######## edge_detect_multi ########
Fig. 1: edge_detect_multi, met1 routing
(2 px per µm) Supply wires on this layer in grey.
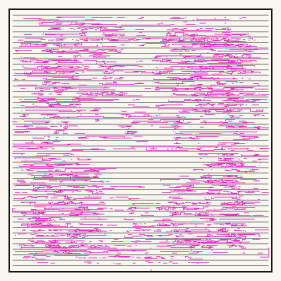
Fig. 2: edge_detect_multi, met3 routing
(4 px per µm) Cells faint in the background.
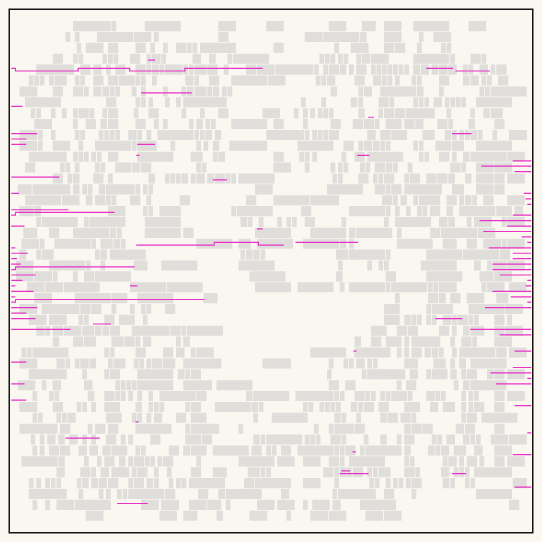
Fig. 3: edge_detect_multi, clock wires, drivers and flops
(3 px per µm)
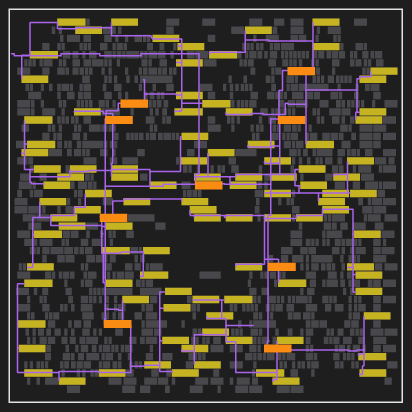
`src/rtl/edge_detect_multi.sv`:
```
// Multi-channel edge detector: per-channel synchronizer, glitch filter, rise/fall
// pulses, mode-selected events, sticky flag and saturating event counter.
module edge_detect_multi #(
  parameter int CH          = 4,
  parameter int SYNC_STAGES = 2,
  parameter int FILT_LEN    = 3,
  parameter int CNT_W       = 16
) (
  input  logic                clk,
  input  logic                rst_n,
  input  logic [CH-1:0]       sig_in,
  input  logic [2*CH-1:0]     mode,
  input  logic [CH-1:0]       sticky_clr,
  input  logic [CH-1:0]       cnt_clr,
  output logic [CH-1:0]       level_out,
  output logic [CH-1:0]       rise_pulse,
  output logic [CH-1:0]       fall_pulse,
  output logic [CH-1:0]       event_pulse,
  output logic [CH-1:0]       event_sticky,
  output logic [CH*CNT_W-1:0] edge_cnt
);

  localparam int FC_W = $clog2(FILT_LEN + 1);
  localparam logic [FC_W-1:0]  FC_LAST = FC_W'(FILT_LEN - 1);
  localparam logic [CNT_W-1:0] CNT_MAX = '1;

  for (genvar i = 0; i < CH; i++) begin : g_ch
    logic [SYNC_STAGES-1:0] sync_q;
    logic [FC_W-1:0]        fc_q;
    logic                   level_q;
    logic                   level_d;
    logic                   rise_q;
    logic                   fall_q;
    logic                   sticky_q;
    logic [CNT_W-1:0]       cnt_q;
    logic                   s;
    logic                   ev;

    assign s  = sync_q[SYNC_STAGES-1];
    assign ev = (rise_q & mode[2*i]) | (fall_q & mode[2*i+1]);

    always_ff @(posedge clk or negedge rst_n) begin
      if (!rst_n) begin
        sync_q <= '0;
      end else begin
        sync_q <= {sync_q[SYNC_STAGES-2:0], sig_in[i]};
      end
    end

    // The filtered level only flips after FILT_LEN consecutive disagreeing
    // cycles; any agreeing cycle restarts the count.
    always_ff @(posedge clk or negedge rst_n) begin
      if (!rst_n) begin
        fc_q    <= '0;
        level_q <= 1'b0;
        level_d <= 1'b0;
        rise_q  <= 1'b0;
        fall_q  <= 1'b0;
      end else begin
        level_d <= level_q;
        rise_q  <= level_q & ~level_d;
        fall_q  <= ~level_q & level_d;
        if (s == level_q) begin
          fc_q <= '0;
        end else if (fc_q == FC_LAST) begin
          fc_q    <= '0;
          level_q <= ~level_q;
        end else begin
          fc_q <= fc_q + FC_W'(1);
        end
      end
    end

    // A coincident event beats a clear for both the flag and the counter.
    always_ff @(posedge clk or negedge rst_n) begin
      if (!rst_n) begin
        sticky_q <= 1'b0;
        cnt_q    <= '0;
      end else begin
        if (ev) begin
          sticky_q <= 1'b1;
        end else if (sticky_clr[i]) begin
          sticky_q <= 1'b0;
        end
        if (cnt_clr[i]) begin
          cnt_q <= CNT_W'(ev);
        end else if (ev && (cnt_q != CNT_MAX)) begin
          cnt_q <= cnt_q + CNT_W'(1);
        end
      end
    end

    assign level_out[i]                 = level_q;
    assign rise_pulse[i]                = rise_q;
    assign fall_pulse[i]                = fall_q;
    assign event_pulse[i]               = ev;
    assign event_sticky[i]              = sticky_q;
    assign edge_cnt[CNT_W*i +: CNT_W]   = cnt_q;
  end

endmodule
```
`config.mk`:
```
export PLATFORM = sky130hd
export DESIGN_NAME = edge_detect_multi
export DESIGN_NICKNAME = d
export VERILOG_FILES = /design/src/rtl/edge_detect_multi.sv
export SDC_FILE = /design/constraint.sdc
export NUM_CORES = 1
export LEC_CHECK = 0
export ABC_AREA = 1
export CELL_PAD_IN_SITES_DETAIL_PLACEMENT = 0
export CELL_PAD_IN_SITES_GLOBAL_PLACEMENT = 1
export CORE_UTILIZATION = 34
export DETAILED_ROUTE_END_ITERATION = 8
export PLACE_DENSITY = 0.73
export REMOVE_ABC_BUFFERS = 1
export SKIP_CTS_REPAIR_TIMING = 1
export SLEW_MARGIN = 5
export SYNTH_ARGS = -nofsm -noshare
export SYNTH_HDL_FRONTEND = slang
export SYNTH_SLANG_ARGS = --single-unit
```
`constraint.sdc`:
```
create_clock -name clk -period 1.8 [get_ports clk]
set_clock_uncertainty 0.2 [all_clocks]
set_input_delay 0.45 -clock clk [delete_from_list [all_inputs] [get_ports clk]]
set_output_delay 0.45 -clock clk [all_outputs]
set_load 0.005 [all_outputs]
```
==> results_dict.tcl <==
# place-and-route summary
set metrics [dict create \
    r2r_slack_ns 0.09 \
    finalPower_mw 7.485 \
    setup_viol 1 \
    path_buffers 2 \
    holdWs_ns 0.1468 \
    netlist_instances 782 \
    warning_count 26 \
    crit_path_cell_trace "buf_4 -> clkdlybuf4s50_1" \
    setup_ws_ns -0.1969 \
    start_kind "register" \
    dominant_cells "combinational gates" \
    grt_pass1_vias 4974 \
    outcome "finished, violations left" \
    synthArstFlopShare 1.000 \
    grt.overflow.total 0 \
    top_area_frac 0.4456 \
    worstMarginPinSlew_ns 0.3366 \
    failed_checks "setup timing" \
]
Notes on Fig. 1 above:
share of all routed wire: 49%
nets with wire on the layer: 957
wire length on this layer: 7480 µm
drt total wl: 15290 µm
via count: 5550
met1 Use GR: 0.2496

Notes on Fig. 2 above:
longest straight run: 47.2 µm
share of all routed wire: 4.0%
wire length on this layer: 617 µm
nets with wire on the layer: 77
main direction: horizontal
GR Layer Usage met3: 0.03135

Notes on Fig. 3 above:
legend:
  flip-flops:
    colour: yellow
    count: 100
  clock-net drivers:
    colour: orange
    count: 9
  clock wires:
    colour: purple
    length: 1520 µm
routed clock nets: 10
Clk pwr share: 0.272
clock latency (worst-skew pair): 0.35 ns
Clock group: 2.04 mW

state kept, by name, indices dropped and copies added (netlist names):
name	cells
g_ch.cnt_q	64
g_ch.fall_q	4
g_ch.sticky_q	4
g_ch.level_q	4
g_ch.sync_q	8
g_ch.level_d	4
g_ch.rise_q	4
g_ch.fc_q	8
worst reg2reg max path: cells and delay by family (launching register included):
kind	cells	cell delay (ns)
and+or+nand+nor	8	0.70
DFF	1	0.40
buffers and inverters	1	0.18
adders and majority gates	1	0.17
worst max-delay path by stage:
stage,to,from
2_1_floorplan,g_ch[1].cnt_q[0]$_DFFE_PN0P_,g_ch[1].cnt_q[0]$_DFFE_PN0P_
3_3_place_gp,event_pulse[2],mode[4]
3_5_place_dp,event_pulse[0],mode[0]
4_1_cts,event_pulse[0],mode[0]
5_1_grt,edge_cnt[1],g_ch[0].cnt_q[1]$_DFFE_PN0P_
6_report,edge_cnt[1],g_ch[0].cnt_q[1]$_DFFE_PN0P_
power by group:
part / switching (mW) / internal (mW)
registers: 0.222 / 2.63
clock network: 0.887 / 1.15
logic: 1.24 / 1.36
total: 2.34 / 5.14

######## rl_modexp_w ########
### src/rtl/rl_modexp_pkg.sv
// Shared types and timing helpers for the rl_modexp_w exponentiator.
package rl_modexp_pkg;

    typedef enum logic [1:0] {
        IDLE   = 2'd0,
        REDUCE = 2'd1,
        LOOP   = 2'd2,
        FINISH = 2'd3
    } state_t;

    // Cycles spent in one REDUCE or LOOP phase: one launch cycle plus W+1 wait cycles.
    function automatic int phase_cycles(input int w);
        return w + 2;
    endfunction

    // Cycles from the accepting edge to the done pulse for n loop iterations.
    function automatic int total_latency(input int w, input int n);
        return 1 + (n + 1) * phase_cycles(w);
    endfunction

endpackage

### src/rtl/mod_mul.sv
// Interleaved shift-add modular multiplier: p = (a * b) mod m.
// Scans a MSB-first, one bit per clock; done pulses W+1 cycles after start.
// Requires b < m; the running remainder stays below m so two subtractions suffice.
module mod_mul #(
    parameter int W = 32
) (
    input  logic         clk,
    input  logic         rstn,
    input  logic         start,
    input  logic [W-1:0] a,
    input  logic [W-1:0] b,
    input  logic [W-1:0] m,
    output logic         done,
    output logic [W-1:0] p
);
    localparam int CW = $clog2(W + 1);

    logic [W+1:0]  acc_q;
    logic [W-1:0]  a_q;
    logic [W-1:0]  b_q;
    logic [W-1:0]  m_q;
    logic [CW-1:0] cnt_q;

    logic [W+1:0]  m_ext;
    logic [W+1:0]  t_add;
    logic [W+1:0]  t_sub1;
    logic [W+1:0]  t_sub2;

    // One reduction step: double, add b if the current a bit is set, then reduce below m.
    always_comb begin
        m_ext  = {2'b00, m_q};
        t_add  = (acc_q << 1) + (a_q[W-1] ? {2'b00, b_q} : '0);
        t_sub1 = (t_add  >= m_ext) ? t_add  - m_ext : t_add;
        t_sub2 = (t_sub1 >= m_ext) ? t_sub1 - m_ext : t_sub1;
    end

    // Operand capture on start, then W steps; done is raised with the final step.
    always_ff @(posedge clk) begin
        if (!rstn) begin
            acc_q <= '0;
            a_q   <= '0;
            b_q   <= '0;
            m_q   <= '0;
            cnt_q <= '0;
            done  <= 1'b0;
        end else begin
            done <= 1'b0;
            if (start) begin
                acc_q <= '0;
                a_q   <= a;
                b_q   <= b;
                m_q   <= m;
                cnt_q <= CW'(W);
            end else if (cnt_q != '0) begin
                acc_q <= t_sub2;
                a_q   <= a_q << 1;
                cnt_q <= cnt_q - CW'(1);
                if (cnt_q == CW'(1)) begin
                    done <= 1'b1;
                end
            end
        end
    end

    assign p = acc_q[W-1:0];

endmodule

### src/rtl/rl_modexp_w.sv
// Right-to-left binary modular exponentiator: r = (base ^ exp) mod modulus.
// A squarer and a multiplier run side by side every iteration; the multiply
// always runs, so each iteration takes the same time regardless of exp bits.
// Optional macro RL_MODEXP_EARLY_EXIT_EN: stop after the highest set exp bit.
//
// state  | meaning
// IDLE   | waiting for start; outputs hold the last result
// REDUCE | squarer computes base mod modulus into y
// LOOP   | one iteration per exp bit: y <= y*y, r_acc <= r_acc*y if bit set
// FINISH | publish r/err, pulse done on the next edge, return to IDLE
module rl_modexp_w
    import rl_modexp_pkg::*;
#(
    parameter int W = 32
) (
    input  logic         clk,
    input  logic         rstn,
    input  logic         start,
    input  logic [W-1:0] base,
    input  logic [W-1:0] exp,
    input  logic [W-1:0] modulus,
    output logic         busy,
    output logic         done,
    output logic [W-1:0] r,
    output logic         err
);
    localparam int CW = $clog2(W + 1);

    state_t        state_q;
    state_t        state_d;

    logic [W-1:0]  base_q;
    logic [W-1:0]  exp_q;
    logic [W-1:0]  m_q;
    logic [W-1:0]  y_q;
    logic [W-1:0]  r_acc_q;
    logic [CW-1:0] i_q;
    logic [CW-1:0] n_q;
    logic [CW-1:0] n_calc;
    logic          wait_q;
    logic          err_pend_q;

    logic          accept;
    logic          sq_start;
    logic          mul_start;
    logic [W-1:0]  sq_a;
    logic [W-1:0]  sq_b;
    logic          commit;
    logic          fin;

    logic          sq_done;
    logic [W-1:0]  sq_p;
    logic          mul_done;
    logic [W-1:0]  mul_p;

    // Number of loop iterations for the operand being accepted.
    always_comb begin
        n_calc = CW'(W);
`ifdef RL_MODEXP_EARLY_EXIT_EN
        n_calc = '0;
        for (int k = 0; k < W; k++) begin
            if (exp[k]) begin
                n_calc = CW'(k + 1);
            end
        end
`endif
    end

    // State register.
    always_ff @(posedge clk) begin
        if (!rstn) begin
            state_q <= IDLE;
        end else begin
            state_q <= state_d;
        end
    end

    // Next-state logic.
    always_comb begin
        state_d = state_q;
        case (state_q)
            IDLE: begin
                if (start) begin
                    state_d = (modulus == '0) ? FINISH : REDUCE;
                end
            end
            REDUCE: begin
                if (commit) begin
                    state_d = (n_q == '0) ? FINISH : LOOP;
                end
            end
            LOOP: begin
                if (commit && (i_q == n_q - CW'(1))) begin
                    state_d = FINISH;
                end
            end
            FINISH: begin
                state_d = IDLE;
            end
            default: begin
                state_d = IDLE;
            end
        endcase
    end

    // Control strobes and squarer operand selection.
    always_comb begin
        accept    = (state_q == IDLE) && start;
        fin       = (state_q == FINISH);
        sq_start  = 1'b0;
        mul_start = 1'b0;
        sq_a      = y_q;
        sq_b      = y_q;
        commit    = 1'b0;
        case (state_q)
            REDUCE: begin
                sq_a     = base_q;
                sq_b     = W'(1);
                sq_start = !wait_q;
                commit   = wait_q && sq_done;
            end
            LOOP: begin
                sq_start  = !wait_q;
                mul_start = !wait_q;
                commit    = wait_q && sq_done && mul_done;
            end
            default: begin
            end
        endcase
    end

    // Datapath: operand capture, per-phase commit, and result publication.
    always_ff @(posedge clk) begin
        if (!rstn) begin
            base_q     <= '0;
            exp_q      <= '0;
            m_q        <= '0;
            y_q        <= '0;
            r_acc_q    <= '0;
            i_q        <= '0;
            n_q        <= '0;
            wait_q     <= 1'b0;
            err_pend_q <= 1'b0;
            busy       <= 1'b0;
            done       <= 1'b0;
            r          <= '0;
            err        <= 1'b0;
        end else begin
            done <= 1'b0;
            if (accept) begin
                base_q     <= base;
                exp_q      <= exp;
                m_q        <= modulus;
                n_q        <= n_calc;
                i_q        <= '0;
                y_q        <= '0;
                wait_q     <= 1'b0;
                // 1 mod m is 0 for m == 1; m == 0 also yields r = 0 with err.
                r_acc_q    <= (modulus > W'(1)) ? W'(1) : '0;
                err_pend_q <= (modulus == '0);
                busy       <= 1'b1;
            end
            if (sq_start) begin
                wait_q <= 1'b1;
            end
            if (commit) begin
                wait_q <= 1'b0;
                y_q    <= sq_p;
                if (state_q == LOOP) begin
                    if (exp_q[0]) begin
                        r_acc_q <= mul_p;
                    end
                    exp_q <= exp_q >> 1;
                    i_q   <= i_q + CW'(1);
                end
            end
            if (fin) begin
                r    <= r_acc_q;
                err  <= err_pend_q;
                done <= 1'b1;
                busy <= 1'b0;
            end
        end
    end

    mod_mul #(.W(W)) u_sq (
        .clk   (clk),
        .rstn  (rstn),
        .start (sq_start),
        .a     (sq_a),
        .b     (sq_b),
        .m     (m_q),
        .done  (sq_done),
        .p     (sq_p)
    );

    mod_mul #(.W(W)) u_mul (
        .clk   (clk),
        .rstn  (rstn),
        .start (mul_start),
        .a     (r_acc_q),
        .b     (y_q),
        .m     (m_q),
        .done  (mul_done),
        .p     (mul_p)
    );

endmodule

### config.mk
export PLATFORM = sky130hd
export DESIGN_NAME = rl_modexp_w
export DESIGN_NICKNAME = d
export VERILOG_FILES = /design/src/rtl/rl_modexp_pkg.sv /design/src/rtl/mod_mul.sv /design/src/rtl/rl_modexp_w.sv
export SDC_FILE = /design/constraint.sdc
export NUM_CORES = 2
export LEC_CHECK = 0
export CORE_AREA = 5 5 300 302
export CTS_CLUSTER_DIAMETER = 40
export DETAILED_ROUTE_END_ITERATION = 7
export DIE_AREA = 0 0 305 307
export SLEW_MARGIN = 20
export SYNTH_ARGS = -nofsm -noshare
export SYNTH_HDL_FRONTEND = slang
export SYNTH_SLANG_ARGS = --single-unit
### constraint.sdc
create_clock -name clk -period 14.6 [get_ports clk]
set_input_delay 1.46 -clock clk [delete_from_list [all_inputs] [get_ports clk]]
set_output_delay 1.46 -clock clk [all_outputs]
set_load 0.03 [all_outputs]
Fig. 4: rl_modexp_w, met1 routing
(1 px per µm) Supply wires on this layer in grey.
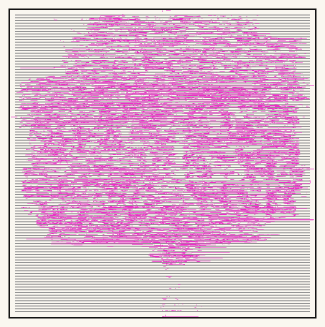
main direction: horizontal
share of all routed wire: 43%
longest straight run: 99.8 µm
drt total wl: 97620 µm
met1 Use GR: 0.2539
via count: 28160

Fig. 5: rl_modexp_w, cell area per tile
(1 px per µm) 30 x 31 tiles, from white (low) to dark blue (high), 0 to 100% covered.
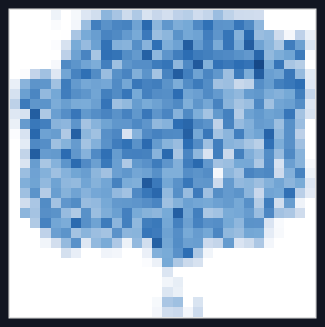
nearly empty tiles: 27%
mean over tiles: 36%
fullest tile: 90%
Starting Density: 0.3459
Util after Layout: 0.3999

==> results_dict.tcl <==
# place-and-route summary
set metrics [dict create \
    final_layout_size_suffix_gt1_frac 0.06061 \
    routed.top_layer "met5" \
    htreeDepth 3 \
    simple_gate_area_frac 0.2277 \
    worstMarginPinSlew_ns 1.100 \
    io_buffers 133 \
    ff_type "dfxtp_1" \
    outcome "finished clean" \
    grt_pass1_wl_um 150100 \
    clock_latency_ns 0.62 \
    use_met3 0.03347 \
    tap_cells 1165 \
    synth_area_um2 30240 \
    ys_sh_xor 0.04866 \
    clock_area_frac 0.07269 \
    grt.overflow.total 0 \
    holdWs_ns 0.4492 \
    finalCriticalPeriod_ns 9.977 \
    finalMaxSlewViolations 0 \
    drt_pass1_iterations 6 \
]
==> placed cells by master (no fill, tap or decap), types with 8 or more instances in the layout <==
cell type / Yosys / layout
nand2b_1: 26 / 24
a311oi_1: 95 / 95
or3_1: 13 / 13
ha_1: 201 / 199
mux2i_1: 73 / 73
xnor2_1: 106 / 106
nor2b_1: 65 / 63
a211o_1: 17 / 17
a31oi_1: 25 / 25
clkbuf_16: 0 / 75
a21boi_0: 74 / 74
nand4_1: 38 / 38
and3_1: 28 / 28
o21ai_0: 138 / 138
nor4_1: 17 / 17
o21ai_1: 9 / 9
and2_1: 79 / 78
a211oi_1: 58 / 58
o31ai_1: 13 / 13
clkdlybuf4s50_1: 0 / 132
o21a_1: 29 / 29
a21o_1: 81 / 81
inv_1: 141 / 141
inv_6: 0 / 13
dfxtp_1: 478 / 478
o21bai_1: 26 / 26
mux2_2: 40 / 40
buf_4: 3 / 27
nand2_1: 811 / 808
xor2_1: 62 / 62
a21oi_1: 392 / 392
or2_2: 10 / 10
nor2_1: 227 / 224
and4_1: 11 / 11
nor3_1: 57 / 57
nand3_1: 129 / 129
o211ai_1: 49 / 49
nor3b_1: 8 / 8
clkbuf_8: 0 / 11

######## sys_ctrl_burst_flat ########
$ cat config.mk
export PLATFORM = sky130hd
export DESIGN_NAME = sys_ctrl_burst_flat
export DESIGN_NICKNAME = d
export VERILOG_FILES = /design/src/rtl/sys_ctrl_burst_if.sv /design/src/rtl/sys_ctrl_burst.sv /design/src/flat_wrapper.sv
export SDC_FILE = /design/constraint.sdc
export NUM_CORES = 1
export LEC_CHECK = 0
export ABC_CLOCK_PERIOD_IN_PS = 5600
export CAP_MARGIN = 10
export CELL_PAD_IN_SITES_DETAIL_PLACEMENT = 0
export CELL_PAD_IN_SITES_GLOBAL_PLACEMENT = 2
export CORE_MARGIN = 10
export CORE_UTILIZATION = 34
export DETAILED_ROUTE_END_ITERATION = 8
export GPL_TIMING_DRIVEN = 0
export HOLD_SLACK_MARGIN = 0.05
export PLACE_DENSITY = 0.86
export SLEW_MARGIN = 20
export SYNTH_ARGS = -nofsm -noshare
export SYNTH_HDL_FRONTEND = slang
export SYNTH_SLANG_ARGS = --single-unit
$ cat constraint.sdc
create_clock -name CLK -period 5.6 [get_ports CLK]
set_input_delay 1.12 -clock CLK [delete_from_list [all_inputs] [get_ports CLK]]
set_output_delay 1.12 -clock CLK [all_outputs]
set_load 0.01 [all_outputs]
$ cat src/rtl/sys_ctrl_burst_if.sv
// sys_ctrl_burst_if: bundles every non-clock/reset signal of sys_ctrl_burst.
//   master : the controller side (drives strobes, address, write data, TX push, CMD_ERR)
//   slave  : the environment side (RX byte stream, register file, ALU, TX FIFO status)
// Signal summary (direction seen from the master):
//   RX_P_Data/RX_Data_Valid   in   framed command byte stream
//   RdData/RdData_Valid       in   register file read return
//   ALU_OUT/ALU_OUT_Valid     in   ALU result return
//   TX_Busy                   in   TX FIFO full
//   ALU_EN/ALU_FUN/ALU_CLK_EN out  ALU control
//   Address/WrEN/RdEN/WrData  out  register file access
//   TX_P_Data/TX_Data_Valid   out  TX FIFO push
//   clk_div_en                out  UART clock divider enable
//   CMD_ERR                   out  illegal frame / dropped byte pulse
interface sys_ctrl_burst_if #(
    parameter int unsigned DATA_WIDTH    = 8,
    parameter int unsigned ADDR_WIDTH    = 4,
    parameter int unsigned ALU_FUN_WIDTH = 4,
    parameter int unsigned ALU_OUT_BYTES = 2
) ();
    logic [DATA_WIDTH-1:0]               RX_P_Data;
    logic                                RX_Data_Valid;
    logic [DATA_WIDTH-1:0]               RdData;
    logic                                RdData_Valid;
    logic [ALU_OUT_BYTES*DATA_WIDTH-1:0] ALU_OUT;
    logic                                ALU_OUT_Valid;
    logic                                TX_Busy;
    logic                                ALU_EN;
    logic [ALU_FUN_WIDTH-1:0]            ALU_FUN;
    logic                                ALU_CLK_EN;
    logic [ADDR_WIDTH-1:0]               Address;
    logic                                WrEN;
    logic                                RdEN;
    logic [DATA_WIDTH-1:0]               WrData;
    logic [DATA_WIDTH-1:0]               TX_P_Data;
    logic                                TX_Data_Valid;
    logic                                clk_div_en;
    logic                                CMD_ERR;

    modport master (
        input  RX_P_Data, RX_Data_Valid, RdData, RdData_Valid, ALU_OUT, ALU_OUT_Valid, TX_Busy,
        output ALU_EN, ALU_FUN, ALU_CLK_EN, Address, WrEN, RdEN, WrData, TX_P_Data,
               TX_Data_Valid, clk_div_en, CMD_ERR
    );

    modport slave (
        output RX_P_Data, RX_Data_Valid, RdData, RdData_Valid, ALU_OUT, ALU_OUT_Valid, TX_Busy,
        input  ALU_EN, ALU_FUN, ALU_CLK_EN, Address, WrEN, RdEN, WrData, TX_P_Data,
               TX_Data_Valid, clk_div_en, CMD_ERR
    );
endinterface

$ cat src/rtl/sys_ctrl_burst.sv
// sys_ctrl_burst: system controller between the UART RX/TX paths, register file and ALU.
// Parses framed commands from the RX byte stream, issues register/ALU strobes and queues
// response bytes into the TX FIFO. Supports single and burst register access, multi-byte ALU
// result streaming (LSB byte first), TX back-pressure and CMD_ERR on illegal frames.
// Ports:
//   CLK  in  system clock
//   RST  in  asynchronous active-low reset
//   bus  sys_ctrl_burst_if.master (RX stream, register file, ALU, TX FIFO, CMD_ERR)
module sys_ctrl_burst #(
    parameter int unsigned DATA_WIDTH    = 8,
    parameter int unsigned ADDR_WIDTH    = 4,
    parameter int unsigned ALU_FUN_WIDTH = 4,
    parameter int unsigned ALU_OUT_BYTES = 2
) (
    input logic              CLK,
    input logic              RST,
    sys_ctrl_burst_if.master bus
);
    localparam int unsigned AluOutW = ALU_OUT_BYTES * DATA_WIDTH;

    localparam logic [DATA_WIDTH-1:0] CmdWr   = DATA_WIDTH'(8'hAA);
    localparam logic [DATA_WIDTH-1:0] CmdRd   = DATA_WIDTH'(8'hBB);
    localparam logic [DATA_WIDTH-1:0] CmdAlu  = DATA_WIDTH'(8'hCC);
    localparam logic [DATA_WIDTH-1:0] CmdAluF = DATA_WIDTH'(8'hDD);
    localparam logic [DATA_WIDTH-1:0] CmdBwr  = DATA_WIDTH'(8'hEE);
    localparam logic [DATA_WIDTH-1:0] CmdBrd  = DATA_WIDTH'(8'hFF);

    typedef enum logic [3:0] {
        StIdle,
        StWrAddr,
        StWrData,
        StRdAddr,
        StAluA,
        StAluB,
        StAluFun,
        StBurstAddr,
        StBurstLen,
        StBurstData,
        StRdWait,
        StAluWait,
        StTxPush
    } state_e;

    state_e                  state_q, state_d;
    logic [ADDR_WIDTH-1:0]   addr_q, addr_d;         // current (burst) address
    logic [DATA_WIDTH-1:0]   len_q, len_d;           // remaining beats / bytes
    logic                    burst_wr_q, burst_wr_d;
    logic                    src_alu_q, src_alu_d;   // TX byte comes from ALU (else read)
    logic [AluOutW-1:0]      alu_res_q, alu_res_d;   // not-yet-sent ALU result bytes
    logic [DATA_WIDTH-1:0]   tx_data_q, tx_data_d;

    logic                    wr_en_q, wr_en_d;
    logic                    rd_en_q, rd_en_d;
    logic                    alu_en_q, alu_en_d;
    logic                    alu_clk_en_q, alu_clk_en_d;
    logic [ALU_FUN_WIDTH-1:0] alu_fun_q, alu_fun_d;
    logic [ADDR_WIDTH-1:0]   address_q, address_d;
    logic [DATA_WIDTH-1:0]   wr_data_q, wr_data_d;
    logic                    cmd_err_q, cmd_err_d;
    logic                    tx_valid;

    logic [DATA_WIDTH-1:0]   rx_byte;
    logic                    rx_valid;

    assign rx_byte  = bus.RX_P_Data;
    assign rx_valid = bus.RX_Data_Valid;

    always_ff @(posedge CLK or negedge RST) begin
        if (!RST) begin
            state_q      <= StIdle;
            addr_q       <= '0;
            len_q        <= '0;
            burst_wr_q   <= 1'b0;
            src_alu_q    <= 1'b0;
            alu_res_q    <= '0;
            tx_data_q    <= '0;
            wr_en_q      <= 1'b0;
            rd_en_q      <= 1'b0;
            alu_en_q     <= 1'b0;
            alu_clk_en_q <= 1'b0;
            alu_fun_q    <= '0;
            address_q    <= '0;
            wr_data_q    <= '0;
            cmd_err_q    <= 1'b0;
        end else begin
            state_q      <= state_d;
            addr_q       <= addr_d;
            len_q        <= len_d;
            burst_wr_q   <= burst_wr_d;
            src_alu_q    <= src_alu_d;
            alu_res_q    <= alu_res_d;
            tx_data_q    <= tx_data_d;
            wr_en_q      <= wr_en_d;
            rd_en_q      <= rd_en_d;
            alu_en_q     <= alu_en_d;
            alu_clk_en_q <= alu_clk_en_d;
            alu_fun_q    <= alu_fun_d;
            address_q    <= address_d;
            wr_data_q    <= wr_data_d;
            cmd_err_q    <= cmd_err_d;
        end
    end

    always_comb begin
        state_d      = state_q;
        addr_d       = addr_q;
        len_d        = len_q;
        burst_wr_d   = burst_wr_q;
        src_alu_d    = src_alu_q;
        alu_res_d    = alu_res_q;
        tx_data_d    = tx_data_q;
        alu_clk_en_d = alu_clk_en_q;
        alu_fun_d    = alu_fun_q;
        address_d    = address_q;
        wr_data_d    = wr_data_q;
        wr_en_d      = 1'b0;
        rd_en_d      = 1'b0;
        alu_en_d     = 1'b0;
        cmd_err_d    = 1'b0;
        tx_valid     = 1'b0;

        unique case (state_q)
            StIdle: begin
                if (rx_valid) begin
                    case (rx_byte)
                        CmdWr:   state_d = StWrAddr;
                        CmdRd:   state_d = StRdAddr;
                        CmdAlu:  state_d = StAluA;
                        CmdAluF: state_d = StAluFun;
                        CmdBwr: begin
                            burst_wr_d = 1'b1;
                            state_d    = StBurstAddr;
                        end
                        CmdBrd: begin
                            burst_wr_d = 1'b0;
                            state_d    = StBurstAddr;
                        end
                        default: cmd_err_d = 1'b1;
                    endcase
                end
            end
            StWrAddr: begin
                if (rx_valid) begin
                    addr_d  = rx_byte[ADDR_WIDTH-1:0];
                    state_d = StWrData;
                end
            end
            StWrData: begin
                if (rx_valid) begin
                    wr_en_d   = 1'b1;
                    address_d = addr_q;
                    wr_data_d = rx_byte;
                    state_d   = StIdle;
                end
            end
            StRdAddr: begin
                if (rx_valid) begin
                    addr_d    = rx_byte[ADDR_WIDTH-1:0];
                    address_d = rx_byte[ADDR_WIDTH-1:0];
                    rd_en_d   = 1'b1;
                    len_d     = DATA_WIDTH'(1);
                    state_d   = StRdWait;
                end
            end
            // Operands land in registers 0 and 1 where the ALU reads them.
            StAluA: begin
                if (rx_valid) begin
                    wr_en_d   = 1'b1;
                    address_d = ADDR_WIDTH'(0);
                    wr_data_d = rx_byte;
                    state_d   = StAluB;
                end
            end
            StAluB: begin
                if (rx_valid) begin
                    wr_en_d   = 1'b1;
                    address_d = ADDR_WIDTH'(1);
                    wr_data_d = rx_byte;
                    state_d   = StAluFun;
                end
            end
            StAluFun: begin
                if (rx_valid) begin
                    alu_en_d     = 1'b1;
                    alu_clk_en_d = 1'b1;
                    alu_fun_d    = rx_byte[ALU_FUN_WIDTH-1:0];
                    state_d      = StAluWait;
                end
            end
            StBurstAddr: begin
                if (rx_valid) begin
                    addr_d  = rx_byte[ADDR_WIDTH-1:0];
                    state_d = StBurstLen;
                end
            end
            StBurstLen: begin
                if (rx_valid) begin
                    if (rx_byte == '0) begin
                        cmd_err_d = 1'b1;
                        state_d   = StIdle;
                    end else begin
                        len_d = rx_byte;
                        if (burst_wr_q) begin
                            state_d = StBurstData;
                        end else begin
                            rd_en_d   = 1'b1;
                            address_d = addr_q;
                            state_d   = StRdWait;
                        end
                    end
                end
            end
            StBurstData: begin
                if (rx_valid) begin
                    wr_en_d   = 1'b1;
                    address_d = addr_q;
                    wr_data_d = rx_byte;
                    addr_d    = addr_q + ADDR_WIDTH'(1);
                    len_d     = len_q - DATA_WIDTH'(1);
                    if (len_q == DATA_WIDTH'(1)) begin
                        state_d = StIdle;
                    end
                end
            end
            // Waiting states cannot accept a frame byte: drop it and flag it.
            StRdWait: begin
                if (rx_valid) begin
                    cmd_err_d = 1'b1;
                end
                if (bus.RdData_Valid) begin
                    tx_data_d = bus.RdData;
                    len_d     = len_q - DATA_WIDTH'(1);
                    src_alu_d = 1'b0;
                    state_d   = StTxPush;
                end
            end
            StAluWait: begin
                if (rx_valid) begin
                    cmd_err_d = 1'b1;
                end
                if (bus.ALU_OUT_Valid) begin
                    alu_clk_en_d = 1'b0;
                    tx_data_d    = bus.ALU_OUT[DATA_WIDTH-1:0];
                    alu_res_d    = bus.ALU_OUT >> DATA_WIDTH;
                    len_d        = DATA_WIDTH'(ALU_OUT_BYTES - 1);
                    src_alu_d    = 1'b1;
                    state_d      = StTxPush;
                end
            end
            // tx_data_q is held until the push is accepted; len_q counts what follows it.
            StTxPush: begin
                if (rx_valid) begin
                    cmd_err_d = 1'b1;
                end
                if (!bus.TX_Busy) begin
                    tx_valid = 1'b1;
                    if (len_q == '0) begin
                        state_d = StIdle;
                    end else if (src_alu_q) begin
                        tx_data_d = alu_res_q[DATA_WIDTH-1:0];
                        alu_res_d = alu_res_q >> DATA_WIDTH;
                        len_d     = len_q - DATA_WIDTH'(1);
                    end else begin
                        addr_d    = addr_q + ADDR_WIDTH'(1);
                        address_d = addr_q + ADDR_WIDTH'(1);
                        rd_en_d   = 1'b1;
                        state_d   = StRdWait;
                    end
                end
            end
            default: state_d = StIdle;
        endcase
    end

    assign bus.ALU_EN        = alu_en_q;
    assign bus.ALU_FUN       = alu_fun_q;
    assign bus.ALU_CLK_EN    = alu_clk_en_q;
    assign bus.Address       = address_q;
    assign bus.WrEN          = wr_en_q;
    assign bus.RdEN          = rd_en_q;
    assign bus.WrData        = wr_data_q;
    assign bus.TX_P_Data     = tx_data_q;
    assign bus.TX_Data_Valid = tx_valid;
    assign bus.clk_div_en    = 1'b1;
    assign bus.CMD_ERR       = cmd_err_q;
endmodule

$ cat src/flat_wrapper.sv
// flat-port wrapper written by rule: the top's interface ports become plain ports
module sys_ctrl_burst_flat 
#(
    parameter int unsigned DATA_WIDTH    = 8,
    parameter int unsigned ADDR_WIDTH    = 4,
    parameter int unsigned ALU_FUN_WIDTH = 4,
    parameter int unsigned ALU_OUT_BYTES = 2
)
  (CLK, RST, bus_RX_P_Data, bus_RX_Data_Valid, bus_RdData, bus_RdData_Valid, bus_ALU_OUT, bus_ALU_OUT_Valid, bus_TX_Busy, bus_ALU_EN, bus_ALU_FUN, bus_ALU_CLK_EN, bus_Address, bus_WrEN, bus_RdEN, bus_WrData, bus_TX_P_Data, bus_TX_Data_Valid, bus_clk_div_en, bus_CMD_ERR);
  sys_ctrl_burst_if #(.DATA_WIDTH(DATA_WIDTH), .ADDR_WIDTH(ADDR_WIDTH), .ALU_FUN_WIDTH(ALU_FUN_WIDTH), .ALU_OUT_BYTES(ALU_OUT_BYTES)) bus_i ();
  input logic CLK;
  input logic RST;
  input wire logic [$bits(bus_i.RX_P_Data)-1:0] bus_RX_P_Data;
  input wire logic [$bits(bus_i.RX_Data_Valid)-1:0] bus_RX_Data_Valid;
  input wire logic [$bits(bus_i.RdData)-1:0] bus_RdData;
  input wire logic [$bits(bus_i.RdData_Valid)-1:0] bus_RdData_Valid;
  input wire logic [$bits(bus_i.ALU_OUT)-1:0] bus_ALU_OUT;
  input wire logic [$bits(bus_i.ALU_OUT_Valid)-1:0] bus_ALU_OUT_Valid;
  input wire logic [$bits(bus_i.TX_Busy)-1:0] bus_TX_Busy;
  output wire logic [$bits(bus_i.ALU_EN)-1:0] bus_ALU_EN;
  output wire logic [$bits(bus_i.ALU_FUN)-1:0] bus_ALU_FUN;
  output wire logic [$bits(bus_i.ALU_CLK_EN)-1:0] bus_ALU_CLK_EN;
  output wire logic [$bits(bus_i.Address)-1:0] bus_Address;
  output wire logic [$bits(bus_i.WrEN)-1:0] bus_WrEN;
  output wire logic [$bits(bus_i.RdEN)-1:0] bus_RdEN;
  output wire logic [$bits(bus_i.WrData)-1:0] bus_WrData;
  output wire logic [$bits(bus_i.TX_P_Data)-1:0] bus_TX_P_Data;
  output wire logic [$bits(bus_i.TX_Data_Valid)-1:0] bus_TX_Data_Valid;
  output wire logic [$bits(bus_i.clk_div_en)-1:0] bus_clk_div_en;
  output wire logic [$bits(bus_i.CMD_ERR)-1:0] bus_CMD_ERR;
  assign bus_i.RX_P_Data = bus_RX_P_Data;
  assign bus_i.RX_Data_Valid = bus_RX_Data_Valid;
  assign bus_i.RdData = bus_RdData;
  assign bus_i.RdData_Valid = bus_RdData_Valid;
  assign bus_i.ALU_OUT = bus_ALU_OUT;
  assign bus_i.ALU_OUT_Valid = bus_ALU_OUT_Valid;
  assign bus_i.TX_Busy = bus_TX_Busy;
  assign bus_ALU_EN = bus_i.ALU_EN;
  assign bus_ALU_FUN = bus_i.ALU_FUN;
  assign bus_ALU_CLK_EN = bus_i.ALU_CLK_EN;
  assign bus_Address = bus_i.Address;
  assign bus_WrEN = bus_i.WrEN;
  assign bus_RdEN = bus_i.RdEN;
  assign bus_WrData = bus_i.WrData;
  assign bus_TX_P_Data = bus_i.TX_P_Data;
  assign bus_TX_Data_Valid = bus_i.TX_Data_Valid;
  assign bus_clk_div_en = bus_i.clk_div_en;
  assign bus_CMD_ERR = bus_i.CMD_ERR;
  sys_ctrl_burst #(.DATA_WIDTH(DATA_WIDTH), .ADDR_WIDTH(ADDR_WIDTH), .ALU_FUN_WIDTH(ALU_FUN_WIDTH), .ALU_OUT_BYTES(ALU_OUT_BYTES)) u_core (.CLK(CLK), .RST(RST), .bus(bus_i));
endmodule
Fig. 6: sys_ctrl_burst_flat, met1 routing
(2 px per µm) Supply wires on this layer in grey.
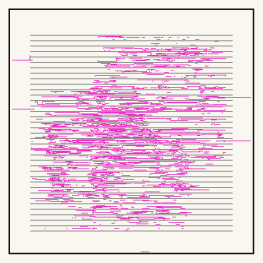
wire length on this layer: 4800 µm
longest straight run: 48.3 µm
met1 Use GR: 0.1886
via count: 3155
drt total wl: 10530 µm

Fig. 7: sys_ctrl_burst_flat, clock wires, drivers and flops
(3 px per µm)
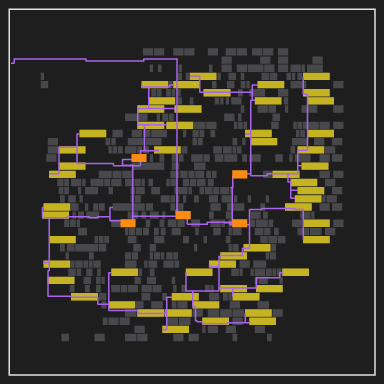
legend:
  clock-net drivers:
    colour: orange
    count: 5
  clock wires:
    colour: purple
    length: 745 µm
  flip-flops:
    colour: yellow
    count: 55
routed clock nets: 6
Clk pwr share: 0.136
clock skew: 0.01171 ns
Clock group: 312 µW
clock latency (worst-skew pair): 0.32 ns

==> results_dict.tcl <==
# place-and-route summary
set metrics [dict create \
    r2r-end "u_core.bus.TX_P_Data[3]$_DFFE_PN0P_" \
    finalPower_mw 2.285 \
    synth_chip_area_um2 3497 \
    fp_util 0.3529 \
    cts.clk_slew.worst_paths_ns 0.09 \
    power_density_nw_per_um2 517.6 \
    p_seq_frac 0.304 \
    synthArstFlopShare 1.000 \
    min_path_type "reg -> reg" \
    drt_pass1_iterations 6 \
    required_ns 4.48 \
    die_w_um 121.4 \
    seqCellArea_um2 1376 \
    fmax_mhz 271.8 \
    fp.coreArea_um2 9910 \
    final.fill_count 974 \
    htreeDepth 2 \
    yosys_warnings 0 \
    syn_to_final_growth_pct 26.23 \
    pin_count 69 \
    crit_cells 3 \
    setup_ws_ns 1.921 \
    outcome "finished clean" \
]
[final cells by class]
class / count / area share
Clock inverter: 2 / 0.01361
Inverter: 15 / 0.01276
Multi-Input combinational cell: 270 / 0.4297
Buffer: 29 / 0.03798
Timing Repair Buffer: 62 / 0.1400
Sequential cell: 55 / 0.3118
Tap cell: 133 / 0.03770
Clock buffer: 6 / 0.01644
[state kept, by name, indices dropped and copies added, names as in the netlist, 4 cells and up]
register,cells
u_core.addr_q,4
u_core.alu_res_q,8
u_core.len_q,8
u_core.state_q,4
u_core.bus.TX_P_Data,8
u_core.bus.WrData,8
u_core.bus.Address,4
u_core.bus.ALU_FUN,4
[routing by layer]
metal | vias to the layer above | routed length (µm)
met5 | - | 0
met4 | 0 | 124
met3 | 11 | 592
met2 | 105 | 5015
met1 | 1533 | 4797
li1 | 1506 | -
[logic make-up after synthesis]
group	Yosys count	synth area share
adders and majority gates	4	0.01431
and+or+nand+nor	119	0.1857
DFF	55	0.3936
muxes	28	0.09839
xor gates and xnor gates	5	0.01252
AOI/OAI and AO/OA	113	0.2304
other	1	0.001072
buffers and inverters	44	0.06404

######## imem_fetch_controller ########
Fig. 8: imem_fetch_controller, cell area per tile
(2 px per µm) 18 x 16 tiles, from white (low) to dark blue (high), 0 to 100% covered.
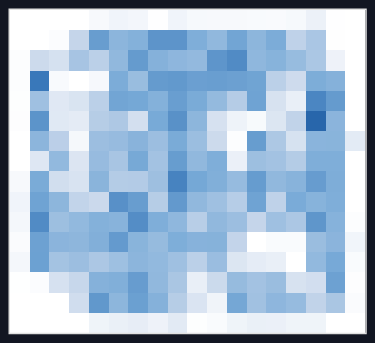
Fig. 9: imem_fetch_controller, the clock network
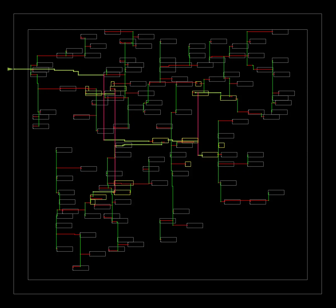
$ cat config.mk
export PLATFORM = sky130hd
export DESIGN_NAME = imem_fetch_controller
export DESIGN_NICKNAME = d
export VERILOG_FILES = /design/src/rtl/imem_fetch_controller.sv
export SDC_FILE = /design/constraint.sdc
export NUM_CORES = 1
export LEC_CHECK = 0
export CAP_MARGIN = 0
export CELL_PAD_IN_SITES_DETAIL_PLACEMENT = 2
export CELL_PAD_IN_SITES_GLOBAL_PLACEMENT = 2
export CORE_ASPECT_RATIO = 0.9
export CORE_MARGIN = 8
export CORE_UTILIZATION = 23
export CTS_CLUSTER_DIAMETER = 100
export DETAILED_ROUTE_END_ITERATION = 12
export GPL_ROUTABILITY_DRIVEN = 0
export PLACE_DENSITY = 0.83
export SYNTH_ARGS = -nofsm -noshare
export SYNTH_HDL_FRONTEND = slang
export SYNTH_SLANG_ARGS = --single-unit
$ cat constraint.sdc
create_clock -name clk -period 2.8 [get_ports clk]
set_input_delay 0.28 -clock clk [delete_from_list [all_inputs] [get_ports clk]]
set_output_delay 0.28 -clock clk [all_outputs]
set_load 0.02 [all_outputs]
$ cat src/rtl/imem_fetch_controller.sv
// Instruction memory sequencer: streams a boot image into the memory, then owns the PC
// and fills the IF/ID register, honouring stall, redirect and out-of-range halt.
module imem_fetch_controller #(
  parameter int unsigned DEPTH    = 1024,
  parameter logic [31:0] RESET_PC = 32'h0000_0000
) (
  input  logic        clk,
  input  logic        rst_n,
  input  logic        load_en,
  input  logic        load_valid,
  input  logic [31:0] load_data,
  output logic        load_ready,
  output logic [31:0] imem_addr,
  output logic        imem_we,
  output logic [31:0] imem_wdata,
  input  logic [31:0] imem_rdata,
  input  logic        stall,
  input  logic        redirect,
  input  logic [31:0] redirect_pc,
  output logic [31:0] pc,
  output logic [31:0] ifid_instr,
  output logic [31:0] ifid_pc_plus4,
  output logic        ifid_valid,
  output logic        halted,
  output logic [10:0] load_count
);

  localparam int unsigned   PW        = $clog2(DEPTH) + 1;
  localparam logic [PW-1:0] DEPTH_CNT = PW'(DEPTH);
  localparam logic [PW-1:0] LAST_WORD = PW'(DEPTH - 1);
  localparam logic [31:0]   PC_LIMIT  = 32'(DEPTH * 4);

  typedef enum logic [1:0] {S_IDLE, S_LOAD, S_RUN, S_HALT} state_e;

  state_e        state_q, state_d;
  logic [31:0]   pc_q, pc_d;
  logic [PW-1:0] wr_ptr_q, wr_ptr_d;
  logic [31:0]   ifid_instr_q, ifid_instr_d;
  logic [31:0]   ifid_pc_plus4_q, ifid_pc_plus4_d;
  logic          ifid_valid_q, ifid_valid_d;
  logic          flush_ifid;
  logic [31:0]   redirect_aligned;

  // Misaligned redirect targets are accepted and rounded down to the word.
  assign redirect_aligned = {redirect_pc[31:2], 2'b00};

  always_comb begin
    // NOTE: every signal written here gets a default first, so no path can infer a latch.
    state_d         = state_q;
    pc_d            = pc_q;
    wr_ptr_d        = wr_ptr_q;
    ifid_instr_d    = ifid_instr_q;
    ifid_pc_plus4_d = ifid_pc_plus4_q;
    ifid_valid_d    = ifid_valid_q;
    flush_ifid      = 1'b0;
    load_ready      = 1'b0;
    imem_we         = 1'b0;
    imem_addr       = '0;
    imem_wdata      = '0;

    case (state_q)
      S_IDLE: begin
        if (load_en) begin
          state_d  = S_LOAD;
          wr_ptr_d = '0;
        end else begin
          state_d    = S_RUN;
          pc_d       = RESET_PC;
          flush_ifid = 1'b1;
        end
      end

      S_LOAD: begin
        load_ready = (wr_ptr_q < DEPTH_CNT);
        imem_addr  = 32'({wr_ptr_q, 2'b00});
        imem_wdata = load_data;
        imem_we    = load_valid & load_ready;
        if (imem_we) wr_ptr_d = wr_ptr_q + PW'(1);
        // A word offered on the cycle load_en drops is still written before leaving.
        if (!load_en || (imem_we && (wr_ptr_q == LAST_WORD))) begin
          state_d    = S_RUN;
          pc_d       = RESET_PC;
          flush_ifid = 1'b1;
        end
      end

      S_RUN: begin
        imem_addr = pc_q;
        if (load_en) begin
          state_d    = S_LOAD;
          wr_ptr_d   = '0;
          flush_ifid = 1'b1;
        end else if (redirect) begin
          pc_d         = redirect_aligned;
          ifid_valid_d = 1'b0;
          ifid_instr_d = '0;
        end else if (pc_q >= PC_LIMIT) begin
          state_d      = S_HALT;
          ifid_valid_d = 1'b0;
        end else if (!stall) begin
          ifid_instr_d    = imem_rdata;
          ifid_pc_plus4_d = pc_q + 32'd4;
          ifid_valid_d    = 1'b1;
          pc_d            = pc_q + 32'd4;
        end
      end

      S_HALT: begin
        imem_addr = pc_q;
        if (load_en) begin
          state_d    = S_LOAD;
          wr_ptr_d   = '0;
          flush_ifid = 1'b1;
        end else if (redirect) begin
          state_d = S_RUN;
          pc_d    = redirect_aligned;
        end
      end

      default: state_d = S_IDLE;
    endcase

    if (flush_ifid) begin
      ifid_valid_d    = 1'b0;
      ifid_instr_d    = '0;
      ifid_pc_plus4_d = '0;
    end
  end

  // NOTE: sequential state uses non-blocking assignments so all flops update from pre-edge values.
  always_ff @(posedge clk or negedge rst_n) begin
    if (!rst_n) begin
      state_q         <= S_IDLE;
      pc_q            <= RESET_PC;
      wr_ptr_q        <= '0;
      ifid_instr_q    <= '0;
      ifid_pc_plus4_q <= '0;
      ifid_valid_q    <= 1'b0;
    end else begin
      state_q         <= state_d;
      pc_q            <= pc_d;
      wr_ptr_q        <= wr_ptr_d;
      ifid_instr_q    <= ifid_instr_d;
      ifid_pc_plus4_q <= ifid_pc_plus4_d;
      ifid_valid_q    <= ifid_valid_d;
    end
  end

  assign pc            = pc_q;
  assign ifid_instr    = ifid_instr_q;
  assign ifid_pc_plus4 = ifid_pc_plus4_q;
  assign ifid_valid    = ifid_valid_q;
  assign halted        = (state_q == S_HALT);
  assign load_count    = 11'(wr_ptr_q);

endmodule

==> results_dict.tcl <==
# place-and-route summary
set metrics [dict create \
    ys_seq_frac 0.4954 \
    finalPower_mw 7.024 \
    wl_per_cell_um 20.98 \
    grt_use_total 0.1616 \
    ff_count 107 \
    grt_util_met2 0.2713 \
    crit_arrival_ns 2.31 \
    outcome "finished clean" \
    cpPeakStageDelay_ns 0.54 \
    fmax_mhz 385.6 \
    dp.cells 1109 \
    r2r_start "pc[28]$_DFFE_PN0P_" \
    fin_tns_setup_ns 0 \
    cts_buffers 9 \
    combPwrFrac 0.538 \
    final.fill_count 2517 \
    diodes 0 \
    placed_cell_area_um2 8522 \
    crit_path_cell_trace "ha_1 -> or2_4 -> buf_4 -> a22oi_1 -> nor2_1 -> clkdlybuf4s50_1" \
    seq_share 0.3014 \
    ff_type "dfrtp_1" \
]
About Fig. 8:
tiles over 75% full: 0.30%
nearly empty tiles: 15%
fullest tile: 78%
mean over tiles: 30%
core outline area: 23210 µm²
Util after Layout: 0.3828
Starting Density: 0.2329

About Fig. 9:
clk sinks: 107
clock latency (worst-skew pair): 0.35 ns
clock skew: 0.01156 ns
Clock buffer cells: 9

timing repair:
item	CTS	global route
gates cloned	0	0
endpoints found under the setup margin	33	48
endpoints found under the hold margin	33	0
pin swaps	0	0
hold buffers	1	0
gates resized	2	15
power groups by stage:
stage	clock (mW)	sequential [mW]	combinational, mW
final	1.32	1.93	3.78
after global routing	1.43	1.96	4.12
after CTS	1.37	1.93	3.80
after detailed placement	0	1.96	3.78
after global placement	0	1.95	3.69
after floorplan	0	2.06	1.91
state kept, by name, summed over array words and instances, names as in the netlist:
signal         count
state_q            2
pc                30
ifid_valid         1
ifid_instr        32
ifid_pc_plus4     31
load_count        11
routing by layer:
metal | up-vias | wire length (µm)
met3 | 29 | 1510
met5 | - | 9
met4 | 2 | 531
met1 | 2701 | 10080
li1 | 2461 | -
met2 | 182 | 11490
worst max-delay path: cells and delay by family (launching register included):
| kind | cells | cell delay (ns) |
|---|---|---|
| DFF | 1 | 0.42 |
| and+or+nand+nor | 2 | 0.36 |
| buffers and inverters | 2 | 0.72 |
| AOI/OAI and AO/OA | 1 | 0.17 |
| adders and majority gates | 1 | 0.29 |

######## uart_rx_ctrl ########
Fig. 10: uart_rx_ctrl, met1 routing
(1.5 px per µm) Supply wires on this layer in grey.
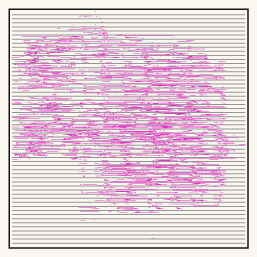
Fig. 11: uart_rx_ctrl, clock wires, drivers and flops
(2 px per µm)
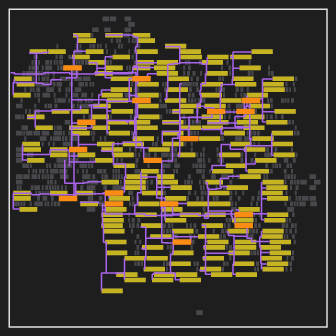
File: src/rtl/uart_pkg.sv
// Shared UART constants: frame length, clear-FSM encodings and the
// oversample divider computation used by RX and TX controllers.
package uart_pkg;

  localparam int unsigned UART_CHAR_BITS = 10;

  localparam logic [2:0] CLR_IDLE  = 3'b001;
  localparam logic [2:0] CLR_CLEAR = 3'b010;
  localparam logic [2:0] CLR_HOLD  = 3'b100;

  function automatic int unsigned calc_div(input int unsigned clk_freq,
                                           input int unsigned baud_rate,
                                           input int unsigned oversamp_rate);
    int unsigned denom;
    denom = baud_rate * oversamp_rate;
    if (denom == 0) return 0;
    return clk_freq / denom;
  endfunction

endpackage

File: src/rtl/uart_fifo.sv
// Synchronous first-word fall-through FIFO with full/empty/level outputs.
// Head word reads as zero while empty.
module uart_fifo #(
  parameter int unsigned WIDTH = 9,
  parameter int unsigned DEPTH = 16
) (
  input  logic                     clk,
  input  logic                     rst_n,
  input  logic                     wr_en,
  input  logic [WIDTH-1:0]         wr_data,
  input  logic                     rd_en,
  output logic [WIDTH-1:0]         rd_data,
  output logic                     full,
  output logic                     empty,
  output logic [$clog2(DEPTH):0]   level
);

  localparam int unsigned AW = $clog2(DEPTH);
  localparam logic [AW:0]   FULL_LEVEL = (AW+1)'(DEPTH);
  localparam logic [AW:0]   LVL_ONE    = (AW+1)'(1);
  localparam logic [AW-1:0] PTR_ONE    = AW'(1);

  logic [WIDTH-1:0] mem [DEPTH];
  logic [AW-1:0]    wr_ptr;
  logic [AW-1:0]    rd_ptr;
  logic [AW:0]      count;
  logic             do_wr;
  logic             do_rd;

  assign empty = (count == '0);
  assign full  = (count == FULL_LEVEL);
  assign level = count;

  // A pop frees the slot in the same cycle, so a push at full may proceed.
  assign do_rd = rd_en & ~empty;
  assign do_wr = wr_en & (~full | do_rd);

  assign rd_data = empty ? '0 : mem[rd_ptr];

  always_ff @(posedge clk) begin
    if (do_wr) mem[wr_ptr] <= wr_data;
  end

  always_ff @(posedge clk or negedge rst_n) begin
    if (!rst_n) begin
      wr_ptr <= '0;
      rd_ptr <= '0;
      count  <= '0;
    end else begin
      if (do_wr) wr_ptr <= wr_ptr + PTR_ONE;
      if (do_rd) rd_ptr <= rd_ptr + PTR_ONE;
      case ({do_wr, do_rd})
        2'b10:   count <= count + LVL_ONE;
        2'b01:   count <= count - LVL_ONE;
        default: count <= count;
      endcase
    end
  end

endmodule

File: src/rtl/uart_rx_ctrl.sv
// UART receive controller: oversample tick, byte capture into a tagged FIFO,
// parity-interrupt clear handshake, idle timeout and sticky status.
module uart_rx_ctrl
  import uart_pkg::*;
#(
  parameter int unsigned CLK_FREQ      = 50000000,
  parameter int unsigned BAUD_RATE     = 115200,
  parameter int unsigned OVERSAMP_RATE = 16,
  parameter int unsigned FIFO_DEPTH    = 16,
  parameter int unsigned TIMEOUT_CHARS = 4
) (
  input  logic                          clk_i,
  input  logic                          reset_n_i,
  input  logic                          enable_i,
  output logic                          sample_tick_o,
  input  logic [7:0]                    rx_data_i,
  input  logic                          rx_valid_i,
  input  logic                          rx_parity_int_i,
  input  logic                          rx_busy_i,
  output logic                          int_clear_n_o,
  input  logic                          rd_en_i,
  output logic [7:0]                    rd_data_o,
  output logic                          rd_perr_o,
  output logic                          rd_empty_o,
  output logic [$clog2(FIFO_DEPTH):0]   fill_level_o,
  output logic                          overflow_o,
  output logic                          parity_err_o,
  output logic                          timeout_o,
  input  logic                          status_clear_i
);

  localparam int unsigned DIV      = calc_div(CLK_FREQ, BAUD_RATE, OVERSAMP_RATE);
  localparam int unsigned DIV_W    = (DIV > 1) ? $clog2(DIV) : 1;
  localparam int unsigned TO_LIMIT = TIMEOUT_CHARS * UART_CHAR_BITS * OVERSAMP_RATE;
  localparam int unsigned TO_W     = $clog2(TO_LIMIT + 1);

  localparam logic [DIV_W-1:0] DIV_LAST = DIV_W'(DIV - 1);
  localparam logic [DIV_W-1:0] DIV_ONE  = DIV_W'(1);
  localparam logic [TO_W-1:0]  TO_LAST  = TO_W'(TO_LIMIT);
  localparam logic [TO_W-1:0]  TO_PRE   = TO_W'(TO_LIMIT - 1);
  localparam logic [TO_W-1:0]  TO_ONE   = TO_W'(1);

  if (DIV < 1) begin : g_div_check
    $error("uart_rx_ctrl: CLK_FREQ/(BAUD_RATE*OVERSAMP_RATE) must be at least 1");
  end

  logic [DIV_W-1:0] div_cnt;
  logic             tick_en;

  always_ff @(posedge clk_i or negedge reset_n_i) begin
    if (!reset_n_i) begin
      div_cnt <= '0;
      tick_en <= 1'b0;
    end else begin
      tick_en <= enable_i;
      if (!enable_i || div_cnt == DIV_LAST) div_cnt <= '0;
      else                                  div_cnt <= div_cnt + DIV_ONE;
    end
  end

  // tick_en keeps the strobe low after a disable even when DIV is 1.
  assign sample_tick_o = tick_en & (div_cnt == DIV_LAST);

  logic       valid_q;
  logic       push_q;
  logic [8:0] push_word;
  logic       valid_rise;

  assign valid_rise = rx_valid_i & ~valid_q;

  always_ff @(posedge clk_i or negedge reset_n_i) begin
    if (!reset_n_i) begin
      valid_q   <= 1'b0;
      push_q    <= 1'b0;
      push_word <= '0;
    end else begin
      valid_q <= rx_valid_i;
      push_q  <= valid_rise;
      if (valid_rise) push_word <= {rx_parity_int_i, rx_data_i};
    end
  end

  logic [8:0] head_word;
  logic       fifo_full;
  logic       pop;
  logic       drop;

  uart_fifo #(
    .WIDTH (9),
    .DEPTH (FIFO_DEPTH)
  ) u_fifo (
    .clk     (clk_i),
    .rst_n   (reset_n_i),
    .wr_en   (push_q),
    .wr_data (push_word),
    .rd_en   (rd_en_i),
    .rd_data (head_word),
    .full    (fifo_full),
    .empty   (rd_empty_o),
    .level   (fill_level_o)
  );

  assign rd_data_o = head_word[7:0];
  assign rd_perr_o = head_word[8];
  assign pop       = rd_en_i & ~rd_empty_o;
  assign drop      = push_q & fifo_full & ~pop;

  logic [2:0] clr_state;
  logic [2:0] clr_next;
  logic       perr_set;

  always_comb begin
    clr_next = clr_state;
    case (clr_state)
      CLR_IDLE:  if (rx_parity_int_i) clr_next = CLR_CLEAR;
      CLR_CLEAR: clr_next = CLR_HOLD;
      CLR_HOLD:  clr_next = CLR_IDLE;
      default:   clr_next = CLR_IDLE;
    endcase
  end

  always_ff @(posedge clk_i or negedge reset_n_i) begin
    if (!reset_n_i) clr_state <= CLR_IDLE;
    else            clr_state <= clr_next;
  end

  assign int_clear_n_o = (clr_state != CLR_CLEAR);
  assign perr_set      = (clr_state == CLR_IDLE) & rx_parity_int_i;

  logic [TO_W-1:0] to_cnt;
  logic            to_reset;
  logic            to_set;

  assign to_reset = rx_busy_i | push_q | pop | rd_empty_o;
  assign to_set   = ~to_reset & sample_tick_o & (to_cnt == TO_PRE);

  always_ff @(posedge clk_i or negedge reset_n_i) begin
    if (!reset_n_i)                              to_cnt <= '0;
    else if (to_reset)                           to_cnt <= '0;
    else if (sample_tick_o && to_cnt != TO_LAST) to_cnt <= to_cnt + TO_ONE;
  end

  // Set events take priority over a simultaneous clear.
  always_ff @(posedge clk_i or negedge reset_n_i) begin
    if (!reset_n_i) begin
      overflow_o   <= 1'b0;
      parity_err_o <= 1'b0;
      timeout_o    <= 1'b0;
    end else begin
      if (drop)                overflow_o <= 1'b1;
      else if (status_clear_i) overflow_o <= 1'b0;
      if (perr_set)            parity_err_o <= 1'b1;
      else if (status_clear_i) parity_err_o <= 1'b0;
      if (to_set)              timeout_o <= 1'b1;
      else if (status_clear_i) timeout_o <= 1'b0;
    end
  end

endmodule

File: config.mk
export PLATFORM = sky130hd
export DESIGN_NAME = uart_rx_ctrl
export DESIGN_NICKNAME = d
export VERILOG_FILES = /design/src/rtl/uart_pkg.sv /design/src/rtl/uart_fifo.sv /design/src/rtl/uart_rx_ctrl.sv
export SDC_FILE = /design/constraint.sdc
export NUM_CORES = 1
export LEC_CHECK = 0
export ABC_AREA = 1
export CAP_MARGIN = 30
export CORE_UTILIZATION = 34
export DETAILED_ROUTE_END_ITERATION = 16
export GPL_TIMING_DRIVEN = 0
export SLEW_MARGIN = 10
export SYNTH_ARGS = -nofsm -noshare
export SYNTH_HDL_FRONTEND = slang
export SYNTH_SLANG_ARGS = --single-unit
File: constraint.sdc
create_clock -name clk_i -period 4.9 [get_ports clk_i]
set_input_delay 0.98 -clock clk_i [delete_from_list [all_inputs] [get_ports clk_i]]
set_output_delay 0.98 -clock clk_i [all_outputs]
set_load 0.01 [all_outputs]
==> results_dict.tcl <==
# place-and-route summary
set metrics [dict create \
    outcome "finished clean" \
    cp_top_family "buffers and inverters" \
    slowest_stage "clkdlybuf4s50_1" \
    switching_share 0.3830 \
    ff_type "edfxtp_1" \
    path_buffers 3 \
    fin_crit_sh 0.7481 \
    power_density_nw_per_um2 553.1 \
    drt_pass1_iterations 6 \
    synth_chip_area_um2 8289 \
    diodes 0 \
    crit_cells 9 \
    finalNonFillerCells 1165 \
    die_h_um 158.1 \
    warning_count 32 \
    post-cts-setup-buffer-count 0 \
    largest_reg_flops 144 \
]
About Fig. 10:
main direction: horizontal
wire length on this layer: 8860 µm
drt total wl: 19630 µm
met1 Use GR: 0.2297
via count: 5574

About Fig. 11:
legend:
  flip-flops:
    colour: yellow
    count: 190
  clock-net drivers:
    colour: orange
    count: 17
  clock wires:
    colour: purple
    length: 2120 µm
flops lie: spread over the die
Clk pwr share: 0.256
clock latency (worst-skew pair): 0.44 ns
Clock group: 1.37 mW
clock skew: 0.01128 ns

-- kinds of logic (layout without fill, tap and decap cells) --
logic type	count (synthesis)	count (layout)	share of synthesized area
AND-OR/OR-AND	24	24	0.01479
AND/OR/NAND/NOR	465	465	0.2459
flip-flops	190	190	0.6607
XOR/XNOR	15	15	0.01585
buffers and inverters	71	140	0.04468
adder cells (fa/ha/maj)	12	12	0.01811
-- final cells by class --
| type | instances | area, µm² | share of cell area |
|---|---|---|---|
| plain buffers | 29 | 212.7 | 0.02204 |
| inverters | 42 | 157.7 | 0.01634 |
| multi-input cells | 516 | 2442 | 0.2531 |
| clock buffers | 17 | 425.4 | 0.04408 |
| well taps | 319 | 399.1 | 0.04136 |
| repair buffers | 37 | 372.9 | 0.03864 |
| flip-flops and latches | 190 | 5477 | 0.5675 |
| clock inverters | 15 | 163.9 | 0.01698 |
-- layer usage --
metal / share of wire / routed length, µm
met5: 0 / 0
met4: 0.016 / 323
met3: 0.061 / 1191
met2: 0.47 / 9254
met1: 0.45 / 8860

######## riscv_lsu_pipe ########
File: config.mk
export PLATFORM = sky130hd
export DESIGN_NAME = riscv_lsu_pipe
export DESIGN_NICKNAME = d
export VERILOG_FILES = /design/src/rtl/riscv_lsu_pipe.sv
export SDC_FILE = /design/constraint.sdc
export NUM_CORES = 1
export LEC_CHECK = 0
export ABC_CLOCK_PERIOD_IN_PS = 3600
export CAP_MARGIN = 0
export CORE_ASPECT_RATIO = 0.6
export CORE_MARGIN = 10
export CORE_UTILIZATION = 48
export DETAILED_ROUTE_END_ITERATION = 10
export PLACE_DENSITY = 0.78
export SLEW_MARGIN = 20
export SYNTH_ARGS = -nofsm -noshare
export SYNTH_HDL_FRONTEND = slang
export SYNTH_SLANG_ARGS = --single-unit
File: constraint.sdc
create_clock -name i_clk -period 3.6 [get_ports i_clk]
set_clock_uncertainty 0.1 [all_clocks]
set_input_delay 0.36 -clock i_clk [delete_from_list [all_inputs] [get_ports i_clk]]
set_output_delay 0.36 -clock i_clk [all_outputs]
set_load 0.02 [all_outputs]
File: src/rtl/riscv_lsu_pipe.sv
// riscv_lsu_pipe -- load/store unit for the execute/memory path.
//
// Takes one memory op per handshake from ID/EX, forms the effective address
// (op1 + op2), traps misaligned halfword/word accesses, and drives a single
// in-order data bus. Loads are tracked in a small FIFO so that each returned
// word can be lane-extracted, sign/zero-extended and written back in issue
// order.
//
// Ports
//   i_clk, i_rst                 clock, synchronous active-high reset
//   i_id_ex_rdy / o_id_ex_ack    op handshake
//   i_id_ex_mem_funct            memory function code
//   i_id_ex_op1, i_id_ex_op2     base / offset
//   i_id_ex_mem_data             store data
//   i_id_ex_wb_rsd               load destination register
//   o_data_bif_*                 bus request (req held until i_data_bif_ack)
//   i_data_bif_rdata/_rvalid     in-order read responses
//   o_wb_rf_write/_data/_rsd     register-file writeback (registered)
//   o_lsu_misalign/_addr         misalign pulse and held faulting address
//   o_lsu_rvalid_err             sticky: response with nothing outstanding

`ifndef MEM_FUNCT_W
`define MEM_FUNCT_W 4
`endif
`ifndef MEM_NOP
`define MEM_NOP 0
`endif
`ifndef MEM_LB
`define MEM_LB 1
`endif
`ifndef MEM_LH
`define MEM_LH 2
`endif
`ifndef MEM_LW
`define MEM_LW 3
`endif
`ifndef MEM_LBU
`define MEM_LBU 4
`endif
`ifndef MEM_LHU
`define MEM_LHU 5
`endif
`ifndef MEM_SB
`define MEM_SB 6
`endif
`ifndef MEM_SH
`define MEM_SH 7
`endif
`ifndef MEM_SW
`define MEM_SW 8
`endif

module riscv_lsu_pipe #(
    parameter int LD_DEPTH    = 4,
    parameter int MEM_FUNCT_W = `MEM_FUNCT_W
) (
    input  logic                   i_clk,
    input  logic                   i_rst,
    input  logic                   i_id_ex_rdy,
    output logic                   o_id_ex_ack,
    input  logic [MEM_FUNCT_W-1:0] i_id_ex_mem_funct,
    input  logic [31:0]            i_id_ex_op1,
    input  logic [31:0]            i_id_ex_op2,
    input  logic [31:0]            i_id_ex_mem_data,
    input  logic [4:0]             i_id_ex_wb_rsd,
    output logic                   o_data_bif_req,
    input  logic                   i_data_bif_ack,
    output logic                   o_data_bif_rnw,
    output logic [31:0]            o_data_bif_addr,
    output logic [3:0]             o_data_bif_wmask,
    output logic [31:0]            o_data_bif_wdata,
    input  logic [31:0]            i_data_bif_rdata,
    input  logic                   i_data_bif_rvalid,
    output logic                   o_wb_rf_write,
    output logic [31:0]            o_wb_rf_data,
    output logic [4:0]             o_wb_rf_rsd,
    output logic                   o_lsu_misalign,
    output logic [31:0]            o_lsu_misalign_addr,
    output logic                   o_lsu_rvalid_err
);

    localparam int PW = $clog2(LD_DEPTH);
    localparam int CW = PW + 1;

    localparam logic [MEM_FUNCT_W-1:0] F_LB  = MEM_FUNCT_W'(`MEM_LB);
    localparam logic [MEM_FUNCT_W-1:0] F_LH  = MEM_FUNCT_W'(`MEM_LH);
    localparam logic [MEM_FUNCT_W-1:0] F_LW  = MEM_FUNCT_W'(`MEM_LW);
    localparam logic [MEM_FUNCT_W-1:0] F_LBU = MEM_FUNCT_W'(`MEM_LBU);
    localparam logic [MEM_FUNCT_W-1:0] F_LHU = MEM_FUNCT_W'(`MEM_LHU);
    localparam logic [MEM_FUNCT_W-1:0] F_SB  = MEM_FUNCT_W'(`MEM_SB);
    localparam logic [MEM_FUNCT_W-1:0] F_SH  = MEM_FUNCT_W'(`MEM_SH);
    localparam logic [MEM_FUNCT_W-1:0] F_SW  = MEM_FUNCT_W'(`MEM_SW);

    // Load tracking FIFO; r_ld_cnt doubles as its occupancy.
    logic [4:0]             r_fifo_rsd   [LD_DEPTH];
    logic [MEM_FUNCT_W-1:0] r_fifo_funct [LD_DEPTH];
    logic [1:0]             r_fifo_off   [LD_DEPTH];
    logic [PW-1:0]          r_wptr;
    logic [PW-1:0]          r_rptr;
    logic [CW-1:0]          r_ld_cnt;

    logic [31:0] w_addr;
    logic        w_is_load;
    logic        w_is_store;
    logic        w_misal;
    logic        w_issue;
    logic        w_accept;
    logic        w_push;
    logic        w_pop;
    logic [3:0]  w_wmask;
    logic [31:0] w_wdata;
    logic [31:0] w_lane;
    logic [31:0] w_ld_data;

    assign w_addr = i_id_ex_op1 + i_id_ex_op2;

    // Held back during reset so every output reads 0 while rst is asserted.
    assign o_id_ex_ack = ~i_rst & (~o_data_bif_req | i_data_bif_ack)
                       & (r_ld_cnt < CW'(LD_DEPTH));
    assign w_accept    = i_id_ex_rdy & o_id_ex_ack;

    always_comb begin
        w_is_load  = 1'b0;
        w_is_store = 1'b0;
        w_misal    = 1'b0;
        w_wmask    = 4'b0000;
        w_wdata    = 32'h0;
        case (i_id_ex_mem_funct)
            F_LB, F_LBU: w_is_load = 1'b1;
            F_LH, F_LHU: begin
                w_is_load = 1'b1;
                w_misal   = w_addr[0];
            end
            F_LW: begin
                w_is_load = 1'b1;
                w_misal   = |w_addr[1:0];
            end
            F_SB: begin
                w_is_store = 1'b1;
                w_wmask    = 4'b0001 << w_addr[1:0];
                w_wdata    = {4{i_id_ex_mem_data[7:0]}};
            end
            F_SH: begin
                w_is_store = 1'b1;
                w_misal    = w_addr[0];
                w_wmask    = 4'b0011 << w_addr[1:0];
                w_wdata    = {2{i_id_ex_mem_data[15:0]}};
            end
            F_SW: begin
                w_is_store = 1'b1;
                w_misal    = |w_addr[1:0];
                w_wmask    = 4'b1111;
                w_wdata    = i_id_ex_mem_data;
            end
            default: ;
        endcase
    end

    assign w_issue = (w_is_load | w_is_store) & ~w_misal;
    assign w_push  = w_accept & w_is_load & ~w_misal;
    // A response can only belong to a load already counted, never to one
    // being pushed in the same cycle.
    assign w_pop   = i_data_bif_rvalid & (r_ld_cnt != '0);

    assign w_lane = i_data_bif_rdata >> {r_fifo_off[r_rptr], 3'b000};

    always_comb begin
        w_ld_data = w_lane;
        case (r_fifo_funct[r_rptr])
            F_LB:    w_ld_data = {{24{w_lane[7]}}, w_lane[7:0]};
            F_LBU:   w_ld_data = {24'h0, w_lane[7:0]};
            F_LH:    w_ld_data = {{16{w_lane[15]}}, w_lane[15:0]};
            F_LHU:   w_ld_data = {16'h0, w_lane[15:0]};
            default: w_ld_data = w_lane;
        endcase
    end

    // Bus request register: a new issue may replace an acked request in the
    // same cycle, so back-to-back ops see no bubble.
    always_ff @(posedge i_clk) begin
        if (i_rst) begin
            o_data_bif_req   <= 1'b0;
            o_data_bif_rnw   <= 1'b0;
            o_data_bif_addr  <= 32'h0;
            o_data_bif_wmask <= 4'h0;
            o_data_bif_wdata <= 32'h0;
        end else if (w_accept && w_issue) begin
            o_data_bif_req   <= 1'b1;
            o_data_bif_rnw   <= w_is_load;
            o_data_bif_addr  <= {w_addr[31:2], 2'b00};
            o_data_bif_wmask <= w_wmask;
            o_data_bif_wdata <= w_wdata;
        end else if (i_data_bif_ack) begin
            o_data_bif_req   <= 1'b0;
        end
    end

    always_ff @(posedge i_clk) begin
        if (w_push) begin
            r_fifo_rsd[r_wptr]   <= i_id_ex_wb_rsd;
            r_fifo_funct[r_wptr] <= i_id_ex_mem_funct;
            r_fifo_off[r_wptr]   <= w_addr[1:0];
        end
    end

    always_ff @(posedge i_clk) begin
        if (i_rst) begin
            r_wptr   <= '0;
            r_rptr   <= '0;
            r_ld_cnt <= '0;
        end else begin
            if (w_push) r_wptr <= r_wptr + 1'b1;
            if (w_pop)  r_rptr <= r_rptr + 1'b1;
            case ({w_push, w_pop})
                2'b10:   r_ld_cnt <= r_ld_cnt + 1'b1;
                2'b01:   r_ld_cnt <= r_ld_cnt - 1'b1;
                default: r_ld_cnt <= r_ld_cnt;
            endcase
        end
    end

    // Writeback; x0 destinations still pop but never write.
    always_ff @(posedge i_clk) begin
        if (i_rst) begin
            o_wb_rf_write <= 1'b0;
            o_wb_rf_data  <= 32'h0;
            o_wb_rf_rsd   <= 5'd0;
        end else begin
            o_wb_rf_write <= w_pop & (r_fifo_rsd[r_rptr] != 5'd0);
            if (w_pop) begin
                o_wb_rf_data <= w_ld_data;
                o_wb_rf_rsd  <= r_fifo_rsd[r_rptr];
            end
        end
    end

    always_ff @(posedge i_clk) begin
        if (i_rst) begin
            o_lsu_misalign      <= 1'b0;
            o_lsu_misalign_addr <= 32'h0;
            o_lsu_rvalid_err    <= 1'b0;
        end else begin
            o_lsu_misalign <= w_accept & w_misal;
            if (w_accept && w_misal)
                o_lsu_misalign_addr <= w_addr;
            if (i_data_bif_rvalid && r_ld_cnt == '0)
                o_lsu_rvalid_err <= 1'b1;
        end
    end

endmodule

Fig. 12: riscv_lsu_pipe, met1 routing
(1.5 px per µm) Supply wires on this layer in grey.
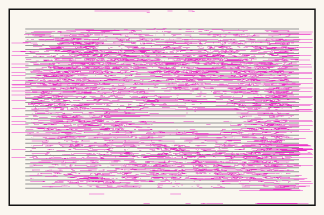
main direction: horizontal
nets with wire on the layer: 1419
share of all routed wire: 46%
longest straight run: 50.1 µm
wire length on this layer: 15700 µm
via count: 9327
drt total wl: 34190 µm
met1 Use GR: 0.3514

==> results_dict.tcl <==
# place-and-route summary
set metrics [dict create \
    outcome "finished clean" \
    io_buffers 282 \
    tap_cells 266 \
    top_regs "o_data_bif_wdata (32), o_lsu_misalign_addr (32), o_wb_rf_data (32)" \
    drt_pass1_iterations 5 \
    hold_viol_final 0 \
    switching_share 0.3196 \
    fin_tns_setup_ns 0 \
    top_power_group "sequential cells" \
    placed_cell_area_um2 12820 \
    inverters 20 \
    r2r-end "o_wb_rf_data[25]$_SDFFE_PP0P_" \
    hold_depth 2 \
    wl_met1_um 15680 \
    crit_arrival_ns 3.48 \
    seq_share 0.3217 \
    die_h_um 129.7 \
    power_density_nw_per_um2 433.4 \
    finalCriticalPeriod_ns 3.217 \
    dominant_cells "combinational gates" \
    p_comb_mw 1.57 \
    fp_util 0.4967 \
    yosys.area.top_type "dfxtp_1" \
    grt_use_total 0.2501 \
]
## how the worst max path moves through the flow
stage                                to  slack [ns]  depth (start not counted)
2_1_floorplan  r_ld_cnt[2]$_SDFFE_PP0P_        0.40                         14
3_3_place_gp   r_ld_cnt[2]$_SDFFE_PP0P_        0.07                         15
3_5_place_dp   r_ld_cnt[2]$_SDFFE_PP0P_       -0.05                         15
4_1_cts        r_ld_cnt[2]$_SDFFE_PP0P_        0.41                         15
5_1_grt        r_ld_cnt[2]$_SDFFE_PP0P_        0.16                         15
6_report       r_ld_cnt[2]$_SDFFE_PP0P_        0.38                         15
## cell usage in the layout (no fill, tap or decap), drive strengths merged, types with 11 or more instances in the layout
cell,instances
clkdlybuf4s50,281
dfxtp,149
nand2,140
nor2,100
a21oi,91
o21ai,58
edfxtp,44
buf,42
a211oi,40
ha,36
nor3,36
inv,27
nand3,25
mux2i,25
xnor2,20
clkbuf,17
and3,16
a221o,16
mux4,12
a21o,11
xor2,11

######## pipe_ctrl ########
Fig. 13: pipe_ctrl, clock wires, drivers and flops
(4 px per µm)
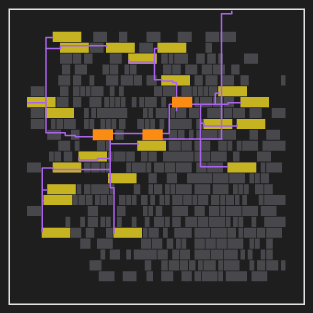
Fig. 14: pipe_ctrl, the clock network
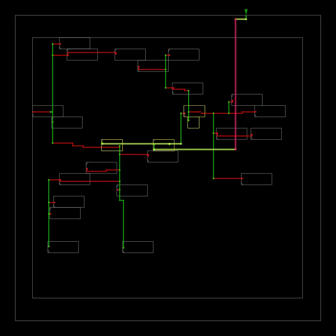
==> src/rtl/pipe_ctrl.sv <==
// pipe_ctrl -- central pipeline sequencer for the 5-stage 16-bit core.
//
// Drives the enable/flush pair for the PC and every pipeline register
// (IF/ID, ID/EX, EX/MEM, MEM/WB). It handles four events: memory-wait
// freeze, taken-branch squash, load-use stall, and HLT drain/halt/resume.
// A saturating counter records stall cycles for performance debug.
//
// Parameters
//   DRAIN_CYC  cycles spent in DRAIN after HLT leaves ID (must be >= 1)
//   CNT_W      width of stall_cnt
//
// Ports
//   clk              clock, all state updates on the rising edge
//   reset            synchronous, active-high
//   mem_busy         data memory not ready this cycle
//   branch_taken_ex  branch in EX resolved taken
//   memread_ex       instruction in EX is a load
//   regwrite_ex      instruction in EX writes a register
//   regwrite_adr_ex  destination register of the EX instruction
//   rs_id, rt_id     source registers of the ID instruction
//   rs_used_id       ID instruction reads rs
//   rt_used_id       ID instruction reads rt
//   halt_id          ID instruction is HLT
//   resume           restart request while halted (pulse)
//   cnt_clear        clear stall_cnt
//   en_*             stage enables (combinational)
//   flush_*          synchronous bubble insert (combinational)
//   pc_sel_br        PC loads the branch target this cycle (combinational)
//   halted           core halted (registered)
//   stall_cnt        saturating count of en_pc=0 cycles outside HALTED
module pipe_ctrl #(
   parameter int unsigned DRAIN_CYC = 3,
   parameter int unsigned CNT_W     = 16
) (
   input  logic             clk,
   input  logic             reset,
   input  logic             mem_busy,
   input  logic             branch_taken_ex,
   input  logic             memread_ex,
   input  logic             regwrite_ex,
   input  logic [2:0]       regwrite_adr_ex,
   input  logic [2:0]       rs_id,
   input  logic [2:0]       rt_id,
   input  logic             rs_used_id,
   input  logic             rt_used_id,
   input  logic             halt_id,
   input  logic             resume,
   input  logic             cnt_clear,
   output logic             en_pc,
   output logic             en_ifid,
   output logic             en_idex,
   output logic             en_exmem,
   output logic             en_memwb,
   output logic             flush_ifid,
   output logic             flush_idex,
   output logic             flush_exmem,
   output logic             flush_memwb,
   output logic             pc_sel_br,
   output logic             halted,
   output logic [CNT_W-1:0] stall_cnt
);

   localparam int unsigned DCW = (DRAIN_CYC > 1) ? $clog2(DRAIN_CYC) : 1;
   localparam logic [DCW-1:0]   DRAIN_LOAD = DCW'(DRAIN_CYC - 1);
   localparam logic [DCW-1:0]   DRAIN_ONE  = DCW'(1);
   localparam logic [CNT_W-1:0] CNT_ONE    = CNT_W'(1);

   typedef enum logic [1:0] {
      RUN    = 2'd0,
      DRAIN  = 2'd1,
      HALTED = 2'd2
   } state_t;

   state_t         state, state_nx;
   logic [DCW-1:0] drain_cnt, drain_cnt_nx;
   logic           halted_nx;
   logic           load_use;
   logic           hit_rs, hit_rt;

   // Hazard against a load still in EX: ID must wait one cycle for the data.
   assign hit_rs   = rs_used_id & (rs_id == regwrite_adr_ex);
   assign hit_rt   = rt_used_id & (rt_id == regwrite_adr_ex);
   assign load_use = memread_ex & regwrite_ex & (hit_rs | hit_rt);

   always_comb begin
      en_pc        = 1'b0;
      en_ifid      = 1'b0;
      en_idex      = 1'b0;
      en_exmem     = 1'b0;
      en_memwb     = 1'b0;
      flush_ifid   = 1'b0;
      flush_idex   = 1'b0;
      flush_exmem  = 1'b0;
      flush_memwb  = 1'b0;
      pc_sel_br    = 1'b0;
      state_nx     = state;
      drain_cnt_nx = drain_cnt;
      halted_nx    = halted;

      if (!reset) begin
         unique case (state)
            RUN: begin
               en_pc    = 1'b1;
               en_ifid  = 1'b1;
               en_idex  = 1'b1;
               en_exmem = 1'b1;
               en_memwb = 1'b1;
               if (mem_busy) begin
                  // Full freeze: nothing moves, nothing is flushed.
                  en_pc    = 1'b0;
                  en_ifid  = 1'b0;
                  en_idex  = 1'b0;
                  en_exmem = 1'b0;
                  en_memwb = 1'b0;
               end else if (branch_taken_ex) begin
                  // Squashes IF and ID, which also discards any load-use or
                  // HLT currently sitting in ID.
                  flush_ifid = 1'b1;
                  flush_idex = 1'b1;
                  pc_sel_br  = 1'b1;
               end else if (load_use) begin
                  en_pc      = 1'b0;
                  en_ifid    = 1'b0;
                  flush_idex = 1'b1;
               end else if (halt_id) begin
                  en_pc        = 1'b0;
                  en_ifid      = 1'b0;
                  flush_idex   = 1'b1;
                  state_nx     = DRAIN;
                  drain_cnt_nx = DRAIN_LOAD;
               end
            end

            DRAIN: begin
               if (!mem_busy) begin
                  // Front end held, bubbles fed into ID/EX while the older
                  // instructions retire.
                  en_idex    = 1'b1;
                  en_exmem   = 1'b1;
                  en_memwb   = 1'b1;
                  flush_idex = 1'b1;
                  if (drain_cnt == '0) begin
                     state_nx  = HALTED;
                     halted_nx = 1'b1;
                  end else begin
                     drain_cnt_nx = drain_cnt - DRAIN_ONE;
                  end
               end
            end

            HALTED: begin
               if (resume) begin
                  // PC already points past HLT; drop the stale IF/ID contents.
                  en_pc      = 1'b1;
                  flush_ifid = 1'b1;
                  halted_nx  = 1'b0;
                  state_nx   = RUN;
               end
            end

            default: begin
               state_nx = RUN;
            end
         endcase
      end
   end

   always_ff @(posedge clk) begin
      if (reset) begin
         state     <= RUN;
         drain_cnt <= '0;
         halted    <= 1'b0;
         stall_cnt <= '0;
      end else begin
         state     <= state_nx;
         drain_cnt <= drain_cnt_nx;
         halted    <= halted_nx;
         if (cnt_clear) begin
            stall_cnt <= '0;
         end else if (!en_pc && (state != HALTED) && (stall_cnt != '1)) begin
            stall_cnt <= stall_cnt + CNT_ONE;
         end
      end
   end

endmodule
==> config.mk <==
export PLATFORM = sky130hd
export DESIGN_NAME = pipe_ctrl
export DESIGN_NICKNAME = d
export VERILOG_FILES = /design/src/rtl/pipe_ctrl.sv
export SDC_FILE = /design/constraint.sdc
export NUM_CORES = 1
export LEC_CHECK = 0
export ABC_AREA = 1
export CORE_MARGIN = 4
export CORE_UTILIZATION = 35
export DETAILED_ROUTE_END_ITERATION = 16
export SETUP_SLACK_MARGIN = 0.3
export SLEW_MARGIN = 10
export SYNTH_ARGS = -nofsm -noshare
export SYNTH_HDL_FRONTEND = slang
export SYNTH_SLANG_ARGS = --single-unit
==> constraint.sdc <==
create_clock -name clk -period 2.5 [get_ports clk]
set_input_delay 0.75 -clock clk [delete_from_list [all_inputs] [get_ports clk]]
set_output_delay 0.75 -clock clk [all_outputs]
set_load 0.005 [all_outputs]
==> results_dict.tcl <==
# place-and-route summary
set metrics [dict create \
    finalCriticalPeriod_ns 2.458 \
    worstMarginPinSlew_ns 0.6606 \
    power_density_nw_per_um2 315.4 \
    rsz0062_at_grt "true" \
    drt_pass1_iterations 4 \
    required_ns 2.66 \
    diodes 0 \
    fa_ha_area_frac 0.01674 \
    top_area_frac 0.2812 \
    crit_arrival_ns 2.62 \
    routed_wl_um 4919 \
    mux_share 0 \
    placed_cell_area_um2 2053 \
    cts.clk_slew.worst_paths_ns 0.09 \
    critical_path_class "in -> reg" \
    tap_cells 50 \
    synth_chip_area_um2 1495 \
    synthTopCellsByArea "dfxtp_1 (28%), nand2_1 (17%), inv_1 (9.3%)" \
    routed.top_layer "met4" \
    final.fill_count 370 \
    outcome "finished clean" \
    ys_cells 238 \
]
Notes on Fig. 13 above:
legend:
  flip-flops:
    colour: yellow
    count: 21
  clock wires:
    colour: purple
    length: 306 µm
  clock-net drivers:
    colour: orange
    count: 3
routed clock nets: 4
clock skew: 0.007587 ns
Clock group: 233 µW
clock latency (worst-skew pair): 0.26 ns
Clk pwr share: 0.286

Notes on Fig. 14 above:
Flops: 21
clk sinks: 21
CTS buffer count: 3
Clock buffer cells: 3

power by group through the flow:
stage	logic, mW	registers [mW]	clock network (mW)
floorplan	0.0800	0.352	0
global placement	0.150	0.352	0
detailed placement	0.150	0.352	0
CTS	0.202	0.345	0.240
global route	0.257	0.346	0.254
finish	0.237	0.345	0.233
flip-flops by register name, indices dropped and copies added, names as in the netlist:
name,cells
state,2
drain_cnt,2
stall_cnt,16
halted,1
cells by family after synthesis:
| kind of cell | Yosys count |
|---|---|
| adders and majority gates | 2 |
| xor gates and xnor gates | 14 |
| DFF | 21 |
| other | 1 |
| buffers and inverters | 47 |
| and+or+nand+nor | 128 |
| AOI/OAI and AO/OA | 25 |
worst paths after layout:
path,endpoint,slack (ns),depth (start not counted)
worst max-delay path,drain_cnt[0]$_SDFFE_PP0P_,0.04,16
worst min-delay path,halted$_SDFFE_PP0P_,0.46,2
worst max register to register,stall_cnt[11]$_SDFFE_PP0P_,0.51,12
worst min register to register,halted$_SDFFE_PP0P_,0.46,2

######## register_fetch ########
[config.mk]
export PLATFORM = sky130hd
export DESIGN_NAME = register_fetch
export DESIGN_NICKNAME = d
export VERILOG_FILES = /design/src/rtl/register_fetch.sv
export SDC_FILE = /design/constraint.sdc
export NUM_CORES = 1
export LEC_CHECK = 0
export CAP_MARGIN = 20
export CORE_AREA = 10 10 167 169
export CTS_BUF_LIST = sky130_fd_sc_hd__clkbuf_8 sky130_fd_sc_hd__clkbuf_16
export DETAILED_ROUTE_END_ITERATION = 16
export DIE_AREA = 0 0 177 179
export PLACE_DENSITY_LB_ADDON = 0.3
export RECOVER_POWER = 25
export SYNTH_ARGS = -nofsm -noshare
export SYNTH_HDL_FRONTEND = slang
export SYNTH_SLANG_ARGS = --single-unit
[constraint.sdc]
create_clock -name clk -period 12.4 [get_ports clk]
set_clock_uncertainty 0.2 [all_clocks]
set_input_delay 1.24 -clock clk [delete_from_list [all_inputs] [get_ports clk]]
set_output_delay 1.24 -clock clk [all_outputs]
set_load 0.01 [all_outputs]
[src/rtl/register_fetch.sv]
// register_fetch -- operand-fetch stage.
//
// During the sequencer's register-fetch step, reads the frame base pointer
// (ci->u.l.base), then the value and tag words of RK(B) and RK(C) over the
// shared Avalon master. The fetched operands and the base pointer are held
// for the execute/writeback stage.
//
// Ports:
//   clk, rst          clock, synchronous active-high reset
//   mem_*             Avalon master; all outputs are zero while not reading,
//                     so the top level can OR them with other bus users
//   fetch_regs        level request, held until done
//   ci, k_base        CallInfo pointer, constant-array pointer
//   B, C              decoded operand fields (bit 8 = constant flag)
//   need_b, need_c    which operands to fetch
//   base              captured frame base
//   val_b/tag_b       RK(B) value word / tag
//   val_c/tag_c       RK(C) value word / tag
//   done              one-cycle completion pulse (registered)
module register_fetch #(
    parameter int CI_BASE_OFFSET = 16,
    parameter int TV_SIZE_LOG2   = 3,
    parameter int TAG_OFFSET     = 4,
    parameter int TAG_WIDTH      = 8
) (
    input  logic                 clk,
    input  logic                 rst,
    output logic [31:0]          mem_address,
    input  logic [31:0]          mem_readdata,
    output logic [31:0]          mem_writedata,
    output logic                 mem_read,
    output logic                 mem_write,
    input  logic                 mem_waitrequest,
    input  logic                 fetch_regs,
    input  logic [31:0]          ci,
    input  logic [31:0]          k_base,
    input  logic [8:0]           B,
    input  logic [8:0]           C,
    input  logic                 need_b,
    input  logic                 need_c,
    output logic [31:0]          base,
    output logic [31:0]          val_b,
    output logic [TAG_WIDTH-1:0] tag_b,
    output logic [31:0]          val_c,
    output logic [TAG_WIDTH-1:0] tag_c,
    output logic                 done
);

    localparam logic [31:0] CI_OFF  = 32'(CI_BASE_OFFSET);
    localparam logic [31:0] TAG_OFF = 32'(TAG_OFFSET);

    typedef enum logic [2:0] {
        IDLE, RD_BASE, RD_BV, RD_BT, RD_CV, RD_CT, FIN
    } state_t;

    state_t state;

    logic [31:0] b_addr;
    logic [31:0] c_addr;

    // Operand addresses use the base register, which by RD_BV/RD_CV already
    // holds the value captured in RD_BASE of this same fetch.
    always_comb begin
        b_addr = (B[8] ? k_base : base) + ({24'd0, B[7:0]} << TV_SIZE_LOG2);
        c_addr = (C[8] ? k_base : base) + ({24'd0, C[7:0]} << TV_SIZE_LOG2);
    end

    // Bus outputs are gated by fetch_regs so an abort drops mem_read in the
    // same cycle rather than one cycle later.
    always_comb begin
        mem_read    = 1'b0;
        mem_address = '0;
        if (fetch_regs) begin
            case (state)
                RD_BASE: begin mem_read = 1'b1; mem_address = ci + CI_OFF;      end
                RD_BV:   begin mem_read = 1'b1; mem_address = b_addr;           end
                RD_BT:   begin mem_read = 1'b1; mem_address = b_addr + TAG_OFF; end
                RD_CV:   begin mem_read = 1'b1; mem_address = c_addr;           end
                RD_CT:   begin mem_read = 1'b1; mem_address = c_addr + TAG_OFF; end
                default: ;
            endcase
        end
    end

    assign mem_writedata = '0;
    assign mem_write     = 1'b0;

    // done is raised on the edge that enters FIN, so it is high exactly
    // while the FSM sits in FIN.
    always_ff @(posedge clk) begin
        if (rst) begin
            state <= IDLE;
            base  <= '0;
            val_b <= '0;
            tag_b <= '0;
            val_c <= '0;
            tag_c <= '0;
            done  <= 1'b0;
        end else begin
            done <= 1'b0;
            if (state != IDLE && !fetch_regs) begin
                state <= IDLE;
            end else begin
                case (state)
                    IDLE: if (fetch_regs) state <= RD_BASE;
                    RD_BASE: if (!mem_waitrequest) begin
                        base <= mem_readdata;
                        if (need_b)      state <= RD_BV;
                        else if (need_c) state <= RD_CV;
                        else begin
                            state <= FIN;
                            done  <= 1'b1;
                        end
                    end
                    RD_BV: if (!mem_waitrequest) begin
                        val_b <= mem_readdata;
                        state <= RD_BT;
                    end
                    RD_BT: if (!mem_waitrequest) begin
                        tag_b <= mem_readdata[TAG_WIDTH-1:0];
                        if (need_c) state <= RD_CV;
                        else begin
                            state <= FIN;
                            done  <= 1'b1;
                        end
                    end
                    RD_CV: if (!mem_waitrequest) begin
                        val_c <= mem_readdata;
                        state <= RD_CT;
                    end
                    RD_CT: if (!mem_waitrequest) begin
                        tag_c <= mem_readdata[TAG_WIDTH-1:0];
                        state <= FIN;
                        done  <= 1'b1;
                    end
                    FIN:     state <= IDLE;
                    default: state <= IDLE;
                endcase
            end
        end
    end

endmodule

Fig. 15: register_fetch, met3 routing
(3 px per µm) Cells faint in the background.
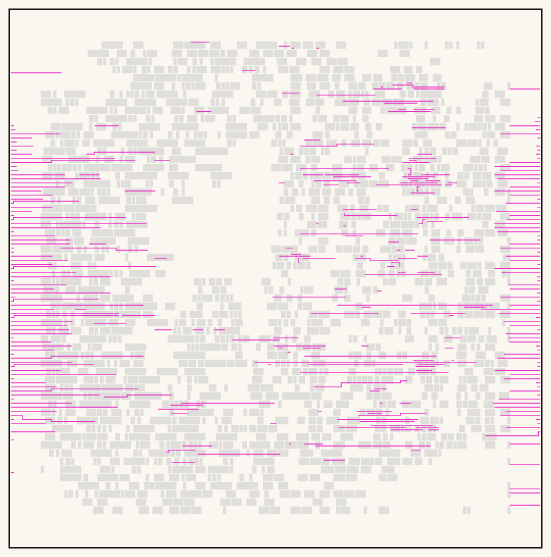
share of all routed wire: 9.4%
main direction: horizontal
wire length on this layer: 3540 µm
nets with wire on the layer: 253
GR Layer Usage met3: 0.06108
via count: 10470
drt total wl: 37830 µm

==> results_dict.tcl <==
# place-and-route summary
set metrics [dict create \
    outcome "finished clean" \
    p_seq_frac 0.293 \
    cpPeakStageDelay_ns 0.54 \
    p_int_uw 942.8 \
    htreeDepth 4 \
    grt_use_total 0.2257 \
    cts_buffers 17 \
    ant_nets 0 \
    setup_viol 0 \
    endpoint_kind "output pin" \
    p_seq_uw 410 \
    grt.overflow.total 0 \
    synth_chip_area_um2 9661 \
    clock_latency_ns 0.40 \
    worstHoldStart "val_b[30]$_SDFFE_PP0P_" \
    post-cts-setup-buffer-count 0 \
    stdcell_area_um2 13010 \
    die_h_um 179 \
    vdd_drop_max_v 0.0001105 \
    ys_seq_frac 0.2404 \
    pin_count 299 \
    grt_util_met2 0.3598 \
    syn_avg_cell_area_um2 7.296 \
    warning_count 28 \
    inverters 10 \
    wl_per_cell_um 20.02 \
]
Fig. 16: register_fetch, cell area per tile
(2 px per µm) 18 x 18 tiles, from white (low) to dark blue (high), 0 to 100% covered.
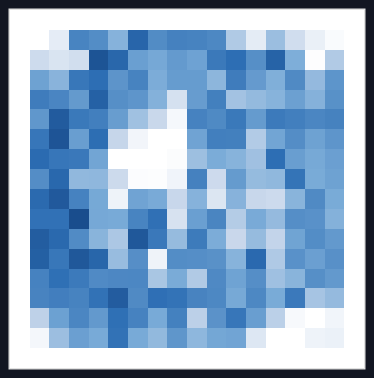
emptiest ninth of the die: south-east
nearly empty tiles: 25%
mean over tiles: 40%
tiles over 75% full: 6.8%
Util after Layout: 0.5256
core outline area: 24750 µm²
Starting Density: 0.3904

## worst reg2reg max path, stage by stage, from the launching register on
cell     delay (ns)
dfxtp_1        0.31
buf_4          0.23
nor3_1         0.26
nor2_1         0.09
nor2_1         0.65
nand2_1        0.16
nor2_1         0.74
mux2i_1        0.27
nor2_1         0.06
## cells by family (layout without fill, tap and decap cells)
group,after synthesis,in the layout,synth area share
multiplexers,94,94,0.1009
AND-OR/OR-AND,336,336,0.2146
buffers and inverters,122,324,0.07266
XOR/XNOR,88,88,0.07978
flip-flops,116,116,0.2404
other,1,35,0.0003882
adder cells (fa/ha/maj),22,22,0.03005
AND/OR/NAND/NOR,545,545,0.2612
## through the flow
stage	power, mW	std cells	setup slack (ns)	utilization	hold WS, ns
after global placement	0.8336	1855	4.755	0.4969	0.2412
final	1.398	1890	4.581	0.5256	0.2491
after CTS	1.403	1887	4.653	0.5243	0.2532
after detailed placement	0.8361	1855	4.667	0.4969	0.2460
after floorplan	0.6722	1356	5.153	-	0.2805
after global routing	1.462	1890	4.286	0.5256	0.2679
## flip-flops by register name (all words and copies together) (netlist names)
name,flops
tag_c,8
val_b,32
done,1
tag_b,8
base,32
val_c,32
state,3

######## adpll_tx_mod ########
Fig. 17: adpll_tx_mod, the clock network
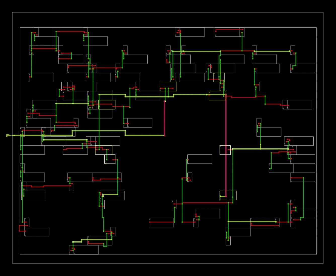
Fig. 18: adpll_tx_mod, met1 routing
(3 px per µm) Supply wires on this layer in grey.
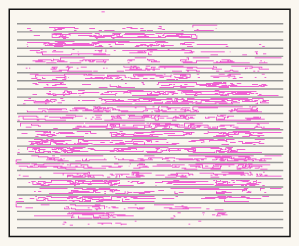
Fig. 19: adpll_tx_mod, cell area per tile
(4 px per µm) 9 x 8 tiles, from white (low) to dark blue (high), 0 to 100% covered.
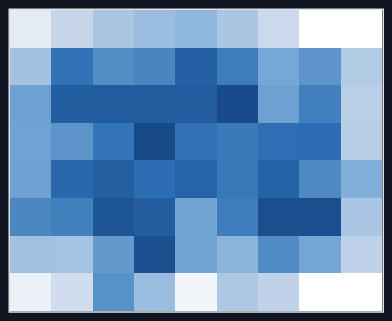
===== src/rtl/adpll_tx_mod.sv =====
// rtl/adpll_tx_mod.sv - transmit modulation sequencer feeding the ADPLL data_mod input
// Frames a byte stream as preamble, LSB-first payload and tail bits, one bit every BIT_DIV clocks.
module adpll_tx_mod #(
  parameter int BIT_DIV      = 32,
  parameter int PREAMBLE_LEN = 8,
  parameter int TAIL_BITS    = 2,
  parameter int LOCK_TIMEOUT = 1023
) (
  input  logic       clk,
  input  logic       rst,
  input  logic       en,
  input  logic [1:0] adpll_mode,
  input  logic       channel_lock,
  input  logic       tx_start,
  input  logic [7:0] byte_data,
  input  logic       byte_last,
  input  logic       byte_valid,
  output logic       byte_ready,
  output logic       data_mod,
  output logic       busy,
  output logic       tx_done,
  output logic       tx_err
);

  localparam logic [1:0]  MODE_TX   = 2'd3;
  localparam logic [7:0]  BIT_LAST  = 8'(BIT_DIV - 1);
  localparam logic [6:0]  PRE_BITS  = 7'(PREAMBLE_LEN);
  localparam logic [6:0]  TAIL_N    = 7'(TAIL_BITS);
  localparam logic [11:0] LOCK_LAST = 12'(LOCK_TIMEOUT - 1);

  typedef enum logic [2:0] {
    S_IDLE, S_WAIT_LOCK, S_PREAMBLE, S_DATA, S_TAIL, S_DONE
  } state_t;

  state_t      state, state_n;
  logic [7:0]  bit_cnt, bit_cnt_n;
  logic [6:0]  bits_left, bits_left_n;
  logic [11:0] lock_cnt, lock_cnt_n;
  logic [7:0]  shift, shift_n;
  logic        shift_last, shift_last_n;
  logic [7:0]  buf_data, buf_data_n;
  logic        buf_last, buf_last_n;
  logic        buf_full, buf_full_n;
  logic        last_acc, last_acc_n;
  logic        data_mod_q, data_mod_n;
  logic        tx_err_q, tx_err_n;
  logic        boundary, last_bit, xfer, abort, framing;

  assign framing    = (state == S_PREAMBLE) || (state == S_DATA) || (state == S_TAIL);
  assign boundary   = (bit_cnt == BIT_LAST);
  assign last_bit   = (bits_left == 7'd1);
  assign byte_ready = en && !buf_full && !last_acc && ((state == S_PREAMBLE) || (state == S_DATA));
  assign xfer       = byte_valid && byte_ready;
  assign data_mod   = data_mod_q;
  assign busy       = (state != S_IDLE);
  assign tx_done    = (state == S_DONE);
  assign tx_err     = tx_err_q;

  always_comb begin
    abort = 1'b0;
    if (state != S_IDLE && adpll_mode != MODE_TX)
      abort = 1'b1;
    if (framing && !channel_lock)
      abort = 1'b1;
    if (state == S_WAIT_LOCK && !channel_lock && lock_cnt == LOCK_LAST)
      abort = 1'b1;
    // Underrun: the next byte must already be buffered when the current bit run ends.
    if (state == S_PREAMBLE && boundary && last_bit && !buf_full)
      abort = 1'b1;
    if (state == S_DATA && boundary && last_bit && !shift_last && !buf_full)
      abort = 1'b1;
  end

  always_comb begin
    state_n      = state;
    bit_cnt_n    = bit_cnt;
    bits_left_n  = bits_left;
    lock_cnt_n   = lock_cnt;
    shift_n      = shift;
    shift_last_n = shift_last;
    buf_data_n   = buf_data;
    buf_last_n   = buf_last;
    buf_full_n   = buf_full;
    last_acc_n   = last_acc;
    data_mod_n   = data_mod_q;
    tx_err_n     = tx_err_q;

    if (xfer) begin
      buf_data_n = byte_data;
      buf_last_n = byte_last;
      buf_full_n = 1'b1;
      if (byte_last)
        last_acc_n = 1'b1;
    end

    if (framing)
      bit_cnt_n = boundary ? 8'd0 : bit_cnt + 8'd1;

    case (state)
      S_IDLE: begin
        data_mod_n = 1'b0;
        last_acc_n = 1'b0;
        if (tx_start && adpll_mode == MODE_TX) begin
          tx_err_n   = 1'b0;
          lock_cnt_n = 12'd0;
          state_n    = S_WAIT_LOCK;
        end
      end
      S_WAIT_LOCK: begin
        data_mod_n = 1'b0;
        lock_cnt_n = lock_cnt + 12'd1;
        if (channel_lock) begin
          bit_cnt_n   = 8'd0;
          bits_left_n = PRE_BITS;
          data_mod_n  = 1'b1;
          state_n     = S_PREAMBLE;
        end
      end
      S_PREAMBLE: begin
        if (boundary) begin
          bits_left_n = bits_left - 7'd1;
          data_mod_n  = ~data_mod_q;
          if (last_bit) begin
            shift_n      = buf_data;
            shift_last_n = buf_last;
            buf_full_n   = xfer;
            bits_left_n  = 7'd8;
            data_mod_n   = buf_data[0];
            state_n      = S_DATA;
          end
        end
      end
      S_DATA: begin
        if (boundary) begin
          bits_left_n = bits_left - 7'd1;
          shift_n     = {1'b0, shift[7:1]};
          data_mod_n  = shift[1];
          if (last_bit) begin
            if (shift_last) begin
              data_mod_n  = 1'b0;
              bits_left_n = TAIL_N;
              state_n     = (TAIL_BITS == 0) ? S_DONE : S_TAIL;
            end else begin
              // Reload uses the old buffer; a same-edge transfer refills it.
              shift_n      = buf_data;
              shift_last_n = buf_last;
              buf_full_n   = xfer;
              bits_left_n  = 7'd8;
              data_mod_n   = buf_data[0];
            end
          end
        end
      end
      S_TAIL: begin
        data_mod_n = 1'b0;
        if (boundary) begin
          bits_left_n = bits_left - 7'd1;
          if (last_bit)
            state_n = S_DONE;
        end
      end
      S_DONE: begin
        data_mod_n = 1'b0;
        state_n    = S_IDLE;
      end
      default: state_n = S_IDLE;
    endcase

    if (abort) begin
      state_n     = S_IDLE;
      tx_err_n    = 1'b1;
      data_mod_n  = 1'b0;
      buf_full_n  = 1'b0;
      last_acc_n  = 1'b0;
      bit_cnt_n   = 8'd0;
      bits_left_n = 7'd0;
      lock_cnt_n  = 12'd0;
    end
  end

  always_ff @(negedge clk) begin
    if (rst) begin
      state      <= S_IDLE;
      bit_cnt    <= 8'd0;
      bits_left  <= 7'd0;
      lock_cnt   <= 12'd0;
      shift      <= 8'd0;
      shift_last <= 1'b0;
      buf_data   <= 8'd0;
      buf_last   <= 1'b0;
      buf_full   <= 1'b0;
      last_acc   <= 1'b0;
      data_mod_q <= 1'b0;
      tx_err_q   <= 1'b0;
    end else if (en) begin
      state      <= state_n;
      bit_cnt    <= bit_cnt_n;
      bits_left  <= bits_left_n;
      lock_cnt   <= lock_cnt_n;
      shift      <= shift_n;
      shift_last <= shift_last_n;
      buf_data   <= buf_data_n;
      buf_last   <= buf_last_n;
      buf_full   <= buf_full_n;
      last_acc   <= last_acc_n;
      data_mod_q <= data_mod_n;
      tx_err_q   <= tx_err_n;
    end
  end

endmodule


===== config.mk =====
export PLATFORM = sky130hd
export DESIGN_NAME = adpll_tx_mod
export DESIGN_NICKNAME = d
export VERILOG_FILES = /design/src/rtl/adpll_tx_mod.sv
export SDC_FILE = /design/constraint.sdc
export NUM_CORES = 1
export LEC_CHECK = 0
export CAP_MARGIN = 10
export CORE_ASPECT_RATIO = 0.8
export CORE_MARGIN = 2
export CORE_UTILIZATION = 45
export CTS_BUF_LIST = sky130_fd_sc_hd__clkbuf_4 sky130_fd_sc_hd__clkbuf_8
export CTS_CLUSTER_DIAMETER = 150
export DETAILED_ROUTE_END_ITERATION = 8
export HOLD_SLACK_MARGIN = 0.02
export PLACE_DENSITY = 0.67
export SYNTH_ARGS = -nofsm -noshare
export SYNTH_HDL_FRONTEND = slang
export SYNTH_SLANG_ARGS = --single-unit

===== constraint.sdc =====
create_clock -name clk -period 3.7 [get_ports clk]
set_input_delay 0.37 -clock clk [delete_from_list [all_inputs] [get_ports clk]]
set_output_delay 0.37 -clock clk [all_outputs]
set_load 0.02 [all_outputs]

==> results_dict.tcl <==
# place-and-route summary
set metrics [dict create \
    grt_use_total 0.2408 \
    fin_tns_setup_ns -2.181 \
    ff_type "dfxtp_1" \
    wl_met3_um 576 \
    setup_viol 26 \
    finalPower_mw 1.290 \
    common_cells "dfxtp_1 (51), nand2_1 (47), a21oi_1 (41)" \
    final.fill_count 540 \
    switching_share 0.3429 \
    pin_count 22 \
    seqCellArea_um2 1021 \
    logic_area_um2 1857 \
    outcome "finished, violations left" \
    rsz0062_at_grt "true" \
    drt_iter0_markers 174 \
    setup_ws_ns -0.1866 \
    syn_to_final_growth_pct 35.49 \
    required_ns 2.10 \
    cap_violations 0 \
    hold_viol_final 0 \
    slowest_stage "or4b_4" \
    failed_checks "setup timing" \
    holdWs_ns 0.4532 \
    wl_met1_um 3783 \
    combPwrFrac 0.130 \
    warning_count 82 \
    critical_path.startpoint "channel_lock" \
    synth_chip_area_um2 2859 \
    inverters 10 \
    routed.top_layer "met4" \
]
About Fig. 17:
Flops: 51
CTS buffer count: 5
clock skew: 0.01922 ns
Clock buffer cells: 5

About Fig. 18:
nets with wire on the layer: 475
wire length on this layer: 3780 µm
share of all routed wire: 46%
longest straight run: 24.8 µm
main direction: horizontal
via count: 3227
drt total wl: 8250 µm
met1 Use GR: 0.2990

About Fig. 19:
densest ninth of the die: centre
nearly empty tiles: 5.6%
fullest tile: 89%
Starting Density: 0.4736
core outline area: 6037 µm²

cell usage in the layout, fill, tap and decap left out, types with 3 or more instances in the layout:
cell             Yosys  final
dfxtp_1             51     51
nand4_1              9      9
nand2_1             47     46
a32oi_1              3      3
or3_4                1      3
and2_1               4      3
nand3_1             23     23
nand2b_1             4      4
buf_4                0     42
mux2i_1             10     10
nand3b_1             3      3
nor3_1              16     14
and3_1               3      3
clkbuf_8             0      5
a21oi_1             41     39
buf_6                0      4
ha_1                 5      5
nor2_1              39     38
or3_1                5      3
inv_1               11     61
clkdlybuf4s50_1      0     15
a311oi_1             3      3
o21ai_1              1      6
a31oi_1              8      8
o21ai_0             18     12
nor3b_1              5      4
kinds of logic (layout without fill, tap and decap cells):
group                      count (synthesis)  count (layout)  synth area share
adders and majority gates                  5               5           0.02188
muxes                                     11              11           0.03895
buffers and inverters                     31             136           0.04113
and+or+nand+nor                          177             178            0.3155
xor gates and xnor gates                   3               3          0.009192
DFF                                       51              51            0.3571
AOI/OAI and AO/OA                         99              99            0.2162

######## alu_sequencer ########
Fig. 20: alu_sequencer, the clock network
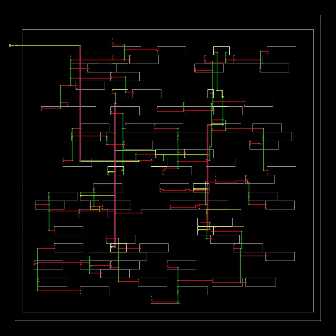
Fig. 21: alu_sequencer, met3 routing
(4 px per µm) Cells faint in the background.
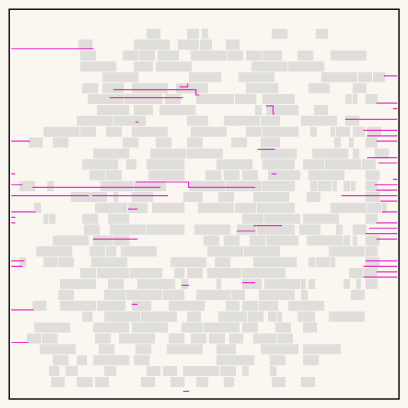
File: config.mk
export PLATFORM = sky130hd
export DESIGN_NAME = alu_sequencer
export DESIGN_NICKNAME = d
export VERILOG_FILES = /design/src/rtl/alu_sequencer_pkg.sv /design/src/rtl/alu_sequencer_regfile.sv /design/src/rtl/alu_sequencer.sv
export SDC_FILE = /design/constraint.sdc
export NUM_CORES = 1
export LEC_CHECK = 0
export CAP_MARGIN = 0
export CORE_MARGIN = 2
export CORE_UTILIZATION = 40
export CTS_BUF_LIST = sky130_fd_sc_hd__clkbuf_4 sky130_fd_sc_hd__clkbuf_8
export DETAILED_ROUTE_END_ITERATION = 16
export GPL_TIMING_DRIVEN = 0
export PLACE_DENSITY_LB_ADDON = 0.2
export SLEW_MARGIN = 20
export SYNTH_ARGS = -nofsm -noshare
export SYNTH_HDL_FRONTEND = slang
export SYNTH_SLANG_ARGS = --single-unit
export TNS_END_PERCENT = 10
File: constraint.sdc
create_clock -name clk -period 2 [get_ports clk]
set_input_delay 0.4 -clock clk [delete_from_list [all_inputs] [get_ports clk]]
set_output_delay 0.4 -clock clk [all_outputs]
set_load 0.1 [all_outputs]
File: src/rtl/alu_sequencer_pkg.sv
// alu_sequencer_pkg: shared opcodes, flag bit positions and FSM encoding
package alu_sequencer_pkg;

    localparam logic [2:0] OP_ADD = 3'b000;
    localparam logic [2:0] OP_AND = 3'b001;
    localparam logic [2:0] OP_NOT = 3'b010;

    localparam int FLAG_C = 3;
    localparam int FLAG_Z = 2;
    localparam int FLAG_V = 1;
    localparam int FLAG_S = 0;

    typedef enum logic [1:0] {
        ST_IDLE = 2'd0,
        ST_EXEC = 2'd1,
        ST_WB   = 2'd2
    } state_t;

    function automatic logic is_legal(input logic [2:0] op);
        return (op == OP_ADD) || (op == OP_AND) || (op == OP_NOT);
    endfunction

endpackage

File: src/rtl/alu_sequencer_regfile.sv
// seq_regfile: general register file with operand/debug reads and one write port
module seq_regfile
    import alu_sequencer_pkg::*;
#(
    parameter int DATA_W   = 8,
    parameter int NUM_REGS = 4,
    localparam int AW      = $clog2(NUM_REGS)
) (
    input  logic              clk,
    input  logic              rst_n,
    input  logic [AW-1:0]     a_sel,
    input  logic [AW-1:0]     b_sel,
    output logic [DATA_W-1:0] a_data,
    output logic [DATA_W-1:0] b_data,
    input  logic [AW-1:0]     dbg_sel,
    output logic [DATA_W-1:0] dbg_data,
    input  logic              wr_en,
    input  logic [AW-1:0]     wr_sel,
    input  logic [DATA_W-1:0] wr_data
);

    logic [DATA_W-1:0] regs [NUM_REGS];

    assign a_data   = regs[a_sel];
    assign b_data   = regs[b_sel];
    assign dbg_data = regs[dbg_sel];

    // single synchronous write port, whole file cleared by reset
    always_ff @(posedge clk or negedge rst_n) begin
        if (!rst_n) begin
            for (int i = 0; i < NUM_REGS; i++) regs[i] <= '0;
        end else if (wr_en) begin
            regs[wr_sel] <= wr_data;
        end
    end

endmodule

File: src/rtl/alu_sequencer.sv
// alu_sequencer: three-cycle control unit that drives an external ALU and commits results
module alu_sequencer
    import alu_sequencer_pkg::*;
#(
    parameter int DATA_W   = 8,
    parameter int NUM_REGS = 4,
    localparam int AW      = $clog2(NUM_REGS)
) (
    input  logic              clk,
    input  logic              rst_n,
    input  logic              instr_valid,
    output logic              instr_ready,
    input  logic [2:0]        instr_op,
    input  logic [AW-1:0]     instr_rd,
    input  logic [AW-1:0]     instr_rs,
    input  logic              instr_use_imm,
    input  logic [DATA_W-1:0] instr_imm,
    output logic [2:0]        alu_opcode,
    output logic [DATA_W-1:0] alu_a,
    output logic [DATA_W-1:0] alu_b,
    input  logic [DATA_W-1:0] alu_res,
    input  logic              alu_carry,
    input  logic              alu_zero,
    input  logic              alu_overflow,
    input  logic              alu_sign,
    output logic              done,
    output logic              illegal,
    output logic [3:0]        flags,
    input  logic [AW-1:0]     dbg_sel,
    output logic [DATA_W-1:0] dbg_data
);

    state_t            state, state_nxt;
    logic [2:0]        op_q;
    logic [AW-1:0]     rd_q;
    logic [DATA_W-1:0] res_h;
    logic [3:0]        flags_h;
    logic [DATA_W-1:0] rf_a, rf_b;
    logic              accept;

    assign accept = instr_valid && instr_ready;

    seq_regfile #(.DATA_W(DATA_W), .NUM_REGS(NUM_REGS)) u_regfile (
        .clk      (clk),
        .rst_n    (rst_n),
        .a_sel    (instr_rd),
        .b_sel    (instr_rs),
        .a_data   (rf_a),
        .b_data   (rf_b),
        .dbg_sel  (dbg_sel),
        .dbg_data (dbg_data),
        .wr_en    (done),
        .wr_sel   (rd_q),
        .wr_data  (res_h)
    );

    // state register
    always_ff @(posedge clk or negedge rst_n) begin
        if (!rst_n) state <= ST_IDLE;
        else        state <= state_nxt;
    end

    // next state and handshake/pulse outputs
    always_comb begin
        state_nxt   = state;
        instr_ready = 1'b0;
        done        = 1'b0;
        illegal     = 1'b0;
        case (state)
            ST_IDLE: begin
                instr_ready = 1'b1;
                state_nxt   = accept ? ST_EXEC : ST_IDLE;
            end
            ST_EXEC: state_nxt = ST_WB;
            ST_WB: begin
                done      = is_legal(op_q);
                illegal   = !is_legal(op_q);
                state_nxt = ST_IDLE;
            end
            default: state_nxt = ST_IDLE;
        endcase
    end

    // operand launch at accept, ALU capture in EXEC, flag commit in WB
    always_ff @(posedge clk or negedge rst_n) begin
        if (!rst_n) begin
            op_q       <= '0;
            rd_q       <= '0;
            alu_opcode <= '0;
            alu_a      <= '0;
            alu_b      <= '0;
            res_h      <= '0;
            flags_h    <= '0;
            flags      <= '0;
        end else begin
            if (accept) begin
                op_q       <= instr_op;
                rd_q       <= instr_rd;
                alu_opcode <= instr_op;
                alu_a      <= rf_a;
                alu_b      <= instr_use_imm ? instr_imm : rf_b;
            end
            if (state == ST_EXEC) begin
                res_h           <= alu_res;
                flags_h[FLAG_C] <= alu_carry;
                flags_h[FLAG_Z] <= alu_zero;
                flags_h[FLAG_V] <= alu_overflow;
                flags_h[FLAG_S] <= alu_sign;
            end
            if (done) flags <= flags_h;
        end
    end

endmodule
==> results_dict.tcl <==
# place-and-route summary
set metrics [dict create \
    power_density_nw_per_um2 1736 \
    fmax_mhz 472.3 \
    failed_checks "setup timing" \
    clkPwrFrac 0.172 \
    setup_ws_ns -0.1171 \
    setup_viol 2 \
    ant_nets 0 \
    lay_top_cells "dfrtp_1 (68), mux2_2 (44), clkdlybuf4s50_1 (24)" \
    seqCellArea_um2 1780 \
    hold_depth 2 \
    synthTopCellsByArea "dfrtp_1 (51%), mux2_2 (14%), mux4_2 (11%)" \
    htreeDepth 3 \
    cts_buffers 9 \
    outcome "finished, violations left" \
    common_cells "dfrtp_1 (71), mux2_2 (44), mux4_2 (17)" \
]
Notes on Fig. 20 above:
clock skew: 0.006877 ns
clk sinks: 71

Notes on Fig. 21 above:
share of all routed wire: 5.0%
nets with wire on the layer: 43
wire length on this layer: 371 µm
longest straight run: 31.7 µm
main direction: horizontal
drt total wl: 7480 µm
GR Layer Usage met3: 0.03885
via count: 2058

==> cells by family (layout without fill, tap and decap cells) <==
| family | count (synthesis) | after routing | share of synthesized area |
|---|---|---|---|
| buffers and inverters | 14 | 91 | 0.02672 |
| AOI/OAI and AO/OA | 9 | 9 | 0.01625 |
| DFF | 71 | 71 | 0.5128 |
| and+or+nand+nor | 19 | 19 | 0.04297 |
| muxes | 93 | 93 | 0.4012 |
==> worst max-delay path, delay by kind of cell (launching register included) <==
family / cells / cell delay [ns]
mux: 1 / 0.48
buf+inv: 1 / 0.48
flops: 1 / 0.41
==> sequential cells by signal, summed over array words and instances (netlist names) <==
| name | cells |
|---|---|
| alu_a | 8 |
| alu_b | 8 |
| flags | 4 |
| flags_h | 4 |
| op_q | 3 |
| rd_q | 2 |
| res_h | 8 |
| state | 2 |
| u_regfile.regs | 32 |
==> what timing repair did <==
action	in CTS	in global routing
endpoints found under the setup margin	34	17
hold endpoints to repair	1	0
resized	72	19
pin swaps	1	0
hold buffers	1	0
==> per-layer routing <==
metal / global-route usage / routed length, µm
met5: 0 / 0
met3: 0.03885 / 371
met4: 0.07151 / 143
met2: 0.2580 / 3445
met1: 0.2390 / 3520

######## meter_display_driver_flat ########
[config.mk]
export PLATFORM = sky130hd
export DESIGN_NAME = meter_display_driver_flat
export DESIGN_NICKNAME = d
export VERILOG_FILES = /design/src/rtl/meter_display_pkg.sv /design/src/rtl/meter_display_driver_if.sv /design/src/rtl/meter_display_driver_seg7_decode.sv /design/src/rtl/meter_display_driver.sv /design/src/flat_wrapper.sv
export SDC_FILE = /design/constraint.sdc
export NUM_CORES = 1
export LEC_CHECK = 0
export ABC_AREA = 1
export CAP_MARGIN = 20
export CORE_MARGIN = 2
export CORE_UTILIZATION = 38
export CTS_CLUSTER_SIZE = 30
export DETAILED_ROUTE_END_ITERATION = 10
export PLACE_DENSITY_LB_ADDON = 0.08
export SLEW_MARGIN = 20
export SYNTH_ARGS = -nofsm -noshare
export SYNTH_HDL_FRONTEND = slang
export SYNTH_SLANG_ARGS = --single-unit
[constraint.sdc]
create_clock -name clk -period 3.3 [get_ports clk]
set_clock_uncertainty 0.2 [all_clocks]
set_input_delay 0.825 -clock clk [delete_from_list [all_inputs] [get_ports clk]]
set_output_delay 0.825 -clock clk [all_outputs]
set_load 0.02 [all_outputs]
[src/rtl/meter_display_pkg.sv]
// Shared types and constants for the meter display driver: segment patterns,
// blink-mode encodings and the digit-scan state type.
package meter_display_pkg;

    typedef enum logic [1:0] {
        DIG1 = 2'd0,
        DIG2 = 2'd1,
        DIG3 = 2'd2,
        DIG4 = 2'd3
    } digit_state_t;

    localparam logic [1:0] BLINK_STEADY = 2'b00;
    localparam logic [1:0] BLINK_FAST   = 2'b01;
    localparam logic [1:0] BLINK_SLOW   = 2'b10;

    // Active-low patterns, bit0 = segment a ... bit6 = segment g.
    localparam logic [6:0] SEG_0     = 7'b1000000;
    localparam logic [6:0] SEG_1     = 7'b1111001;
    localparam logic [6:0] SEG_2     = 7'b0100100;
    localparam logic [6:0] SEG_3     = 7'b0110000;
    localparam logic [6:0] SEG_4     = 7'b0011001;
    localparam logic [6:0] SEG_5     = 7'b0010010;
    localparam logic [6:0] SEG_6     = 7'b0000010;
    localparam logic [6:0] SEG_7     = 7'b1111000;
    localparam logic [6:0] SEG_8     = 7'b0000000;
    localparam logic [6:0] SEG_9     = 7'b0010000;
    localparam logic [6:0] SEG_DASH  = 7'b0111111;
    localparam logic [6:0] SEG_BLANK = 7'b1111111;

    function automatic digit_state_t next_digit(input digit_state_t s);
        digit_state_t n;
        case (s)
            DIG1:    n = DIG2;
            DIG2:    n = DIG3;
            DIG3:    n = DIG4;
            default: n = DIG1;
        endcase
        return n;
    endfunction

    // Active-low anode vector, bit0 = a1 (leftmost).
    function automatic logic [3:0] anode_sel(input digit_state_t s);
        logic [3:0] an;
        case (s)
            DIG1:    an = 4'b1110;
            DIG2:    an = 4'b1101;
            DIG3:    an = 4'b1011;
            default: an = 4'b0111;
        endcase
        return an;
    endfunction

endpackage

[src/rtl/meter_display_driver_if.sv]
// Digit/blink inputs and multiplexed segment/anode outputs of the meter display.
interface meter_display_driver_if;
    logic [3:0] val1;
    logic [3:0] val2;
    logic [3:0] val3;
    logic [3:0] val4;
    logic [1:0] blink_mode;
    logic [6:0] led_seg;
    logic       a1;
    logic       a2;
    logic       a3;
    logic       a4;

    modport master (
        output val1, val2, val3, val4, blink_mode,
        input  led_seg, a1, a2, a3, a4
    );

    modport slave (
        input  val1, val2, val3, val4, blink_mode,
        output led_seg, a1, a2, a3, a4
    );
endinterface

[src/rtl/meter_display_driver_seg7_decode.sv]
// Combinational BCD to active-low 7-segment decoder; codes 10-15 show a dash.
module seg7_decode
    import meter_display_pkg::*;
(
    input  logic [3:0] i_bcd,
    output logic [6:0] o_seg
);

    always_comb begin
        o_seg = SEG_DASH;
        case (i_bcd)
            4'd0:    o_seg = SEG_0;
            4'd1:    o_seg = SEG_1;
            4'd2:    o_seg = SEG_2;
            4'd3:    o_seg = SEG_3;
            4'd4:    o_seg = SEG_4;
            4'd5:    o_seg = SEG_5;
            4'd6:    o_seg = SEG_6;
            4'd7:    o_seg = SEG_7;
            4'd8:    o_seg = SEG_8;
            4'd9:    o_seg = SEG_9;
            default: o_seg = SEG_DASH;
        endcase
    end

endmodule

[src/rtl/meter_display_driver.sv]
// Four-digit multiplexed 7-segment driver with blink phase generator.
// Optional leading-zero blanking is enabled by defining LEADING_ZERO_BLANK_EN.
//
// state | meaning
// DIG1  | driving a1 (thousands)
// DIG2  | driving a2 (hundreds)
// DIG3  | driving a3 (tens)
// DIG4  | driving a4 (units)
module meter_display_driver
    import meter_display_pkg::*;
#(
    parameter int REFRESH_DIV = 100000,
    parameter int BLINK_HALF  = 50000000
) (
    input  logic                   clk,
    input  logic                   rst,
    meter_display_driver_if.slave  bus
);

    localparam int RW = $clog2(REFRESH_DIV);
    localparam int BW = $clog2(4 * BLINK_HALF);

    localparam logic [RW-1:0] REF_LAST  = RW'(REFRESH_DIV - 1);
    localparam logic [BW-1:0] HALF_C    = BW'(BLINK_HALF);
    localparam logic [BW-1:0] FULL_C    = BW'(2 * BLINK_HALF);
    localparam logic [BW-1:0] FAST_LAST = BW'(2 * BLINK_HALF - 1);
    localparam logic [BW-1:0] SLOW_LAST = BW'(4 * BLINK_HALF - 1);

    digit_state_t  r_state;
    digit_state_t  w_state_nxt;
    logic [RW-1:0] r_refresh;
    logic [BW-1:0] r_blink;
    logic [BW-1:0] w_blink_nxt;
    logic [1:0]    r_mode_q;
    logic [3:0]    r_digit;
    logic [3:0]    w_digit_nxt;
    logic [6:0]    r_seg;
    logic [3:0]    r_an;
    logic [6:0]    w_seg_dec;
    logic [6:0]    w_seg_nxt;
    logic [3:0]    w_an_nxt;
    logic          w_boundary;
    logic          w_visible;
    logic          w_lz_blank;

    assign w_boundary = (r_refresh == REF_LAST);

    always_ff @(posedge clk or posedge rst) begin
        if (rst) begin
            r_state <= DIG1;
        end else begin
            r_state <= w_state_nxt;
        end
    end

    // The digit for the upcoming slot is captured on the same edge the FSM
    // enters it, so the input is never re-sampled mid-slot.
    always_comb begin
        w_state_nxt = r_state;
        w_digit_nxt = r_digit;
        if (w_boundary) begin
            w_state_nxt = next_digit(r_state);
            case (w_state_nxt)
                DIG1:    w_digit_nxt = bus.val1;
                DIG2:    w_digit_nxt = bus.val2;
                DIG3:    w_digit_nxt = bus.val3;
                default: w_digit_nxt = bus.val4;
            endcase
        end
    end

    always_comb begin
        w_blink_nxt = r_blink;
        w_visible   = 1'b1;
        if (bus.blink_mode != r_mode_q) begin
            w_blink_nxt = '0;
        end else begin
            case (r_mode_q)
                BLINK_STEADY: w_blink_nxt = '0;
                BLINK_FAST:   w_blink_nxt = (r_blink >= FAST_LAST) ? '0 : r_blink + BW'(1);
                default:      w_blink_nxt = (r_blink >= SLOW_LAST) ? '0 : r_blink + BW'(1);
            endcase
        end
        case (r_mode_q)
            BLINK_STEADY: w_visible = 1'b1;
            BLINK_FAST:   w_visible = (r_blink < HALF_C);
            default:      w_visible = (r_blink < FULL_C);
        endcase
    end

`ifdef LEADING_ZERO_BLANK_EN
    // Units digit is never blanked, so only the upper three are snapshotted.
    logic [3:0] r_snap1;
    logic [3:0] r_snap2;
    logic [3:0] r_snap3;

    always_ff @(posedge clk or posedge rst) begin
        if (rst) begin
            r_snap1 <= '0;
            r_snap2 <= '0;
            r_snap3 <= '0;
        end else if (w_boundary && (w_state_nxt == DIG1)) begin
            r_snap1 <= bus.val1;
            r_snap2 <= bus.val2;
            r_snap3 <= bus.val3;
        end
    end

    always_comb begin
        w_lz_blank = 1'b0;
        case (r_state)
            DIG1:    w_lz_blank = (r_snap1 == 4'd0);
            DIG2:    w_lz_blank = (r_snap1 == 4'd0) && (r_snap2 == 4'd0);
            DIG3:    w_lz_blank = (r_snap1 == 4'd0) && (r_snap2 == 4'd0) && (r_snap3 == 4'd0);
            default: w_lz_blank = 1'b0;
        endcase
    end
`else
    assign w_lz_blank = 1'b0;
`endif

    seg7_decode u_decode (
        .i_bcd (r_digit),
        .o_seg (w_seg_dec)
    );

    always_comb begin
        w_an_nxt  = 4'b1111;
        w_seg_nxt = SEG_BLANK;
        if (w_visible) begin
            w_an_nxt  = anode_sel(r_state);
            w_seg_nxt = w_lz_blank ? SEG_BLANK : w_seg_dec;
        end
    end

    always_ff @(posedge clk or posedge rst) begin
        if (rst) begin
            r_refresh <= '0;
            r_blink   <= '0;
            r_mode_q  <= BLINK_STEADY;
            r_digit   <= '0;
            r_seg     <= SEG_BLANK;
            r_an      <= 4'b1111;
        end else begin
            r_refresh <= w_boundary ? '0 : r_refresh + RW'(1);
            r_blink   <= w_blink_nxt;
            r_mode_q  <= bus.blink_mode;
            r_digit   <= w_digit_nxt;
            r_seg     <= w_seg_nxt;
            r_an      <= w_an_nxt;
        end
    end

    assign bus.led_seg = r_seg;
    assign bus.a1      = r_an[0];
    assign bus.a2      = r_an[1];
    assign bus.a3      = r_an[2];
    assign bus.a4      = r_an[3];

endmodule
[src/flat_wrapper.sv]
// flat-port wrapper written by rule: the top's interface ports become plain ports
module meter_display_driver_flat import meter_display_pkg::*;
#(
    parameter int REFRESH_DIV = 100000,
    parameter int BLINK_HALF  = 50000000
)
  (clk, rst, bus_val1, bus_val2, bus_val3, bus_val4, bus_blink_mode, bus_led_seg, bus_a1, bus_a2, bus_a3, bus_a4);
  meter_display_driver_if bus_i ();
  input  logic clk;
  input  logic rst;
  input wire logic [$bits(bus_i.val1)-1:0] bus_val1;
  input wire logic [$bits(bus_i.val2)-1:0] bus_val2;
  input wire logic [$bits(bus_i.val3)-1:0] bus_val3;
  input wire logic [$bits(bus_i.val4)-1:0] bus_val4;
  input wire logic [$bits(bus_i.blink_mode)-1:0] bus_blink_mode;
  output wire logic [$bits(bus_i.led_seg)-1:0] bus_led_seg;
  output wire logic [$bits(bus_i.a1)-1:0] bus_a1;
  output wire logic [$bits(bus_i.a2)-1:0] bus_a2;
  output wire logic [$bits(bus_i.a3)-1:0] bus_a3;
  output wire logic [$bits(bus_i.a4)-1:0] bus_a4;
  assign bus_i.val1 = bus_val1;
  assign bus_i.val2 = bus_val2;
  assign bus_i.val3 = bus_val3;
  assign bus_i.val4 = bus_val4;
  assign bus_i.blink_mode = bus_blink_mode;
  assign bus_led_seg = bus_i.led_seg;
  assign bus_a1 = bus_i.a1;
  assign bus_a2 = bus_i.a2;
  assign bus_a3 = bus_i.a3;
  assign bus_a4 = bus_i.a4;
  meter_display_driver #(.REFRESH_DIV(REFRESH_DIV), .BLINK_HALF(BLINK_HALF)) u_core (.clk(clk), .rst(rst), .bus(bus_i));
endmodule
Fig. 22: meter_display_driver_flat, cell area per tile
(4 px per µm) 10 x 10 tiles, from white (low) to dark blue (high), 0 to 100% covered.
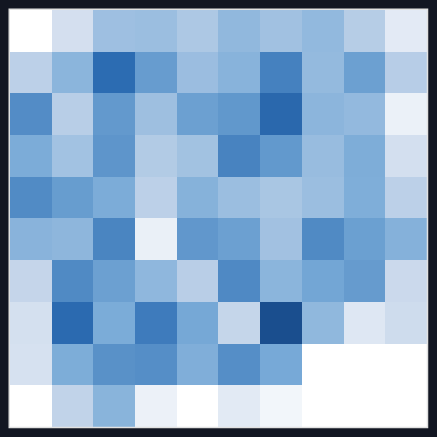
emptiest ninth of the die: south-east
nearly empty tiles: 9.0%
fullest tile: 88%
tiles over 75% full: 4.0%
mean over tiles: 40%
core outline area: 9774 µm²
Starting Density: 0.3902
Util after Layout: 0.4567

Fig. 23: meter_display_driver_flat, clock wires, drivers and flops
(4 px per µm)
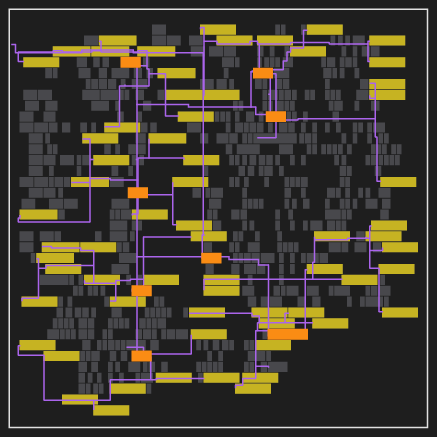
legend:
  clock-net drivers:
    colour: orange
    count: 9
  clock wires:
    colour: purple
    length: 1060 µm
  flip-flops:
    colour: yellow
    count: 64
routed clock nets: 10
clock latency (worst-skew pair): 0.35 ns
Clk pwr share: 0.451

==> results_dict.tcl <==
# place-and-route summary
set metrics [dict create \
    r2r_start "u_core.r_blink[19]$_DFF_PP0_" \
    clock_path_buffers 2 \
    placed_cell_area_um2 4264 \
    cts.clk_slew.worst_paths_ns 0.07 \
    dp.cells 660 \
    fmax_mhz 399.5 \
    rows 36 \
    seqCellArea_um2 1615 \
    crit_fanout 1 \
    setup_ws_ns 0.7971 \
    gp_congestion 0.8829 \
    synthArstFlopShare 1.000 \
    ctsHoldBuffers 0 \
    ff_count 64 \
    yosysMostFrequentCell "nand2_1" \
    ys_sh_xor 0.05741 \
    fin_crit_sh 0.7585 \
    lay_top_count "nand2_1" \
    nClkBuffers 14 \
    yosys_warnings 0 \
    warning_count 34 \
    die_h_um 104.2 \
    ff_type "dfrtp_1" \
    rsz0062_at_grt "false" \
    r2r_slack_ns 1.22 \
    power_density_nw_per_um2 351.1 \
    leakagePower_nw 2.031 \
    outcome "finished clean" \
    edf_count 0 \
]
==> where the power goes <==
part,internal [mW],switching (mW)
registers,0.787,0.00236
logic,0.0323,0.0392
clock network,0.392,0.315
total,1.21,0.356
==> worst register-to-register path, stage by stage, from the launching register on <==
cell     delay, ns
dfrtp_1       0.53
inv_2         0.06
nand2_1       0.06
nor2_1        0.04
nand2_1       0.05
nand2_1       0.06
nand2_1       0.07
nand2_2       0.07
o21ai_1       0.66
nand3_1       0.18
==> stage by stage <==
stage / hold slack (ns) / utilization
after floorplan: 0.2303 / -
after global placement: 0.2497 / 0.4363
after detailed placement: 0.2624 / 0.4363
after CTS: 0.2752 / 0.4567
after global routing: 0.2837 / 0.4567
final: 0.2701 / 0.4567
==> kinds of logic (layout without fill, tap and decap cells) <==
| kind of cell | Yosys count | in the layout |
|---|---|---|
| simple gates | 277 | 277 |
| buf+inv | 80 | 122 |
| flops | 64 | 64 |
| compound gates | 43 | 43 |
| xor+xnor | 25 | 25 |
| fa+ha+maj | 12 | 12 |
==> layer usage <==
layer	up-vias	GRT usage
met5	-	0
met4	0	0.07722
met3	18	0.03697
met2	65	0.2608
met1	1494	0.2315
li1	1648	-

######## delay_var_signed ########
Fig. 24: delay_var_signed, met1 routing
(1.5 px per µm) Supply wires on this layer in grey.
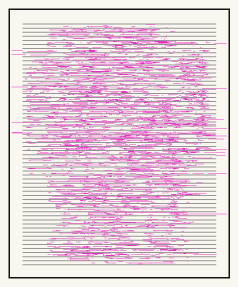
Fig. 25: delay_var_signed, cell area per tile
(2 px per µm) 15 x 18 tiles, from white (low) to dark blue (high), 0 to 100% covered.
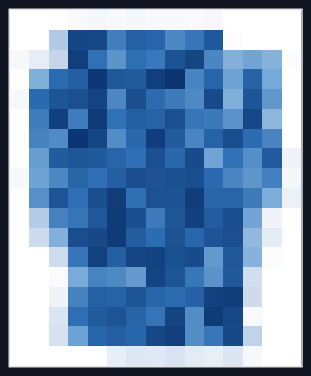
Fig. 26: delay_var_signed, met3 routing
(3 px per µm) Cells faint in the background.
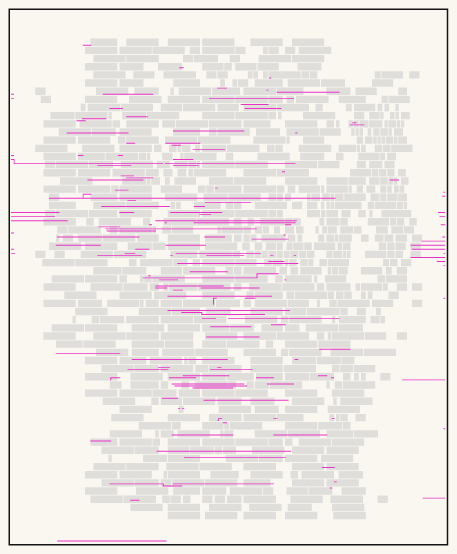
`src/rtl/delay_pkg.sv`:
```
// ----------------------------------------------------------------------------
// delay_pkg
// Shared types and helpers for the runtime-programmable signed delay line.
//   delay_state_t : RUN  - output follows the buffer (or bypass for d=0)
//                   FILL - buffer history not yet valid, output forced to 0
//   clamp_delay   : limits a requested delay to the buffer depth
// ----------------------------------------------------------------------------
package delay_pkg;

    typedef enum logic {
        RUN  = 1'b0,
        FILL = 1'b1
    } delay_state_t;

    // Requests above the buffer depth behave as the deepest delay.
    function automatic int clamp_delay(input int delay_sel, input int max_delay);
        return (delay_sel > max_delay) ? max_delay : delay_sel;
    endfunction

endpackage

```
`src/rtl/delay_ram_sdp.sv`:
```
// ----------------------------------------------------------------------------
// delay_ram_sdp
// DEPTH x WIDTH simple dual-port sample buffer. Write is synchronous; read is
// combinational so that the value returned on an edge that also writes the
// same address is the old (oldest) entry.
// Ports:
//   clk   : clock
//   we    : write enable
//   waddr : write address
//   wdata : write data
//   raddr : read address
//   rdata : read data (asynchronous)
// ----------------------------------------------------------------------------
module delay_ram_sdp #(
    parameter int DEPTH = 16,
    parameter int WIDTH = 16,
    parameter int AW    = (DEPTH > 1) ? $clog2(DEPTH) : 1
) (
    input  logic                    clk,
    input  logic                    we,
    input  logic [AW-1:0]           waddr,
    input  logic signed [WIDTH-1:0] wdata,
    input  logic [AW-1:0]           raddr,
    output logic signed [WIDTH-1:0] rdata
);

    logic signed [WIDTH-1:0] mem [0:DEPTH-1];

    always_ff @(posedge clk) begin
        if (we) begin
            mem[waddr] <= wdata;
        end
    end

    assign rdata = mem[raddr];

endmodule

```
`src/rtl/delay_var_signed.sv`:
```
// ----------------------------------------------------------------------------
// delay_var_signed
// Signed delay line whose delay (in accepted samples) is set at runtime.
// Samples are stored in a circular buffer; the output is the sample accepted
// cur_delay accepted samples earlier. After reset or any delay change a fill
// phase forces c to 0 until the buffer holds cur_delay samples of history.
// Ports:
//   clk       : clock, posedge
//   rstn      : synchronous active-low reset
//   a_valid   : sample strobe, a is accepted on an edge with a_valid=1
//   a         : input sample (signed)
//   delay_sel : requested delay, clamped to MAX_DELAY
//   c         : delayed sample, registered
//   c_valid   : one-cycle pulse marking an update of c
//   busy      : high while filling (c forced to 0)
// ----------------------------------------------------------------------------
module delay_var_signed
    import delay_pkg::*;
#(
    parameter int MAX_DELAY = 16,
    parameter int WIDTH     = 16
) (
    input  logic                             clk,
    input  logic                             rstn,
    input  logic                             a_valid,
    input  logic signed [WIDTH-1:0]          a,
    input  logic [$clog2(MAX_DELAY+1)-1:0]   delay_sel,
    output logic signed [WIDTH-1:0]          c,
    output logic                             c_valid,
    output logic                             busy
);

    localparam int DW = $clog2(MAX_DELAY + 1);
    localparam int PW = (MAX_DELAY > 1) ? $clog2(MAX_DELAY) : 1;

    delay_state_t            state_reg, state_next;
    logic [PW-1:0]           wr_ptr_reg, wr_ptr_next;
    logic [DW-1:0]           cur_delay_reg, cur_delay_next;
    logic [DW-1:0]           fill_cnt_reg, fill_cnt_next;
    logic signed [WIDTH-1:0] c_reg, c_next;
    logic                    c_valid_reg, c_valid_next;

    logic [DW-1:0]           d_new;
    logic                    change;
    logic [DW-1:0]           fill_inc;
    logic [PW-1:0]           rd_addr;
    logic signed [WIDTH-1:0] rd_data;
    logic                    ram_we;
    int                      rd_i;

    delay_ram_sdp #(
        .DEPTH (MAX_DELAY),
        .WIDTH (WIDTH),
        .AW    (PW)
    ) u_ram (
        .clk   (clk),
        .we    (ram_we),
        .waddr (wr_ptr_reg),
        .wdata (a),
        .raddr (rd_addr),
        .rdata (rd_data)
    );

    // When no change is detected d_new equals cur_delay, so d_new is always
    // the effective delay for this edge.
    always_comb begin
        d_new  = DW'(clamp_delay(int'(delay_sel), MAX_DELAY));
        change = (d_new != cur_delay_reg);

        // Counting restarts from zero on the edge where a change is seen.
        fill_inc = (change ? '0 : fill_cnt_reg) + DW'(1);

        // Slot written d accepted samples ago; d=MAX_DELAY lands on wr_ptr.
        rd_i = int'(wr_ptr_reg) + MAX_DELAY - int'(d_new);
        if (rd_i >= MAX_DELAY) begin
            rd_i = rd_i - MAX_DELAY;
        end
        rd_addr = PW'(rd_i);
    end

    always_comb begin
        state_next     = state_reg;
        wr_ptr_next    = wr_ptr_reg;
        cur_delay_next = cur_delay_reg;
        fill_cnt_next  = fill_cnt_reg;
        c_next         = c_reg;
        c_valid_next   = 1'b0;
        ram_we         = 1'b0;

        if (change) begin
            cur_delay_next = d_new;
            fill_cnt_next  = '0;
            state_next     = (d_new != '0) ? FILL : RUN;
        end

        if (a_valid && rstn) begin
            ram_we       = 1'b1;
            c_valid_next = 1'b1;
            wr_ptr_next  = (wr_ptr_reg == PW'(MAX_DELAY - 1)) ? '0 : wr_ptr_reg + PW'(1);

            if (d_new == '0) begin
                c_next = a;
            end else if ((state_reg == RUN) && !change) begin
                c_next = rd_data;
            end else begin
                c_next        = '0;
                fill_cnt_next = fill_inc;
                if (fill_inc == d_new) begin
                    state_next = RUN;
                end
            end
        end
    end

    always_ff @(posedge clk) begin
        if (!rstn) begin
            state_reg     <= RUN;
            wr_ptr_reg    <= '0;
            cur_delay_reg <= '0;
            fill_cnt_reg  <= '0;
            c_reg         <= '0;
            c_valid_reg   <= 1'b0;
        end else begin
            state_reg     <= state_next;
            wr_ptr_reg    <= wr_ptr_next;
            cur_delay_reg <= cur_delay_next;
            fill_cnt_reg  <= fill_cnt_next;
            c_reg         <= c_next;
            c_valid_reg   <= c_valid_next;
        end
    end

    assign c       = c_reg;
    assign c_valid = c_valid_reg;
    assign busy    = (state_reg == FILL);

endmodule

```
`config.mk`:
```
export PLATFORM = sky130hd
export DESIGN_NAME = delay_var_signed
export DESIGN_NICKNAME = d
export VERILOG_FILES = /design/src/rtl/delay_pkg.sv /design/src/rtl/delay_ram_sdp.sv /design/src/rtl/delay_var_signed.sv
export SDC_FILE = /design/constraint.sdc
export NUM_CORES = 1
export LEC_CHECK = 0
export CORE_ASPECT_RATIO = 1.25
export CORE_MARGIN = 8
export CORE_UTILIZATION = 55
export DETAILED_ROUTE_END_ITERATION = 6
export PLACE_DENSITY = 0.76
export SYNTH_ARGS = -nofsm -noshare
export SYNTH_HDL_FRONTEND = slang
export SYNTH_HIERARCHICAL = 1
export SYNTH_SLANG_ARGS = --single-unit
```
`constraint.sdc`:
```
create_clock -name clk -period 2.8 [get_ports clk]
set_input_delay 0.28 -clock clk [delete_from_list [all_inputs] [get_ports clk]]
set_output_delay 0.28 -clock clk [all_outputs]
set_load 0.03 [all_outputs]
```
==> results_dict.tcl <==
# place-and-route summary
set metrics [dict create \
    outcome "finished clean" \
    netlist_instances 612 \
    worstHoldStart "delay_sel[4]" \
    grt.overflow.total 0 \
    power_density_nw_per_um2 679.8 \
    critical_path.startpoint "wr_ptr_reg[0]$_SDFFE_PN0P_" \
    fp.dieArea_um2 25920 \
    fin_crit_sh 0.9484 \
    cp_top_family "adder cells" \
    critPathCapture "c[12]$_SDFFE_PN0P_" \
    logic_area_um2 3062 \
    largest_reg_flops 256 \
    cts_buffers 27 \
    rsz0062_at_grt "false" \
    grt_pass1_vias 6760 \
    max-slew-margin-rel 0.5403 \
    fp_nets 642 \
    synth_chip_area_um2 11550 \
    r2r_start "wr_ptr_reg[0]$_SDFFE_PN0P_" \
    ant_nets 0 \
    clock_path_buffers 3 \
    critical_path_class "reg -> reg" \
    seqCellArea_um2 8328 \
    cpPeakStageDelay_ns 0.47 \
    syn_to_final_growth_pct 20.26 \
    min_path_type "in -> reg" \
    comb_share 0.2204 \
    tap_cells 274 \
]
About Fig. 24:
nets with wire on the layer: 740
main direction: horizontal
met1 Use GR: 0.2620
drt total wl: 26590 µm
via count: 6312

About Fig. 25:
densest ninth of the die: centre
emptiest ninth of the die: south-west
nearly empty tiles: 19%
fullest tile: 98%
tiles over 75% full: 40%
mean over tiles: 52%
core outline area: 20740 µm²
Util after Layout: 0.6696
Starting Density: 0.5568

About Fig. 26:
wire length on this layer: 1750 µm
nets with wire on the layer: 98
longest straight run: 95.2 µm
main direction: horizontal
share of all routed wire: 6.6%
GR Layer Usage met3: 0.02589

==> cells by family (layout without fill, tap and decap cells) <==
kind of cell | Yosys count | count (layout)
compound gates | 98 | 98
xor+xnor | 14 | 14
fa+ha+maj | 6 | 6
buf+inv | 40 | 186
flops | 288 | 288
mux | 68 | 68
simple gates | 98 | 98
==> power by group <==
part	total (mW)	internal [mW]	switching, mW
Sequential	4.74	4.72	0.0245
Clock	3.53	2.04	1.49
Combinational	1.17	0.568	0.607
Total	9.44	7.33	2.12
==> per-stage QoR <==
stage,hold WS [ns],utilization,setup slack [ns],instances,total power [mW]
finish,0.4316,0.6696,0.1445,1032,9.443
global route,0.4406,0.6696,0.004828,1032,9.756
CTS,0.4046,0.6693,0.06474,1032,9.512
detailed placement,0.5157,0.6278,-0.4502,983,5.997
global placement,0.5030,0.6278,-0.4123,983,5.965
floorplan,0.3789,-,0.05492,612,5.490
==> what timing repair did <==
action                                 in CTS  in global routing
endpoints found under the hold margin       0                  0
gates resized                               0                  2
setup endpoints to repair                   0                  3
hold buffers                                0                  0

######## nmi_rr_arbiter ########
Fig. 27: nmi_rr_arbiter, the clock network
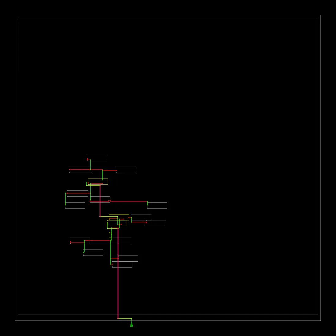
Fig. 28: nmi_rr_arbiter, met3 routing
(3 px per µm) Cells faint in the background.
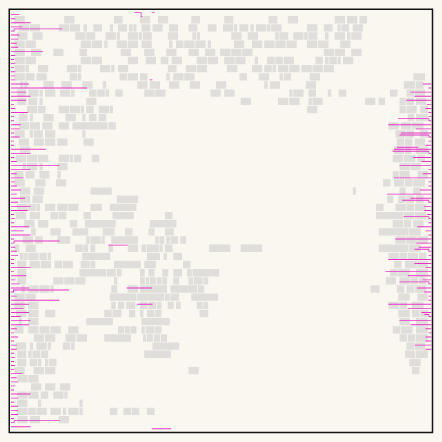
Fig. 29: nmi_rr_arbiter, cell area per tile
(3 px per µm) 14 x 14 tiles, from white (low) to dark blue (high), 0 to 100% covered.
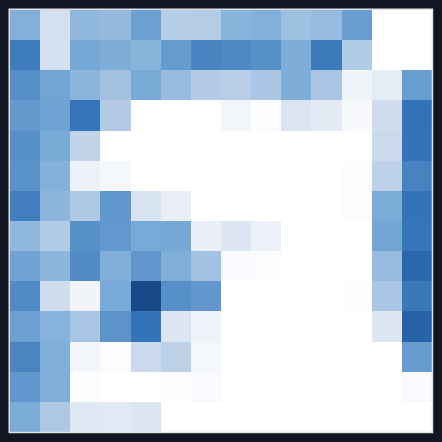
**config.mk**
```make
export PLATFORM = sky130hd
export DESIGN_NAME = nmi_rr_arbiter
export DESIGN_NICKNAME = d
export VERILOG_FILES = /design/src/rtl/nmi_rr_arbiter.sv
export SDC_FILE = /design/constraint.sdc
export NUM_CORES = 1
export LEC_CHECK = 0
export CELL_PAD_IN_SITES_DETAIL_PLACEMENT = 0
export CELL_PAD_IN_SITES_GLOBAL_PLACEMENT = 2
export CORE_UTILIZATION = 11
export DETAILED_ROUTE_END_ITERATION = 12
export GPL_ROUTABILITY_DRIVEN = 1
export MAX_ROUTING_LAYER = met4
export PLACE_DENSITY = 0.88
export SETUP_SLACK_MARGIN = 0.15
export SYNTH_ARGS = -nofsm -noshare
export SYNTH_HDL_FRONTEND = slang
export SYNTH_SLANG_ARGS = --single-unit
```
**constraint.sdc**
```tcl
create_clock -name clk_i -period 2.8 [get_ports clk_i]
set_clock_uncertainty 0.1 [all_clocks]
set_input_delay 0.56 -clock clk_i [delete_from_list [all_inputs] [get_ports clk_i]]
set_output_delay 0.56 -clock clk_i [all_outputs]
set_load 0.03 [all_outputs]
```
**src/rtl/nmi_rr_arbiter.sv**
```systemverilog
// nmi_rr_arbiter: round-robin share of one nmi slave port among NUM_MST requesters, with a per-transaction watchdog
module nmi_rr_arbiter #(
    parameter int          NUM_MST       = 2,
    parameter int          TIMEOUT_CYC   = 1024,
    parameter logic [31:0] TIMEOUT_RDATA = 32'hDEAD_BEEF
) (
    input  logic                       clk_i,
    input  logic                       rst_n_i,
    input  logic [NUM_MST-1:0]         m_valid_i,
    input  logic [NUM_MST*32-1:0]      m_addr_i,
    input  logic [NUM_MST*32-1:0]      m_wdata_i,
    input  logic [NUM_MST*4-1:0]       m_wstrb_i,
    output logic [NUM_MST-1:0]         m_ready_o,
    output logic [31:0]                m_rdata_o,
    output logic                       s_valid_o,
    output logic [31:0]                s_addr_o,
    output logic [31:0]                s_wdata_o,
    output logic [3:0]                 s_wstrb_o,
    input  logic                       s_ready_i,
    input  logic [31:0]                s_rdata_i,
    output logic [$clog2(NUM_MST)-1:0] grant_id_o,
    output logic                       timeout_o
);
    localparam int GW = $clog2(NUM_MST);
    localparam int WW = (TIMEOUT_CYC > 0) ? $clog2(TIMEOUT_CYC + 1) : 1;
    localparam logic [WW-1:0] WD_LAST = WW'((TIMEOUT_CYC > 0) ? TIMEOUT_CYC - 1 : 0);

    typedef enum logic {IDLE, BUSY} state_t;

    state_t         state;
    logic [GW-1:0]  gnt, last_gnt, winner;
    logic [WW-1:0]  wd_cnt;
    logic           held, live, ack, expire, done;

    function automatic logic [GW-1:0] rot(input logic [GW-1:0] base, input int off);
        return GW'((int'(base) + 1 + off) % NUM_MST);
    endfunction

    // scan downward so the lowest offset from last_gnt+1 overwrites and wins
    always_comb begin
        winner = gnt;
        for (int i = NUM_MST - 1; i >= 0; i--)
            if (m_valid_i[rot(last_gnt, i)]) winner = rot(last_gnt, i);
    end

    always_comb begin
        held       = m_valid_i[gnt];
        live       = (state == BUSY) && held;
        ack        = live && s_ready_i;
        expire     = live && !s_ready_i && (TIMEOUT_CYC != 0) && (wd_cnt == WD_LAST);
        done       = ack || expire;
        s_valid_o  = live;
        s_addr_o   = live ? m_addr_i[32*int'(gnt) +: 32] : '0;
        s_wdata_o  = live ? m_wdata_i[32*int'(gnt) +: 32] : '0;
        s_wstrb_o  = live ? m_wstrb_i[4*int'(gnt) +: 4] : '0;
        m_ready_o  = done ? NUM_MST'(1) << gnt : '0;
        m_rdata_o  = ack ? s_rdata_i : expire ? TIMEOUT_RDATA : '0;
        timeout_o  = expire;
        grant_id_o = gnt;
    end

    // a requester that drops valid mid-transaction is abandoned without a ready pulse
    always_ff @(posedge clk_i or negedge rst_n_i) begin
        if (!rst_n_i) begin
            state    <= IDLE;
            gnt      <= '0;
            last_gnt <= GW'(NUM_MST - 1);
            wd_cnt   <= '0;
        end else if (state == IDLE) begin
            if (|m_valid_i) begin
                gnt    <= winner;
                state  <= BUSY;
                wd_cnt <= '0;
            end
        end else if (!held || done) begin
            last_gnt <= gnt;
            state    <= IDLE;
        end else if (wd_cnt != '1) begin
            wd_cnt <= wd_cnt + 1'b1;
        end
    end
endmodule

```
==> results_dict.tcl <==
# place-and-route summary
set metrics [dict create \
    met2_length_um 5855 \
    warning_count 28 \
    dp.cells 786 \
    grt_pass1_vias 3063 \
    clkPwrFrac 0.086 \
    finalNonFillerCells 797 \
    num-multi-input-gates 239 \
    die_w_um 140.6 \
    pin_count 278 \
    drt_iter0_markers 101 \
    required_ns 2.14 \
    grt_max_degree 57 \
    buf_share 0.5536 \
    fp_nets 455 \
    outcome "finished clean" \
    rows 50 \
]
## Picture notes: Fig. 27
Clock buffer cells: 4
Flops: 14
clk sinks: 14
clock latency (worst-skew pair): 0.24 ns

## Picture notes: Fig. 28
nets with wire on the layer: 173
share of all routed wire: 7.0%
longest straight run: 25.1 µm
wire length on this layer: 771 µm
main direction: horizontal
GR Layer Usage met3: 0.01461
drt total wl: 10970 µm
via count: 3132

## Picture notes: Fig. 29
tiles over 75% full: 1.5%
mean over tiles: 26%
nearly empty tiles: 37%
fullest tile: 90%
core outline area: 18770 µm²
Util after Layout: 0.2866

## final timing paths
kind / endpoint / slack, ns / depth (start not counted)
max: m_rdata_o[15] / 0.16 / 7
min: last_gnt$_DFFE_PN1P_ / 0.41 / 2
max reg2reg: wd_cnt[8]$_DFFE_PN0P_ / 0.85 / 6
min reg2reg: last_gnt$_DFFE_PN1P_ / 0.41 / 2
max in group asynchronous: grant_id_o$_DFFE_PN0P_ / 1.45 / 1
min in group asynchronous: wd_cnt[9]$_DFFE_PN0P_ / 0.64 / 1
## registers in the layout, indices dropped and copies added, names as in the netlist
signal,count
last_gnt,1
state,1
wd_cnt,11
grant_id_o,1
## timing repair
item	4_1_cts	5_1_grt
setup endpoints to repair	82	34
gates cloned	3	1
resized	56	20
setup buffers	1	2
pin swaps	0	3
## critical path: stages, from the launching register on
cell     delay (ns)
dfrtp_4        0.48
mux2_4         0.33
buf_6          0.12
and2_4         0.13
and2_4         0.19
buf_12         0.15
a21o_1         0.19
buf_6          0.15
## cells by family after synthesis
kind of cell	share of synthesized area
buffers and inverters	0.06927
adder cells (fa/ha/maj)	0.005920
AND/OR/NAND/NOR	0.2516
flip-flops	0.1664
AND-OR/OR-AND	0.1776
multiplexers	0.3292

######## pattern_sequencer ########
[config.mk]
export PLATFORM = sky130hd
export DESIGN_NAME = pattern_sequencer
export DESIGN_NICKNAME = d
export VERILOG_FILES = /design/src/rtl/pattern_sequencer_pkg.sv /design/src/rtl/pattern_shifter.sv /design/src/rtl/pattern_sequencer.sv
export SDC_FILE = /design/constraint.sdc
export NUM_CORES = 1
export LEC_CHECK = 0
export CORE_ASPECT_RATIO = 1.4
export CORE_UTILIZATION = 53
export CTS_BUF_LIST = sky130_fd_sc_hd__clkbuf_2 sky130_fd_sc_hd__clkbuf_4 sky130_fd_sc_hd__clkbuf_8
export CTS_CLUSTER_DIAMETER = 150
export DETAILED_ROUTE_END_ITERATION = 6
export PLACE_DENSITY_LB_ADDON = 0.08
export SLEW_MARGIN = 30
export SYNTH_ARGS = -nofsm -noshare
export SYNTH_HDL_FRONTEND = slang
export SYNTH_SLANG_ARGS = --single-unit
[constraint.sdc]
create_clock -name clk -period 2.5 [get_ports clk]
set_input_delay 0.5 -clock clk [delete_from_list [all_inputs] [get_ports clk]]
set_output_delay 0.5 -clock clk [all_outputs]
set_load 0.05 [all_outputs]
[src/rtl/pattern_sequencer_pkg.sv]
// Shared definitions for the pattern sequencer: parameter defaults and
// the one-hot controller state encoding.
package pattern_sequencer_pkg;

    localparam int PAT_W_DEF = 16;
    localparam int CNT_W_DEF = 5;

    typedef enum logic [4:0] {
        ST_IDLE  = 5'b00001,
        ST_CLEAR = 5'b00010,
        ST_RUN   = 5'b00100,
        ST_DRAIN = 5'b01000,
        ST_DONE  = 5'b10000
    } state_t;

endpackage

[src/rtl/pattern_shifter.sv]
// Pattern shift register plus bit-index counter; presents the current
// bit on bit_out (LSB first) and flags the last bit of the clamped length.
module pattern_shifter #(
    parameter int PAT_W = 16,
    parameter int CNT_W = 5
) (
    input  logic             clk,
    input  logic             reset,
    input  logic             load,
    input  logic             shift,
    input  logic [PAT_W-1:0] pattern,
    input  logic [CNT_W-1:0] length,
    output logic             bit_out,
    output logic [CNT_W-1:0] idx,
    output logic             len_zero,
    output logic             last_bit
);

    localparam logic [CNT_W-1:0] PAT_W_C = CNT_W'(PAT_W);

    logic [PAT_W-1:0] sreg;
    logic [CNT_W-1:0] len_q;
    logic [CNT_W-1:0] idx_q;
    logic [CNT_W-1:0] len_clamped;

    assign len_clamped = (length > PAT_W_C) ? PAT_W_C : length;

    always_ff @(posedge clk or negedge reset) begin
        if (!reset) begin
            sreg  <= '0;
            len_q <= '0;
            idx_q <= '0;
        end else if (load) begin
            sreg  <= pattern;
            len_q <= len_clamped;
            idx_q <= '0;
        end else if (shift) begin
            sreg  <= sreg >> 1;
            idx_q <= idx_q + CNT_W'(1);
        end
    end

    assign bit_out  = sreg[0];
    assign idx      = idx_q;
    assign len_zero = (len_q == '0);
    assign last_bit = (idx_q == len_q - CNT_W'(1));

endmodule

[src/rtl/pattern_sequencer.sv]
// Plays a latched bit pattern into a sequence detector, resets the detector
// beforehand and tallies its z outputs per played bit.
module pattern_sequencer
    import pattern_sequencer_pkg::*;
#(
    parameter int PAT_W = PAT_W_DEF,
    parameter int CNT_W = CNT_W_DEF
) (
    input  logic             clk,
    input  logic             reset,
    input  logic             start,
    input  logic             abort,
    input  logic [PAT_W-1:0] pattern,
    input  logic [CNT_W-1:0] length,
    input  logic             z_in,
    output logic             w_out,
    output logic             det_reset,
    output logic             busy,
    output logic             done,
    output logic [CNT_W-1:0] match_count,
    output logic [CNT_W-1:0] first_idx,
    output logic [4:0]       state
);

    state_t cur_st, nxt_st;

    logic             load;
    logic             shift;
    logic             bit_out;
    logic [CNT_W-1:0] idx;
    logic             len_zero;
    logic             last_bit;
    logic             sample;
    logic             found;
    logic [CNT_W-1:0] attr_idx;

    pattern_shifter #(
        .PAT_W (PAT_W),
        .CNT_W (CNT_W)
    ) u_shifter (
        .clk      (clk),
        .reset    (reset),
        .load     (load),
        .shift    (shift),
        .pattern  (pattern),
        .length   (length),
        .bit_out  (bit_out),
        .idx      (idx),
        .len_zero (len_zero),
        .last_bit (last_bit)
    );

    always_ff @(posedge clk or negedge reset) begin
        if (!reset) cur_st <= ST_IDLE;
        else        cur_st <= nxt_st;
    end

    always_comb begin
        nxt_st = cur_st;
        load   = 1'b0;
        shift  = 1'b0;
        unique case (cur_st)
            ST_IDLE: begin
                if (start && !abort) begin
                    nxt_st = ST_CLEAR;
                    load   = 1'b1;
                end
            end
            ST_CLEAR: begin
                if (abort)         nxt_st = ST_IDLE;
                else if (len_zero) nxt_st = ST_DONE;
                else               nxt_st = ST_RUN;
            end
            ST_RUN: begin
                shift = 1'b1;
                if (abort)         nxt_st = ST_IDLE;
                else if (last_bit) nxt_st = ST_DRAIN;
            end
            ST_DRAIN: begin
                if (abort) nxt_st = ST_IDLE;
                else       nxt_st = ST_DONE;
            end
            ST_DONE:  nxt_st = ST_IDLE;
            default:  nxt_st = ST_IDLE;
        endcase
    end

    // z reflects the bit played one cycle earlier; the index has already
    // advanced past it in both RUN and DRAIN, so the attributed bit is idx-1.
    assign sample   = !abort && ((cur_st == ST_RUN && idx != '0) || cur_st == ST_DRAIN);
    assign attr_idx = idx - CNT_W'(1);

    always_ff @(posedge clk or negedge reset) begin
        if (!reset) begin
            match_count <= '0;
            first_idx   <= '1;
            found       <= 1'b0;
        end else if (load) begin
            match_count <= '0;
            first_idx   <= '1;
            found       <= 1'b0;
        end else if (sample && z_in) begin
            match_count <= match_count + CNT_W'(1);
            if (!found) begin
                first_idx <= attr_idx;
                found     <= 1'b1;
            end
        end
    end

    assign w_out     = (cur_st == ST_RUN) && bit_out;
    assign det_reset = reset && (cur_st != ST_CLEAR);
    assign busy      = (cur_st == ST_CLEAR) || (cur_st == ST_RUN) || (cur_st == ST_DRAIN);
    assign done      = (cur_st == ST_DONE);
    assign state     = cur_st;

endmodule

Fig. 30: pattern_sequencer, met3 routing
(6 px per µm) Cells faint in the background.
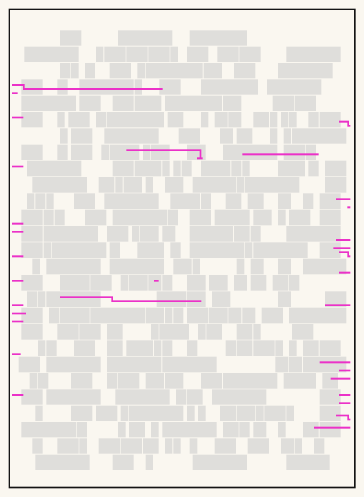
share of all routed wire: 3.0%
longest straight run: 23.0 µm
nets with wire on the layer: 30
GR Layer Usage met3: 0.04376
via count: 1794
drt total wl: 4429 µm

Fig. 31: pattern_sequencer, clock wires, drivers and flops
(4 px per µm)
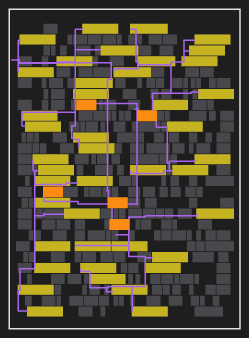
legend:
  clock-net drivers:
    colour: orange
    count: 5
  flip-flops:
    colour: yellow
    count: 42
  clock wires:
    colour: purple
    length: 480 µm
routed clock nets: 6
flops lie: spread over the die
Clk pwr share: 0.292
clock latency (worst-skew pair): 0.29 ns

==> results_dict.tcl <==
# place-and-route summary
set metrics [dict create \
    outcome "finished, violations left" \
    failed_checks "DRC" \
    wl_met1_um 1871 \
    syn_avg_cell_area_um2 10.01 \
    fin_crit_sh 0.8984 \
    endpoint_kind "output pin" \
    die_h_um 79.47 \
    dp.cells 311 \
    numSynthFlops 42 \
    final.fill_count 341 \
    crit_arrival_ns 1.75 \
    cpPeakStageDelay_ns 0.83 \
    r2r_start "u_shifter.idx[0]$_DFFE_PN0P_" \
    htreeDepth 2 \
    synthArstFlopShare 1.000 \
    lay_top_count "clkdlybuf4s50_1" \
    antenna_found_initial 0 \
    remaining_drc_errors 3 \
    pin_count 45 \
    fp.dieArea_um2 4556 \
    ff_count 42 \
    diodes 0 \
    num-multi-input-gates 165 \
    required_ns 2.00 \
    routed.top_layer "met4" \
    start_kind "register" \
    io_buffers 44 \
]
Fig. 32: pattern_sequencer, cell area per tile
(4 px per µm) 6 x 8 tiles, from white (low) to dark blue (high), 0 to 100% covered.
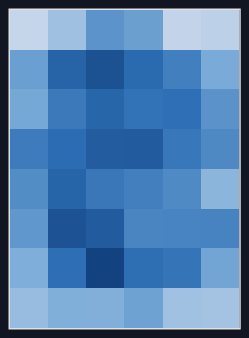
fullest tile: 93%
tiles over 75% full: 25%
mean over tiles: 62%
Util after Layout: 0.7190
core outline area: 4020 µm²
Starting Density: 0.5652

power by group:
part	switching [mW]	leakage [nW]	internal, mW
registers	0.0530	0.534	0.753
logic	0.143	0.770	0.148
clock network	0.219	0.0517	0.234
sequential cells by signal, summed over array words and instances, names as in the netlist:
name,flops
match_count,5
state,5
u_shifter.idx,5
first_idx,5
u_shifter.len_q,5
found,1
u_shifter.sreg,16
cell families after synthesis:
family,count (synthesis),share of synthesized area
adders and majority gates,5,0.02753
buffers and inverters,20,0.05836
xor gates and xnor gates,13,0.05011
and+or+nand+nor,92,0.2032
muxes,23,0.1013
DFF,42,0.4659
AOI/OAI and AO/OA,32,0.09362
how the worst max path moves through the flow:
stage | start | to | slack [ns] | cells after the start
finish | state[0]$_DFFE_PN1P_ | state[0] | 0.25 | 1
global route | state[2]$_DFFE_PN0P_ | busy | 0.14 | 5
CTS | state[0]$_DFFE_PN1P_ | state[0] | 0.24 | 1
detailed placement | abort | match_count[2]$_DFFE_PN0P_ | 0.22 | 7
global placement | abort | match_count[2]$_DFFE_PN0P_ | 0.23 | 7
floorplan | state[2]$_DFFE_PN0P_ | done | 0.05 | 2

######## divisor_arbitro_flat ########
Fig. 33: divisor_arbitro_flat, cell area per tile
(3 px per µm) 12 x 12 tiles, from white (low) to dark blue (high), 0 to 100% covered.
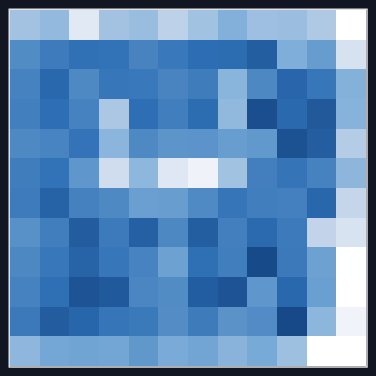
Fig. 34: divisor_arbitro_flat, clock wires, drivers and flops
(3 px per µm)
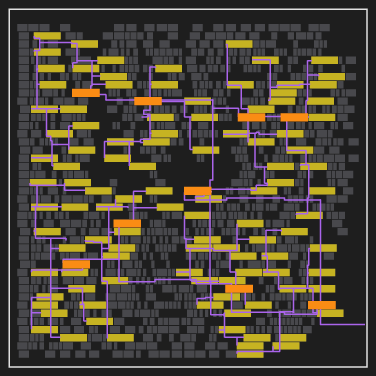
File: src/rtl/divisor_arbitro_if.sv
// Purpose: groups every non-clock signal of the divider arbiter into one bundle.
//   It covers the two requester channels and the link to the shared divider.
//   master: the arbiter side (divisor_arbitro).
//   slave : the environment side, meaning the requesters and the divider.
// Signals:
//   sol_0/sol_1, dd_0/dd_1, dv_0/dv_1 : request, dividend and divisor per channel
//   ack_0/ack_1, resultado, error     : per-channel completion pulse, quotient and error flag
//   ocupado                           : arbiter busy
//   dividendo, divisor, inicie        : operands and go to the divider
//   termino, cociente                 : divider done/ready and quotient
interface divisor_arbitro_if #(
  parameter int DD_W = 32,
  parameter int DV_W = 16,
  parameter int Q_W  = 32
);
  logic            sol_0;
  logic            sol_1;
  logic [DD_W-1:0] dd_0;
  logic [DD_W-1:0] dd_1;
  logic [DV_W-1:0] dv_0;
  logic [DV_W-1:0] dv_1;
  logic            ack_0;
  logic            ack_1;
  logic [Q_W-1:0]  resultado;
  logic            error;
  logic            ocupado;
  logic [DD_W-1:0] dividendo;
  logic [DV_W-1:0] divisor;
  logic            inicie;
  logic            termino;
  logic [Q_W-1:0]  cociente;

  modport master (
    input  sol_0, sol_1, dd_0, dd_1, dv_0, dv_1, termino, cociente,
    output ack_0, ack_1, resultado, error, ocupado, dividendo, divisor, inicie
  );

  modport slave (
    output sol_0, sol_1, dd_0, dd_1, dv_0, dv_1, termino, cociente,
    input  ack_0, ack_1, resultado, error, ocupado, dividendo, divisor, inicie
  );
endinterface

File: src/rtl/divisor_arbitro.sv
// Purpose: shares one multicycle divider between two requesters.
//   Arbitration between the two channels is round-robin.
//   The operands of the granted channel are captured in registers.
//   The arbiter runs the inicie/termino handshake with the divider.
//   The quotient is returned with a one-cycle ack on the granted channel.
//   A zero divisor is answered at once with all-ones and error, and the divider is not started.
//   A watchdog bounds each wait on the divider to T_MAX cycles.
//   When the watchdog expires, the request is answered with zero and error.
// Ports:
//   reloj : clock, rising edge
//   reset : asynchronous, active-high, clears all state
//   bus   : divisor_arbitro_if.master, carrying the requester channels and the divider link
module divisor_arbitro #(
  parameter int DD_W  = 32,
  parameter int DV_W  = 16,
  parameter int Q_W   = 32,
  parameter int T_MAX = 1024
) (
  input  logic             reloj,
  input  logic             reset,
  divisor_arbitro_if.master bus
);

  typedef enum logic [2:0] {
    OCIOSO,
    ESPERA_LISTO,
    LANZA,
    ESPERA_BAJA,
    ESPERA_ALTA,
    ENTREGA
  } estado_t;

  // The watchdog fires after T_MAX cycles spent in one waiting state.
  localparam logic [15:0] WD_LIM = 16'(T_MAX - 1);

  estado_t         estado_q, estado_d;
  logic            canal_q, canal_d;
  logic            prioridad_q, prioridad_d;
  logic [DD_W-1:0] dividendo_q, dividendo_d;
  logic [DV_W-1:0] divisor_q, divisor_d;
  logic [Q_W-1:0]  resultado_q, resultado_d;
  logic            error_q, error_d;
  logic            ack_0_q, ack_0_d;
  logic            ack_1_q, ack_1_d;
  logic            inicie_q, inicie_d;
  logic            ocupado_q, ocupado_d;
  logic [15:0]     wd_q, wd_d;
  logic            grant;
  logic            wd_fin;
  logic            espera;

  // State register and all registered outputs.
  always_ff @(posedge reloj or posedge reset) begin
    if (reset) begin
      estado_q    <= OCIOSO;
      canal_q     <= 1'b0;
      prioridad_q <= 1'b0;
      dividendo_q <= '0;
      divisor_q   <= '0;
      resultado_q <= '0;
      error_q     <= 1'b0;
      ack_0_q     <= 1'b0;
      ack_1_q     <= 1'b0;
      inicie_q    <= 1'b0;
      ocupado_q   <= 1'b0;
      wd_q        <= '0;
    end else begin
      estado_q    <= estado_d;
      canal_q     <= canal_d;
      prioridad_q <= prioridad_d;
      dividendo_q <= dividendo_d;
      divisor_q   <= divisor_d;
      resultado_q <= resultado_d;
      error_q     <= error_d;
      ack_0_q     <= ack_0_d;
      ack_1_q     <= ack_1_d;
      inicie_q    <= inicie_d;
      ocupado_q   <= ocupado_d;
      wd_q        <= wd_d;
    end
  end

  // Next-state logic.
  // Requests are looked at only in OCIOSO, so a channel that drops sol early
  // still has its operation completed.
  // Once ENTREGA has been visited, the same channel can be granted again no
  // earlier than the cycle after its ack.
  // The outputs are decoded from the next state, so that each one changes
  // on the same edge as the state it belongs to.
  always_comb begin
    estado_d    = estado_q;
    canal_d     = canal_q;
    prioridad_d = prioridad_q;
    dividendo_d = dividendo_q;
    divisor_d   = divisor_q;
    resultado_d = resultado_q;
    error_d     = error_q;
    grant       = 1'b0;
    wd_fin      = (wd_q == WD_LIM);

    case (estado_q)
      OCIOSO: begin
        if (bus.sol_0 || bus.sol_1) begin
          grant       = (bus.sol_0 && bus.sol_1) ? prioridad_q : bus.sol_1;
          canal_d     = grant;
          dividendo_d = grant ? bus.dd_1 : bus.dd_0;
          divisor_d   = grant ? bus.dv_1 : bus.dv_0;
          if (divisor_d == '0) begin
            estado_d    = ENTREGA;
            resultado_d = '1;
            error_d     = 1'b1;
          end else begin
            estado_d = ESPERA_LISTO;
          end
        end
      end
      ESPERA_LISTO: begin
        if (bus.termino) begin
          estado_d = LANZA;
        end else if (wd_fin) begin
          estado_d    = ENTREGA;
          resultado_d = '0;
          error_d     = 1'b1;
        end
      end
      LANZA: begin
        estado_d = ESPERA_BAJA;
      end
      ESPERA_BAJA: begin
        // A low termino while inicie is high means the divider took the operands.
        if (!bus.termino) begin
          estado_d = ESPERA_ALTA;
        end else if (wd_fin) begin
          estado_d    = ENTREGA;
          resultado_d = '0;
          error_d     = 1'b1;
        end
      end
      ESPERA_ALTA: begin
        if (bus.termino) begin
          estado_d    = ENTREGA;
          resultado_d = bus.cociente;
          error_d     = 1'b0;
        end else if (wd_fin) begin
          estado_d    = ENTREGA;
          resultado_d = '0;
          error_d     = 1'b1;
        end
      end
      ENTREGA: begin
        prioridad_d = ~canal_q;
        estado_d    = OCIOSO;
      end
      default: begin
        estado_d = OCIOSO;
      end
    endcase

    // The watchdog restarts on every state change.
    // It only runs while waiting on the divider.
    espera = (estado_q == ESPERA_LISTO) || (estado_q == ESPERA_BAJA) ||
             (estado_q == ESPERA_ALTA);
    wd_d   = ((estado_d != estado_q) || !espera) ? 16'd0 : wd_q + 16'd1;

    inicie_d  = (estado_d == LANZA) || (estado_d == ESPERA_BAJA);
    ack_0_d   = (estado_d == ENTREGA) && !canal_d;
    ack_1_d   = (estado_d == ENTREGA) && canal_d;
    ocupado_d = (estado_d != OCIOSO);
  end

  assign bus.ack_0     = ack_0_q;
  assign bus.ack_1     = ack_1_q;
  assign bus.resultado = resultado_q;
  assign bus.error     = error_q;
  assign bus.ocupado   = ocupado_q;
  assign bus.dividendo = dividendo_q;
  assign bus.divisor   = divisor_q;
  assign bus.inicie    = inicie_q;

endmodule

File: src/flat_wrapper.sv
// flat-port wrapper written by rule: the top's interface ports become plain ports
module divisor_arbitro_flat 
#(
  parameter int DD_W  = 32,
  parameter int DV_W  = 16,
  parameter int Q_W   = 32,
  parameter int T_MAX = 1024
)
  (reloj, reset, bus_sol_0, bus_sol_1, bus_dd_0, bus_dd_1, bus_dv_0, bus_dv_1, bus_termino, bus_cociente, bus_ack_0, bus_ack_1, bus_resultado, bus_error, bus_ocupado, bus_dividendo, bus_divisor, bus_inicie);
  divisor_arbitro_if #(.DD_W(DD_W), .DV_W(DV_W), .Q_W(Q_W)) bus_i ();
  input  logic reloj;
  input  logic reset;
  input wire logic [$bits(bus_i.sol_0)-1:0] bus_sol_0;
  input wire logic [$bits(bus_i.sol_1)-1:0] bus_sol_1;
  input wire logic [$bits(bus_i.dd_0)-1:0] bus_dd_0;
  input wire logic [$bits(bus_i.dd_1)-1:0] bus_dd_1;
  input wire logic [$bits(bus_i.dv_0)-1:0] bus_dv_0;
  input wire logic [$bits(bus_i.dv_1)-1:0] bus_dv_1;
  input wire logic [$bits(bus_i.termino)-1:0] bus_termino;
  input wire logic [$bits(bus_i.cociente)-1:0] bus_cociente;
  output wire logic [$bits(bus_i.ack_0)-1:0] bus_ack_0;
  output wire logic [$bits(bus_i.ack_1)-1:0] bus_ack_1;
  output wire logic [$bits(bus_i.resultado)-1:0] bus_resultado;
  output wire logic [$bits(bus_i.error)-1:0] bus_error;
  output wire logic [$bits(bus_i.ocupado)-1:0] bus_ocupado;
  output wire logic [$bits(bus_i.dividendo)-1:0] bus_dividendo;
  output wire logic [$bits(bus_i.divisor)-1:0] bus_divisor;
  output wire logic [$bits(bus_i.inicie)-1:0] bus_inicie;
  assign bus_i.sol_0 = bus_sol_0;
  assign bus_i.sol_1 = bus_sol_1;
  assign bus_i.dd_0 = bus_dd_0;
  assign bus_i.dd_1 = bus_dd_1;
  assign bus_i.dv_0 = bus_dv_0;
  assign bus_i.dv_1 = bus_dv_1;
  assign bus_i.termino = bus_termino;
  assign bus_i.cociente = bus_cociente;
  assign bus_ack_0 = bus_i.ack_0;
  assign bus_ack_1 = bus_i.ack_1;
  assign bus_resultado = bus_i.resultado;
  assign bus_error = bus_i.error;
  assign bus_ocupado = bus_i.ocupado;
  assign bus_dividendo = bus_i.dividendo;
  assign bus_divisor = bus_i.divisor;
  assign bus_inicie = bus_i.inicie;
  divisor_arbitro #(.DD_W(DD_W), .DV_W(DV_W), .Q_W(Q_W), .T_MAX(T_MAX)) u_core (.reloj(reloj), .reset(reset), .bus(bus_i));
endmodule
File: config.mk
export PLATFORM = sky130hd
export DESIGN_NAME = divisor_arbitro_flat
export DESIGN_NICKNAME = d
export VERILOG_FILES = /design/src/rtl/divisor_arbitro_if.sv /design/src/rtl/divisor_arbitro.sv /design/src/flat_wrapper.sv
export SDC_FILE = /design/constraint.sdc
export NUM_CORES = 1
export LEC_CHECK = 0
export ABC_AREA = 1
export CAP_MARGIN = 20
export CORE_MARGIN = 2
export CORE_UTILIZATION = 45
export DETAILED_ROUTE_END_ITERATION = 10
export PLACE_DENSITY = 0.81
export SLEW_MARGIN = 20
export SYNTH_ARGS = -nofsm -noshare
export SYNTH_HDL_FRONTEND = slang
export SYNTH_SLANG_ARGS = --single-unit
File: constraint.sdc
create_clock -name reloj -period 3.9 [get_ports reloj]
set_input_delay 0.585 -clock reloj [delete_from_list [all_inputs] [get_ports reloj]]
set_output_delay 0.585 -clock reloj [all_outputs]
set_load 0.01 [all_outputs]
==> results_dict.tcl <==
# place-and-route summary
set metrics [dict create \
    outcome "finished clean" \
    cap_violations 0 \
    grt_max_degree 65 \
    max-slew-margin-rel 0.3158 \
    post-cts-setup-buffer-count 0 \
    die_h_um 118.8 \
    cts_resized 0 \
    dp.final_hpwl_um 12550 \
    inverters 28 \
    ys_types 31 \
    grt_pass1_vias 5980 \
    met1_usage 0.3131 \
    wl_per_cell_um 14.82 \
    fin_skew_ns 0.007844 \
    grt.overflow.total 0 \
    start_kind "primary input" \
    synth_chip_area_um2 5927 \
    crit_fanout 33 \
    finalCriticalPeriod_ns 3.045 \
    grt_use_total 0.2566 \
    buffers 228 \
    vdd_drop_max_v 0.0005155 \
    worst_hold_path.endpoint "u_core.prioridad_q$_DFFE_PP0N_" \
]
About Fig. 33:
fullest tile: 90%
mean over tiles: 58%
emptiest ninth of the die: south-east
Starting Density: 0.4659
core outline area: 12720 µm²

About Fig. 34:
legend:
  clock-net drivers:
    colour: orange
    count: 9
  clock wires:
    colour: purple
    length: 1330 µm
  flip-flops:
    colour: yellow
    count: 106
flops lie: spread over the die
clock latency (worst-skew pair): 0.36 ns
Clk pwr share: 0.141

[state kept, by name, indices dropped and copies added, names as in the netlist]
signal,flops
u_core.canal_q,1
u_core.bus.divisor,16
u_core.bus.ack_0,1
u_core.wd_q,16
u_core.bus.ocupado,1
u_core.bus.inicie,1
u_core.prioridad_q,1
u_core.bus.dividendo,32
u_core.estado_q,3
u_core.bus.ack_1,1
u_core.bus.error,1
u_core.bus.resultado,32
[report_power, final]
part	internal [mW]	switching [mW]	total (mW)
combinational	1.56	1.91	3.47
sequential	1.59	0.367	1.96
clock	0.461	0.428	0.889
[critical path: cells and delay by family]
family        cells  cell delay, ns
simple gates     11            1.90
buf+inv           1            0.78
[cell families (layout without fill, tap and decap cells)]
family / Yosys count / after routing / share of synthesized area
and+or+nand+nor: 553 / 553 / 0.4047
DFF: 106 / 106 / 0.4475
adders and majority gates: 1 / 1 / 0.002111
buffers and inverters: 80 / 272 / 0.05911
xor gates and xnor gates: 10 / 10 / 0.01478
AOI/OAI and AO/OA: 81 / 81 / 0.07178

######## serial_add_sequencer ########
`src/rtl/serial_add_sequencer.sv`:
```
// Bit-serial adder sequencer driving one shared external full-adder cell, LSB first.
// Optional ADDSUB_EN adds a `sub` input turning the operation into a - b.
module serial_add_sequencer #(
  parameter int WIDTH = 8
) (
  input  logic             clk,
  input  logic             rst_n,
  input  logic             ena,
  input  logic             start,
  input  logic [WIDTH-1:0] a,
  input  logic [WIDTH-1:0] b,
  input  logic             cin,
`ifdef ADDSUB_EN
  input  logic             sub,
`endif
  input  logic             fa_sum,
  input  logic             fa_cout,
  output logic             fa_a,
  output logic             fa_b,
  output logic             fa_cin,
  output logic             busy,
  output logic             done,
  output logic [WIDTH-1:0] sum,
  output logic             cout
);

  localparam int CNT_W = (WIDTH > 1) ? $clog2(WIDTH) : 1;
  localparam logic [CNT_W-1:0] CNT_LAST = CNT_W'(WIDTH - 1);

  localparam logic [1:0] S_IDLE = 2'd0;
  localparam logic [1:0] S_RUN  = 2'd1;
  localparam logic [1:0] S_DONE = 2'd2;

  logic [1:0]       state_q, state_d;
  logic [CNT_W-1:0] cnt_q, cnt_d;
  logic [WIDTH-1:0] a_sh_q, a_sh_d;
  logic [WIDTH-1:0] b_sh_q, b_sh_d;
  logic             carry_q, carry_d;
  logic [WIDTH-1:0] sum_q, sum_d;
  logic             cout_q, cout_d;
  logic             busy_q, busy_d;
  logic             done_q, done_d;
  logic [WIDTH-1:0] b_load_s;
  logic             carry_load_s;

  // Operand preparation at capture time: subtraction is a + ~b + 1.
  always_comb begin
    b_load_s     = b;
    carry_load_s = cin;
`ifdef ADDSUB_EN
    if (sub) begin
      b_load_s     = ~b;
      carry_load_s = 1'b1;
    end else begin
      b_load_s     = b;
      carry_load_s = cin;
    end
`endif
  end

  // Next-state and datapath; with ena low every register holds.
  always_comb begin
    state_d = state_q;
    cnt_d   = cnt_q;
    a_sh_d  = a_sh_q;
    b_sh_d  = b_sh_q;
    carry_d = carry_q;
    sum_d   = sum_q;
    cout_d  = cout_q;
    if (ena) begin
      case (state_q)
        S_IDLE: begin
          if (start) begin
            a_sh_d  = a;
            b_sh_d  = b_load_s;
            carry_d = carry_load_s;
            cnt_d   = {CNT_W{1'b0}};
            sum_d   = {WIDTH{1'b0}};
            cout_d  = 1'b0;
            state_d = S_RUN;
          end else begin
            state_d = S_IDLE;
          end
        end
        S_RUN: begin
          sum_d   = {fa_sum, sum_q[WIDTH-1:1]};
          carry_d = fa_cout;
          a_sh_d  = {1'b0, a_sh_q[WIDTH-1:1]};
          b_sh_d  = {1'b0, b_sh_q[WIDTH-1:1]};
          // Counter parks on the last index rather than wrapping.
          if (cnt_q == CNT_LAST) begin
            cout_d  = fa_cout;
            state_d = S_DONE;
          end else begin
            cnt_d   = cnt_q + {{(CNT_W-1){1'b0}}, 1'b1};
            state_d = S_RUN;
          end
        end
        S_DONE: begin
          state_d = S_IDLE;
        end
        default: begin
          state_d = S_IDLE;
        end
      endcase
    end else begin
      state_d = state_q;
    end
    busy_d = (state_d != S_IDLE);
    done_d = (state_d == S_DONE);
  end

  // State registers with asynchronous active-low reset.
  always_ff @(posedge clk or negedge rst_n) begin
    if (!rst_n) begin
      state_q <= S_IDLE;
      cnt_q   <= {CNT_W{1'b0}};
      a_sh_q  <= {WIDTH{1'b0}};
      b_sh_q  <= {WIDTH{1'b0}};
      carry_q <= 1'b0;
      sum_q   <= {WIDTH{1'b0}};
      cout_q  <= 1'b0;
      busy_q  <= 1'b0;
      done_q  <= 1'b0;
    end else begin
      state_q <= state_d;
      cnt_q   <= cnt_d;
      a_sh_q  <= a_sh_d;
      b_sh_q  <= b_sh_d;
      carry_q <= carry_d;
      sum_q   <= sum_d;
      cout_q  <= cout_d;
      busy_q  <= busy_d;
      done_q  <= done_d;
    end
  end

  assign fa_a   = a_sh_q[0];
  assign fa_b   = b_sh_q[0];
  assign fa_cin = carry_q;
  assign busy   = busy_q;
  assign done   = done_q;
  assign sum    = sum_q;
  assign cout   = cout_q;

endmodule

```
`config.mk`:
```
export PLATFORM = sky130hd
export DESIGN_NAME = serial_add_sequencer
export DESIGN_NICKNAME = d
export VERILOG_FILES = /design/src/rtl/serial_add_sequencer.sv
export SDC_FILE = /design/constraint.sdc
export NUM_CORES = 1
export LEC_CHECK = 0
export ABC_AREA = 1
export CORE_MARGIN = 5
export CORE_UTILIZATION = 50
export CTS_BUF_LIST = sky130_fd_sc_hd__clkbuf_4
export CTS_CLUSTER_SIZE = 8
export DETAILED_ROUTE_END_ITERATION = 10
export DONT_BUFFER_PORTS = 1
export GPL_TIMING_DRIVEN = 1
export HOLD_SLACK_MARGIN = 0.05
export SLEW_MARGIN = 20
export SYNTH_ARGS = -nofsm -noshare
export SYNTH_HDL_FRONTEND = slang
export SYNTH_SLANG_ARGS = --single-unit
```
`constraint.sdc`:
```
create_clock -name clk -period 1.8 [get_ports clk]
set_input_delay 0.27 -clock clk [delete_from_list [all_inputs] [get_ports clk]]
set_output_delay 0.27 -clock clk [all_outputs]
set_load 0.1 [all_outputs]
```
Fig. 35: serial_add_sequencer, met1 routing
(4 px per µm) Supply wires on this layer in grey.
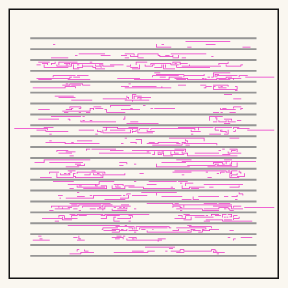
longest straight run: 14.7 µm
share of all routed wire: 42%
main direction: horizontal
via count: 1377
met1 Use GR: 0.2245
drt total wl: 3557 µm

==> results_dict.tcl <==
# place-and-route summary
set metrics [dict create \
    edf_count 0 \
    cp_top_family "adder cells" \
    common_cells "nand2_1 (106), dfrtp_1 (33), nand3_1 (31)" \
    outcome "finished clean" \
    yosysMostFrequentCell "nand2_1" \
    cts_tree "built" \
    fp_nets 239 \
    synthTopCellsByArea "dfrtp_1 (51%), nand2_1 (25%), nand3_1 (9.6%)" \
    ys_types 16 \
    path_buffers 0 \
    htreeDepth 2 \
    grt_max_degree 34 \
    comb_share 0.3789 \
    preCtsSetupSlack_ns 0.3639 \
    wl_met3_um 293 \
    pin_count 37 \
    crit_path_cell_trace "ha_1 -> ha_1 -> a21oi_1 -> nand3_1 -> nand2_1 -> nor2_1" \
    grt_pass1_wl_um 6092 \
    buffers 19 \
    setup_ws_ns 0.3541 \
    dominant_cells "flip-flops and latches" \
    ff_count 33 \
    finalPower_mw 2.192 \
    hold_viol_final 0 \
]
Fig. 36: serial_add_sequencer, met3 routing
(8 px per µm) Cells faint in the background.
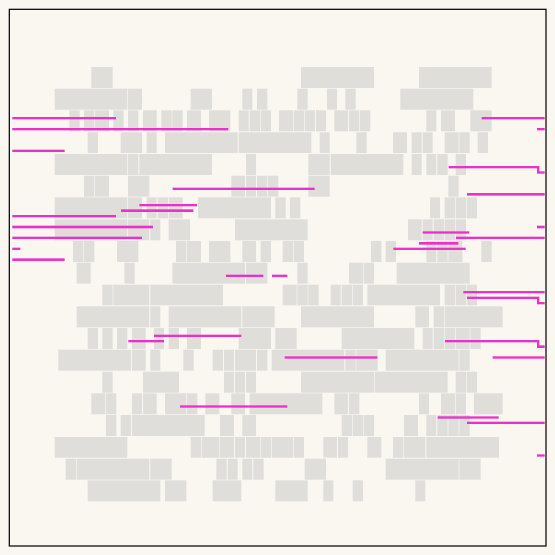
longest straight run: 26.7 µm
share of all routed wire: 8.3%
GR Layer Usage met3: 0.06914

-- worst min path at each step --
stage,depth (start not counted),endpoint,slack [ns]
after floorplan,0,a_sh_q[0]$_DFFE_PN0P_,-0.03
after global placement,0,a_sh_q[2]$_DFFE_PN0P_,-0.02
after detailed placement,0,a_sh_q[2]$_DFFE_PN0P_,-0.02
after CTS,2,cnt_q[2]$_DFFE_PN0P_,0.06
after global routing,2,cnt_q[1]$_DFFE_PN0P_,0.06
final,2,cnt_q[2]$_DFFE_PN0P_,0.07
-- cell families (layout without fill, tap and decap cells) --
kind of cell | count (synthesis) | count (layout)
AOI/OAI and AO/OA | 7 | 7
adders and majority gates | 2 | 2
buffers and inverters | 22 | 39
DFF | 33 | 33
and+or+nand+nor | 150 | 150
-- power breakdown --
group,leakage [nW],internal [mW],total [mW],switching [mW]
combinational,0.601,0.204,0.859,0.655
clock,0.0292,0.157,0.384,0.228
sequential,0.429,0.881,0.949,0.0681
-- what timing repair did --
action | 4_1_cts | 5_1_grt
endpoints found under the hold margin | 33 | 0
gates resized | 0 | 0
hold buffers | 2 | 0

######## obstacle_field_flat ########
Fig. 37: obstacle_field_flat, the clock network
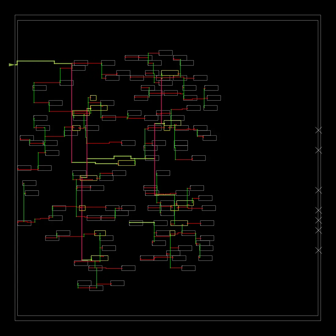
Fig. 38: obstacle_field_flat, cell area per tile
(2 px per µm) 17 x 17 tiles, from white (low) to dark blue (high), 0 to 100% covered.
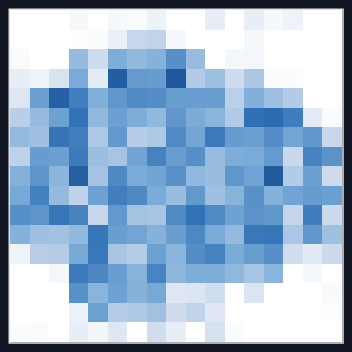
**src/rtl/obstacle_field_if.sv**
```systemverilog
// Bundles the game-step inputs and the obstacle/score outputs of obstacle_field.
// master = tick source / display side, slave = the obstacle engine.
interface obstacle_field_if #(
   parameter int unsigned NUM_OBS = 4,
   parameter int unsigned SCORE_W = 8
);
   logic                   tick;
   logic                   start;
   logic                   difficulty;
   logic [9:0]             plane_y;
   logic [NUM_OBS*10-1:0]  obs_x;
   logic [NUM_OBS*10-1:0]  obs_gap_y;
   logic [NUM_OBS-1:0]     obs_active;
   logic                   running;
   logic                   game_over;
   logic [SCORE_W-1:0]     score;

   modport master (
      output tick, start, difficulty, plane_y,
      input  obs_x, obs_gap_y, obs_active, running, game_over, score
   );

   modport slave (
      input  tick, start, difficulty, plane_y,
      output obs_x, obs_gap_y, obs_active, running, game_over, score
   );
endinterface

```
**src/rtl/obstacle_field.sv**
```systemverilog
// N-channel obstacle engine: scrolling, LFSR gap placement, spawn scheduling, collision, scoring, FSM.
// Optional macro OBS_SPEEDUP_EN: speed grows with score (base + score/16, capped at 2*base).
module obstacle_field #(
   parameter int unsigned NUM_OBS    = 4,
   parameter int unsigned SCREEN_W   = 640,
   parameter int unsigned OBS_W      = 40,
   parameter int unsigned GAP_H      = 120,
   parameter int unsigned PLANE_X    = 100,
   parameter int unsigned PLANE_W    = 32,
   parameter int unsigned PLANE_H    = 20,
   parameter int unsigned SPAWN_GAP  = 60,
   parameter int unsigned SPEED_SLOW = 2,
   parameter int unsigned SPEED_FAST = 4,
   parameter int unsigned SCORE_W    = 8,
   parameter logic [15:0] LFSR_SEED  = 16'hACE1
) (
   input logic             clk,
   input logic             reset,
   obstacle_field_if.slave bus
);

   localparam int unsigned          CntW     = (SPAWN_GAP > 1) ? $clog2(SPAWN_GAP) : 1;
   localparam logic [CntW-1:0]      CntLast  = CntW'(SPAWN_GAP - 1);
   localparam logic [SCORE_W-1:0]   ScoreMax = '1;
   localparam logic [NUM_OBS-1:0]   ObsOne   = NUM_OBS'(1);

   typedef enum logic [1:0] {StIdle, StRun, StOver} state_e;

   state_e              state_q, state_d;
   logic [9:0]          x_q   [NUM_OBS];
   logic [9:0]          x_d   [NUM_OBS];
   logic [9:0]          gap_q [NUM_OBS];
   logic [9:0]          gap_d [NUM_OBS];
   logic [NUM_OBS-1:0]  active_q, active_d;
   logic [SCORE_W-1:0]  score_q, score_d;
   logic [CntW-1:0]     cnt_q, cnt_d;
   logic [15:0]         lfsr_q, lfsr_d;
   logic                start_low_q, start_low_d;
   logic                running_q, running_d;
   logic                game_over_q, game_over_d;

   logic [NUM_OBS-1:0]  hit;
   logic [NUM_OBS-1:0]  retire;
   logic [NUM_OBS-1:0]  free_ch;
   logic [NUM_OBS-1:0]  spawn_oh;
   logic                crash;
   logic [10:0]         base_spd;
   logic [10:0]         spd;
   logic [3:0]          ret_cnt;
   logic [SCORE_W+3:0]  score_sum;
   logic [SCORE_W-1:0]  score_sat;

   // Overlap of [x, x+OBS_W) with the plane span, outside the vertical gap; 11-bit compares.
   always_comb begin
      for (int i = 0; i < NUM_OBS; i++) begin
         hit[i] = active_q[i]
            && ({1'b0, x_q[i]} < 11'(PLANE_X + PLANE_W))
            && (({1'b0, x_q[i]} + 11'(OBS_W)) > 11'(PLANE_X))
            && !(({1'b0, bus.plane_y} >= {1'b0, gap_q[i]})
                 && (({1'b0, bus.plane_y} + 11'(PLANE_H))
                     <= ({1'b0, gap_q[i]} + 11'(GAP_H))));
      end
   end

   assign crash    = (state_q == StRun) && (|hit);
   assign base_spd = bus.difficulty ? 11'(SPEED_FAST) : 11'(SPEED_SLOW);

`ifdef OBS_SPEEDUP_EN
   logic [10:0] boost_spd;
   assign boost_spd = base_spd + 11'(score_q >> 4);
   assign spd       = (boost_spd > (base_spd << 1)) ? (base_spd << 1) : boost_spd;
`else
   assign spd = base_spd;
`endif

   always_comb begin
      ret_cnt = '0;
      for (int i = 0; i < NUM_OBS; i++) begin
         retire[i] = active_q[i] && ({1'b0, x_q[i]} < spd);
         ret_cnt   = ret_cnt + 4'(retire[i]);
      end
   end

   assign score_sum = {4'b0000, score_q} + {{SCORE_W{1'b0}}, ret_cnt};
   assign score_sat = (score_sum > {4'b0000, ScoreMax}) ? ScoreMax : score_sum[SCORE_W-1:0];

   // Lowest free channel, judged on pre-tick occupancy so a retiring slot waits a tick.
   assign free_ch  = ~active_q;
   assign spawn_oh = free_ch & (~free_ch + ObsOne);

   always_comb begin
      state_d     = state_q;
      x_d         = x_q;
      gap_d       = gap_q;
      active_d    = active_q;
      score_d     = score_q;
      cnt_d       = cnt_q;
      start_low_d = start_low_q;
      lfsr_d      = {lfsr_q[14:0], lfsr_q[15] ^ lfsr_q[13] ^ lfsr_q[12] ^ lfsr_q[10]};

      unique case (state_q)
         StIdle: begin
            if (bus.start) begin
               state_d  = StRun;
               active_d = '0;
               score_d  = '0;
               cnt_d    = CntLast;
               for (int i = 0; i < NUM_OBS; i++) begin
                  x_d[i]   = '0;
                  gap_d[i] = '0;
               end
            end
         end
         StRun: begin
            start_low_d = 1'b0;
            if (crash) begin
               state_d = StOver;
            end else if (bus.tick) begin
               for (int i = 0; i < NUM_OBS; i++) begin
                  if (retire[i]) begin
                     active_d[i] = 1'b0;
                  end else if (active_q[i]) begin
                     x_d[i] = x_q[i] - spd[9:0];
                  end
               end
               score_d = score_sat;
               if (cnt_q == CntLast) begin
                  if (|free_ch) begin
                     cnt_d = '0;
                     for (int i = 0; i < NUM_OBS; i++) begin
                        if (spawn_oh[i]) begin
                           x_d[i]      = 10'(SCREEN_W);
                           gap_d[i]    = 10'd16 + {2'b00, lfsr_q[7:0]};
                           active_d[i] = 1'b1;
                        end
                     end
                  end
               end else begin
                  cnt_d = cnt_q + CntW'(1);
               end
            end
         end
         StOver: begin
            // Leave only on a fresh press: start must be seen low while in OVER first.
            if (!bus.start) begin
               start_low_d = 1'b1;
            end else if (start_low_q) begin
               state_d     = StIdle;
               start_low_d = 1'b0;
               active_d    = '0;
               score_d     = '0;
               for (int i = 0; i < NUM_OBS; i++) begin
                  x_d[i]   = '0;
                  gap_d[i] = '0;
               end
            end
         end
         default: state_d = StIdle;
      endcase

      running_d   = (state_d == StRun);
      game_over_d = (state_d == StOver);
   end

   always_ff @(posedge clk) begin
      if (reset) begin
         state_q     <= StIdle;
         active_q    <= '0;
         score_q     <= '0;
         cnt_q       <= '0;
         lfsr_q      <= LFSR_SEED;
         start_low_q <= 1'b0;
         running_q   <= 1'b0;
         game_over_q <= 1'b0;
         for (int i = 0; i < NUM_OBS; i++) begin
            x_q[i]   <= '0;
            gap_q[i] <= '0;
         end
      end else begin
         state_q     <= state_d;
         active_q    <= active_d;
         score_q     <= score_d;
         cnt_q       <= cnt_d;
         lfsr_q      <= lfsr_d;
         start_low_q <= start_low_d;
         running_q   <= running_d;
         game_over_q <= game_over_d;
         for (int i = 0; i < NUM_OBS; i++) begin
            x_q[i]   <= x_d[i];
            gap_q[i] <= gap_d[i];
         end
      end
   end

   for (genvar g = 0; g < NUM_OBS; g++) begin : g_pack
      assign bus.obs_x[10*g +: 10]     = x_q[g];
      assign bus.obs_gap_y[10*g +: 10] = gap_q[g];
   end

   assign bus.obs_active = active_q;
   assign bus.running    = running_q;
   assign bus.game_over  = game_over_q;
   assign bus.score      = score_q;

endmodule
```
**src/flat_wrapper.sv**
```systemverilog
// flat-port wrapper written by rule: the top's interface ports become plain ports
module obstacle_field_flat 
#(
   parameter int unsigned NUM_OBS    = 4,
   parameter int unsigned SCREEN_W   = 640,
   parameter int unsigned OBS_W      = 40,
   parameter int unsigned GAP_H      = 120,
   parameter int unsigned PLANE_X    = 100,
   parameter int unsigned PLANE_W    = 32,
   parameter int unsigned PLANE_H    = 20,
   parameter int unsigned SPAWN_GAP  = 60,
   parameter int unsigned SPEED_SLOW = 2,
   parameter int unsigned SPEED_FAST = 4,
   parameter int unsigned SCORE_W    = 8,
   parameter logic [15:0] LFSR_SEED  = 16'hACE1
)
  (clk, reset, bus_tick, bus_start, bus_difficulty, bus_plane_y, bus_obs_x, bus_obs_gap_y, bus_obs_active, bus_running, bus_game_over, bus_score);
  obstacle_field_if #(.NUM_OBS(NUM_OBS), .SCORE_W(SCORE_W)) bus_i ();
  input logic clk;
  input logic reset;
  input wire logic [$bits(bus_i.tick)-1:0] bus_tick;
  input wire logic [$bits(bus_i.start)-1:0] bus_start;
  input wire logic [$bits(bus_i.difficulty)-1:0] bus_difficulty;
  input wire logic [$bits(bus_i.plane_y)-1:0] bus_plane_y;
  output wire logic [$bits(bus_i.obs_x)-1:0] bus_obs_x;
  output wire logic [$bits(bus_i.obs_gap_y)-1:0] bus_obs_gap_y;
  output wire logic [$bits(bus_i.obs_active)-1:0] bus_obs_active;
  output wire logic [$bits(bus_i.running)-1:0] bus_running;
  output wire logic [$bits(bus_i.game_over)-1:0] bus_game_over;
  output wire logic [$bits(bus_i.score)-1:0] bus_score;
  assign bus_i.tick = bus_tick;
  assign bus_i.start = bus_start;
  assign bus_i.difficulty = bus_difficulty;
  assign bus_i.plane_y = bus_plane_y;
  assign bus_obs_x = bus_i.obs_x;
  assign bus_obs_gap_y = bus_i.obs_gap_y;
  assign bus_obs_active = bus_i.obs_active;
  assign bus_running = bus_i.running;
  assign bus_game_over = bus_i.game_over;
  assign bus_score = bus_i.score;
  obstacle_field #(.NUM_OBS(NUM_OBS), .SCREEN_W(SCREEN_W), .OBS_W(OBS_W), .GAP_H(GAP_H), .PLANE_X(PLANE_X), .PLANE_W(PLANE_W), .PLANE_H(PLANE_H), .SPAWN_GAP(SPAWN_GAP), .SPEED_SLOW(SPEED_SLOW), .SPEED_FAST(SPEED_FAST), .SCORE_W(SCORE_W), .LFSR_SEED(LFSR_SEED)) u_core (.clk(clk), .reset(reset), .bus(bus_i));
endmodule
```
**config.mk**
```make
export PLATFORM = sky130hd
export DESIGN_NAME = obstacle_field_flat
export DESIGN_NICKNAME = d
export VERILOG_FILES = /design/src/rtl/obstacle_field_if.sv /design/src/rtl/obstacle_field.sv /design/src/flat_wrapper.sv
export SDC_FILE = /design/constraint.sdc
export NUM_CORES = 1
export LEC_CHECK = 0
export CAP_MARGIN = 20
export CORE_UTILIZATION = 30
export DETAILED_ROUTE_END_ITERATION = 10
export PLACE_DENSITY = 0.57
export SYNTH_ARGS = -nofsm -noshare
export SYNTH_HDL_FRONTEND = slang
export SYNTH_SLANG_ARGS = --single-unit
```
**constraint.sdc**
```tcl
create_clock -name clk -period 13.5 [get_ports clk]
set_input_delay 4.05 -clock clk [delete_from_list [all_inputs] [get_ports clk]]
set_output_delay 4.05 -clock clk [all_outputs]
set_load 0.01 [all_outputs]
```
==> results_dict.tcl <==
# place-and-route summary
set metrics [dict create \
    r2r_slack_ns 8.86 \
    inverters 87 \
    preCtsSetupSlack_ns 4.374 \
    drt_pass1_iterations 11 \
    remaining_drc_errors 7 \
    r2r-end "u_core.bus.obs_x[32]$_SDFFE_PP0P_" \
    outcome "finished, violations left" \
    failed_checks "DRC" \
    final_layout_size_suffix_gt1_frac 0.05792 \
    holdWs_ns 0.4207 \
    rsz0062_at_grt "false" \
    setup_ws_ns 4.725 \
    ys_seq_frac 0.2750 \
    worstHoldStart "u_core.lfsr_q[9]$_SDFF_PP0_" \
    power_density_nw_per_um2 76.48 \
    pin_count 109 \
    required_ns 13.78 \
]
## Picture notes: Fig. 37
clock skew: 0.01233 ns
Flops: 111
Clock buffer cells: 9
clock latency (worst-skew pair): 0.37 ns

## Picture notes: Fig. 38
emptiest ninth of the die: north-east
fullest tile: 84%
nearly empty tiles: 22%
tiles over 75% full: 2.1%
mean over tiles: 34%
Starting Density: 0.3084
Util after Layout: 0.3684
core outline area: 26210 µm²

[sequential cells by signal, indices dropped and copies added, names as in the netlist]
signal,flops
u_core.bus.obs_gap_y,36
u_core.bus.score,8
u_core.state_q,2
u_core.cnt_q,6
u_core.bus.obs_active,4
u_core.start_low_q,1
u_core.bus.running,1
u_core.lfsr_q,16
u_core.bus.obs_x,36
u_core.bus.game_over,1
[power by group]
group	total (mW)	switching [mW]	internal, mW
combinational	0.129	0.0859	0.0428
clock	0.272	0.140	0.131
sequential	0.338	0.00457	0.333
total	0.738	0.231	0.508
[kinds of logic (layout without fill, tap and decap cells)]
| family | Yosys count | in the layout | share of synthesized area |
|---|---|---|---|
| and+or+nand+nor | 373 | 373 | 0.2421 |
| muxes | 4 | 4 | 0.005109 |
| DFF | 111 | 111 | 0.2750 |
| xor gates and xnor gates | 31 | 31 | 0.03545 |
| other | 1 | 8 | 0.0004640 |
| AOI/OAI and AO/OA | 270 | 270 | 0.2174 |
| buffers and inverters | 136 | 213 | 0.07215 |
| adders and majority gates | 95 | 95 | 0.1523 |
[metal layers]
metal	global-route usage	wire [µm]
met5	0	0
met4	0.05364	422
met3	0.02264	1122
met2	0.3005	11630
met1	0.2412	11680

######## sr_latch_driver ########
`config.mk`:
```
export PLATFORM = sky130hd
export DESIGN_NAME = sr_latch_driver
export DESIGN_NICKNAME = d
export VERILOG_FILES = /design/src/rtl/sr_latch_driver.sv
export SDC_FILE = /design/constraint.sdc
export NUM_CORES = 1
export LEC_CHECK = 0
export CAP_MARGIN = 20
export CORE_MARGIN = 1
export CORE_UTILIZATION = 45
export CTS_BUF_LIST = sky130_fd_sc_hd__clkbuf_4 sky130_fd_sc_hd__clkbuf_8
export DETAILED_ROUTE_END_ITERATION = 6
export PLACE_DENSITY = 0.7
export SLEW_MARGIN = 20
export SYNTH_ARGS = -nofsm -noshare
export SYNTH_HDL_FRONTEND = slang
export SYNTH_SLANG_ARGS = --single-unit
```
`constraint.sdc`:
```
create_clock -name clk -period 4.2 [get_ports clk]
set_clock_uncertainty 0.2 [all_clocks]
set_input_delay 0.84 -clock clk [delete_from_list [all_inputs] [get_ports clk]]
set_output_delay 0.84 -clock clk [all_outputs]
set_load 0.01 [all_outputs]
```
`src/rtl/sr_latch_driver.sv`:
```
// -----------------------------------------------------------------------------
// sr_latch_driver
//
// Drives the S and R inputs of an external cross-coupled NOR SR latch. Each
// command accepted over a valid/ready handshake produces a dead-time phase, one
// clean S or R pulse, and a settle phase. Q/Qbar are then read back through
// 2-flop synchronizers, and the command is reported as good or bad.
//
// Ports:
//   clk        system clock, rising edge
//   reset      synchronous, active-high reset
//   req_valid  command request
//   req_set    command type, 1 = set (Q->1), 0 = reset (Q->0); sampled on accept
//   req_ready  block can accept a command (registered)
//   S, R       latch drive, straight from flops
//   Q_fb       latch Q, asynchronous to clk
//   Qbar_fb    latch Qbar, asynchronous to clk
//   busy       command in progress
//   done       one-cycle completion strobe
//   err        sticky result of the last command (1 = latch did not follow)
//   q_sync     synchronized Q_fb
//
// Every output except busy and req_ready is a registered decode of the state
// the FSM was in during the previous cycle. The pins therefore lag the state
// register by one edge, which keeps S/R free of glitches. busy and req_ready
// change on the accept edge itself so that a second request is never taken.
// -----------------------------------------------------------------------------
module sr_latch_driver #(
    parameter int PULSE_CYCLES = 4,
    parameter int GAP_CYCLES   = 2,
    parameter int CNT_W        = 8
) (
    input  logic clk,
    input  logic reset,
    input  logic req_valid,
    input  logic req_set,
    output logic req_ready,
    output logic S,
    output logic R,
    input  logic Q_fb,
    input  logic Qbar_fb,
    output logic busy,
    output logic done,
    output logic err,
    output logic q_sync
);

    typedef enum logic [2:0] {
        IDLE,
        PRE,
        PULSE,
        SETTLE,
        CHECK
    } state_t;

    // Counter reload values; each phase exits on the cycle its counter is zero.
    localparam logic [CNT_W-1:0] PRE_LOAD    = CNT_W'((GAP_CYCLES > 0) ? (GAP_CYCLES - 1) : 0);
    localparam logic [CNT_W-1:0] PULSE_LOAD  = CNT_W'(PULSE_CYCLES - 1);
    // Two extra settle cycles cover the synchronizer latency before CHECK.
    localparam logic [CNT_W-1:0] SETTLE_LOAD = CNT_W'(GAP_CYCLES + 1);

    state_t           state;
    logic [CNT_W-1:0] cnt;
    logic             cmd;

    logic q_meta;
    logic qbar_meta;
    logic qbar_sync;

    // Synchronizer stage for the asynchronous latch feedback.
    always_ff @(posedge clk) begin
        if (reset) begin
            q_meta    <= 1'b0;
            q_sync    <= 1'b0;
            qbar_meta <= 1'b0;
            qbar_sync <= 1'b0;
        end else begin
            q_meta    <= Q_fb;
            q_sync    <= q_meta;
            qbar_meta <= Qbar_fb;
            qbar_sync <= qbar_meta;
        end
    end

    // Command FSM and registered output stage.
    always_ff @(posedge clk) begin
        if (reset) begin
            state     <= IDLE;
            cnt       <= '0;
            cmd       <= 1'b0;
            S         <= 1'b0;
            R         <= 1'b0;
            busy      <= 1'b0;
            done      <= 1'b0;
            err       <= 1'b0;
            req_ready <= 1'b0;
        end else begin
            // Pins follow the state held during the cycle that just ended.
            S    <= (state == PULSE) &&  cmd;
            R    <= (state == PULSE) && !cmd;
            done <= (state == CHECK);

            case (state)
                IDLE: begin
                    req_ready <= 1'b1;
                    busy      <= 1'b0;
                    if (req_valid && req_ready) begin
                        cmd       <= req_set;
                        err       <= 1'b0;
                        busy      <= 1'b1;
                        req_ready <= 1'b0;
                        if (GAP_CYCLES == 0) begin
                            state <= PULSE;
                            cnt   <= PULSE_LOAD;
                        end else begin
                            state <= PRE;
                            cnt   <= PRE_LOAD;
                        end
                    end
                end

                PRE: begin
                    if (cnt == '0) begin
                        state <= PULSE;
                        cnt   <= PULSE_LOAD;
                    end else begin
                        cnt <= cnt - 1'b1;
                    end
                end

                PULSE: begin
                    if (cnt == '0) begin
                        state <= SETTLE;
                        cnt   <= SETTLE_LOAD;
                    end else begin
                        cnt <= cnt - 1'b1;
                    end
                end

                SETTLE: begin
                    if (cnt == '0) begin
                        state <= CHECK;
                        cnt   <= '0;
                    end else begin
                        cnt <= cnt - 1'b1;
                    end
                end

                CHECK: begin
                    // Wrong level, or Q == Qbar (both low after a forbidden
                    // or disturbed state), counts as a failed command.
                    err   <= (q_sync != cmd) || (qbar_sync == q_sync);
                    state <= IDLE;
                    cnt   <= '0;
                end

                default: begin
                    state <= IDLE;
                    cnt   <= '0;
                end
            endcase
        end
    end

endmodule

```
Fig. 39: sr_latch_driver, met1 routing
(6 px per µm) Supply wires on this layer in grey.
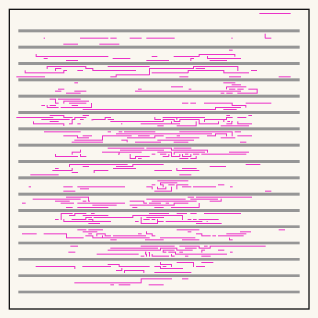
main direction: horizontal
share of all routed wire: 49%
wire length on this layer: 986 µm
longest straight run: 22.1 µm
nets with wire on the layer: 118
drt total wl: 1995 µm
met1 Use GR: 0.2395
via count: 894

==> results_dict.tcl <==
# place-and-route summary
set metrics [dict create \
    outcome "finished clean" \
    fp.coreArea_um2 2042 \
    endpoint_kind "output pin" \
    cpPeakStageDelay_ns 0.59 \
    remaining_drc_errors 0 \
    leakagePower_nw 0.4152 \
    buf_share 0.1082 \
    warning_count 27 \
    holdWs_ns 0.2488 \
    ff_count 22 \
    grt_util_met2 0.2905 \
    antenna_found_initial 0 \
    clock_path_buffers 2 \
    final_layout_size_suffix_gt1_frac 0.09836 \
    fin_tns_setup_ns 0 \
]
-- cells in the final DEF (no fill, tap or decap), types with 4 or more instances in the layout --
| cell | instances |
|---|---|
| clkdlybuf4s50_1 | 12 |
| dfxtp_1 | 22 |
| a21oi_1 | 9 |
| or3_1 | 4 |
| nor2b_1 | 4 |
| nor2_1 | 7 |
| o31ai_1 | 5 |
| nand2_1 | 6 |
| inv_1 | 6 |
-- power breakdown --
group	switching (mW)	leakage, nW	internal [mW]	total [mW]
Combinational	0.233	0.221	0.194	0.427
Clock	0.0549	0.0138	0.0334	0.0883
Sequential	0.0695	0.180	0.258	0.328
-- state kept, by name, summed over array words and instances (netlist names) --
| name | cells |
|---|---|
| cnt | 8 |
| state | 3 |
| R | 1 |
| S | 1 |
| busy | 1 |
| cmd | 1 |
| done | 1 |
| err | 1 |
| q_meta | 1 |
| q_sync | 1 |
| qbar_meta | 1 |
| qbar_sync | 1 |
| req_ready | 1 |
-- cells by family after synthesis --
family / count (synthesis)
flops: 22
buf+inv: 12
fa+ha+maj: 2
compound gates: 31
simple gates: 45

######## trigger_event_buffer_flat ########
Fig. 40: trigger_event_buffer_flat, the clock network
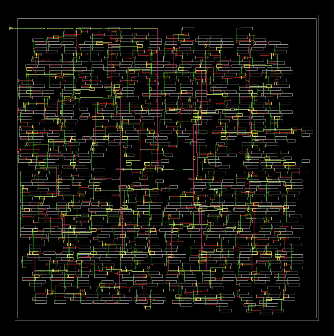
File: src/rtl/trigger_pkg.sv
// Shared widths, evt_data field layout and the packed event record for the trigger event buffer.
package trigger_pkg;

  localparam int TRG_TYPE_W     = 5;
  localparam int TRG_POS_W      = 4;
  localparam int DEF_CNT_WIDTH  = 16;
  localparam int DEF_TS_WIDTH   = 32;
  localparam int DEF_DEPTH_LOG2 = 4;

  // Field offsets inside evt_data at default widths; timestamp occupies the LSBs.
  localparam int EVT_TS_LSB   = 0;
  localparam int EVT_NUM_LSB  = EVT_TS_LSB + DEF_TS_WIDTH;
  localparam int EVT_POS_LSB  = EVT_NUM_LSB + DEF_CNT_WIDTH;
  localparam int EVT_TYPE_LSB = EVT_POS_LSB + TRG_POS_W;
  localparam int EVT_W        = EVT_TYPE_LSB + TRG_TYPE_W;

  typedef struct packed {
    logic [TRG_TYPE_W-1:0]    trg_type;
    logic [TRG_POS_W-1:0]     trg_pos;
    logic [DEF_CNT_WIDTH-1:0] trg_num;
    logic [DEF_TS_WIDTH-1:0]  timestamp;
  } evt_t;

  function automatic int evt_width(input int cnt_w, input int ts_w);
    return TRG_TYPE_W + TRG_POS_W + cnt_w + ts_w;
  endfunction

endpackage

File: src/rtl/trigger_event_buffer_if.sv
// Valid/ready event stream from the trigger event buffer to the readout stage.
interface trigger_event_buffer_if
  import trigger_pkg::*;
#(
  parameter int DATA_W = EVT_W
) ();

  logic [DATA_W-1:0] evt_data;
  logic              evt_valid;
  logic              evt_ready;

  modport master (output evt_data, output evt_valid, input evt_ready);
  modport slave  (input evt_data, input evt_valid, output evt_ready);

endinterface

File: src/rtl/trigger_event_buffer_fifo.sv
// evt_fifo_sync: show-ahead synchronous FIFO; a push into a full FIFO is taken only alongside a pop.
module evt_fifo_sync #(
  parameter int WIDTH      = 57,
  parameter int DEPTH_LOG2 = 4
) (
  input  logic                  clk80,
  input  logic                  reset,
  input  logic                  clear,
  input  logic                  push,
  input  logic                  pop,
  input  logic [WIDTH-1:0]      wr_data,
  output logic [WIDTH-1:0]      rd_data,
  output logic                  full,
  output logic                  empty,
  output logic [DEPTH_LOG2:0]   fill
);

  localparam int DEPTH = 1 << DEPTH_LOG2;
  localparam logic [DEPTH_LOG2:0] FULL_LVL = (DEPTH_LOG2 + 1)'(DEPTH);

  logic [WIDTH-1:0]      mem [DEPTH];
  logic [DEPTH_LOG2-1:0] wr_ptr;
  logic [DEPTH_LOG2-1:0] rd_ptr;
  logic                  do_push;
  logic                  do_pop;

  assign empty   = (fill == '0);
  assign full    = (fill == FULL_LVL);
  assign do_pop  = pop & ~empty;
  assign do_push = push & (~full | do_pop);
  assign rd_data = mem[rd_ptr];

  always_ff @(posedge clk80) begin
    if (do_push) mem[wr_ptr] <= wr_data;
  end

  // Occupancy is the single source of truth; pointers just wrap.
  always_ff @(posedge clk80) begin
    if (reset | clear) begin
      wr_ptr <= '0;
      rd_ptr <= '0;
      fill   <= '0;
    end else begin
      if (do_push) wr_ptr <= wr_ptr + 1'b1;
      if (do_pop)  rd_ptr <= rd_ptr + 1'b1;
      case ({do_push, do_pop})
        2'b10:   fill <= fill + 1'b1;
        2'b01:   fill <= fill - 1'b1;
        default: fill <= fill;
      endcase
    end
  end

endmodule

File: src/rtl/trigger_event_buffer.sv
// Tags sampled triggers with trigger number and timestamp and queues them for readout.
// Optional dead-time veto is enabled with TRG_DEADTIME_EN.
module trigger_event_buffer
  import trigger_pkg::*;
#(
  parameter int DEPTH_LOG2 = DEF_DEPTH_LOG2,
  parameter int TS_WIDTH   = DEF_TS_WIDTH,
  parameter int CNT_WIDTH  = DEF_CNT_WIDTH
) (
  input  logic                  clk80,
  input  logic                  reset,
  input  logic                  sync,
  input  logic                  enable,
  input  logic                  clear,
  input  logic [TRG_TYPE_W-1:0] trigger_in,
  input  logic [TRG_POS_W-1:0]  trigger_pos,
`ifdef TRG_DEADTIME_EN
  input  logic [7:0]            deadtime,
  output logic [7:0]            veto_cnt,
`endif
  trigger_event_buffer_if.master evt_if,
  output logic [DEPTH_LOG2:0]   fill,
  output logic                  overflow,
  output logic [7:0]            drop_cnt
);

  localparam int DATA_W = evt_width(CNT_WIDTH, TS_WIDTH);

  logic                 flush;
  logic [TS_WIDTH-1:0]  timestamp;
  logic [CNT_WIDTH-1:0] trg_num;
  logic                 raw_evt;
  logic                 veto;
  logic                 det;
  logic                 drop;
  logic                 pop;
  logic                 fifo_full;
  logic                 fifo_empty;
  logic                 evt_valid_int;
  logic [DATA_W-1:0]    fifo_wr_data;
  logic [DATA_W-1:0]    fifo_rd_data;

  assign flush   = reset | clear;
  assign raw_evt = sync & enable & (trigger_in != '0);
  assign det     = raw_evt & ~veto;

  // Valid is masked during a flush so no handshake can complete on queued data being discarded.
  assign evt_valid_int    = ~fifo_empty & ~flush;
  assign pop              = evt_valid_int & evt_if.evt_ready;
  assign drop             = det & fifo_full & ~pop;
  assign evt_if.evt_valid = evt_valid_int;
  assign evt_if.evt_data  = evt_valid_int ? fifo_rd_data : '0;
  assign fifo_wr_data     = {trigger_in, trigger_pos, trg_num, timestamp};

  always_ff @(posedge clk80) begin
    if (flush) begin
      timestamp <= '0;
      trg_num   <= '0;
      overflow  <= 1'b0;
      drop_cnt  <= '0;
    end else begin
      if (sync) timestamp <= timestamp + 1'b1;
      if (det)  trg_num   <= trg_num + 1'b1;
      if (drop) begin
        overflow <= 1'b1;
        if (drop_cnt != 8'hFF) drop_cnt <= drop_cnt + 1'b1;
      end
    end
  end

`ifdef TRG_DEADTIME_EN
  logic [7:0] dt_cnt;

  assign veto = raw_evt & (dt_cnt != '0);

  // Dead time restarts on every tagged event, dropped or not, and counts down in sync ticks.
  always_ff @(posedge clk80) begin
    if (flush) begin
      dt_cnt   <= '0;
      veto_cnt <= '0;
    end else begin
      if (det)                          dt_cnt <= deadtime;
      else if (sync && dt_cnt != '0)    dt_cnt <= dt_cnt - 1'b1;
      if (veto && veto_cnt != 8'hFF)    veto_cnt <= veto_cnt + 1'b1;
    end
  end
`else
  assign veto = 1'b0;
`endif

  evt_fifo_sync #(
    .WIDTH      (DATA_W),
    .DEPTH_LOG2 (DEPTH_LOG2)
  ) u_fifo (
    .clk80   (clk80),
    .reset   (reset),
    .clear   (clear),
    .push    (det),
    .pop     (pop),
    .wr_data (fifo_wr_data),
    .rd_data (fifo_rd_data),
    .full    (fifo_full),
    .empty   (fifo_empty),
    .fill    (fill)
  );

endmodule

File: src/flat_wrapper.sv
// flat-port wrapper written by rule: the top's interface ports become plain ports
module trigger_event_buffer_flat import trigger_pkg::*;
#(
  parameter int DEPTH_LOG2 = DEF_DEPTH_LOG2,
  parameter int TS_WIDTH   = DEF_TS_WIDTH,
  parameter int CNT_WIDTH  = DEF_CNT_WIDTH
)
  (clk80, reset, sync, enable, clear, trigger_in, trigger_pos, fill, overflow, drop_cnt, evt_if_evt_data, evt_if_evt_valid, evt_if_evt_ready);
  trigger_event_buffer_if #(.DATA_W(EVT_W)) evt_if_i ();
  input  logic clk80;
  input  logic reset;
  input  logic sync;
  input  logic enable;
  input  logic clear;
  input  logic [TRG_TYPE_W-1:0] trigger_in;
  input  logic [TRG_POS_W-1:0] trigger_pos;
  output logic [DEPTH_LOG2:0] fill;
  output logic overflow;
  output logic [7:0] drop_cnt;
  output wire logic [$bits(evt_if_i.evt_data)-1:0] evt_if_evt_data;
  output wire logic [$bits(evt_if_i.evt_valid)-1:0] evt_if_evt_valid;
  input wire logic [$bits(evt_if_i.evt_ready)-1:0] evt_if_evt_ready;
  assign evt_if_evt_data = evt_if_i.evt_data;
  assign evt_if_evt_valid = evt_if_i.evt_valid;
  assign evt_if_i.evt_ready = evt_if_evt_ready;
  trigger_event_buffer #(.DEPTH_LOG2(DEPTH_LOG2), .TS_WIDTH(TS_WIDTH), .CNT_WIDTH(CNT_WIDTH)) u_core (.clk80(clk80), .reset(reset), .sync(sync), .enable(enable), .clear(clear), .trigger_in(trigger_in), .trigger_pos(trigger_pos), .evt_if(evt_if_i), .fill(fill), .overflow(overflow), .drop_cnt(drop_cnt));
endmodule
File: config.mk
export PLATFORM = sky130hd
export DESIGN_NAME = trigger_event_buffer_flat
export DESIGN_NICKNAME = d
export VERILOG_FILES = /design/src/rtl/trigger_pkg.sv /design/src/rtl/trigger_event_buffer_if.sv /design/src/rtl/trigger_event_buffer_fifo.sv /design/src/rtl/trigger_event_buffer.sv /design/src/flat_wrapper.sv
export SDC_FILE = /design/constraint.sdc
export NUM_CORES = 1
export LEC_CHECK = 0
export ABC_CLOCK_PERIOD_IN_PS = 7980
export CAP_MARGIN = 40
export CELL_PAD_IN_SITES_DETAIL_PLACEMENT = 0
export CELL_PAD_IN_SITES_GLOBAL_PLACEMENT = 2
export CORE_AREA = 2 2 285 287
export CTS_BUF_LIST = sky130_fd_sc_hd__clkbuf_8
export DETAILED_ROUTE_END_ITERATION = 10
export DIE_AREA = 0 0 287 289
export GPL_TIMING_DRIVEN = 0
export PLACE_DENSITY = 0.74
export SKIP_CTS_REPAIR_TIMING = 1
export SYNTH_ARGS = -nofsm -noshare
export SYNTH_HDL_FRONTEND = slang
export SYNTH_SLANG_ARGS = --single-unit
File: constraint.sdc
create_clock -name clk80 -period 7.98 [get_ports clk80]
set_input_delay 0.798 -clock clk80 [delete_from_list [all_inputs] [get_ports clk80]]
set_output_delay 0.798 -clock clk80 [all_outputs]
set_load 0.005 [all_outputs]
==> results_dict.tcl <==
# place-and-route summary
set metrics [dict create \
    outcome "finished clean" \
    final_layout_size_suffix_gt1_frac 0.2916 \
    start_kind "register" \
    cap_violations 0 \
    yosys_warnings 0 \
    r2r_slack_ns 4.64 \
    io_buffers 84 \
    required_ns 7.18 \
    remaining_drc_errors 0 \
    hold_depth 3 \
    top_regs "u_core.u_fifo.mem (912), u_core.timestamp (32), u_core.trg_num (16)" \
    fin_tns_setup_ns 0 \
    grt_pass1_wl_um 131200 \
    met1_usage 0.3050 \
    fin_crit_sh 0.6177 \
]
## Picture notes: Fig. 40
clock skew: 0.02306 ns
Clock group: 4.08 mW
clock latency (worst-skew pair): 0.80 ns
CTS buffer count: 161

==> Yosys cell counts, types with 7 or more instances <==
master / count / share of area
nor4_1: 7 / 0.0012
clkbuf_1: 52 / 0.0051
and4_1: 10 / 0.0023
and2_1: 64 / 0.011
ha_1: 11 / 0.0036
xnor2_1: 27 / 0.0062
nand3_1: 26 / 0.0034
a21oi_1: 11 / 0.0014
mux4_2: 285 / 0.17
nor3_1: 11 / 0.0014
edfxtp_1: 912 / 0.72
buf_2: 24 / 0.0032
nand4_1: 12 / 0.0020
nor2_1: 79 / 0.0078
dfxtp_1: 74 / 0.039
buf_1: 8 / 0.00079
xor2_1: 30 / 0.0069
nand2_1: 29 / 0.0029
inv_1: 9 / 0.00089
==> cell type report <==
| type | count | share of cell area |
|---|---|---|
| buffer | 89 | 0.008613 |
| timing repair buffer | 184 | 0.05341 |
| multi-input combinational | 651 | 0.1975 |
| antenna | 2 | 0.0001115 |
| inverter | 9 | 0.0007526 |
| sequential | 986 | 0.6431 |
| tap | 1060 | 0.02955 |
| clock buffer | 176 | 0.05397 |
| clock inverter | 117 | 0.01299 |

######## stepper_step_gen ########
Fig. 41: stepper_step_gen, cell area per tile
(2 px per µm) 20 x 12 tiles, from white (low) to dark blue (high), 0 to 100% covered.
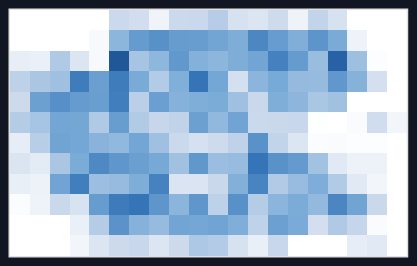
$ cat config.mk
export PLATFORM = sky130hd
export DESIGN_NAME = stepper_step_gen
export DESIGN_NICKNAME = d
export VERILOG_FILES = /design/src/rtl/stepper_pkg.sv /design/src/rtl/stepper_period_ctr.sv /design/src/rtl/stepper_step_gen.sv
export SDC_FILE = /design/constraint.sdc
export NUM_CORES = 1
export LEC_CHECK = 0
export CORE_ASPECT_RATIO = 0.6
export CORE_MARGIN = 5
export CORE_UTILIZATION = 30
export CTS_CLUSTER_SIZE = 10
export DETAILED_ROUTE_END_ITERATION = 8
export PLACE_DENSITY = 0.53
export SYNTH_ARGS = -nofsm -noshare
export SYNTH_HDL_FRONTEND = slang
export SYNTH_SLANG_ARGS = --single-unit
export TNS_END_PERCENT = 5
$ cat constraint.sdc
create_clock -name FAB_CLK -period 3.2 [get_ports FAB_CLK]
set_input_delay 0.48 -clock FAB_CLK [delete_from_list [all_inputs] [get_ports FAB_CLK]]
set_output_delay 0.48 -clock FAB_CLK [all_outputs]
set_load 0.01 [all_outputs]
$ cat src/rtl/stepper_pkg.sv
// Shared types and widths for the stepper step generator.
package stepper_pkg;

  localparam int unsigned POS_W = 32;
  localparam int unsigned CNT_W = 16;
  localparam int unsigned PER_W = 16;
  localparam int unsigned EFF_W = PER_W + 1;
  localparam int unsigned CTR_W = PER_W + 2;

  typedef enum logic [1:0] {
    IDLE,
    SETUP,
    PULSE_HI,
    PULSE_LO
  } state_t;

endpackage

$ cat src/rtl/stepper_period_ctr.sv
// Loadable down-counter with terminal-count flag; times SETUP, PULSE_HI and PULSE_LO.
module stepper_period_ctr
  import stepper_pkg::*;
#(
  parameter int unsigned W = CTR_W
) (
  input  logic         clk,
  input  logic         reset,
  input  logic         load,
  input  logic [W-1:0] load_val,
  output logic         tc_c
);

  logic [W-1:0] count;

  always_ff @(posedge clk) begin
    if (reset) begin
      count <= '0;
    end else if (load) begin
      count <= load_val;
    end else if (count != '0) begin
      count <= count - W'(1);
    end
  end

  assign tc_c = (count == '0);

endmodule

$ cat src/rtl/stepper_step_gen.sv
// Step/direction pulse generator with DIR setup, abort and lock-loss handling.
// Define STEPPER_RAMP_EN to build in the start ramp (first period doubled, then shortened per step).
module stepper_step_gen
  import stepper_pkg::*;
#(
  parameter int unsigned PULSE_W   = 50,
  parameter int unsigned DIR_SETUP = 20,
  parameter int unsigned RAMP_STEP = 16
) (
  input  logic             FAB_CLK,
  input  logic             RESET,
  input  logic             FAB_LOCK,
  input  logic             CMD_VALID,
  output logic             CMD_READY,
  input  logic [CNT_W-1:0] CMD_STEPS,
  input  logic             CMD_DIR,
  input  logic [PER_W-1:0] CMD_PERIOD,
  input  logic             ABORT,
  output logic             STEP,
  output logic             DIR,
  output logic             BUSY,
  output logic             DONE,
  output logic             FAULT,
  output logic [POS_W-1:0] POSITION
);

  state_t           state, state_d;
  logic [CNT_W-1:0] steps_q, steps_d, steps_dec;
  logic [CTR_W-1:0] per_q, per_d, per_start_c, per_next_c;
  logic [EFF_W-1:0] eff_c;
  logic [POS_W-1:0] pos_q, pos_d, pos_step_c;
  logic             dir_q, dir_d, fault_q, fault_d, abort_q, abort_d, done_d;
  logic             step_q, busy_q, done_q;
  logic             accept, ld, tc;
  logic [CTR_W-1:0] ld_val;

  // Ready gates registered state with live lock so a lock drop blocks accept at once.
  assign CMD_READY  = (state == IDLE) && FAB_LOCK && !RESET;
  assign accept     = CMD_READY && CMD_VALID;
  assign eff_c      = ({1'b0, CMD_PERIOD} > EFF_W'(2 * PULSE_W)) ? {1'b0, CMD_PERIOD}
                                                                  : EFF_W'(2 * PULSE_W);
  assign steps_dec  = steps_q - CNT_W'(1);
  assign pos_step_c = dir_q ? pos_q + POS_W'(1) : pos_q - POS_W'(1);

`ifdef STEPPER_RAMP_EN
  logic [EFF_W-1:0] floor_q;

  always_ff @(posedge FAB_CLK) begin
    if (RESET) begin
      floor_q <= '0;
    end else if (accept) begin
      floor_q <= eff_c;
    end
  end

  assign per_start_c = {eff_c, 1'b0};
  assign per_next_c  = (per_q >= CTR_W'(floor_q) + CTR_W'(RAMP_STEP))
                       ? per_q - CTR_W'(RAMP_STEP) : CTR_W'(floor_q);
`else
  assign per_start_c = CTR_W'(eff_c);
  assign per_next_c  = per_q;

  // RAMP_STEP shapes only the ramp build.
  if (RAMP_STEP != 0) begin : g_flat_period
  end
`endif

  stepper_period_ctr #(.W(CTR_W)) u_ctr (
    .clk      (FAB_CLK),
    .reset    (RESET),
    .load     (ld),
    .load_val (ld_val),
    .tc_c     (tc)
  );

  always_ff @(posedge FAB_CLK) begin
    if (RESET) begin
      state   <= IDLE;
      steps_q <= '0;
      per_q   <= '0;
      pos_q   <= '0;
      dir_q   <= 1'b0;
      fault_q <= 1'b0;
      abort_q <= 1'b0;
      step_q  <= 1'b0;
      busy_q  <= 1'b0;
      done_q  <= 1'b0;
    end else begin
      state   <= state_d;
      steps_q <= steps_d;
      per_q   <= per_d;
      pos_q   <= pos_d;
      dir_q   <= dir_d;
      fault_q <= fault_d;
      abort_q <= abort_d;
      step_q  <= (state_d == PULSE_HI);
      busy_q  <= (state_d != IDLE);
      done_q  <= done_d;
    end
  end

  always_comb begin
    state_d = state;
    steps_d = steps_q;
    per_d   = per_q;
    pos_d   = pos_q;
    dir_d   = dir_q;
    fault_d = fault_q;
    abort_d = abort_q;
    done_d  = 1'b0;
    ld      = 1'b0;
    ld_val  = '0;

    unique case (state)
      IDLE: begin
        if (accept) begin
          dir_d   = CMD_DIR;
          fault_d = 1'b0;
          abort_d = 1'b0;
          steps_d = CMD_STEPS;
          per_d   = per_start_c;
          if (CMD_STEPS == '0) begin
            done_d = 1'b1;
          end else begin
            state_d = SETUP;
            ld      = 1'b1;
            ld_val  = CTR_W'(DIR_SETUP - 1);
          end
        end
      end
      SETUP: begin
        if (tc) begin
          state_d = PULSE_HI;
          pos_d   = pos_step_c;
          ld      = 1'b1;
          ld_val  = CTR_W'(PULSE_W - 1);
        end
      end
      PULSE_HI: begin
        if (ABORT) abort_d = 1'b1;
        if (tc) begin
          if (abort_d) begin
            state_d = IDLE;
            done_d  = 1'b1;
          end else begin
            state_d = PULSE_LO;
            ld      = 1'b1;
            ld_val  = per_q - CTR_W'(PULSE_W) - CTR_W'(1);
          end
        end
      end
      PULSE_LO: begin
        if (tc) begin
          steps_d = steps_dec;
          if (steps_dec != '0) begin
            state_d = PULSE_HI;
            pos_d   = pos_step_c;
            per_d   = per_next_c;
            ld      = 1'b1;
            ld_val  = CTR_W'(PULSE_W - 1);
          end else begin
            state_d = IDLE;
            done_d  = 1'b1;
          end
        end
      end
      default: state_d = IDLE;
    endcase

    // Abort outside the high phase ends the move immediately.
    if ((state == SETUP || state == PULSE_LO) && ABORT) begin
      state_d = IDLE;
      done_d  = 1'b1;
      pos_d   = pos_q;
      ld      = 1'b0;
    end

    // Lock loss outranks everything: drop the move silently and flag it.
    if (state != IDLE && !FAB_LOCK) begin
      state_d = IDLE;
      done_d  = 1'b0;
      fault_d = 1'b1;
      abort_d = 1'b0;
      pos_d   = pos_q;
      ld      = 1'b0;
    end
  end

  assign STEP     = step_q;
  assign DIR      = dir_q;
  assign BUSY     = busy_q;
  assign DONE     = done_q;
  assign FAULT    = fault_q;
  assign POSITION = pos_q;

endmodule

==> results_dict.tcl <==
# place-and-route summary
set metrics [dict create \
    ant_nets 0 \
    worstMarginPinSlew_ns 1.084 \
    comb_share 0.5546 \
    path_buffers 2 \
    cpPeakStageDelay_ns 0.52 \
    outcome "finished clean" \
    placed_cell_area_um2 7629 \
    syn_avg_cell_area_um2 7.610 \
    gp_congestion 0.8669 \
    fmax_mhz 329.4 \
    dp.final_hpwl_um 15120 \
    netlist_instances 839 \
    seqCellArea_um2 1805 \
    cts_buffers 9 \
    dominant_cells "combinational gates" \
    setup_ws_ns 0.1642 \
]
Notes on Fig. 41 above:
nearly empty tiles: 17%
emptiest ninth of the die: east
tiles over 75% full: 0.80%
mean over tiles: 31%
fullest tile: 84%
core outline area: 20980 µm²
Util after Layout: 0.3811
Starting Density: 0.3043

[Yosys cell counts (3+ instances only)]
| cell type | n |
|---|---|
| buf_6 | 3 |
| and2_1 | 6 |
| nand3b_1 | 6 |
| xor2_1 | 23 |
| a211o_1 | 4 |
| nand4_1 | 14 |
| o31ai_1 | 5 |
| o41ai_1 | 3 |
| nand2_1 | 107 |
| nor2_1 | 86 |
| or3_1 | 12 |
| nand2b_1 | 11 |
| ha_1 | 34 |
| o21a_1 | 4 |
| clkbuf_1 | 26 |
| nand3_1 | 23 |
| mux2i_1 | 8 |
| a31oi_1 | 5 |
| and3_1 | 8 |
| xnor2_1 | 27 |
| inv_1 | 19 |
| or2_2 | 5 |
| and2_0 | 5 |
| a311oi_1 | 3 |
| o21ai_0 | 36 |
| nor4_1 | 19 |
| a21o_1 | 13 |
| buf_4 | 6 |
| buf_2 | 5 |
| a22oi_1 | 9 |
| a211oi_1 | 13 |
| nor3_1 | 32 |
| o21bai_1 | 3 |
| dfxtp_1 | 90 |
| nor3b_1 | 4 |
| a21oi_1 | 100 |
| o211ai_1 | 8 |
| nor2b_1 | 6 |

######## alu_core_flat ########
<file path="config.mk">
export PLATFORM = sky130hd
export DESIGN_NAME = alu_core_flat
export DESIGN_NICKNAME = d
export VERILOG_FILES = /design/src/rtl/alu_pkg.sv /design/src/rtl/alu_core_if.sv /design/src/rtl/alu_exec.sv /design/src/rtl/alu_core.sv /design/src/flat_wrapper.sv
export SDC_FILE = /design/constraint.sdc
export NUM_CORES = 1
export LEC_CHECK = 0
export CAP_MARGIN = 10
export CORE_MARGIN = 4
export CORE_UTILIZATION = 30
export DETAILED_ROUTE_END_ITERATION = 6
export PLACE_DENSITY = 0.5
export SLEW_MARGIN = 40
export SYNTH_ARGS = -nofsm -noshare
export SYNTH_HDL_FRONTEND = slang
export SYNTH_SLANG_ARGS = --single-unit
</file>
<file path="constraint.sdc">
create_clock -name clk -period 5.5 [get_ports clk]
set_clock_uncertainty 0.05 [all_clocks]
set_input_delay 1.1 -clock clk [delete_from_list [all_inputs] [get_ports clk]]
set_output_delay 1.1 -clock clk [all_outputs]
set_load 0.05 [all_outputs]
</file>
<file path="src/rtl/alu_pkg.sv">
`default_nettype none
//============================================================================
// Module   : alu_pkg
// Brief    : Shared constants, opcode encodings, FSM states and the
//            operand-need decoder for the alu_core block.
// Revision : 1.0 - initial release
//============================================================================
package alu_pkg;

    localparam int OP_WIDTH  = 8;
    localparam int CMD_WIDTH = 4;
    localparam int SHIFT_W   = $clog2(OP_WIDTH);
    localparam int TIMEOUT   = 16;
    localparam int CNT_W     = $clog2(TIMEOUT);

    typedef enum logic [CMD_WIDTH-1:0] {
        A_ADD     = 4'd0,
        A_SUB     = 4'd1,
        A_ADD_CIN = 4'd2,
        A_SUB_CIN = 4'd3,
        A_INC_A   = 4'd4,
        A_DEC_A   = 4'd5,
        A_INC_B   = 4'd6,
        A_DEC_B   = 4'd7,
        A_CMP     = 4'd8
    } arith_op_t;

    typedef enum logic [CMD_WIDTH-1:0] {
        L_AND   = 4'd0,
        L_NAND  = 4'd1,
        L_OR    = 4'd2,
        L_NOR   = 4'd3,
        L_XOR   = 4'd4,
        L_XNOR  = 4'd5,
        L_NOT_A = 4'd6,
        L_NOT_B = 4'd7,
        L_SHR_A = 4'd8,
        L_SHL_A = 4'd9,
        L_SHR_B = 4'd10,
        L_SHL_B = 4'd11,
        L_ROL   = 4'd12,
        L_ROR   = 4'd13
    } logic_op_t;

    typedef enum logic [1:0] {
        IDLE   = 2'd0,
        WAIT_A = 2'd1,
        WAIT_B = 2'd2
    } fsm_state_t;

    // Returns {need_a, need_b}; illegal opcodes need both so they still
    // resolve (to an error) through the normal collection path.
    function automatic logic [1:0] need_ops(input logic mode,
                                            input logic [CMD_WIDTH-1:0] cmd);
        logic [1:0] need;
        need = 2'b11;
        if (mode) begin
            if (cmd == A_INC_A || cmd == A_DEC_A)
                need = 2'b10;
            else if (cmd == A_INC_B || cmd == A_DEC_B)
                need = 2'b01;
        end else begin
            if (cmd == L_NOT_A || cmd == L_SHR_A || cmd == L_SHL_A)
                need = 2'b10;
            else if (cmd == L_NOT_B || cmd == L_SHR_B || cmd == L_SHL_B)
                need = 2'b01;
        end
        return need;
    endfunction

endpackage
`default_nettype wire

</file>
<file path="src/rtl/alu_core_if.sv">
`default_nettype none
//============================================================================
// Module   : alu_core_if
// Brief    : Driver/monitor bus of the ALU: operand stream in, registered
//            result and flags out.
// Revision : 1.0 - initial release
//============================================================================
interface alu_core_if;
    import alu_pkg::*;

    logic                 CE;
    logic [1:0]           INP_VALID;
    logic                 MODE;
    logic [CMD_WIDTH-1:0] CMD;
    logic [OP_WIDTH-1:0]  OPA;
    logic [OP_WIDTH-1:0]  OPB;
    logic                 CIN;
    logic [OP_WIDTH:0]    RES;
    logic                 ERR;
    logic                 OFLOW;
    logic                 COUT;
    logic                 G;
    logic                 L;
    logic                 E;

    modport master (
        output CE, INP_VALID, MODE, CMD, OPA, OPB, CIN,
        input  RES, ERR, OFLOW, COUT, G, L, E
    );

    modport slave (
        input  CE, INP_VALID, MODE, CMD, OPA, OPB, CIN,
        output RES, ERR, OFLOW, COUT, G, L, E
    );
endinterface
`default_nettype wire

</file>
<file path="src/rtl/alu_exec.sv">
`default_nettype none
//============================================================================
// Module   : alu_exec
// Brief    : Combinational ALU datapath: result, flags and error for one
//            fully assembled (mode, cmd, a, b, cin) operation.
// Revision : 1.0 - initial release
//============================================================================
module alu_exec
    import alu_pkg::*;
(
    input  logic                 i_mode,
    input  logic [CMD_WIDTH-1:0] i_cmd,
    input  logic [OP_WIDTH-1:0]  i_a,
    input  logic [OP_WIDTH-1:0]  i_b,
    input  logic                 i_cin,
    output logic [OP_WIDTH:0]    o_res,
    output logic                 o_err,
    output logic                 o_oflow,
    output logic                 o_cout,
    output logic                 o_g,
    output logic                 o_l,
    output logic                 o_e
);
    localparam logic [OP_WIDTH:0] c_one   = (OP_WIDTH+1)'(1);
    localparam logic [SHIFT_W:0]  c_width = (SHIFT_W+1)'(OP_WIDTH);

    logic [OP_WIDTH:0]   w_a9;
    logic [OP_WIDTH:0]   w_b9;
    logic [OP_WIDTH:0]   w_c9;
    logic [SHIFT_W-1:0]  w_amt;
    logic                w_amt_bad;
    logic [OP_WIDTH-1:0] w_rol;
    logic [OP_WIDTH-1:0] w_ror;

    assign w_a9      = {1'b0, i_a};
    assign w_b9      = {1'b0, i_b};
    assign w_c9      = {{OP_WIDTH{1'b0}}, i_cin};
    assign w_amt     = i_b[SHIFT_W-1:0];
    // Rotate amounts beyond the operand width are rejected, not wrapped.
    assign w_amt_bad = |i_b[OP_WIDTH-1:SHIFT_W];
    // A shift by the full width yields zero, so amount 0 needs no special case.
    assign w_rol     = (i_a << w_amt) | (i_a >> (c_width - {1'b0, w_amt}));
    assign w_ror     = (i_a >> w_amt) | (i_a << (c_width - {1'b0, w_amt}));

    // Decode the opcode into result and flags; errors leave everything else zero.
    always_comb begin
        o_res   = '0;
        o_err   = 1'b0;
        o_oflow = 1'b0;
        o_cout  = 1'b0;
        o_g     = 1'b0;
        o_l     = 1'b0;
        o_e     = 1'b0;
        if (i_mode) begin
            case (i_cmd)
                A_ADD:     o_res = w_a9 + w_b9;
                A_SUB: begin
                    o_res   = w_a9 - w_b9;
                    o_oflow = (i_a < i_b);
                end
                A_ADD_CIN: o_res = w_a9 + w_b9 + w_c9;
                A_SUB_CIN: begin
                    o_res   = w_a9 - w_b9 - w_c9;
                    o_oflow = (w_a9 < (w_b9 + w_c9));
                end
                A_INC_A:   o_res = w_a9 + c_one;
                A_DEC_A:   o_res = w_a9 - c_one;
                A_INC_B:   o_res = w_b9 + c_one;
                A_DEC_B:   o_res = w_b9 - c_one;
                A_CMP: begin
                    o_g = (i_a > i_b);
                    o_l = (i_a < i_b);
                    o_e = (i_a == i_b);
                end
                default:   o_err = 1'b1;
            endcase
            // The ninth result bit is the carry/borrow out of the arithmetic.
            o_cout = o_res[OP_WIDTH];
        end else begin
            case (i_cmd)
                L_AND:   o_res = {1'b0, i_a & i_b};
                L_NAND:  o_res = {1'b0, ~(i_a & i_b)};
                L_OR:    o_res = {1'b0, i_a | i_b};
                L_NOR:   o_res = {1'b0, ~(i_a | i_b)};
                L_XOR:   o_res = {1'b0, i_a ^ i_b};
                L_XNOR:  o_res = {1'b0, ~(i_a ^ i_b)};
                L_NOT_A: o_res = {1'b0, ~i_a};
                L_NOT_B: o_res = {1'b0, ~i_b};
                L_SHR_A: o_res = {1'b0, i_a >> 1};
                L_SHL_A: o_res = {1'b0, i_a << 1};
                L_SHR_B: o_res = {1'b0, i_b >> 1};
                L_SHL_B: o_res = {1'b0, i_b << 1};
                L_ROL: begin
                    if (w_amt_bad) o_err = 1'b1;
                    else           o_res = {1'b0, w_rol};
                end
                L_ROR: begin
                    if (w_amt_bad) o_err = 1'b1;
                    else           o_res = {1'b0, w_ror};
                end
                default: o_err = 1'b1;
            endcase
        end
    end
endmodule
`default_nettype wire

</file>
<file path="src/rtl/alu_core.sv">
`default_nettype none
//============================================================================
// Module   : alu_core
// Brief    : Cycle-based ALU top: collects operands that may arrive split
//            across cycles (with timeout), executes and registers results.
// Revision : 1.0 - initial release
//============================================================================
module alu_core
    import alu_pkg::*;
(
    input  logic       clk,
    input  logic       RST,
    alu_core_if.slave  bus
);
    localparam logic [CNT_W-1:0] c_cnt_last = CNT_W'(TIMEOUT - 1);

    fsm_state_t           r_state, w_nxt_state;
    logic [CNT_W-1:0]     r_cnt, w_nxt_cnt;
    logic                 r_mode, w_nxt_mode;
    logic [CMD_WIDTH-1:0] r_cmd, w_nxt_cmd;
    logic [OP_WIDTH-1:0]  r_opa, w_nxt_opa;
    logic [OP_WIDTH-1:0]  r_opb, w_nxt_opb;
    logic                 r_cin, w_nxt_cin;
    logic [OP_WIDTH:0]    r_res, w_nxt_res;
    logic                 r_err, w_nxt_err;
    logic                 r_oflow, w_nxt_oflow;
    logic                 r_cout, w_nxt_cout;
    logic                 r_g, w_nxt_g;
    logic                 r_l, w_nxt_l;
    logic                 r_e, w_nxt_e;

    logic                 w_ex_mode;
    logic [CMD_WIDTH-1:0] w_ex_cmd;
    logic [OP_WIDTH-1:0]  w_ex_a;
    logic [OP_WIDTH-1:0]  w_ex_b;
    logic                 w_ex_cin;
    logic [OP_WIDTH:0]    w_ex_res;
    logic                 w_ex_err, w_ex_oflow, w_ex_cout, w_ex_g, w_ex_l, w_ex_e;
    logic [1:0]           w_need;
    logic                 w_covered;
    logic                 w_take_ex;
    logic                 w_take_err;

    // While waiting, the command and the already-held operand come from the
    // latches; only the missing operand is taken from the bus.
    assign w_ex_mode = (r_state == IDLE)   ? bus.MODE : r_mode;
    assign w_ex_cmd  = (r_state == IDLE)   ? bus.CMD  : r_cmd;
    assign w_ex_cin  = (r_state == IDLE)   ? bus.CIN  : r_cin;
    assign w_ex_a    = (r_state == WAIT_B) ? r_opa    : bus.OPA;
    assign w_ex_b    = (r_state == WAIT_A) ? r_opb    : bus.OPB;

    assign w_need    = need_ops(bus.MODE, bus.CMD);
    assign w_covered = ~(w_need[1] & ~bus.INP_VALID[0]) &
                       ~(w_need[0] & ~bus.INP_VALID[1]);

    alu_exec u_exec (
        .i_mode  (w_ex_mode),
        .i_cmd   (w_ex_cmd),
        .i_a     (w_ex_a),
        .i_b     (w_ex_b),
        .i_cin   (w_ex_cin),
        .o_res   (w_ex_res),
        .o_err   (w_ex_err),
        .o_oflow (w_ex_oflow),
        .o_cout  (w_ex_cout),
        .o_g     (w_ex_g),
        .o_l     (w_ex_l),
        .o_e     (w_ex_e)
    );

    // Next-state, operand latching, timeout counting and output selection.
    always_comb begin
        w_nxt_state = r_state;
        w_nxt_cnt   = r_cnt;
        w_nxt_mode  = r_mode;
        w_nxt_cmd   = r_cmd;
        w_nxt_opa   = r_opa;
        w_nxt_opb   = r_opb;
        w_nxt_cin   = r_cin;
        w_nxt_res   = r_res;
        w_nxt_err   = r_err;
        w_nxt_oflow = r_oflow;
        w_nxt_cout  = r_cout;
        w_nxt_g     = r_g;
        w_nxt_l     = r_l;
        w_nxt_e     = r_e;
        w_take_ex   = 1'b0;
        w_take_err  = 1'b0;

        case (r_state)
            IDLE: begin
                if (bus.INP_VALID == 2'b00) begin
                    w_take_err = 1'b1;
                end else if (w_covered) begin
                    w_take_ex = 1'b1;
                end else if (w_need == 2'b11 && bus.INP_VALID == 2'b01) begin
                    w_nxt_opa   = bus.OPA;
                    w_nxt_mode  = bus.MODE;
                    w_nxt_cmd   = bus.CMD;
                    w_nxt_cin   = bus.CIN;
                    w_nxt_cnt   = '0;
                    w_nxt_state = WAIT_B;
                end else if (w_need == 2'b11 && bus.INP_VALID == 2'b10) begin
                    w_nxt_opb   = bus.OPB;
                    w_nxt_mode  = bus.MODE;
                    w_nxt_cmd   = bus.CMD;
                    w_nxt_cin   = bus.CIN;
                    w_nxt_cnt   = '0;
                    w_nxt_state = WAIT_A;
                end else begin
                    // Single-operand command offered only the wrong operand.
                    w_take_err = 1'b1;
                end
            end
            WAIT_A, WAIT_B: begin
                if ((r_state == WAIT_A && bus.INP_VALID[0]) ||
                    (r_state == WAIT_B && bus.INP_VALID[1])) begin
                    w_take_ex   = 1'b1;
                    w_nxt_state = IDLE;
                end else if (r_cnt == c_cnt_last) begin
                    w_take_err  = 1'b1;
                    w_nxt_state = IDLE;
                end else begin
                    w_nxt_cnt = r_cnt + 1'b1;
                end
            end
            default: w_nxt_state = IDLE;
        endcase

        if (w_take_ex) begin
            w_nxt_res   = w_ex_res;
            w_nxt_err   = w_ex_err;
            w_nxt_oflow = w_ex_oflow;
            w_nxt_cout  = w_ex_cout;
            w_nxt_g     = w_ex_g;
            w_nxt_l     = w_ex_l;
            w_nxt_e     = w_ex_e;
        end else if (w_take_err) begin
            w_nxt_res   = '0;
            w_nxt_err   = 1'b1;
            w_nxt_oflow = 1'b0;
            w_nxt_cout  = 1'b0;
            w_nxt_g     = 1'b0;
            w_nxt_l     = 1'b0;
            w_nxt_e     = 1'b0;
        end
    end

    // State, latches, counter and outputs: reset wins over CE, CE=0 freezes all.
    always_ff @(posedge clk) begin
        if (!RST) begin
            r_state <= IDLE;
            r_cnt   <= '0;
            r_mode  <= 1'b0;
            r_cmd   <= '0;
            r_opa   <= '0;
            r_opb   <= '0;
            r_cin   <= 1'b0;
            r_res   <= '0;
            r_err   <= 1'b0;
            r_oflow <= 1'b0;
            r_cout  <= 1'b0;
            r_g     <= 1'b0;
            r_l     <= 1'b0;
            r_e     <= 1'b0;
        end else if (bus.CE) begin
            r_state <= w_nxt_state;
            r_cnt   <= w_nxt_cnt;
            r_mode  <= w_nxt_mode;
            r_cmd   <= w_nxt_cmd;
            r_opa   <= w_nxt_opa;
            r_opb   <= w_nxt_opb;
            r_cin   <= w_nxt_cin;
            r_res   <= w_nxt_res;
            r_err   <= w_nxt_err;
            r_oflow <= w_nxt_oflow;
            r_cout  <= w_nxt_cout;
            r_g     <= w_nxt_g;
            r_l     <= w_nxt_l;
            r_e     <= w_nxt_e;
        end
    end

    assign bus.RES   = r_res;
    assign bus.ERR   = r_err;
    assign bus.OFLOW = r_oflow;
    assign bus.COUT  = r_cout;
    assign bus.G     = r_g;
    assign bus.L     = r_l;
    assign bus.E     = r_e;
endmodule
`default_nettype wire

</file>
<file path="src/flat_wrapper.sv">
// flat-port wrapper written by rule: the top's interface ports become plain ports
module alu_core_flat import alu_pkg::*;
  (clk, RST, bus_CE, bus_INP_VALID, bus_MODE, bus_CMD, bus_OPA, bus_OPB, bus_CIN, bus_RES, bus_ERR, bus_OFLOW, bus_COUT, bus_G, bus_L, bus_E);
  alu_core_if bus_i ();
  input  logic clk;
  input  logic RST;
  input wire logic [$bits(bus_i.CE)-1:0] bus_CE;
  input wire logic [$bits(bus_i.INP_VALID)-1:0] bus_INP_VALID;
  input wire logic [$bits(bus_i.MODE)-1:0] bus_MODE;
  input wire logic [$bits(bus_i.CMD)-1:0] bus_CMD;
  input wire logic [$bits(bus_i.OPA)-1:0] bus_OPA;
  input wire logic [$bits(bus_i.OPB)-1:0] bus_OPB;
  input wire logic [$bits(bus_i.CIN)-1:0] bus_CIN;
  output wire logic [$bits(bus_i.RES)-1:0] bus_RES;
  output wire logic [$bits(bus_i.ERR)-1:0] bus_ERR;
  output wire logic [$bits(bus_i.OFLOW)-1:0] bus_OFLOW;
  output wire logic [$bits(bus_i.COUT)-1:0] bus_COUT;
  output wire logic [$bits(bus_i.G)-1:0] bus_G;
  output wire logic [$bits(bus_i.L)-1:0] bus_L;
  output wire logic [$bits(bus_i.E)-1:0] bus_E;
  assign bus_i.CE = bus_CE;
  assign bus_i.INP_VALID = bus_INP_VALID;
  assign bus_i.MODE = bus_MODE;
  assign bus_i.CMD = bus_CMD;
  assign bus_i.OPA = bus_OPA;
  assign bus_i.OPB = bus_OPB;
  assign bus_i.CIN = bus_CIN;
  assign bus_RES = bus_i.RES;
  assign bus_ERR = bus_i.ERR;
  assign bus_OFLOW = bus_i.OFLOW;
  assign bus_COUT = bus_i.COUT;
  assign bus_G = bus_i.G;
  assign bus_L = bus_i.L;
  assign bus_E = bus_i.E;
  alu_core u_core (.clk(clk), .RST(RST), .bus(bus_i));
endmodule
</file>
Fig. 42: alu_core_flat, met3 routing
(3 px per µm) Cells faint in the background.
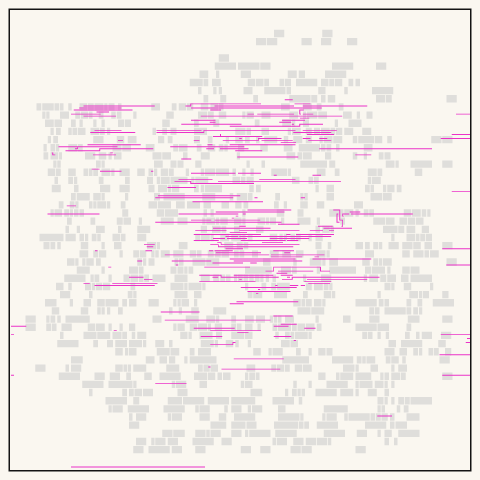
nets with wire on the layer: 141
longest straight run: 46.9 µm
share of all routed wire: 7.9%
via count: 7196
GR Layer Usage met3: 0.03393
drt total wl: 27800 µm

Fig. 43: alu_core_flat, met1 routing
(2 px per µm) Supply wires on this layer in grey.
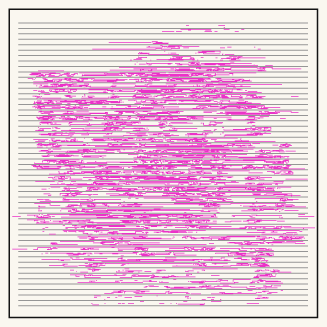
wire length on this layer: 12400 µm
longest straight run: 65.3 µm
nets with wire on the layer: 925
main direction: horizontal
met1 Use GR: 0.3140

Fig. 44: alu_core_flat, clock wires, drivers and flops
(2 px per µm)
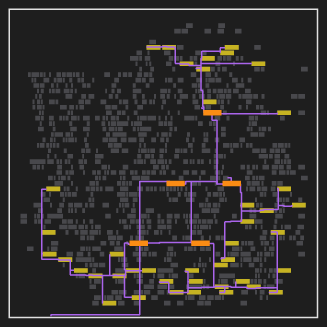
legend:
  clock wires:
    colour: purple
    length: 816 µm
  flip-flops:
    colour: yellow
    count: 42
  clock-net drivers:
    colour: orange
    count: 5
flops lie: spread over the die
routed clock nets: 6
clock latency (worst-skew pair): 0.29 ns
Clock group: 305 µW
Clk pwr share: 0.178

path summary, 6_finish.rpt:
kind,start,endpoint,slack [ns],depth (start not counted)
worst min register to register,u_core.r_cin$_SDFFE_PN0P_,u_core.r_cin$_SDFFE_PN0P_,0.42,2
worst max-delay path,bus_OPA[2],u_core.bus.RES[7]$_SDFFE_PN0P_,0.80,12
worst min-delay path,u_core.r_cin$_SDFFE_PN0P_,u_core.r_cin$_SDFFE_PN0P_,0.42,2
worst max register to register,u_core.r_state[0]$_SDFFE_PN0P_,u_core.bus.RES[7]$_SDFFE_PN0P_,0.88,14
through the flow:
| stage | hold slack (ns) | setup slack (ns) |
|---|---|---|
| 2_1_floorplan | 0.3910 | 1.396 |
| 3_3_place_gp | 0.3981 | 0.6829 |
| 3_5_place_dp | 0.4119 | 0.5888 |
| 4_1_cts | 0.4217 | 0.8936 |
| 5_1_grt | 0.4472 | 0.5974 |
| 6_report | 0.4167 | 0.7973 |
area by class of cell:
type                       count  area (µm²)
fill                        2240       13210
sequential                    42       840.8
clock buffer                   6       128.9
clock inverter                 2       13.76
inverter                      41       153.9
multi-input combinational    753        5099
tap                          270       337.8
timing repair buffer          81       710.7
==> results_dict.tcl <==
# place-and-route summary
set metrics [dict create \
    cts_root_buf "clkbuf_16" \
    grt.overflow.total 0 \
    outcome "finished clean" \
    grt_max_degree 34 \
    ant_nets 0 \
    cts_sinks 42 \
    fmax_mhz 212.6 \
    crit_arrival_ns 4.82 \
    synthAoiAreaFrac 0.3192 \
    switching_share 0.4966 \
    fa_ha_area_frac 0.09376 \
    remaining_drc_errors 0 \
    ctsHoldBuffers 0 \
    fp.coreArea_um2 20490 \
    mux_share 0.1011 \
]

######## multicycle_control_unit ########
==> config.mk <==
export PLATFORM = sky130hd
export DESIGN_NAME = multicycle_control_unit
export DESIGN_NICKNAME = d
export VERILOG_FILES = /design/src/rtl/multicycle_control_unit.sv
export SDC_FILE = /design/constraint.sdc
export NUM_CORES = 1
export LEC_CHECK = 0
export ABC_AREA = 1
export CAP_MARGIN = 20
export CORE_MARGIN = 2
export CORE_UTILIZATION = 49
export DETAILED_ROUTE_END_ITERATION = 6
export PLACE_DENSITY = 0.78
export REMOVE_ABC_BUFFERS = 1
export SLEW_MARGIN = 20
export SYNTH_ARGS = -nofsm -noshare
export SYNTH_HDL_FRONTEND = slang
export SYNTH_SLANG_ARGS = --single-unit
==> constraint.sdc <==
create_clock -name Clock -period 2.2 [get_ports Clock]
set_clock_uncertainty 0.1 [all_clocks]
set_input_delay 0.22 -clock Clock [delete_from_list [all_inputs] [get_ports Clock]]
set_output_delay 0.22 -clock Clock [all_outputs]
set_load 0.02 [all_outputs]
==> src/rtl/multicycle_control_unit.sv <==
// Multi-cycle control FSM for the 16-bit datapath: sequences each instruction
// over 3-5 cycles and drives registered datapath controls, PC enable and status.
module multicycle_control_unit #(
    parameter int unsigned RETIRE_W       = 16,
    parameter bit          START_ON_RESET = 1'b0
) (
    input  logic                Clock,
    input  logic                Resetn,
    input  logic                Run,
    input  logic [3:0]          opcode,
    output logic                RegDst,
    output logic                Branch,
    output logic                MemRead,
    output logic                MemWrite,
    output logic                RegWrite,
    output logic                MemToReg,
    output logic                ALUSrc,
    output logic [1:0]          ALUOp,
    output logic                PCWrite,
    output logic                Halted,
    output logic                Illegal,
    output logic [2:0]          State,
    output logic [RETIRE_W-1:0] RetireCount
);

    localparam int unsigned STATE_W = 3;
    localparam int unsigned OP_W    = 4;
    localparam int unsigned ALUOP_W = 2;

    localparam logic [STATE_W-1:0] S_IDLE   = 3'd0;
    localparam logic [STATE_W-1:0] S_FETCH  = 3'd1;
    localparam logic [STATE_W-1:0] S_DECODE = 3'd2;
    localparam logic [STATE_W-1:0] S_EXEC   = 3'd3;
    localparam logic [STATE_W-1:0] S_MEM    = 3'd4;
    localparam logic [STATE_W-1:0] S_WB     = 3'd5;
    localparam logic [STATE_W-1:0] S_HALT   = 3'd7;

    localparam logic [OP_W-1:0] OP_RTYPE = 4'b0000;
    localparam logic [OP_W-1:0] OP_ADDI  = 4'b0100;
    localparam logic [OP_W-1:0] OP_SLTI  = 4'b0101;
    localparam logic [OP_W-1:0] OP_LW    = 4'b1000;
    localparam logic [OP_W-1:0] OP_SW    = 4'b1100;
    localparam logic [OP_W-1:0] OP_BEQ   = 4'b0010;
    localparam logic [OP_W-1:0] OP_HALT  = 4'b1111;

    logic [STATE_W-1:0] state_q, state_d;
    logic [OP_W-1:0]    op_q, op_d;
    logic               first_q;
    logic               done;

    logic               reg_dst_d, branch_d, mem_read_d, mem_write_d;
    logic               reg_write_d, mem_to_reg_d, alu_src_d;
    logic [ALUOP_W-1:0] alu_op_d;
    logic               pc_write_d, halted_d, illegal_d;

    function automatic logic is_legal(input logic [OP_W-1:0] op);
        case (op)
            OP_RTYPE, OP_ADDI, OP_SLTI, OP_LW,
            OP_SW, OP_BEQ, OP_HALT:              is_legal = 1'b1;
            default:                             is_legal = 1'b0;
        endcase
    endfunction

    assign State = state_q;

    // Next state plus the Moore outputs of that next state, so outputs register alongside it.
    always_comb begin
        state_d      = state_q;
        op_d         = op_q;
        done         = 1'b0;
        reg_dst_d    = 1'b0;
        branch_d     = 1'b0;
        mem_read_d   = 1'b0;
        mem_write_d  = 1'b0;
        reg_write_d  = 1'b0;
        mem_to_reg_d = 1'b0;
        alu_src_d    = 1'b0;
        alu_op_d     = '0;
        pc_write_d   = 1'b0;
        halted_d     = 1'b0;
        illegal_d    = 1'b0;

        case (state_q)
            S_IDLE: begin
                if (Run || (START_ON_RESET && first_q)) state_d = S_FETCH;
            end
            S_FETCH: state_d = S_DECODE;
            S_DECODE: begin
                op_d    = opcode;
                state_d = (opcode == OP_HALT) ? S_HALT : S_EXEC;
            end
            S_EXEC: begin
                case (op_q)
                    OP_LW, OP_SW:               state_d = S_MEM;
                    OP_RTYPE, OP_ADDI, OP_SLTI: state_d = S_WB;
                    default:                    done    = 1'b1;
                endcase
            end
            S_MEM: begin
                if (op_q == OP_LW) state_d = S_WB;
                else               done    = 1'b1;
            end
            S_WB:    done    = 1'b1;
            S_HALT:  state_d = S_HALT;
            default: state_d = S_IDLE;
        endcase

        // Run only matters at an instruction boundary.
        if (done) state_d = Run ? S_FETCH : S_IDLE;

        // Mux selects held from EXEC to the end of the instruction.
        if (state_d == S_EXEC || state_d == S_MEM || state_d == S_WB) begin
            case (op_d)
                OP_RTYPE: begin
                    reg_dst_d = 1'b1;
                    alu_op_d  = 2'b10;
                end
                OP_ADDI: alu_src_d = 1'b1;
                OP_SLTI: begin
                    alu_src_d = 1'b1;
                    alu_op_d  = 2'b11;
                end
                OP_LW: begin
                    alu_src_d    = 1'b1;
                    mem_to_reg_d = 1'b1;
                end
                OP_SW:   alu_src_d = 1'b1;
                OP_BEQ:  alu_op_d  = 2'b01;
                default: ;
            endcase
        end

        // Single-cycle strobes.
        case (state_d)
            S_EXEC: begin
                branch_d   = (op_d == OP_BEQ);
                illegal_d  = !is_legal(op_d);
                pc_write_d = (op_d == OP_BEQ) || !is_legal(op_d);
            end
            S_MEM: begin
                mem_read_d  = (op_d == OP_LW);
                mem_write_d = (op_d == OP_SW);
                pc_write_d  = (op_d == OP_SW);
            end
            S_WB: begin
                reg_write_d = 1'b1;
                pc_write_d  = 1'b1;
            end
            S_HALT:  halted_d = 1'b1;
            default: ;
        endcase
    end

    always_ff @(posedge Clock) begin
        if (!Resetn) begin
            state_q     <= S_IDLE;
            op_q        <= '0;
            first_q     <= 1'b1;
            RegDst      <= 1'b0;
            Branch      <= 1'b0;
            MemRead     <= 1'b0;
            MemWrite    <= 1'b0;
            RegWrite    <= 1'b0;
            MemToReg    <= 1'b0;
            ALUSrc      <= 1'b0;
            ALUOp       <= '0;
            PCWrite     <= 1'b0;
            Halted      <= 1'b0;
            Illegal     <= 1'b0;
            RetireCount <= '0;
        end else begin
            state_q     <= state_d;
            op_q        <= op_d;
            first_q     <= 1'b0;
            RegDst      <= reg_dst_d;
            Branch      <= branch_d;
            MemRead     <= mem_read_d;
            MemWrite    <= mem_write_d;
            RegWrite    <= reg_write_d;
            MemToReg    <= mem_to_reg_d;
            ALUSrc      <= alu_src_d;
            ALUOp       <= alu_op_d;
            PCWrite     <= pc_write_d;
            Halted      <= halted_d;
            Illegal     <= illegal_d;
            // Counts the completion cycle once it has been presented on PCWrite.
            RetireCount <= RetireCount + RETIRE_W'(PCWrite);
        end
    end

endmodule

==> results_dict.tcl <==
# place-and-route summary
set metrics [dict create \
    outcome "finished clean" \
    grt_max_degree 14 \
    cts_buffers 5 \
    yosysMostFrequentCell "nand2_1" \
    crit_cells 1 \
    synth_chip_area_um2 1644 \
    netlist_instances 216 \
    ys_cells 216 \
    preCtsSetupSlack_ns 0.3345 \
    p_comb_uw 561 \
    seqCellArea_um2 700.7 \
    fin_tns_setup_ns 0 \
    post-route-util 0.6514 \
    finalMaxSlewViolations 0 \
    htreeDepth 2 \
    finalPower_mw 1.780 \
    max-slew-margin-rel 0.6969 \
]
worst min path at each step:
stage / endpoint / cells after the start
after detailed placement: RetireCount[15]$_SDFF_PN0_ / 2
after global placement: RetireCount[15]$_SDFF_PN0_ / 2
after floorplan: RetireCount[0]$_SDFF_PN0_ / 2
after global routing: RegWrite$_SDFF_PN0_ / 3
final: RetireCount[15]$_SDFF_PN0_ / 2
after CTS: RetireCount[15]$_SDFF_PN0_ / 2
kinds of logic (layout without fill, tap and decap cells):
logic type | count (synthesis) | count (layout) | synth area share
simple gates | 113 | 113 | 0.3546
xor+xnor | 1 | 1 | 0.005328
flops | 35 | 35 | 0.4262
buf+inv | 28 | 71 | 0.07306
fa+ha+maj | 2 | 2 | 0.01522
compound gates | 37 | 37 | 0.1256
metal layers:
layer | GRT usage | up-vias | share of wire
li1 | - | 806 | -
met1 | 0.2678 | 662 | 0.50
met2 | 0.2707 | 27 | 0.44
met3 | 0.06832 | 5 | 0.036
met4 | 0.08207 | 0 | 0.018
met5 | 0 | - | 0
Fig. 45: multicycle_control_unit, met3 routing
(8 px per µm) Cells faint in the background.
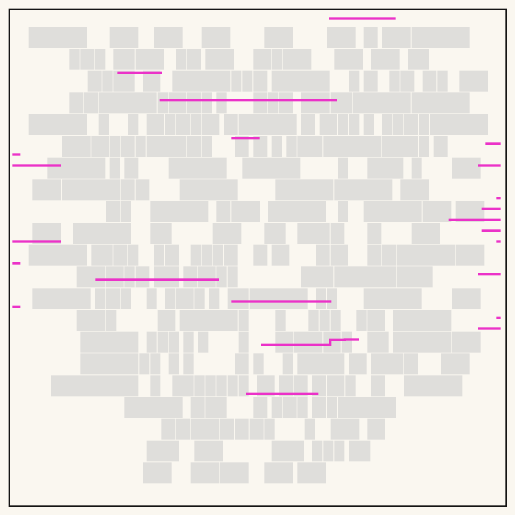
wire length on this layer: 121 µm
longest straight run: 21.8 µm
via count: 1500
drt total wl: 3316 µm
GR Layer Usage met3: 0.06832



## Gallery

Met3 routing.
panel A
(3 px per µm) Cells faint in the background.
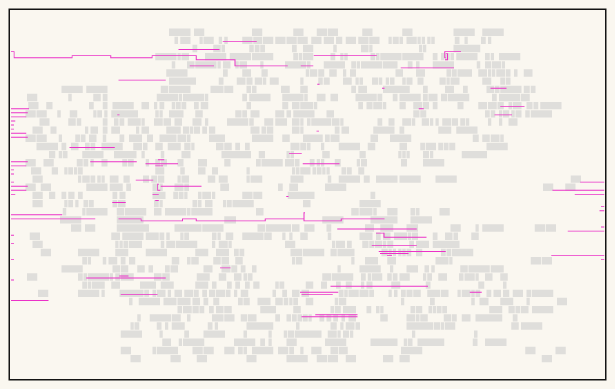
panel B
(3 px per µm) Cells faint in the background.
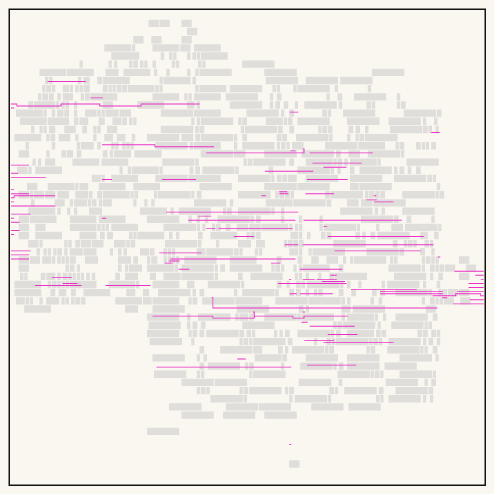
panel C
(2 px per µm) Cells faint in the background.
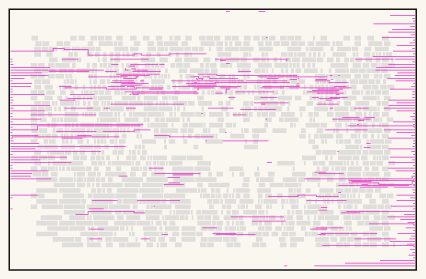
panel D
(3 px per µm) Cells faint in the background.
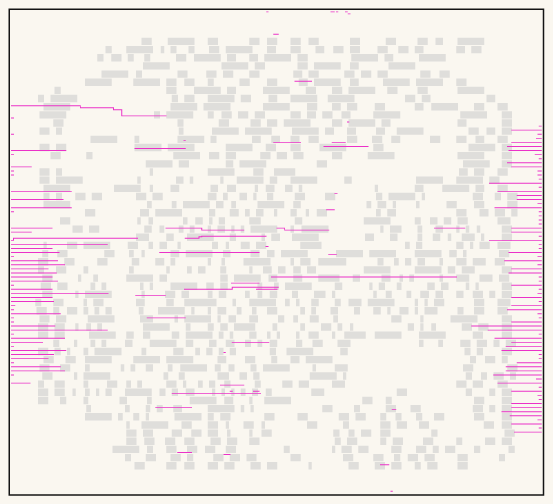
panel E
(1.5 px per µm) Cells faint in the background.
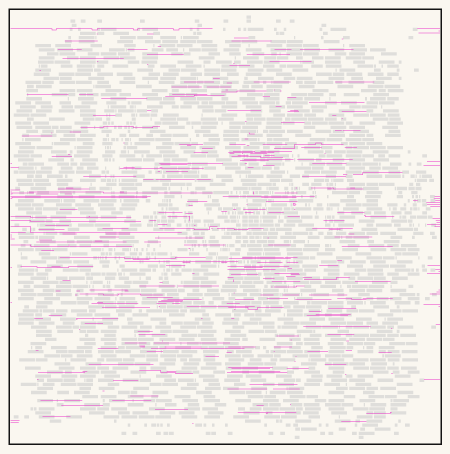
panel F
(4 px per µm) Cells faint in the background.
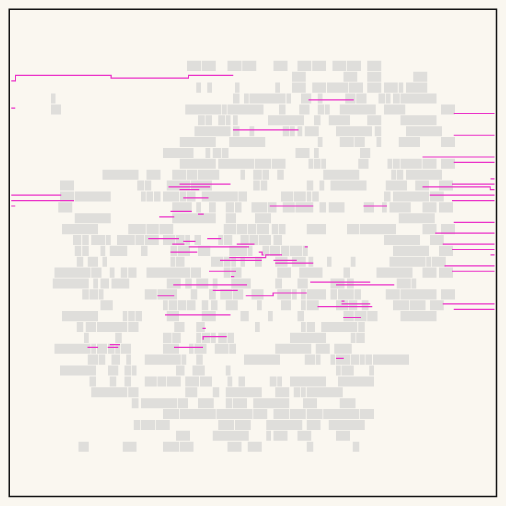
stepper_step_gen -> panel A
uart_rx_ctrl -> panel B
riscv_lsu_pipe -> panel C
trigger_event_buffer_flat -> panel E
imem_fetch_controller -> panel D
sys_ctrl_burst_flat -> panel F
Of these, smallest die: panel F
Of these, largest die: panel E

Key to panel D:
share of all routed wire: 6.4%
wire length on this layer: 1510 µm
longest straight run: 61.6 µm
main direction: horizontal


==> gallery <==
Cell area per tile.
Plate I
(3 px per µm) 13 x 13 tiles, from white (low) to dark blue (high), 0 to 100% covered.
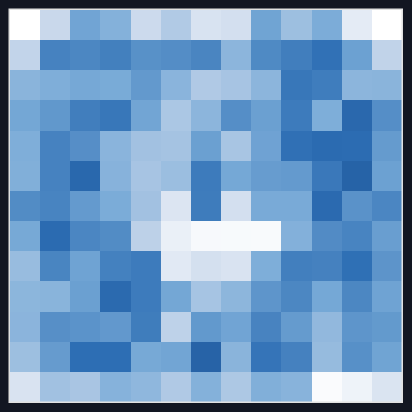
Plate II
(1 px per µm) 29 x 29 tiles, from white (low) to dark blue (high), 0 to 100% covered.
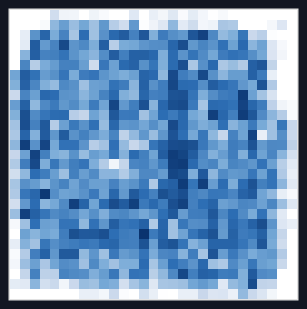
Plate III
(4 px per µm) 7 x 7 tiles, from white (low) to dark blue (high), 0 to 100% covered.
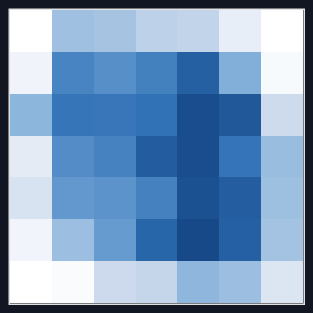
Plate IV
(4 px per µm) 10 x 10 tiles, from white (low) to dark blue (high), 0 to 100% covered.
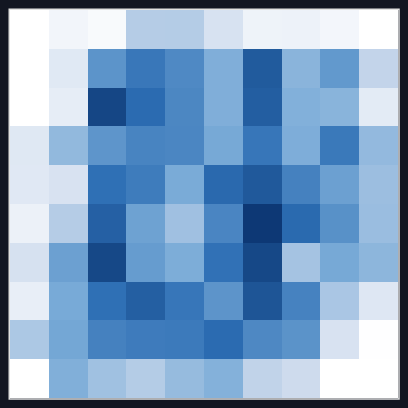
Plate V
(6 px per µm) 6 x 6 tiles, from white (low) to dark blue (high), 0 to 100% covered.
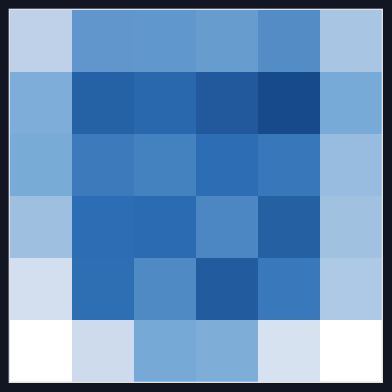
Plate VI
(2 px per µm) 16 x 16 tiles, from white (low) to dark blue (high), 0 to 100% covered.
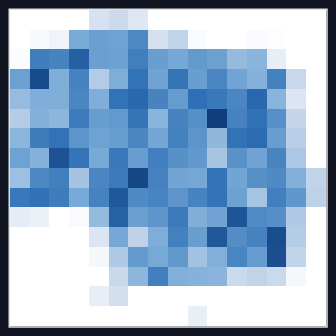
The one with the largest die is Plate II.
The one with the smallest die is Plate V.
| picture | from |
|---|---|
| Plate V | multicycle_control_unit |
| Plate IV | alu_sequencer |
| Plate II | trigger_event_buffer_flat |
| Plate VI | uart_rx_ctrl |
| Plate III | pipe_ctrl |
| Plate I | edge_detect_multi |

Key to Plate II:
fullest tile: 99%
tiles over 75% full: 20%
emptiest ninth of the die: north-east
nearly empty tiles: 7.7%
densest ninth of the die: centre
mean over tiles: 53%

Power is estimated from default activity; no workload was simulated.
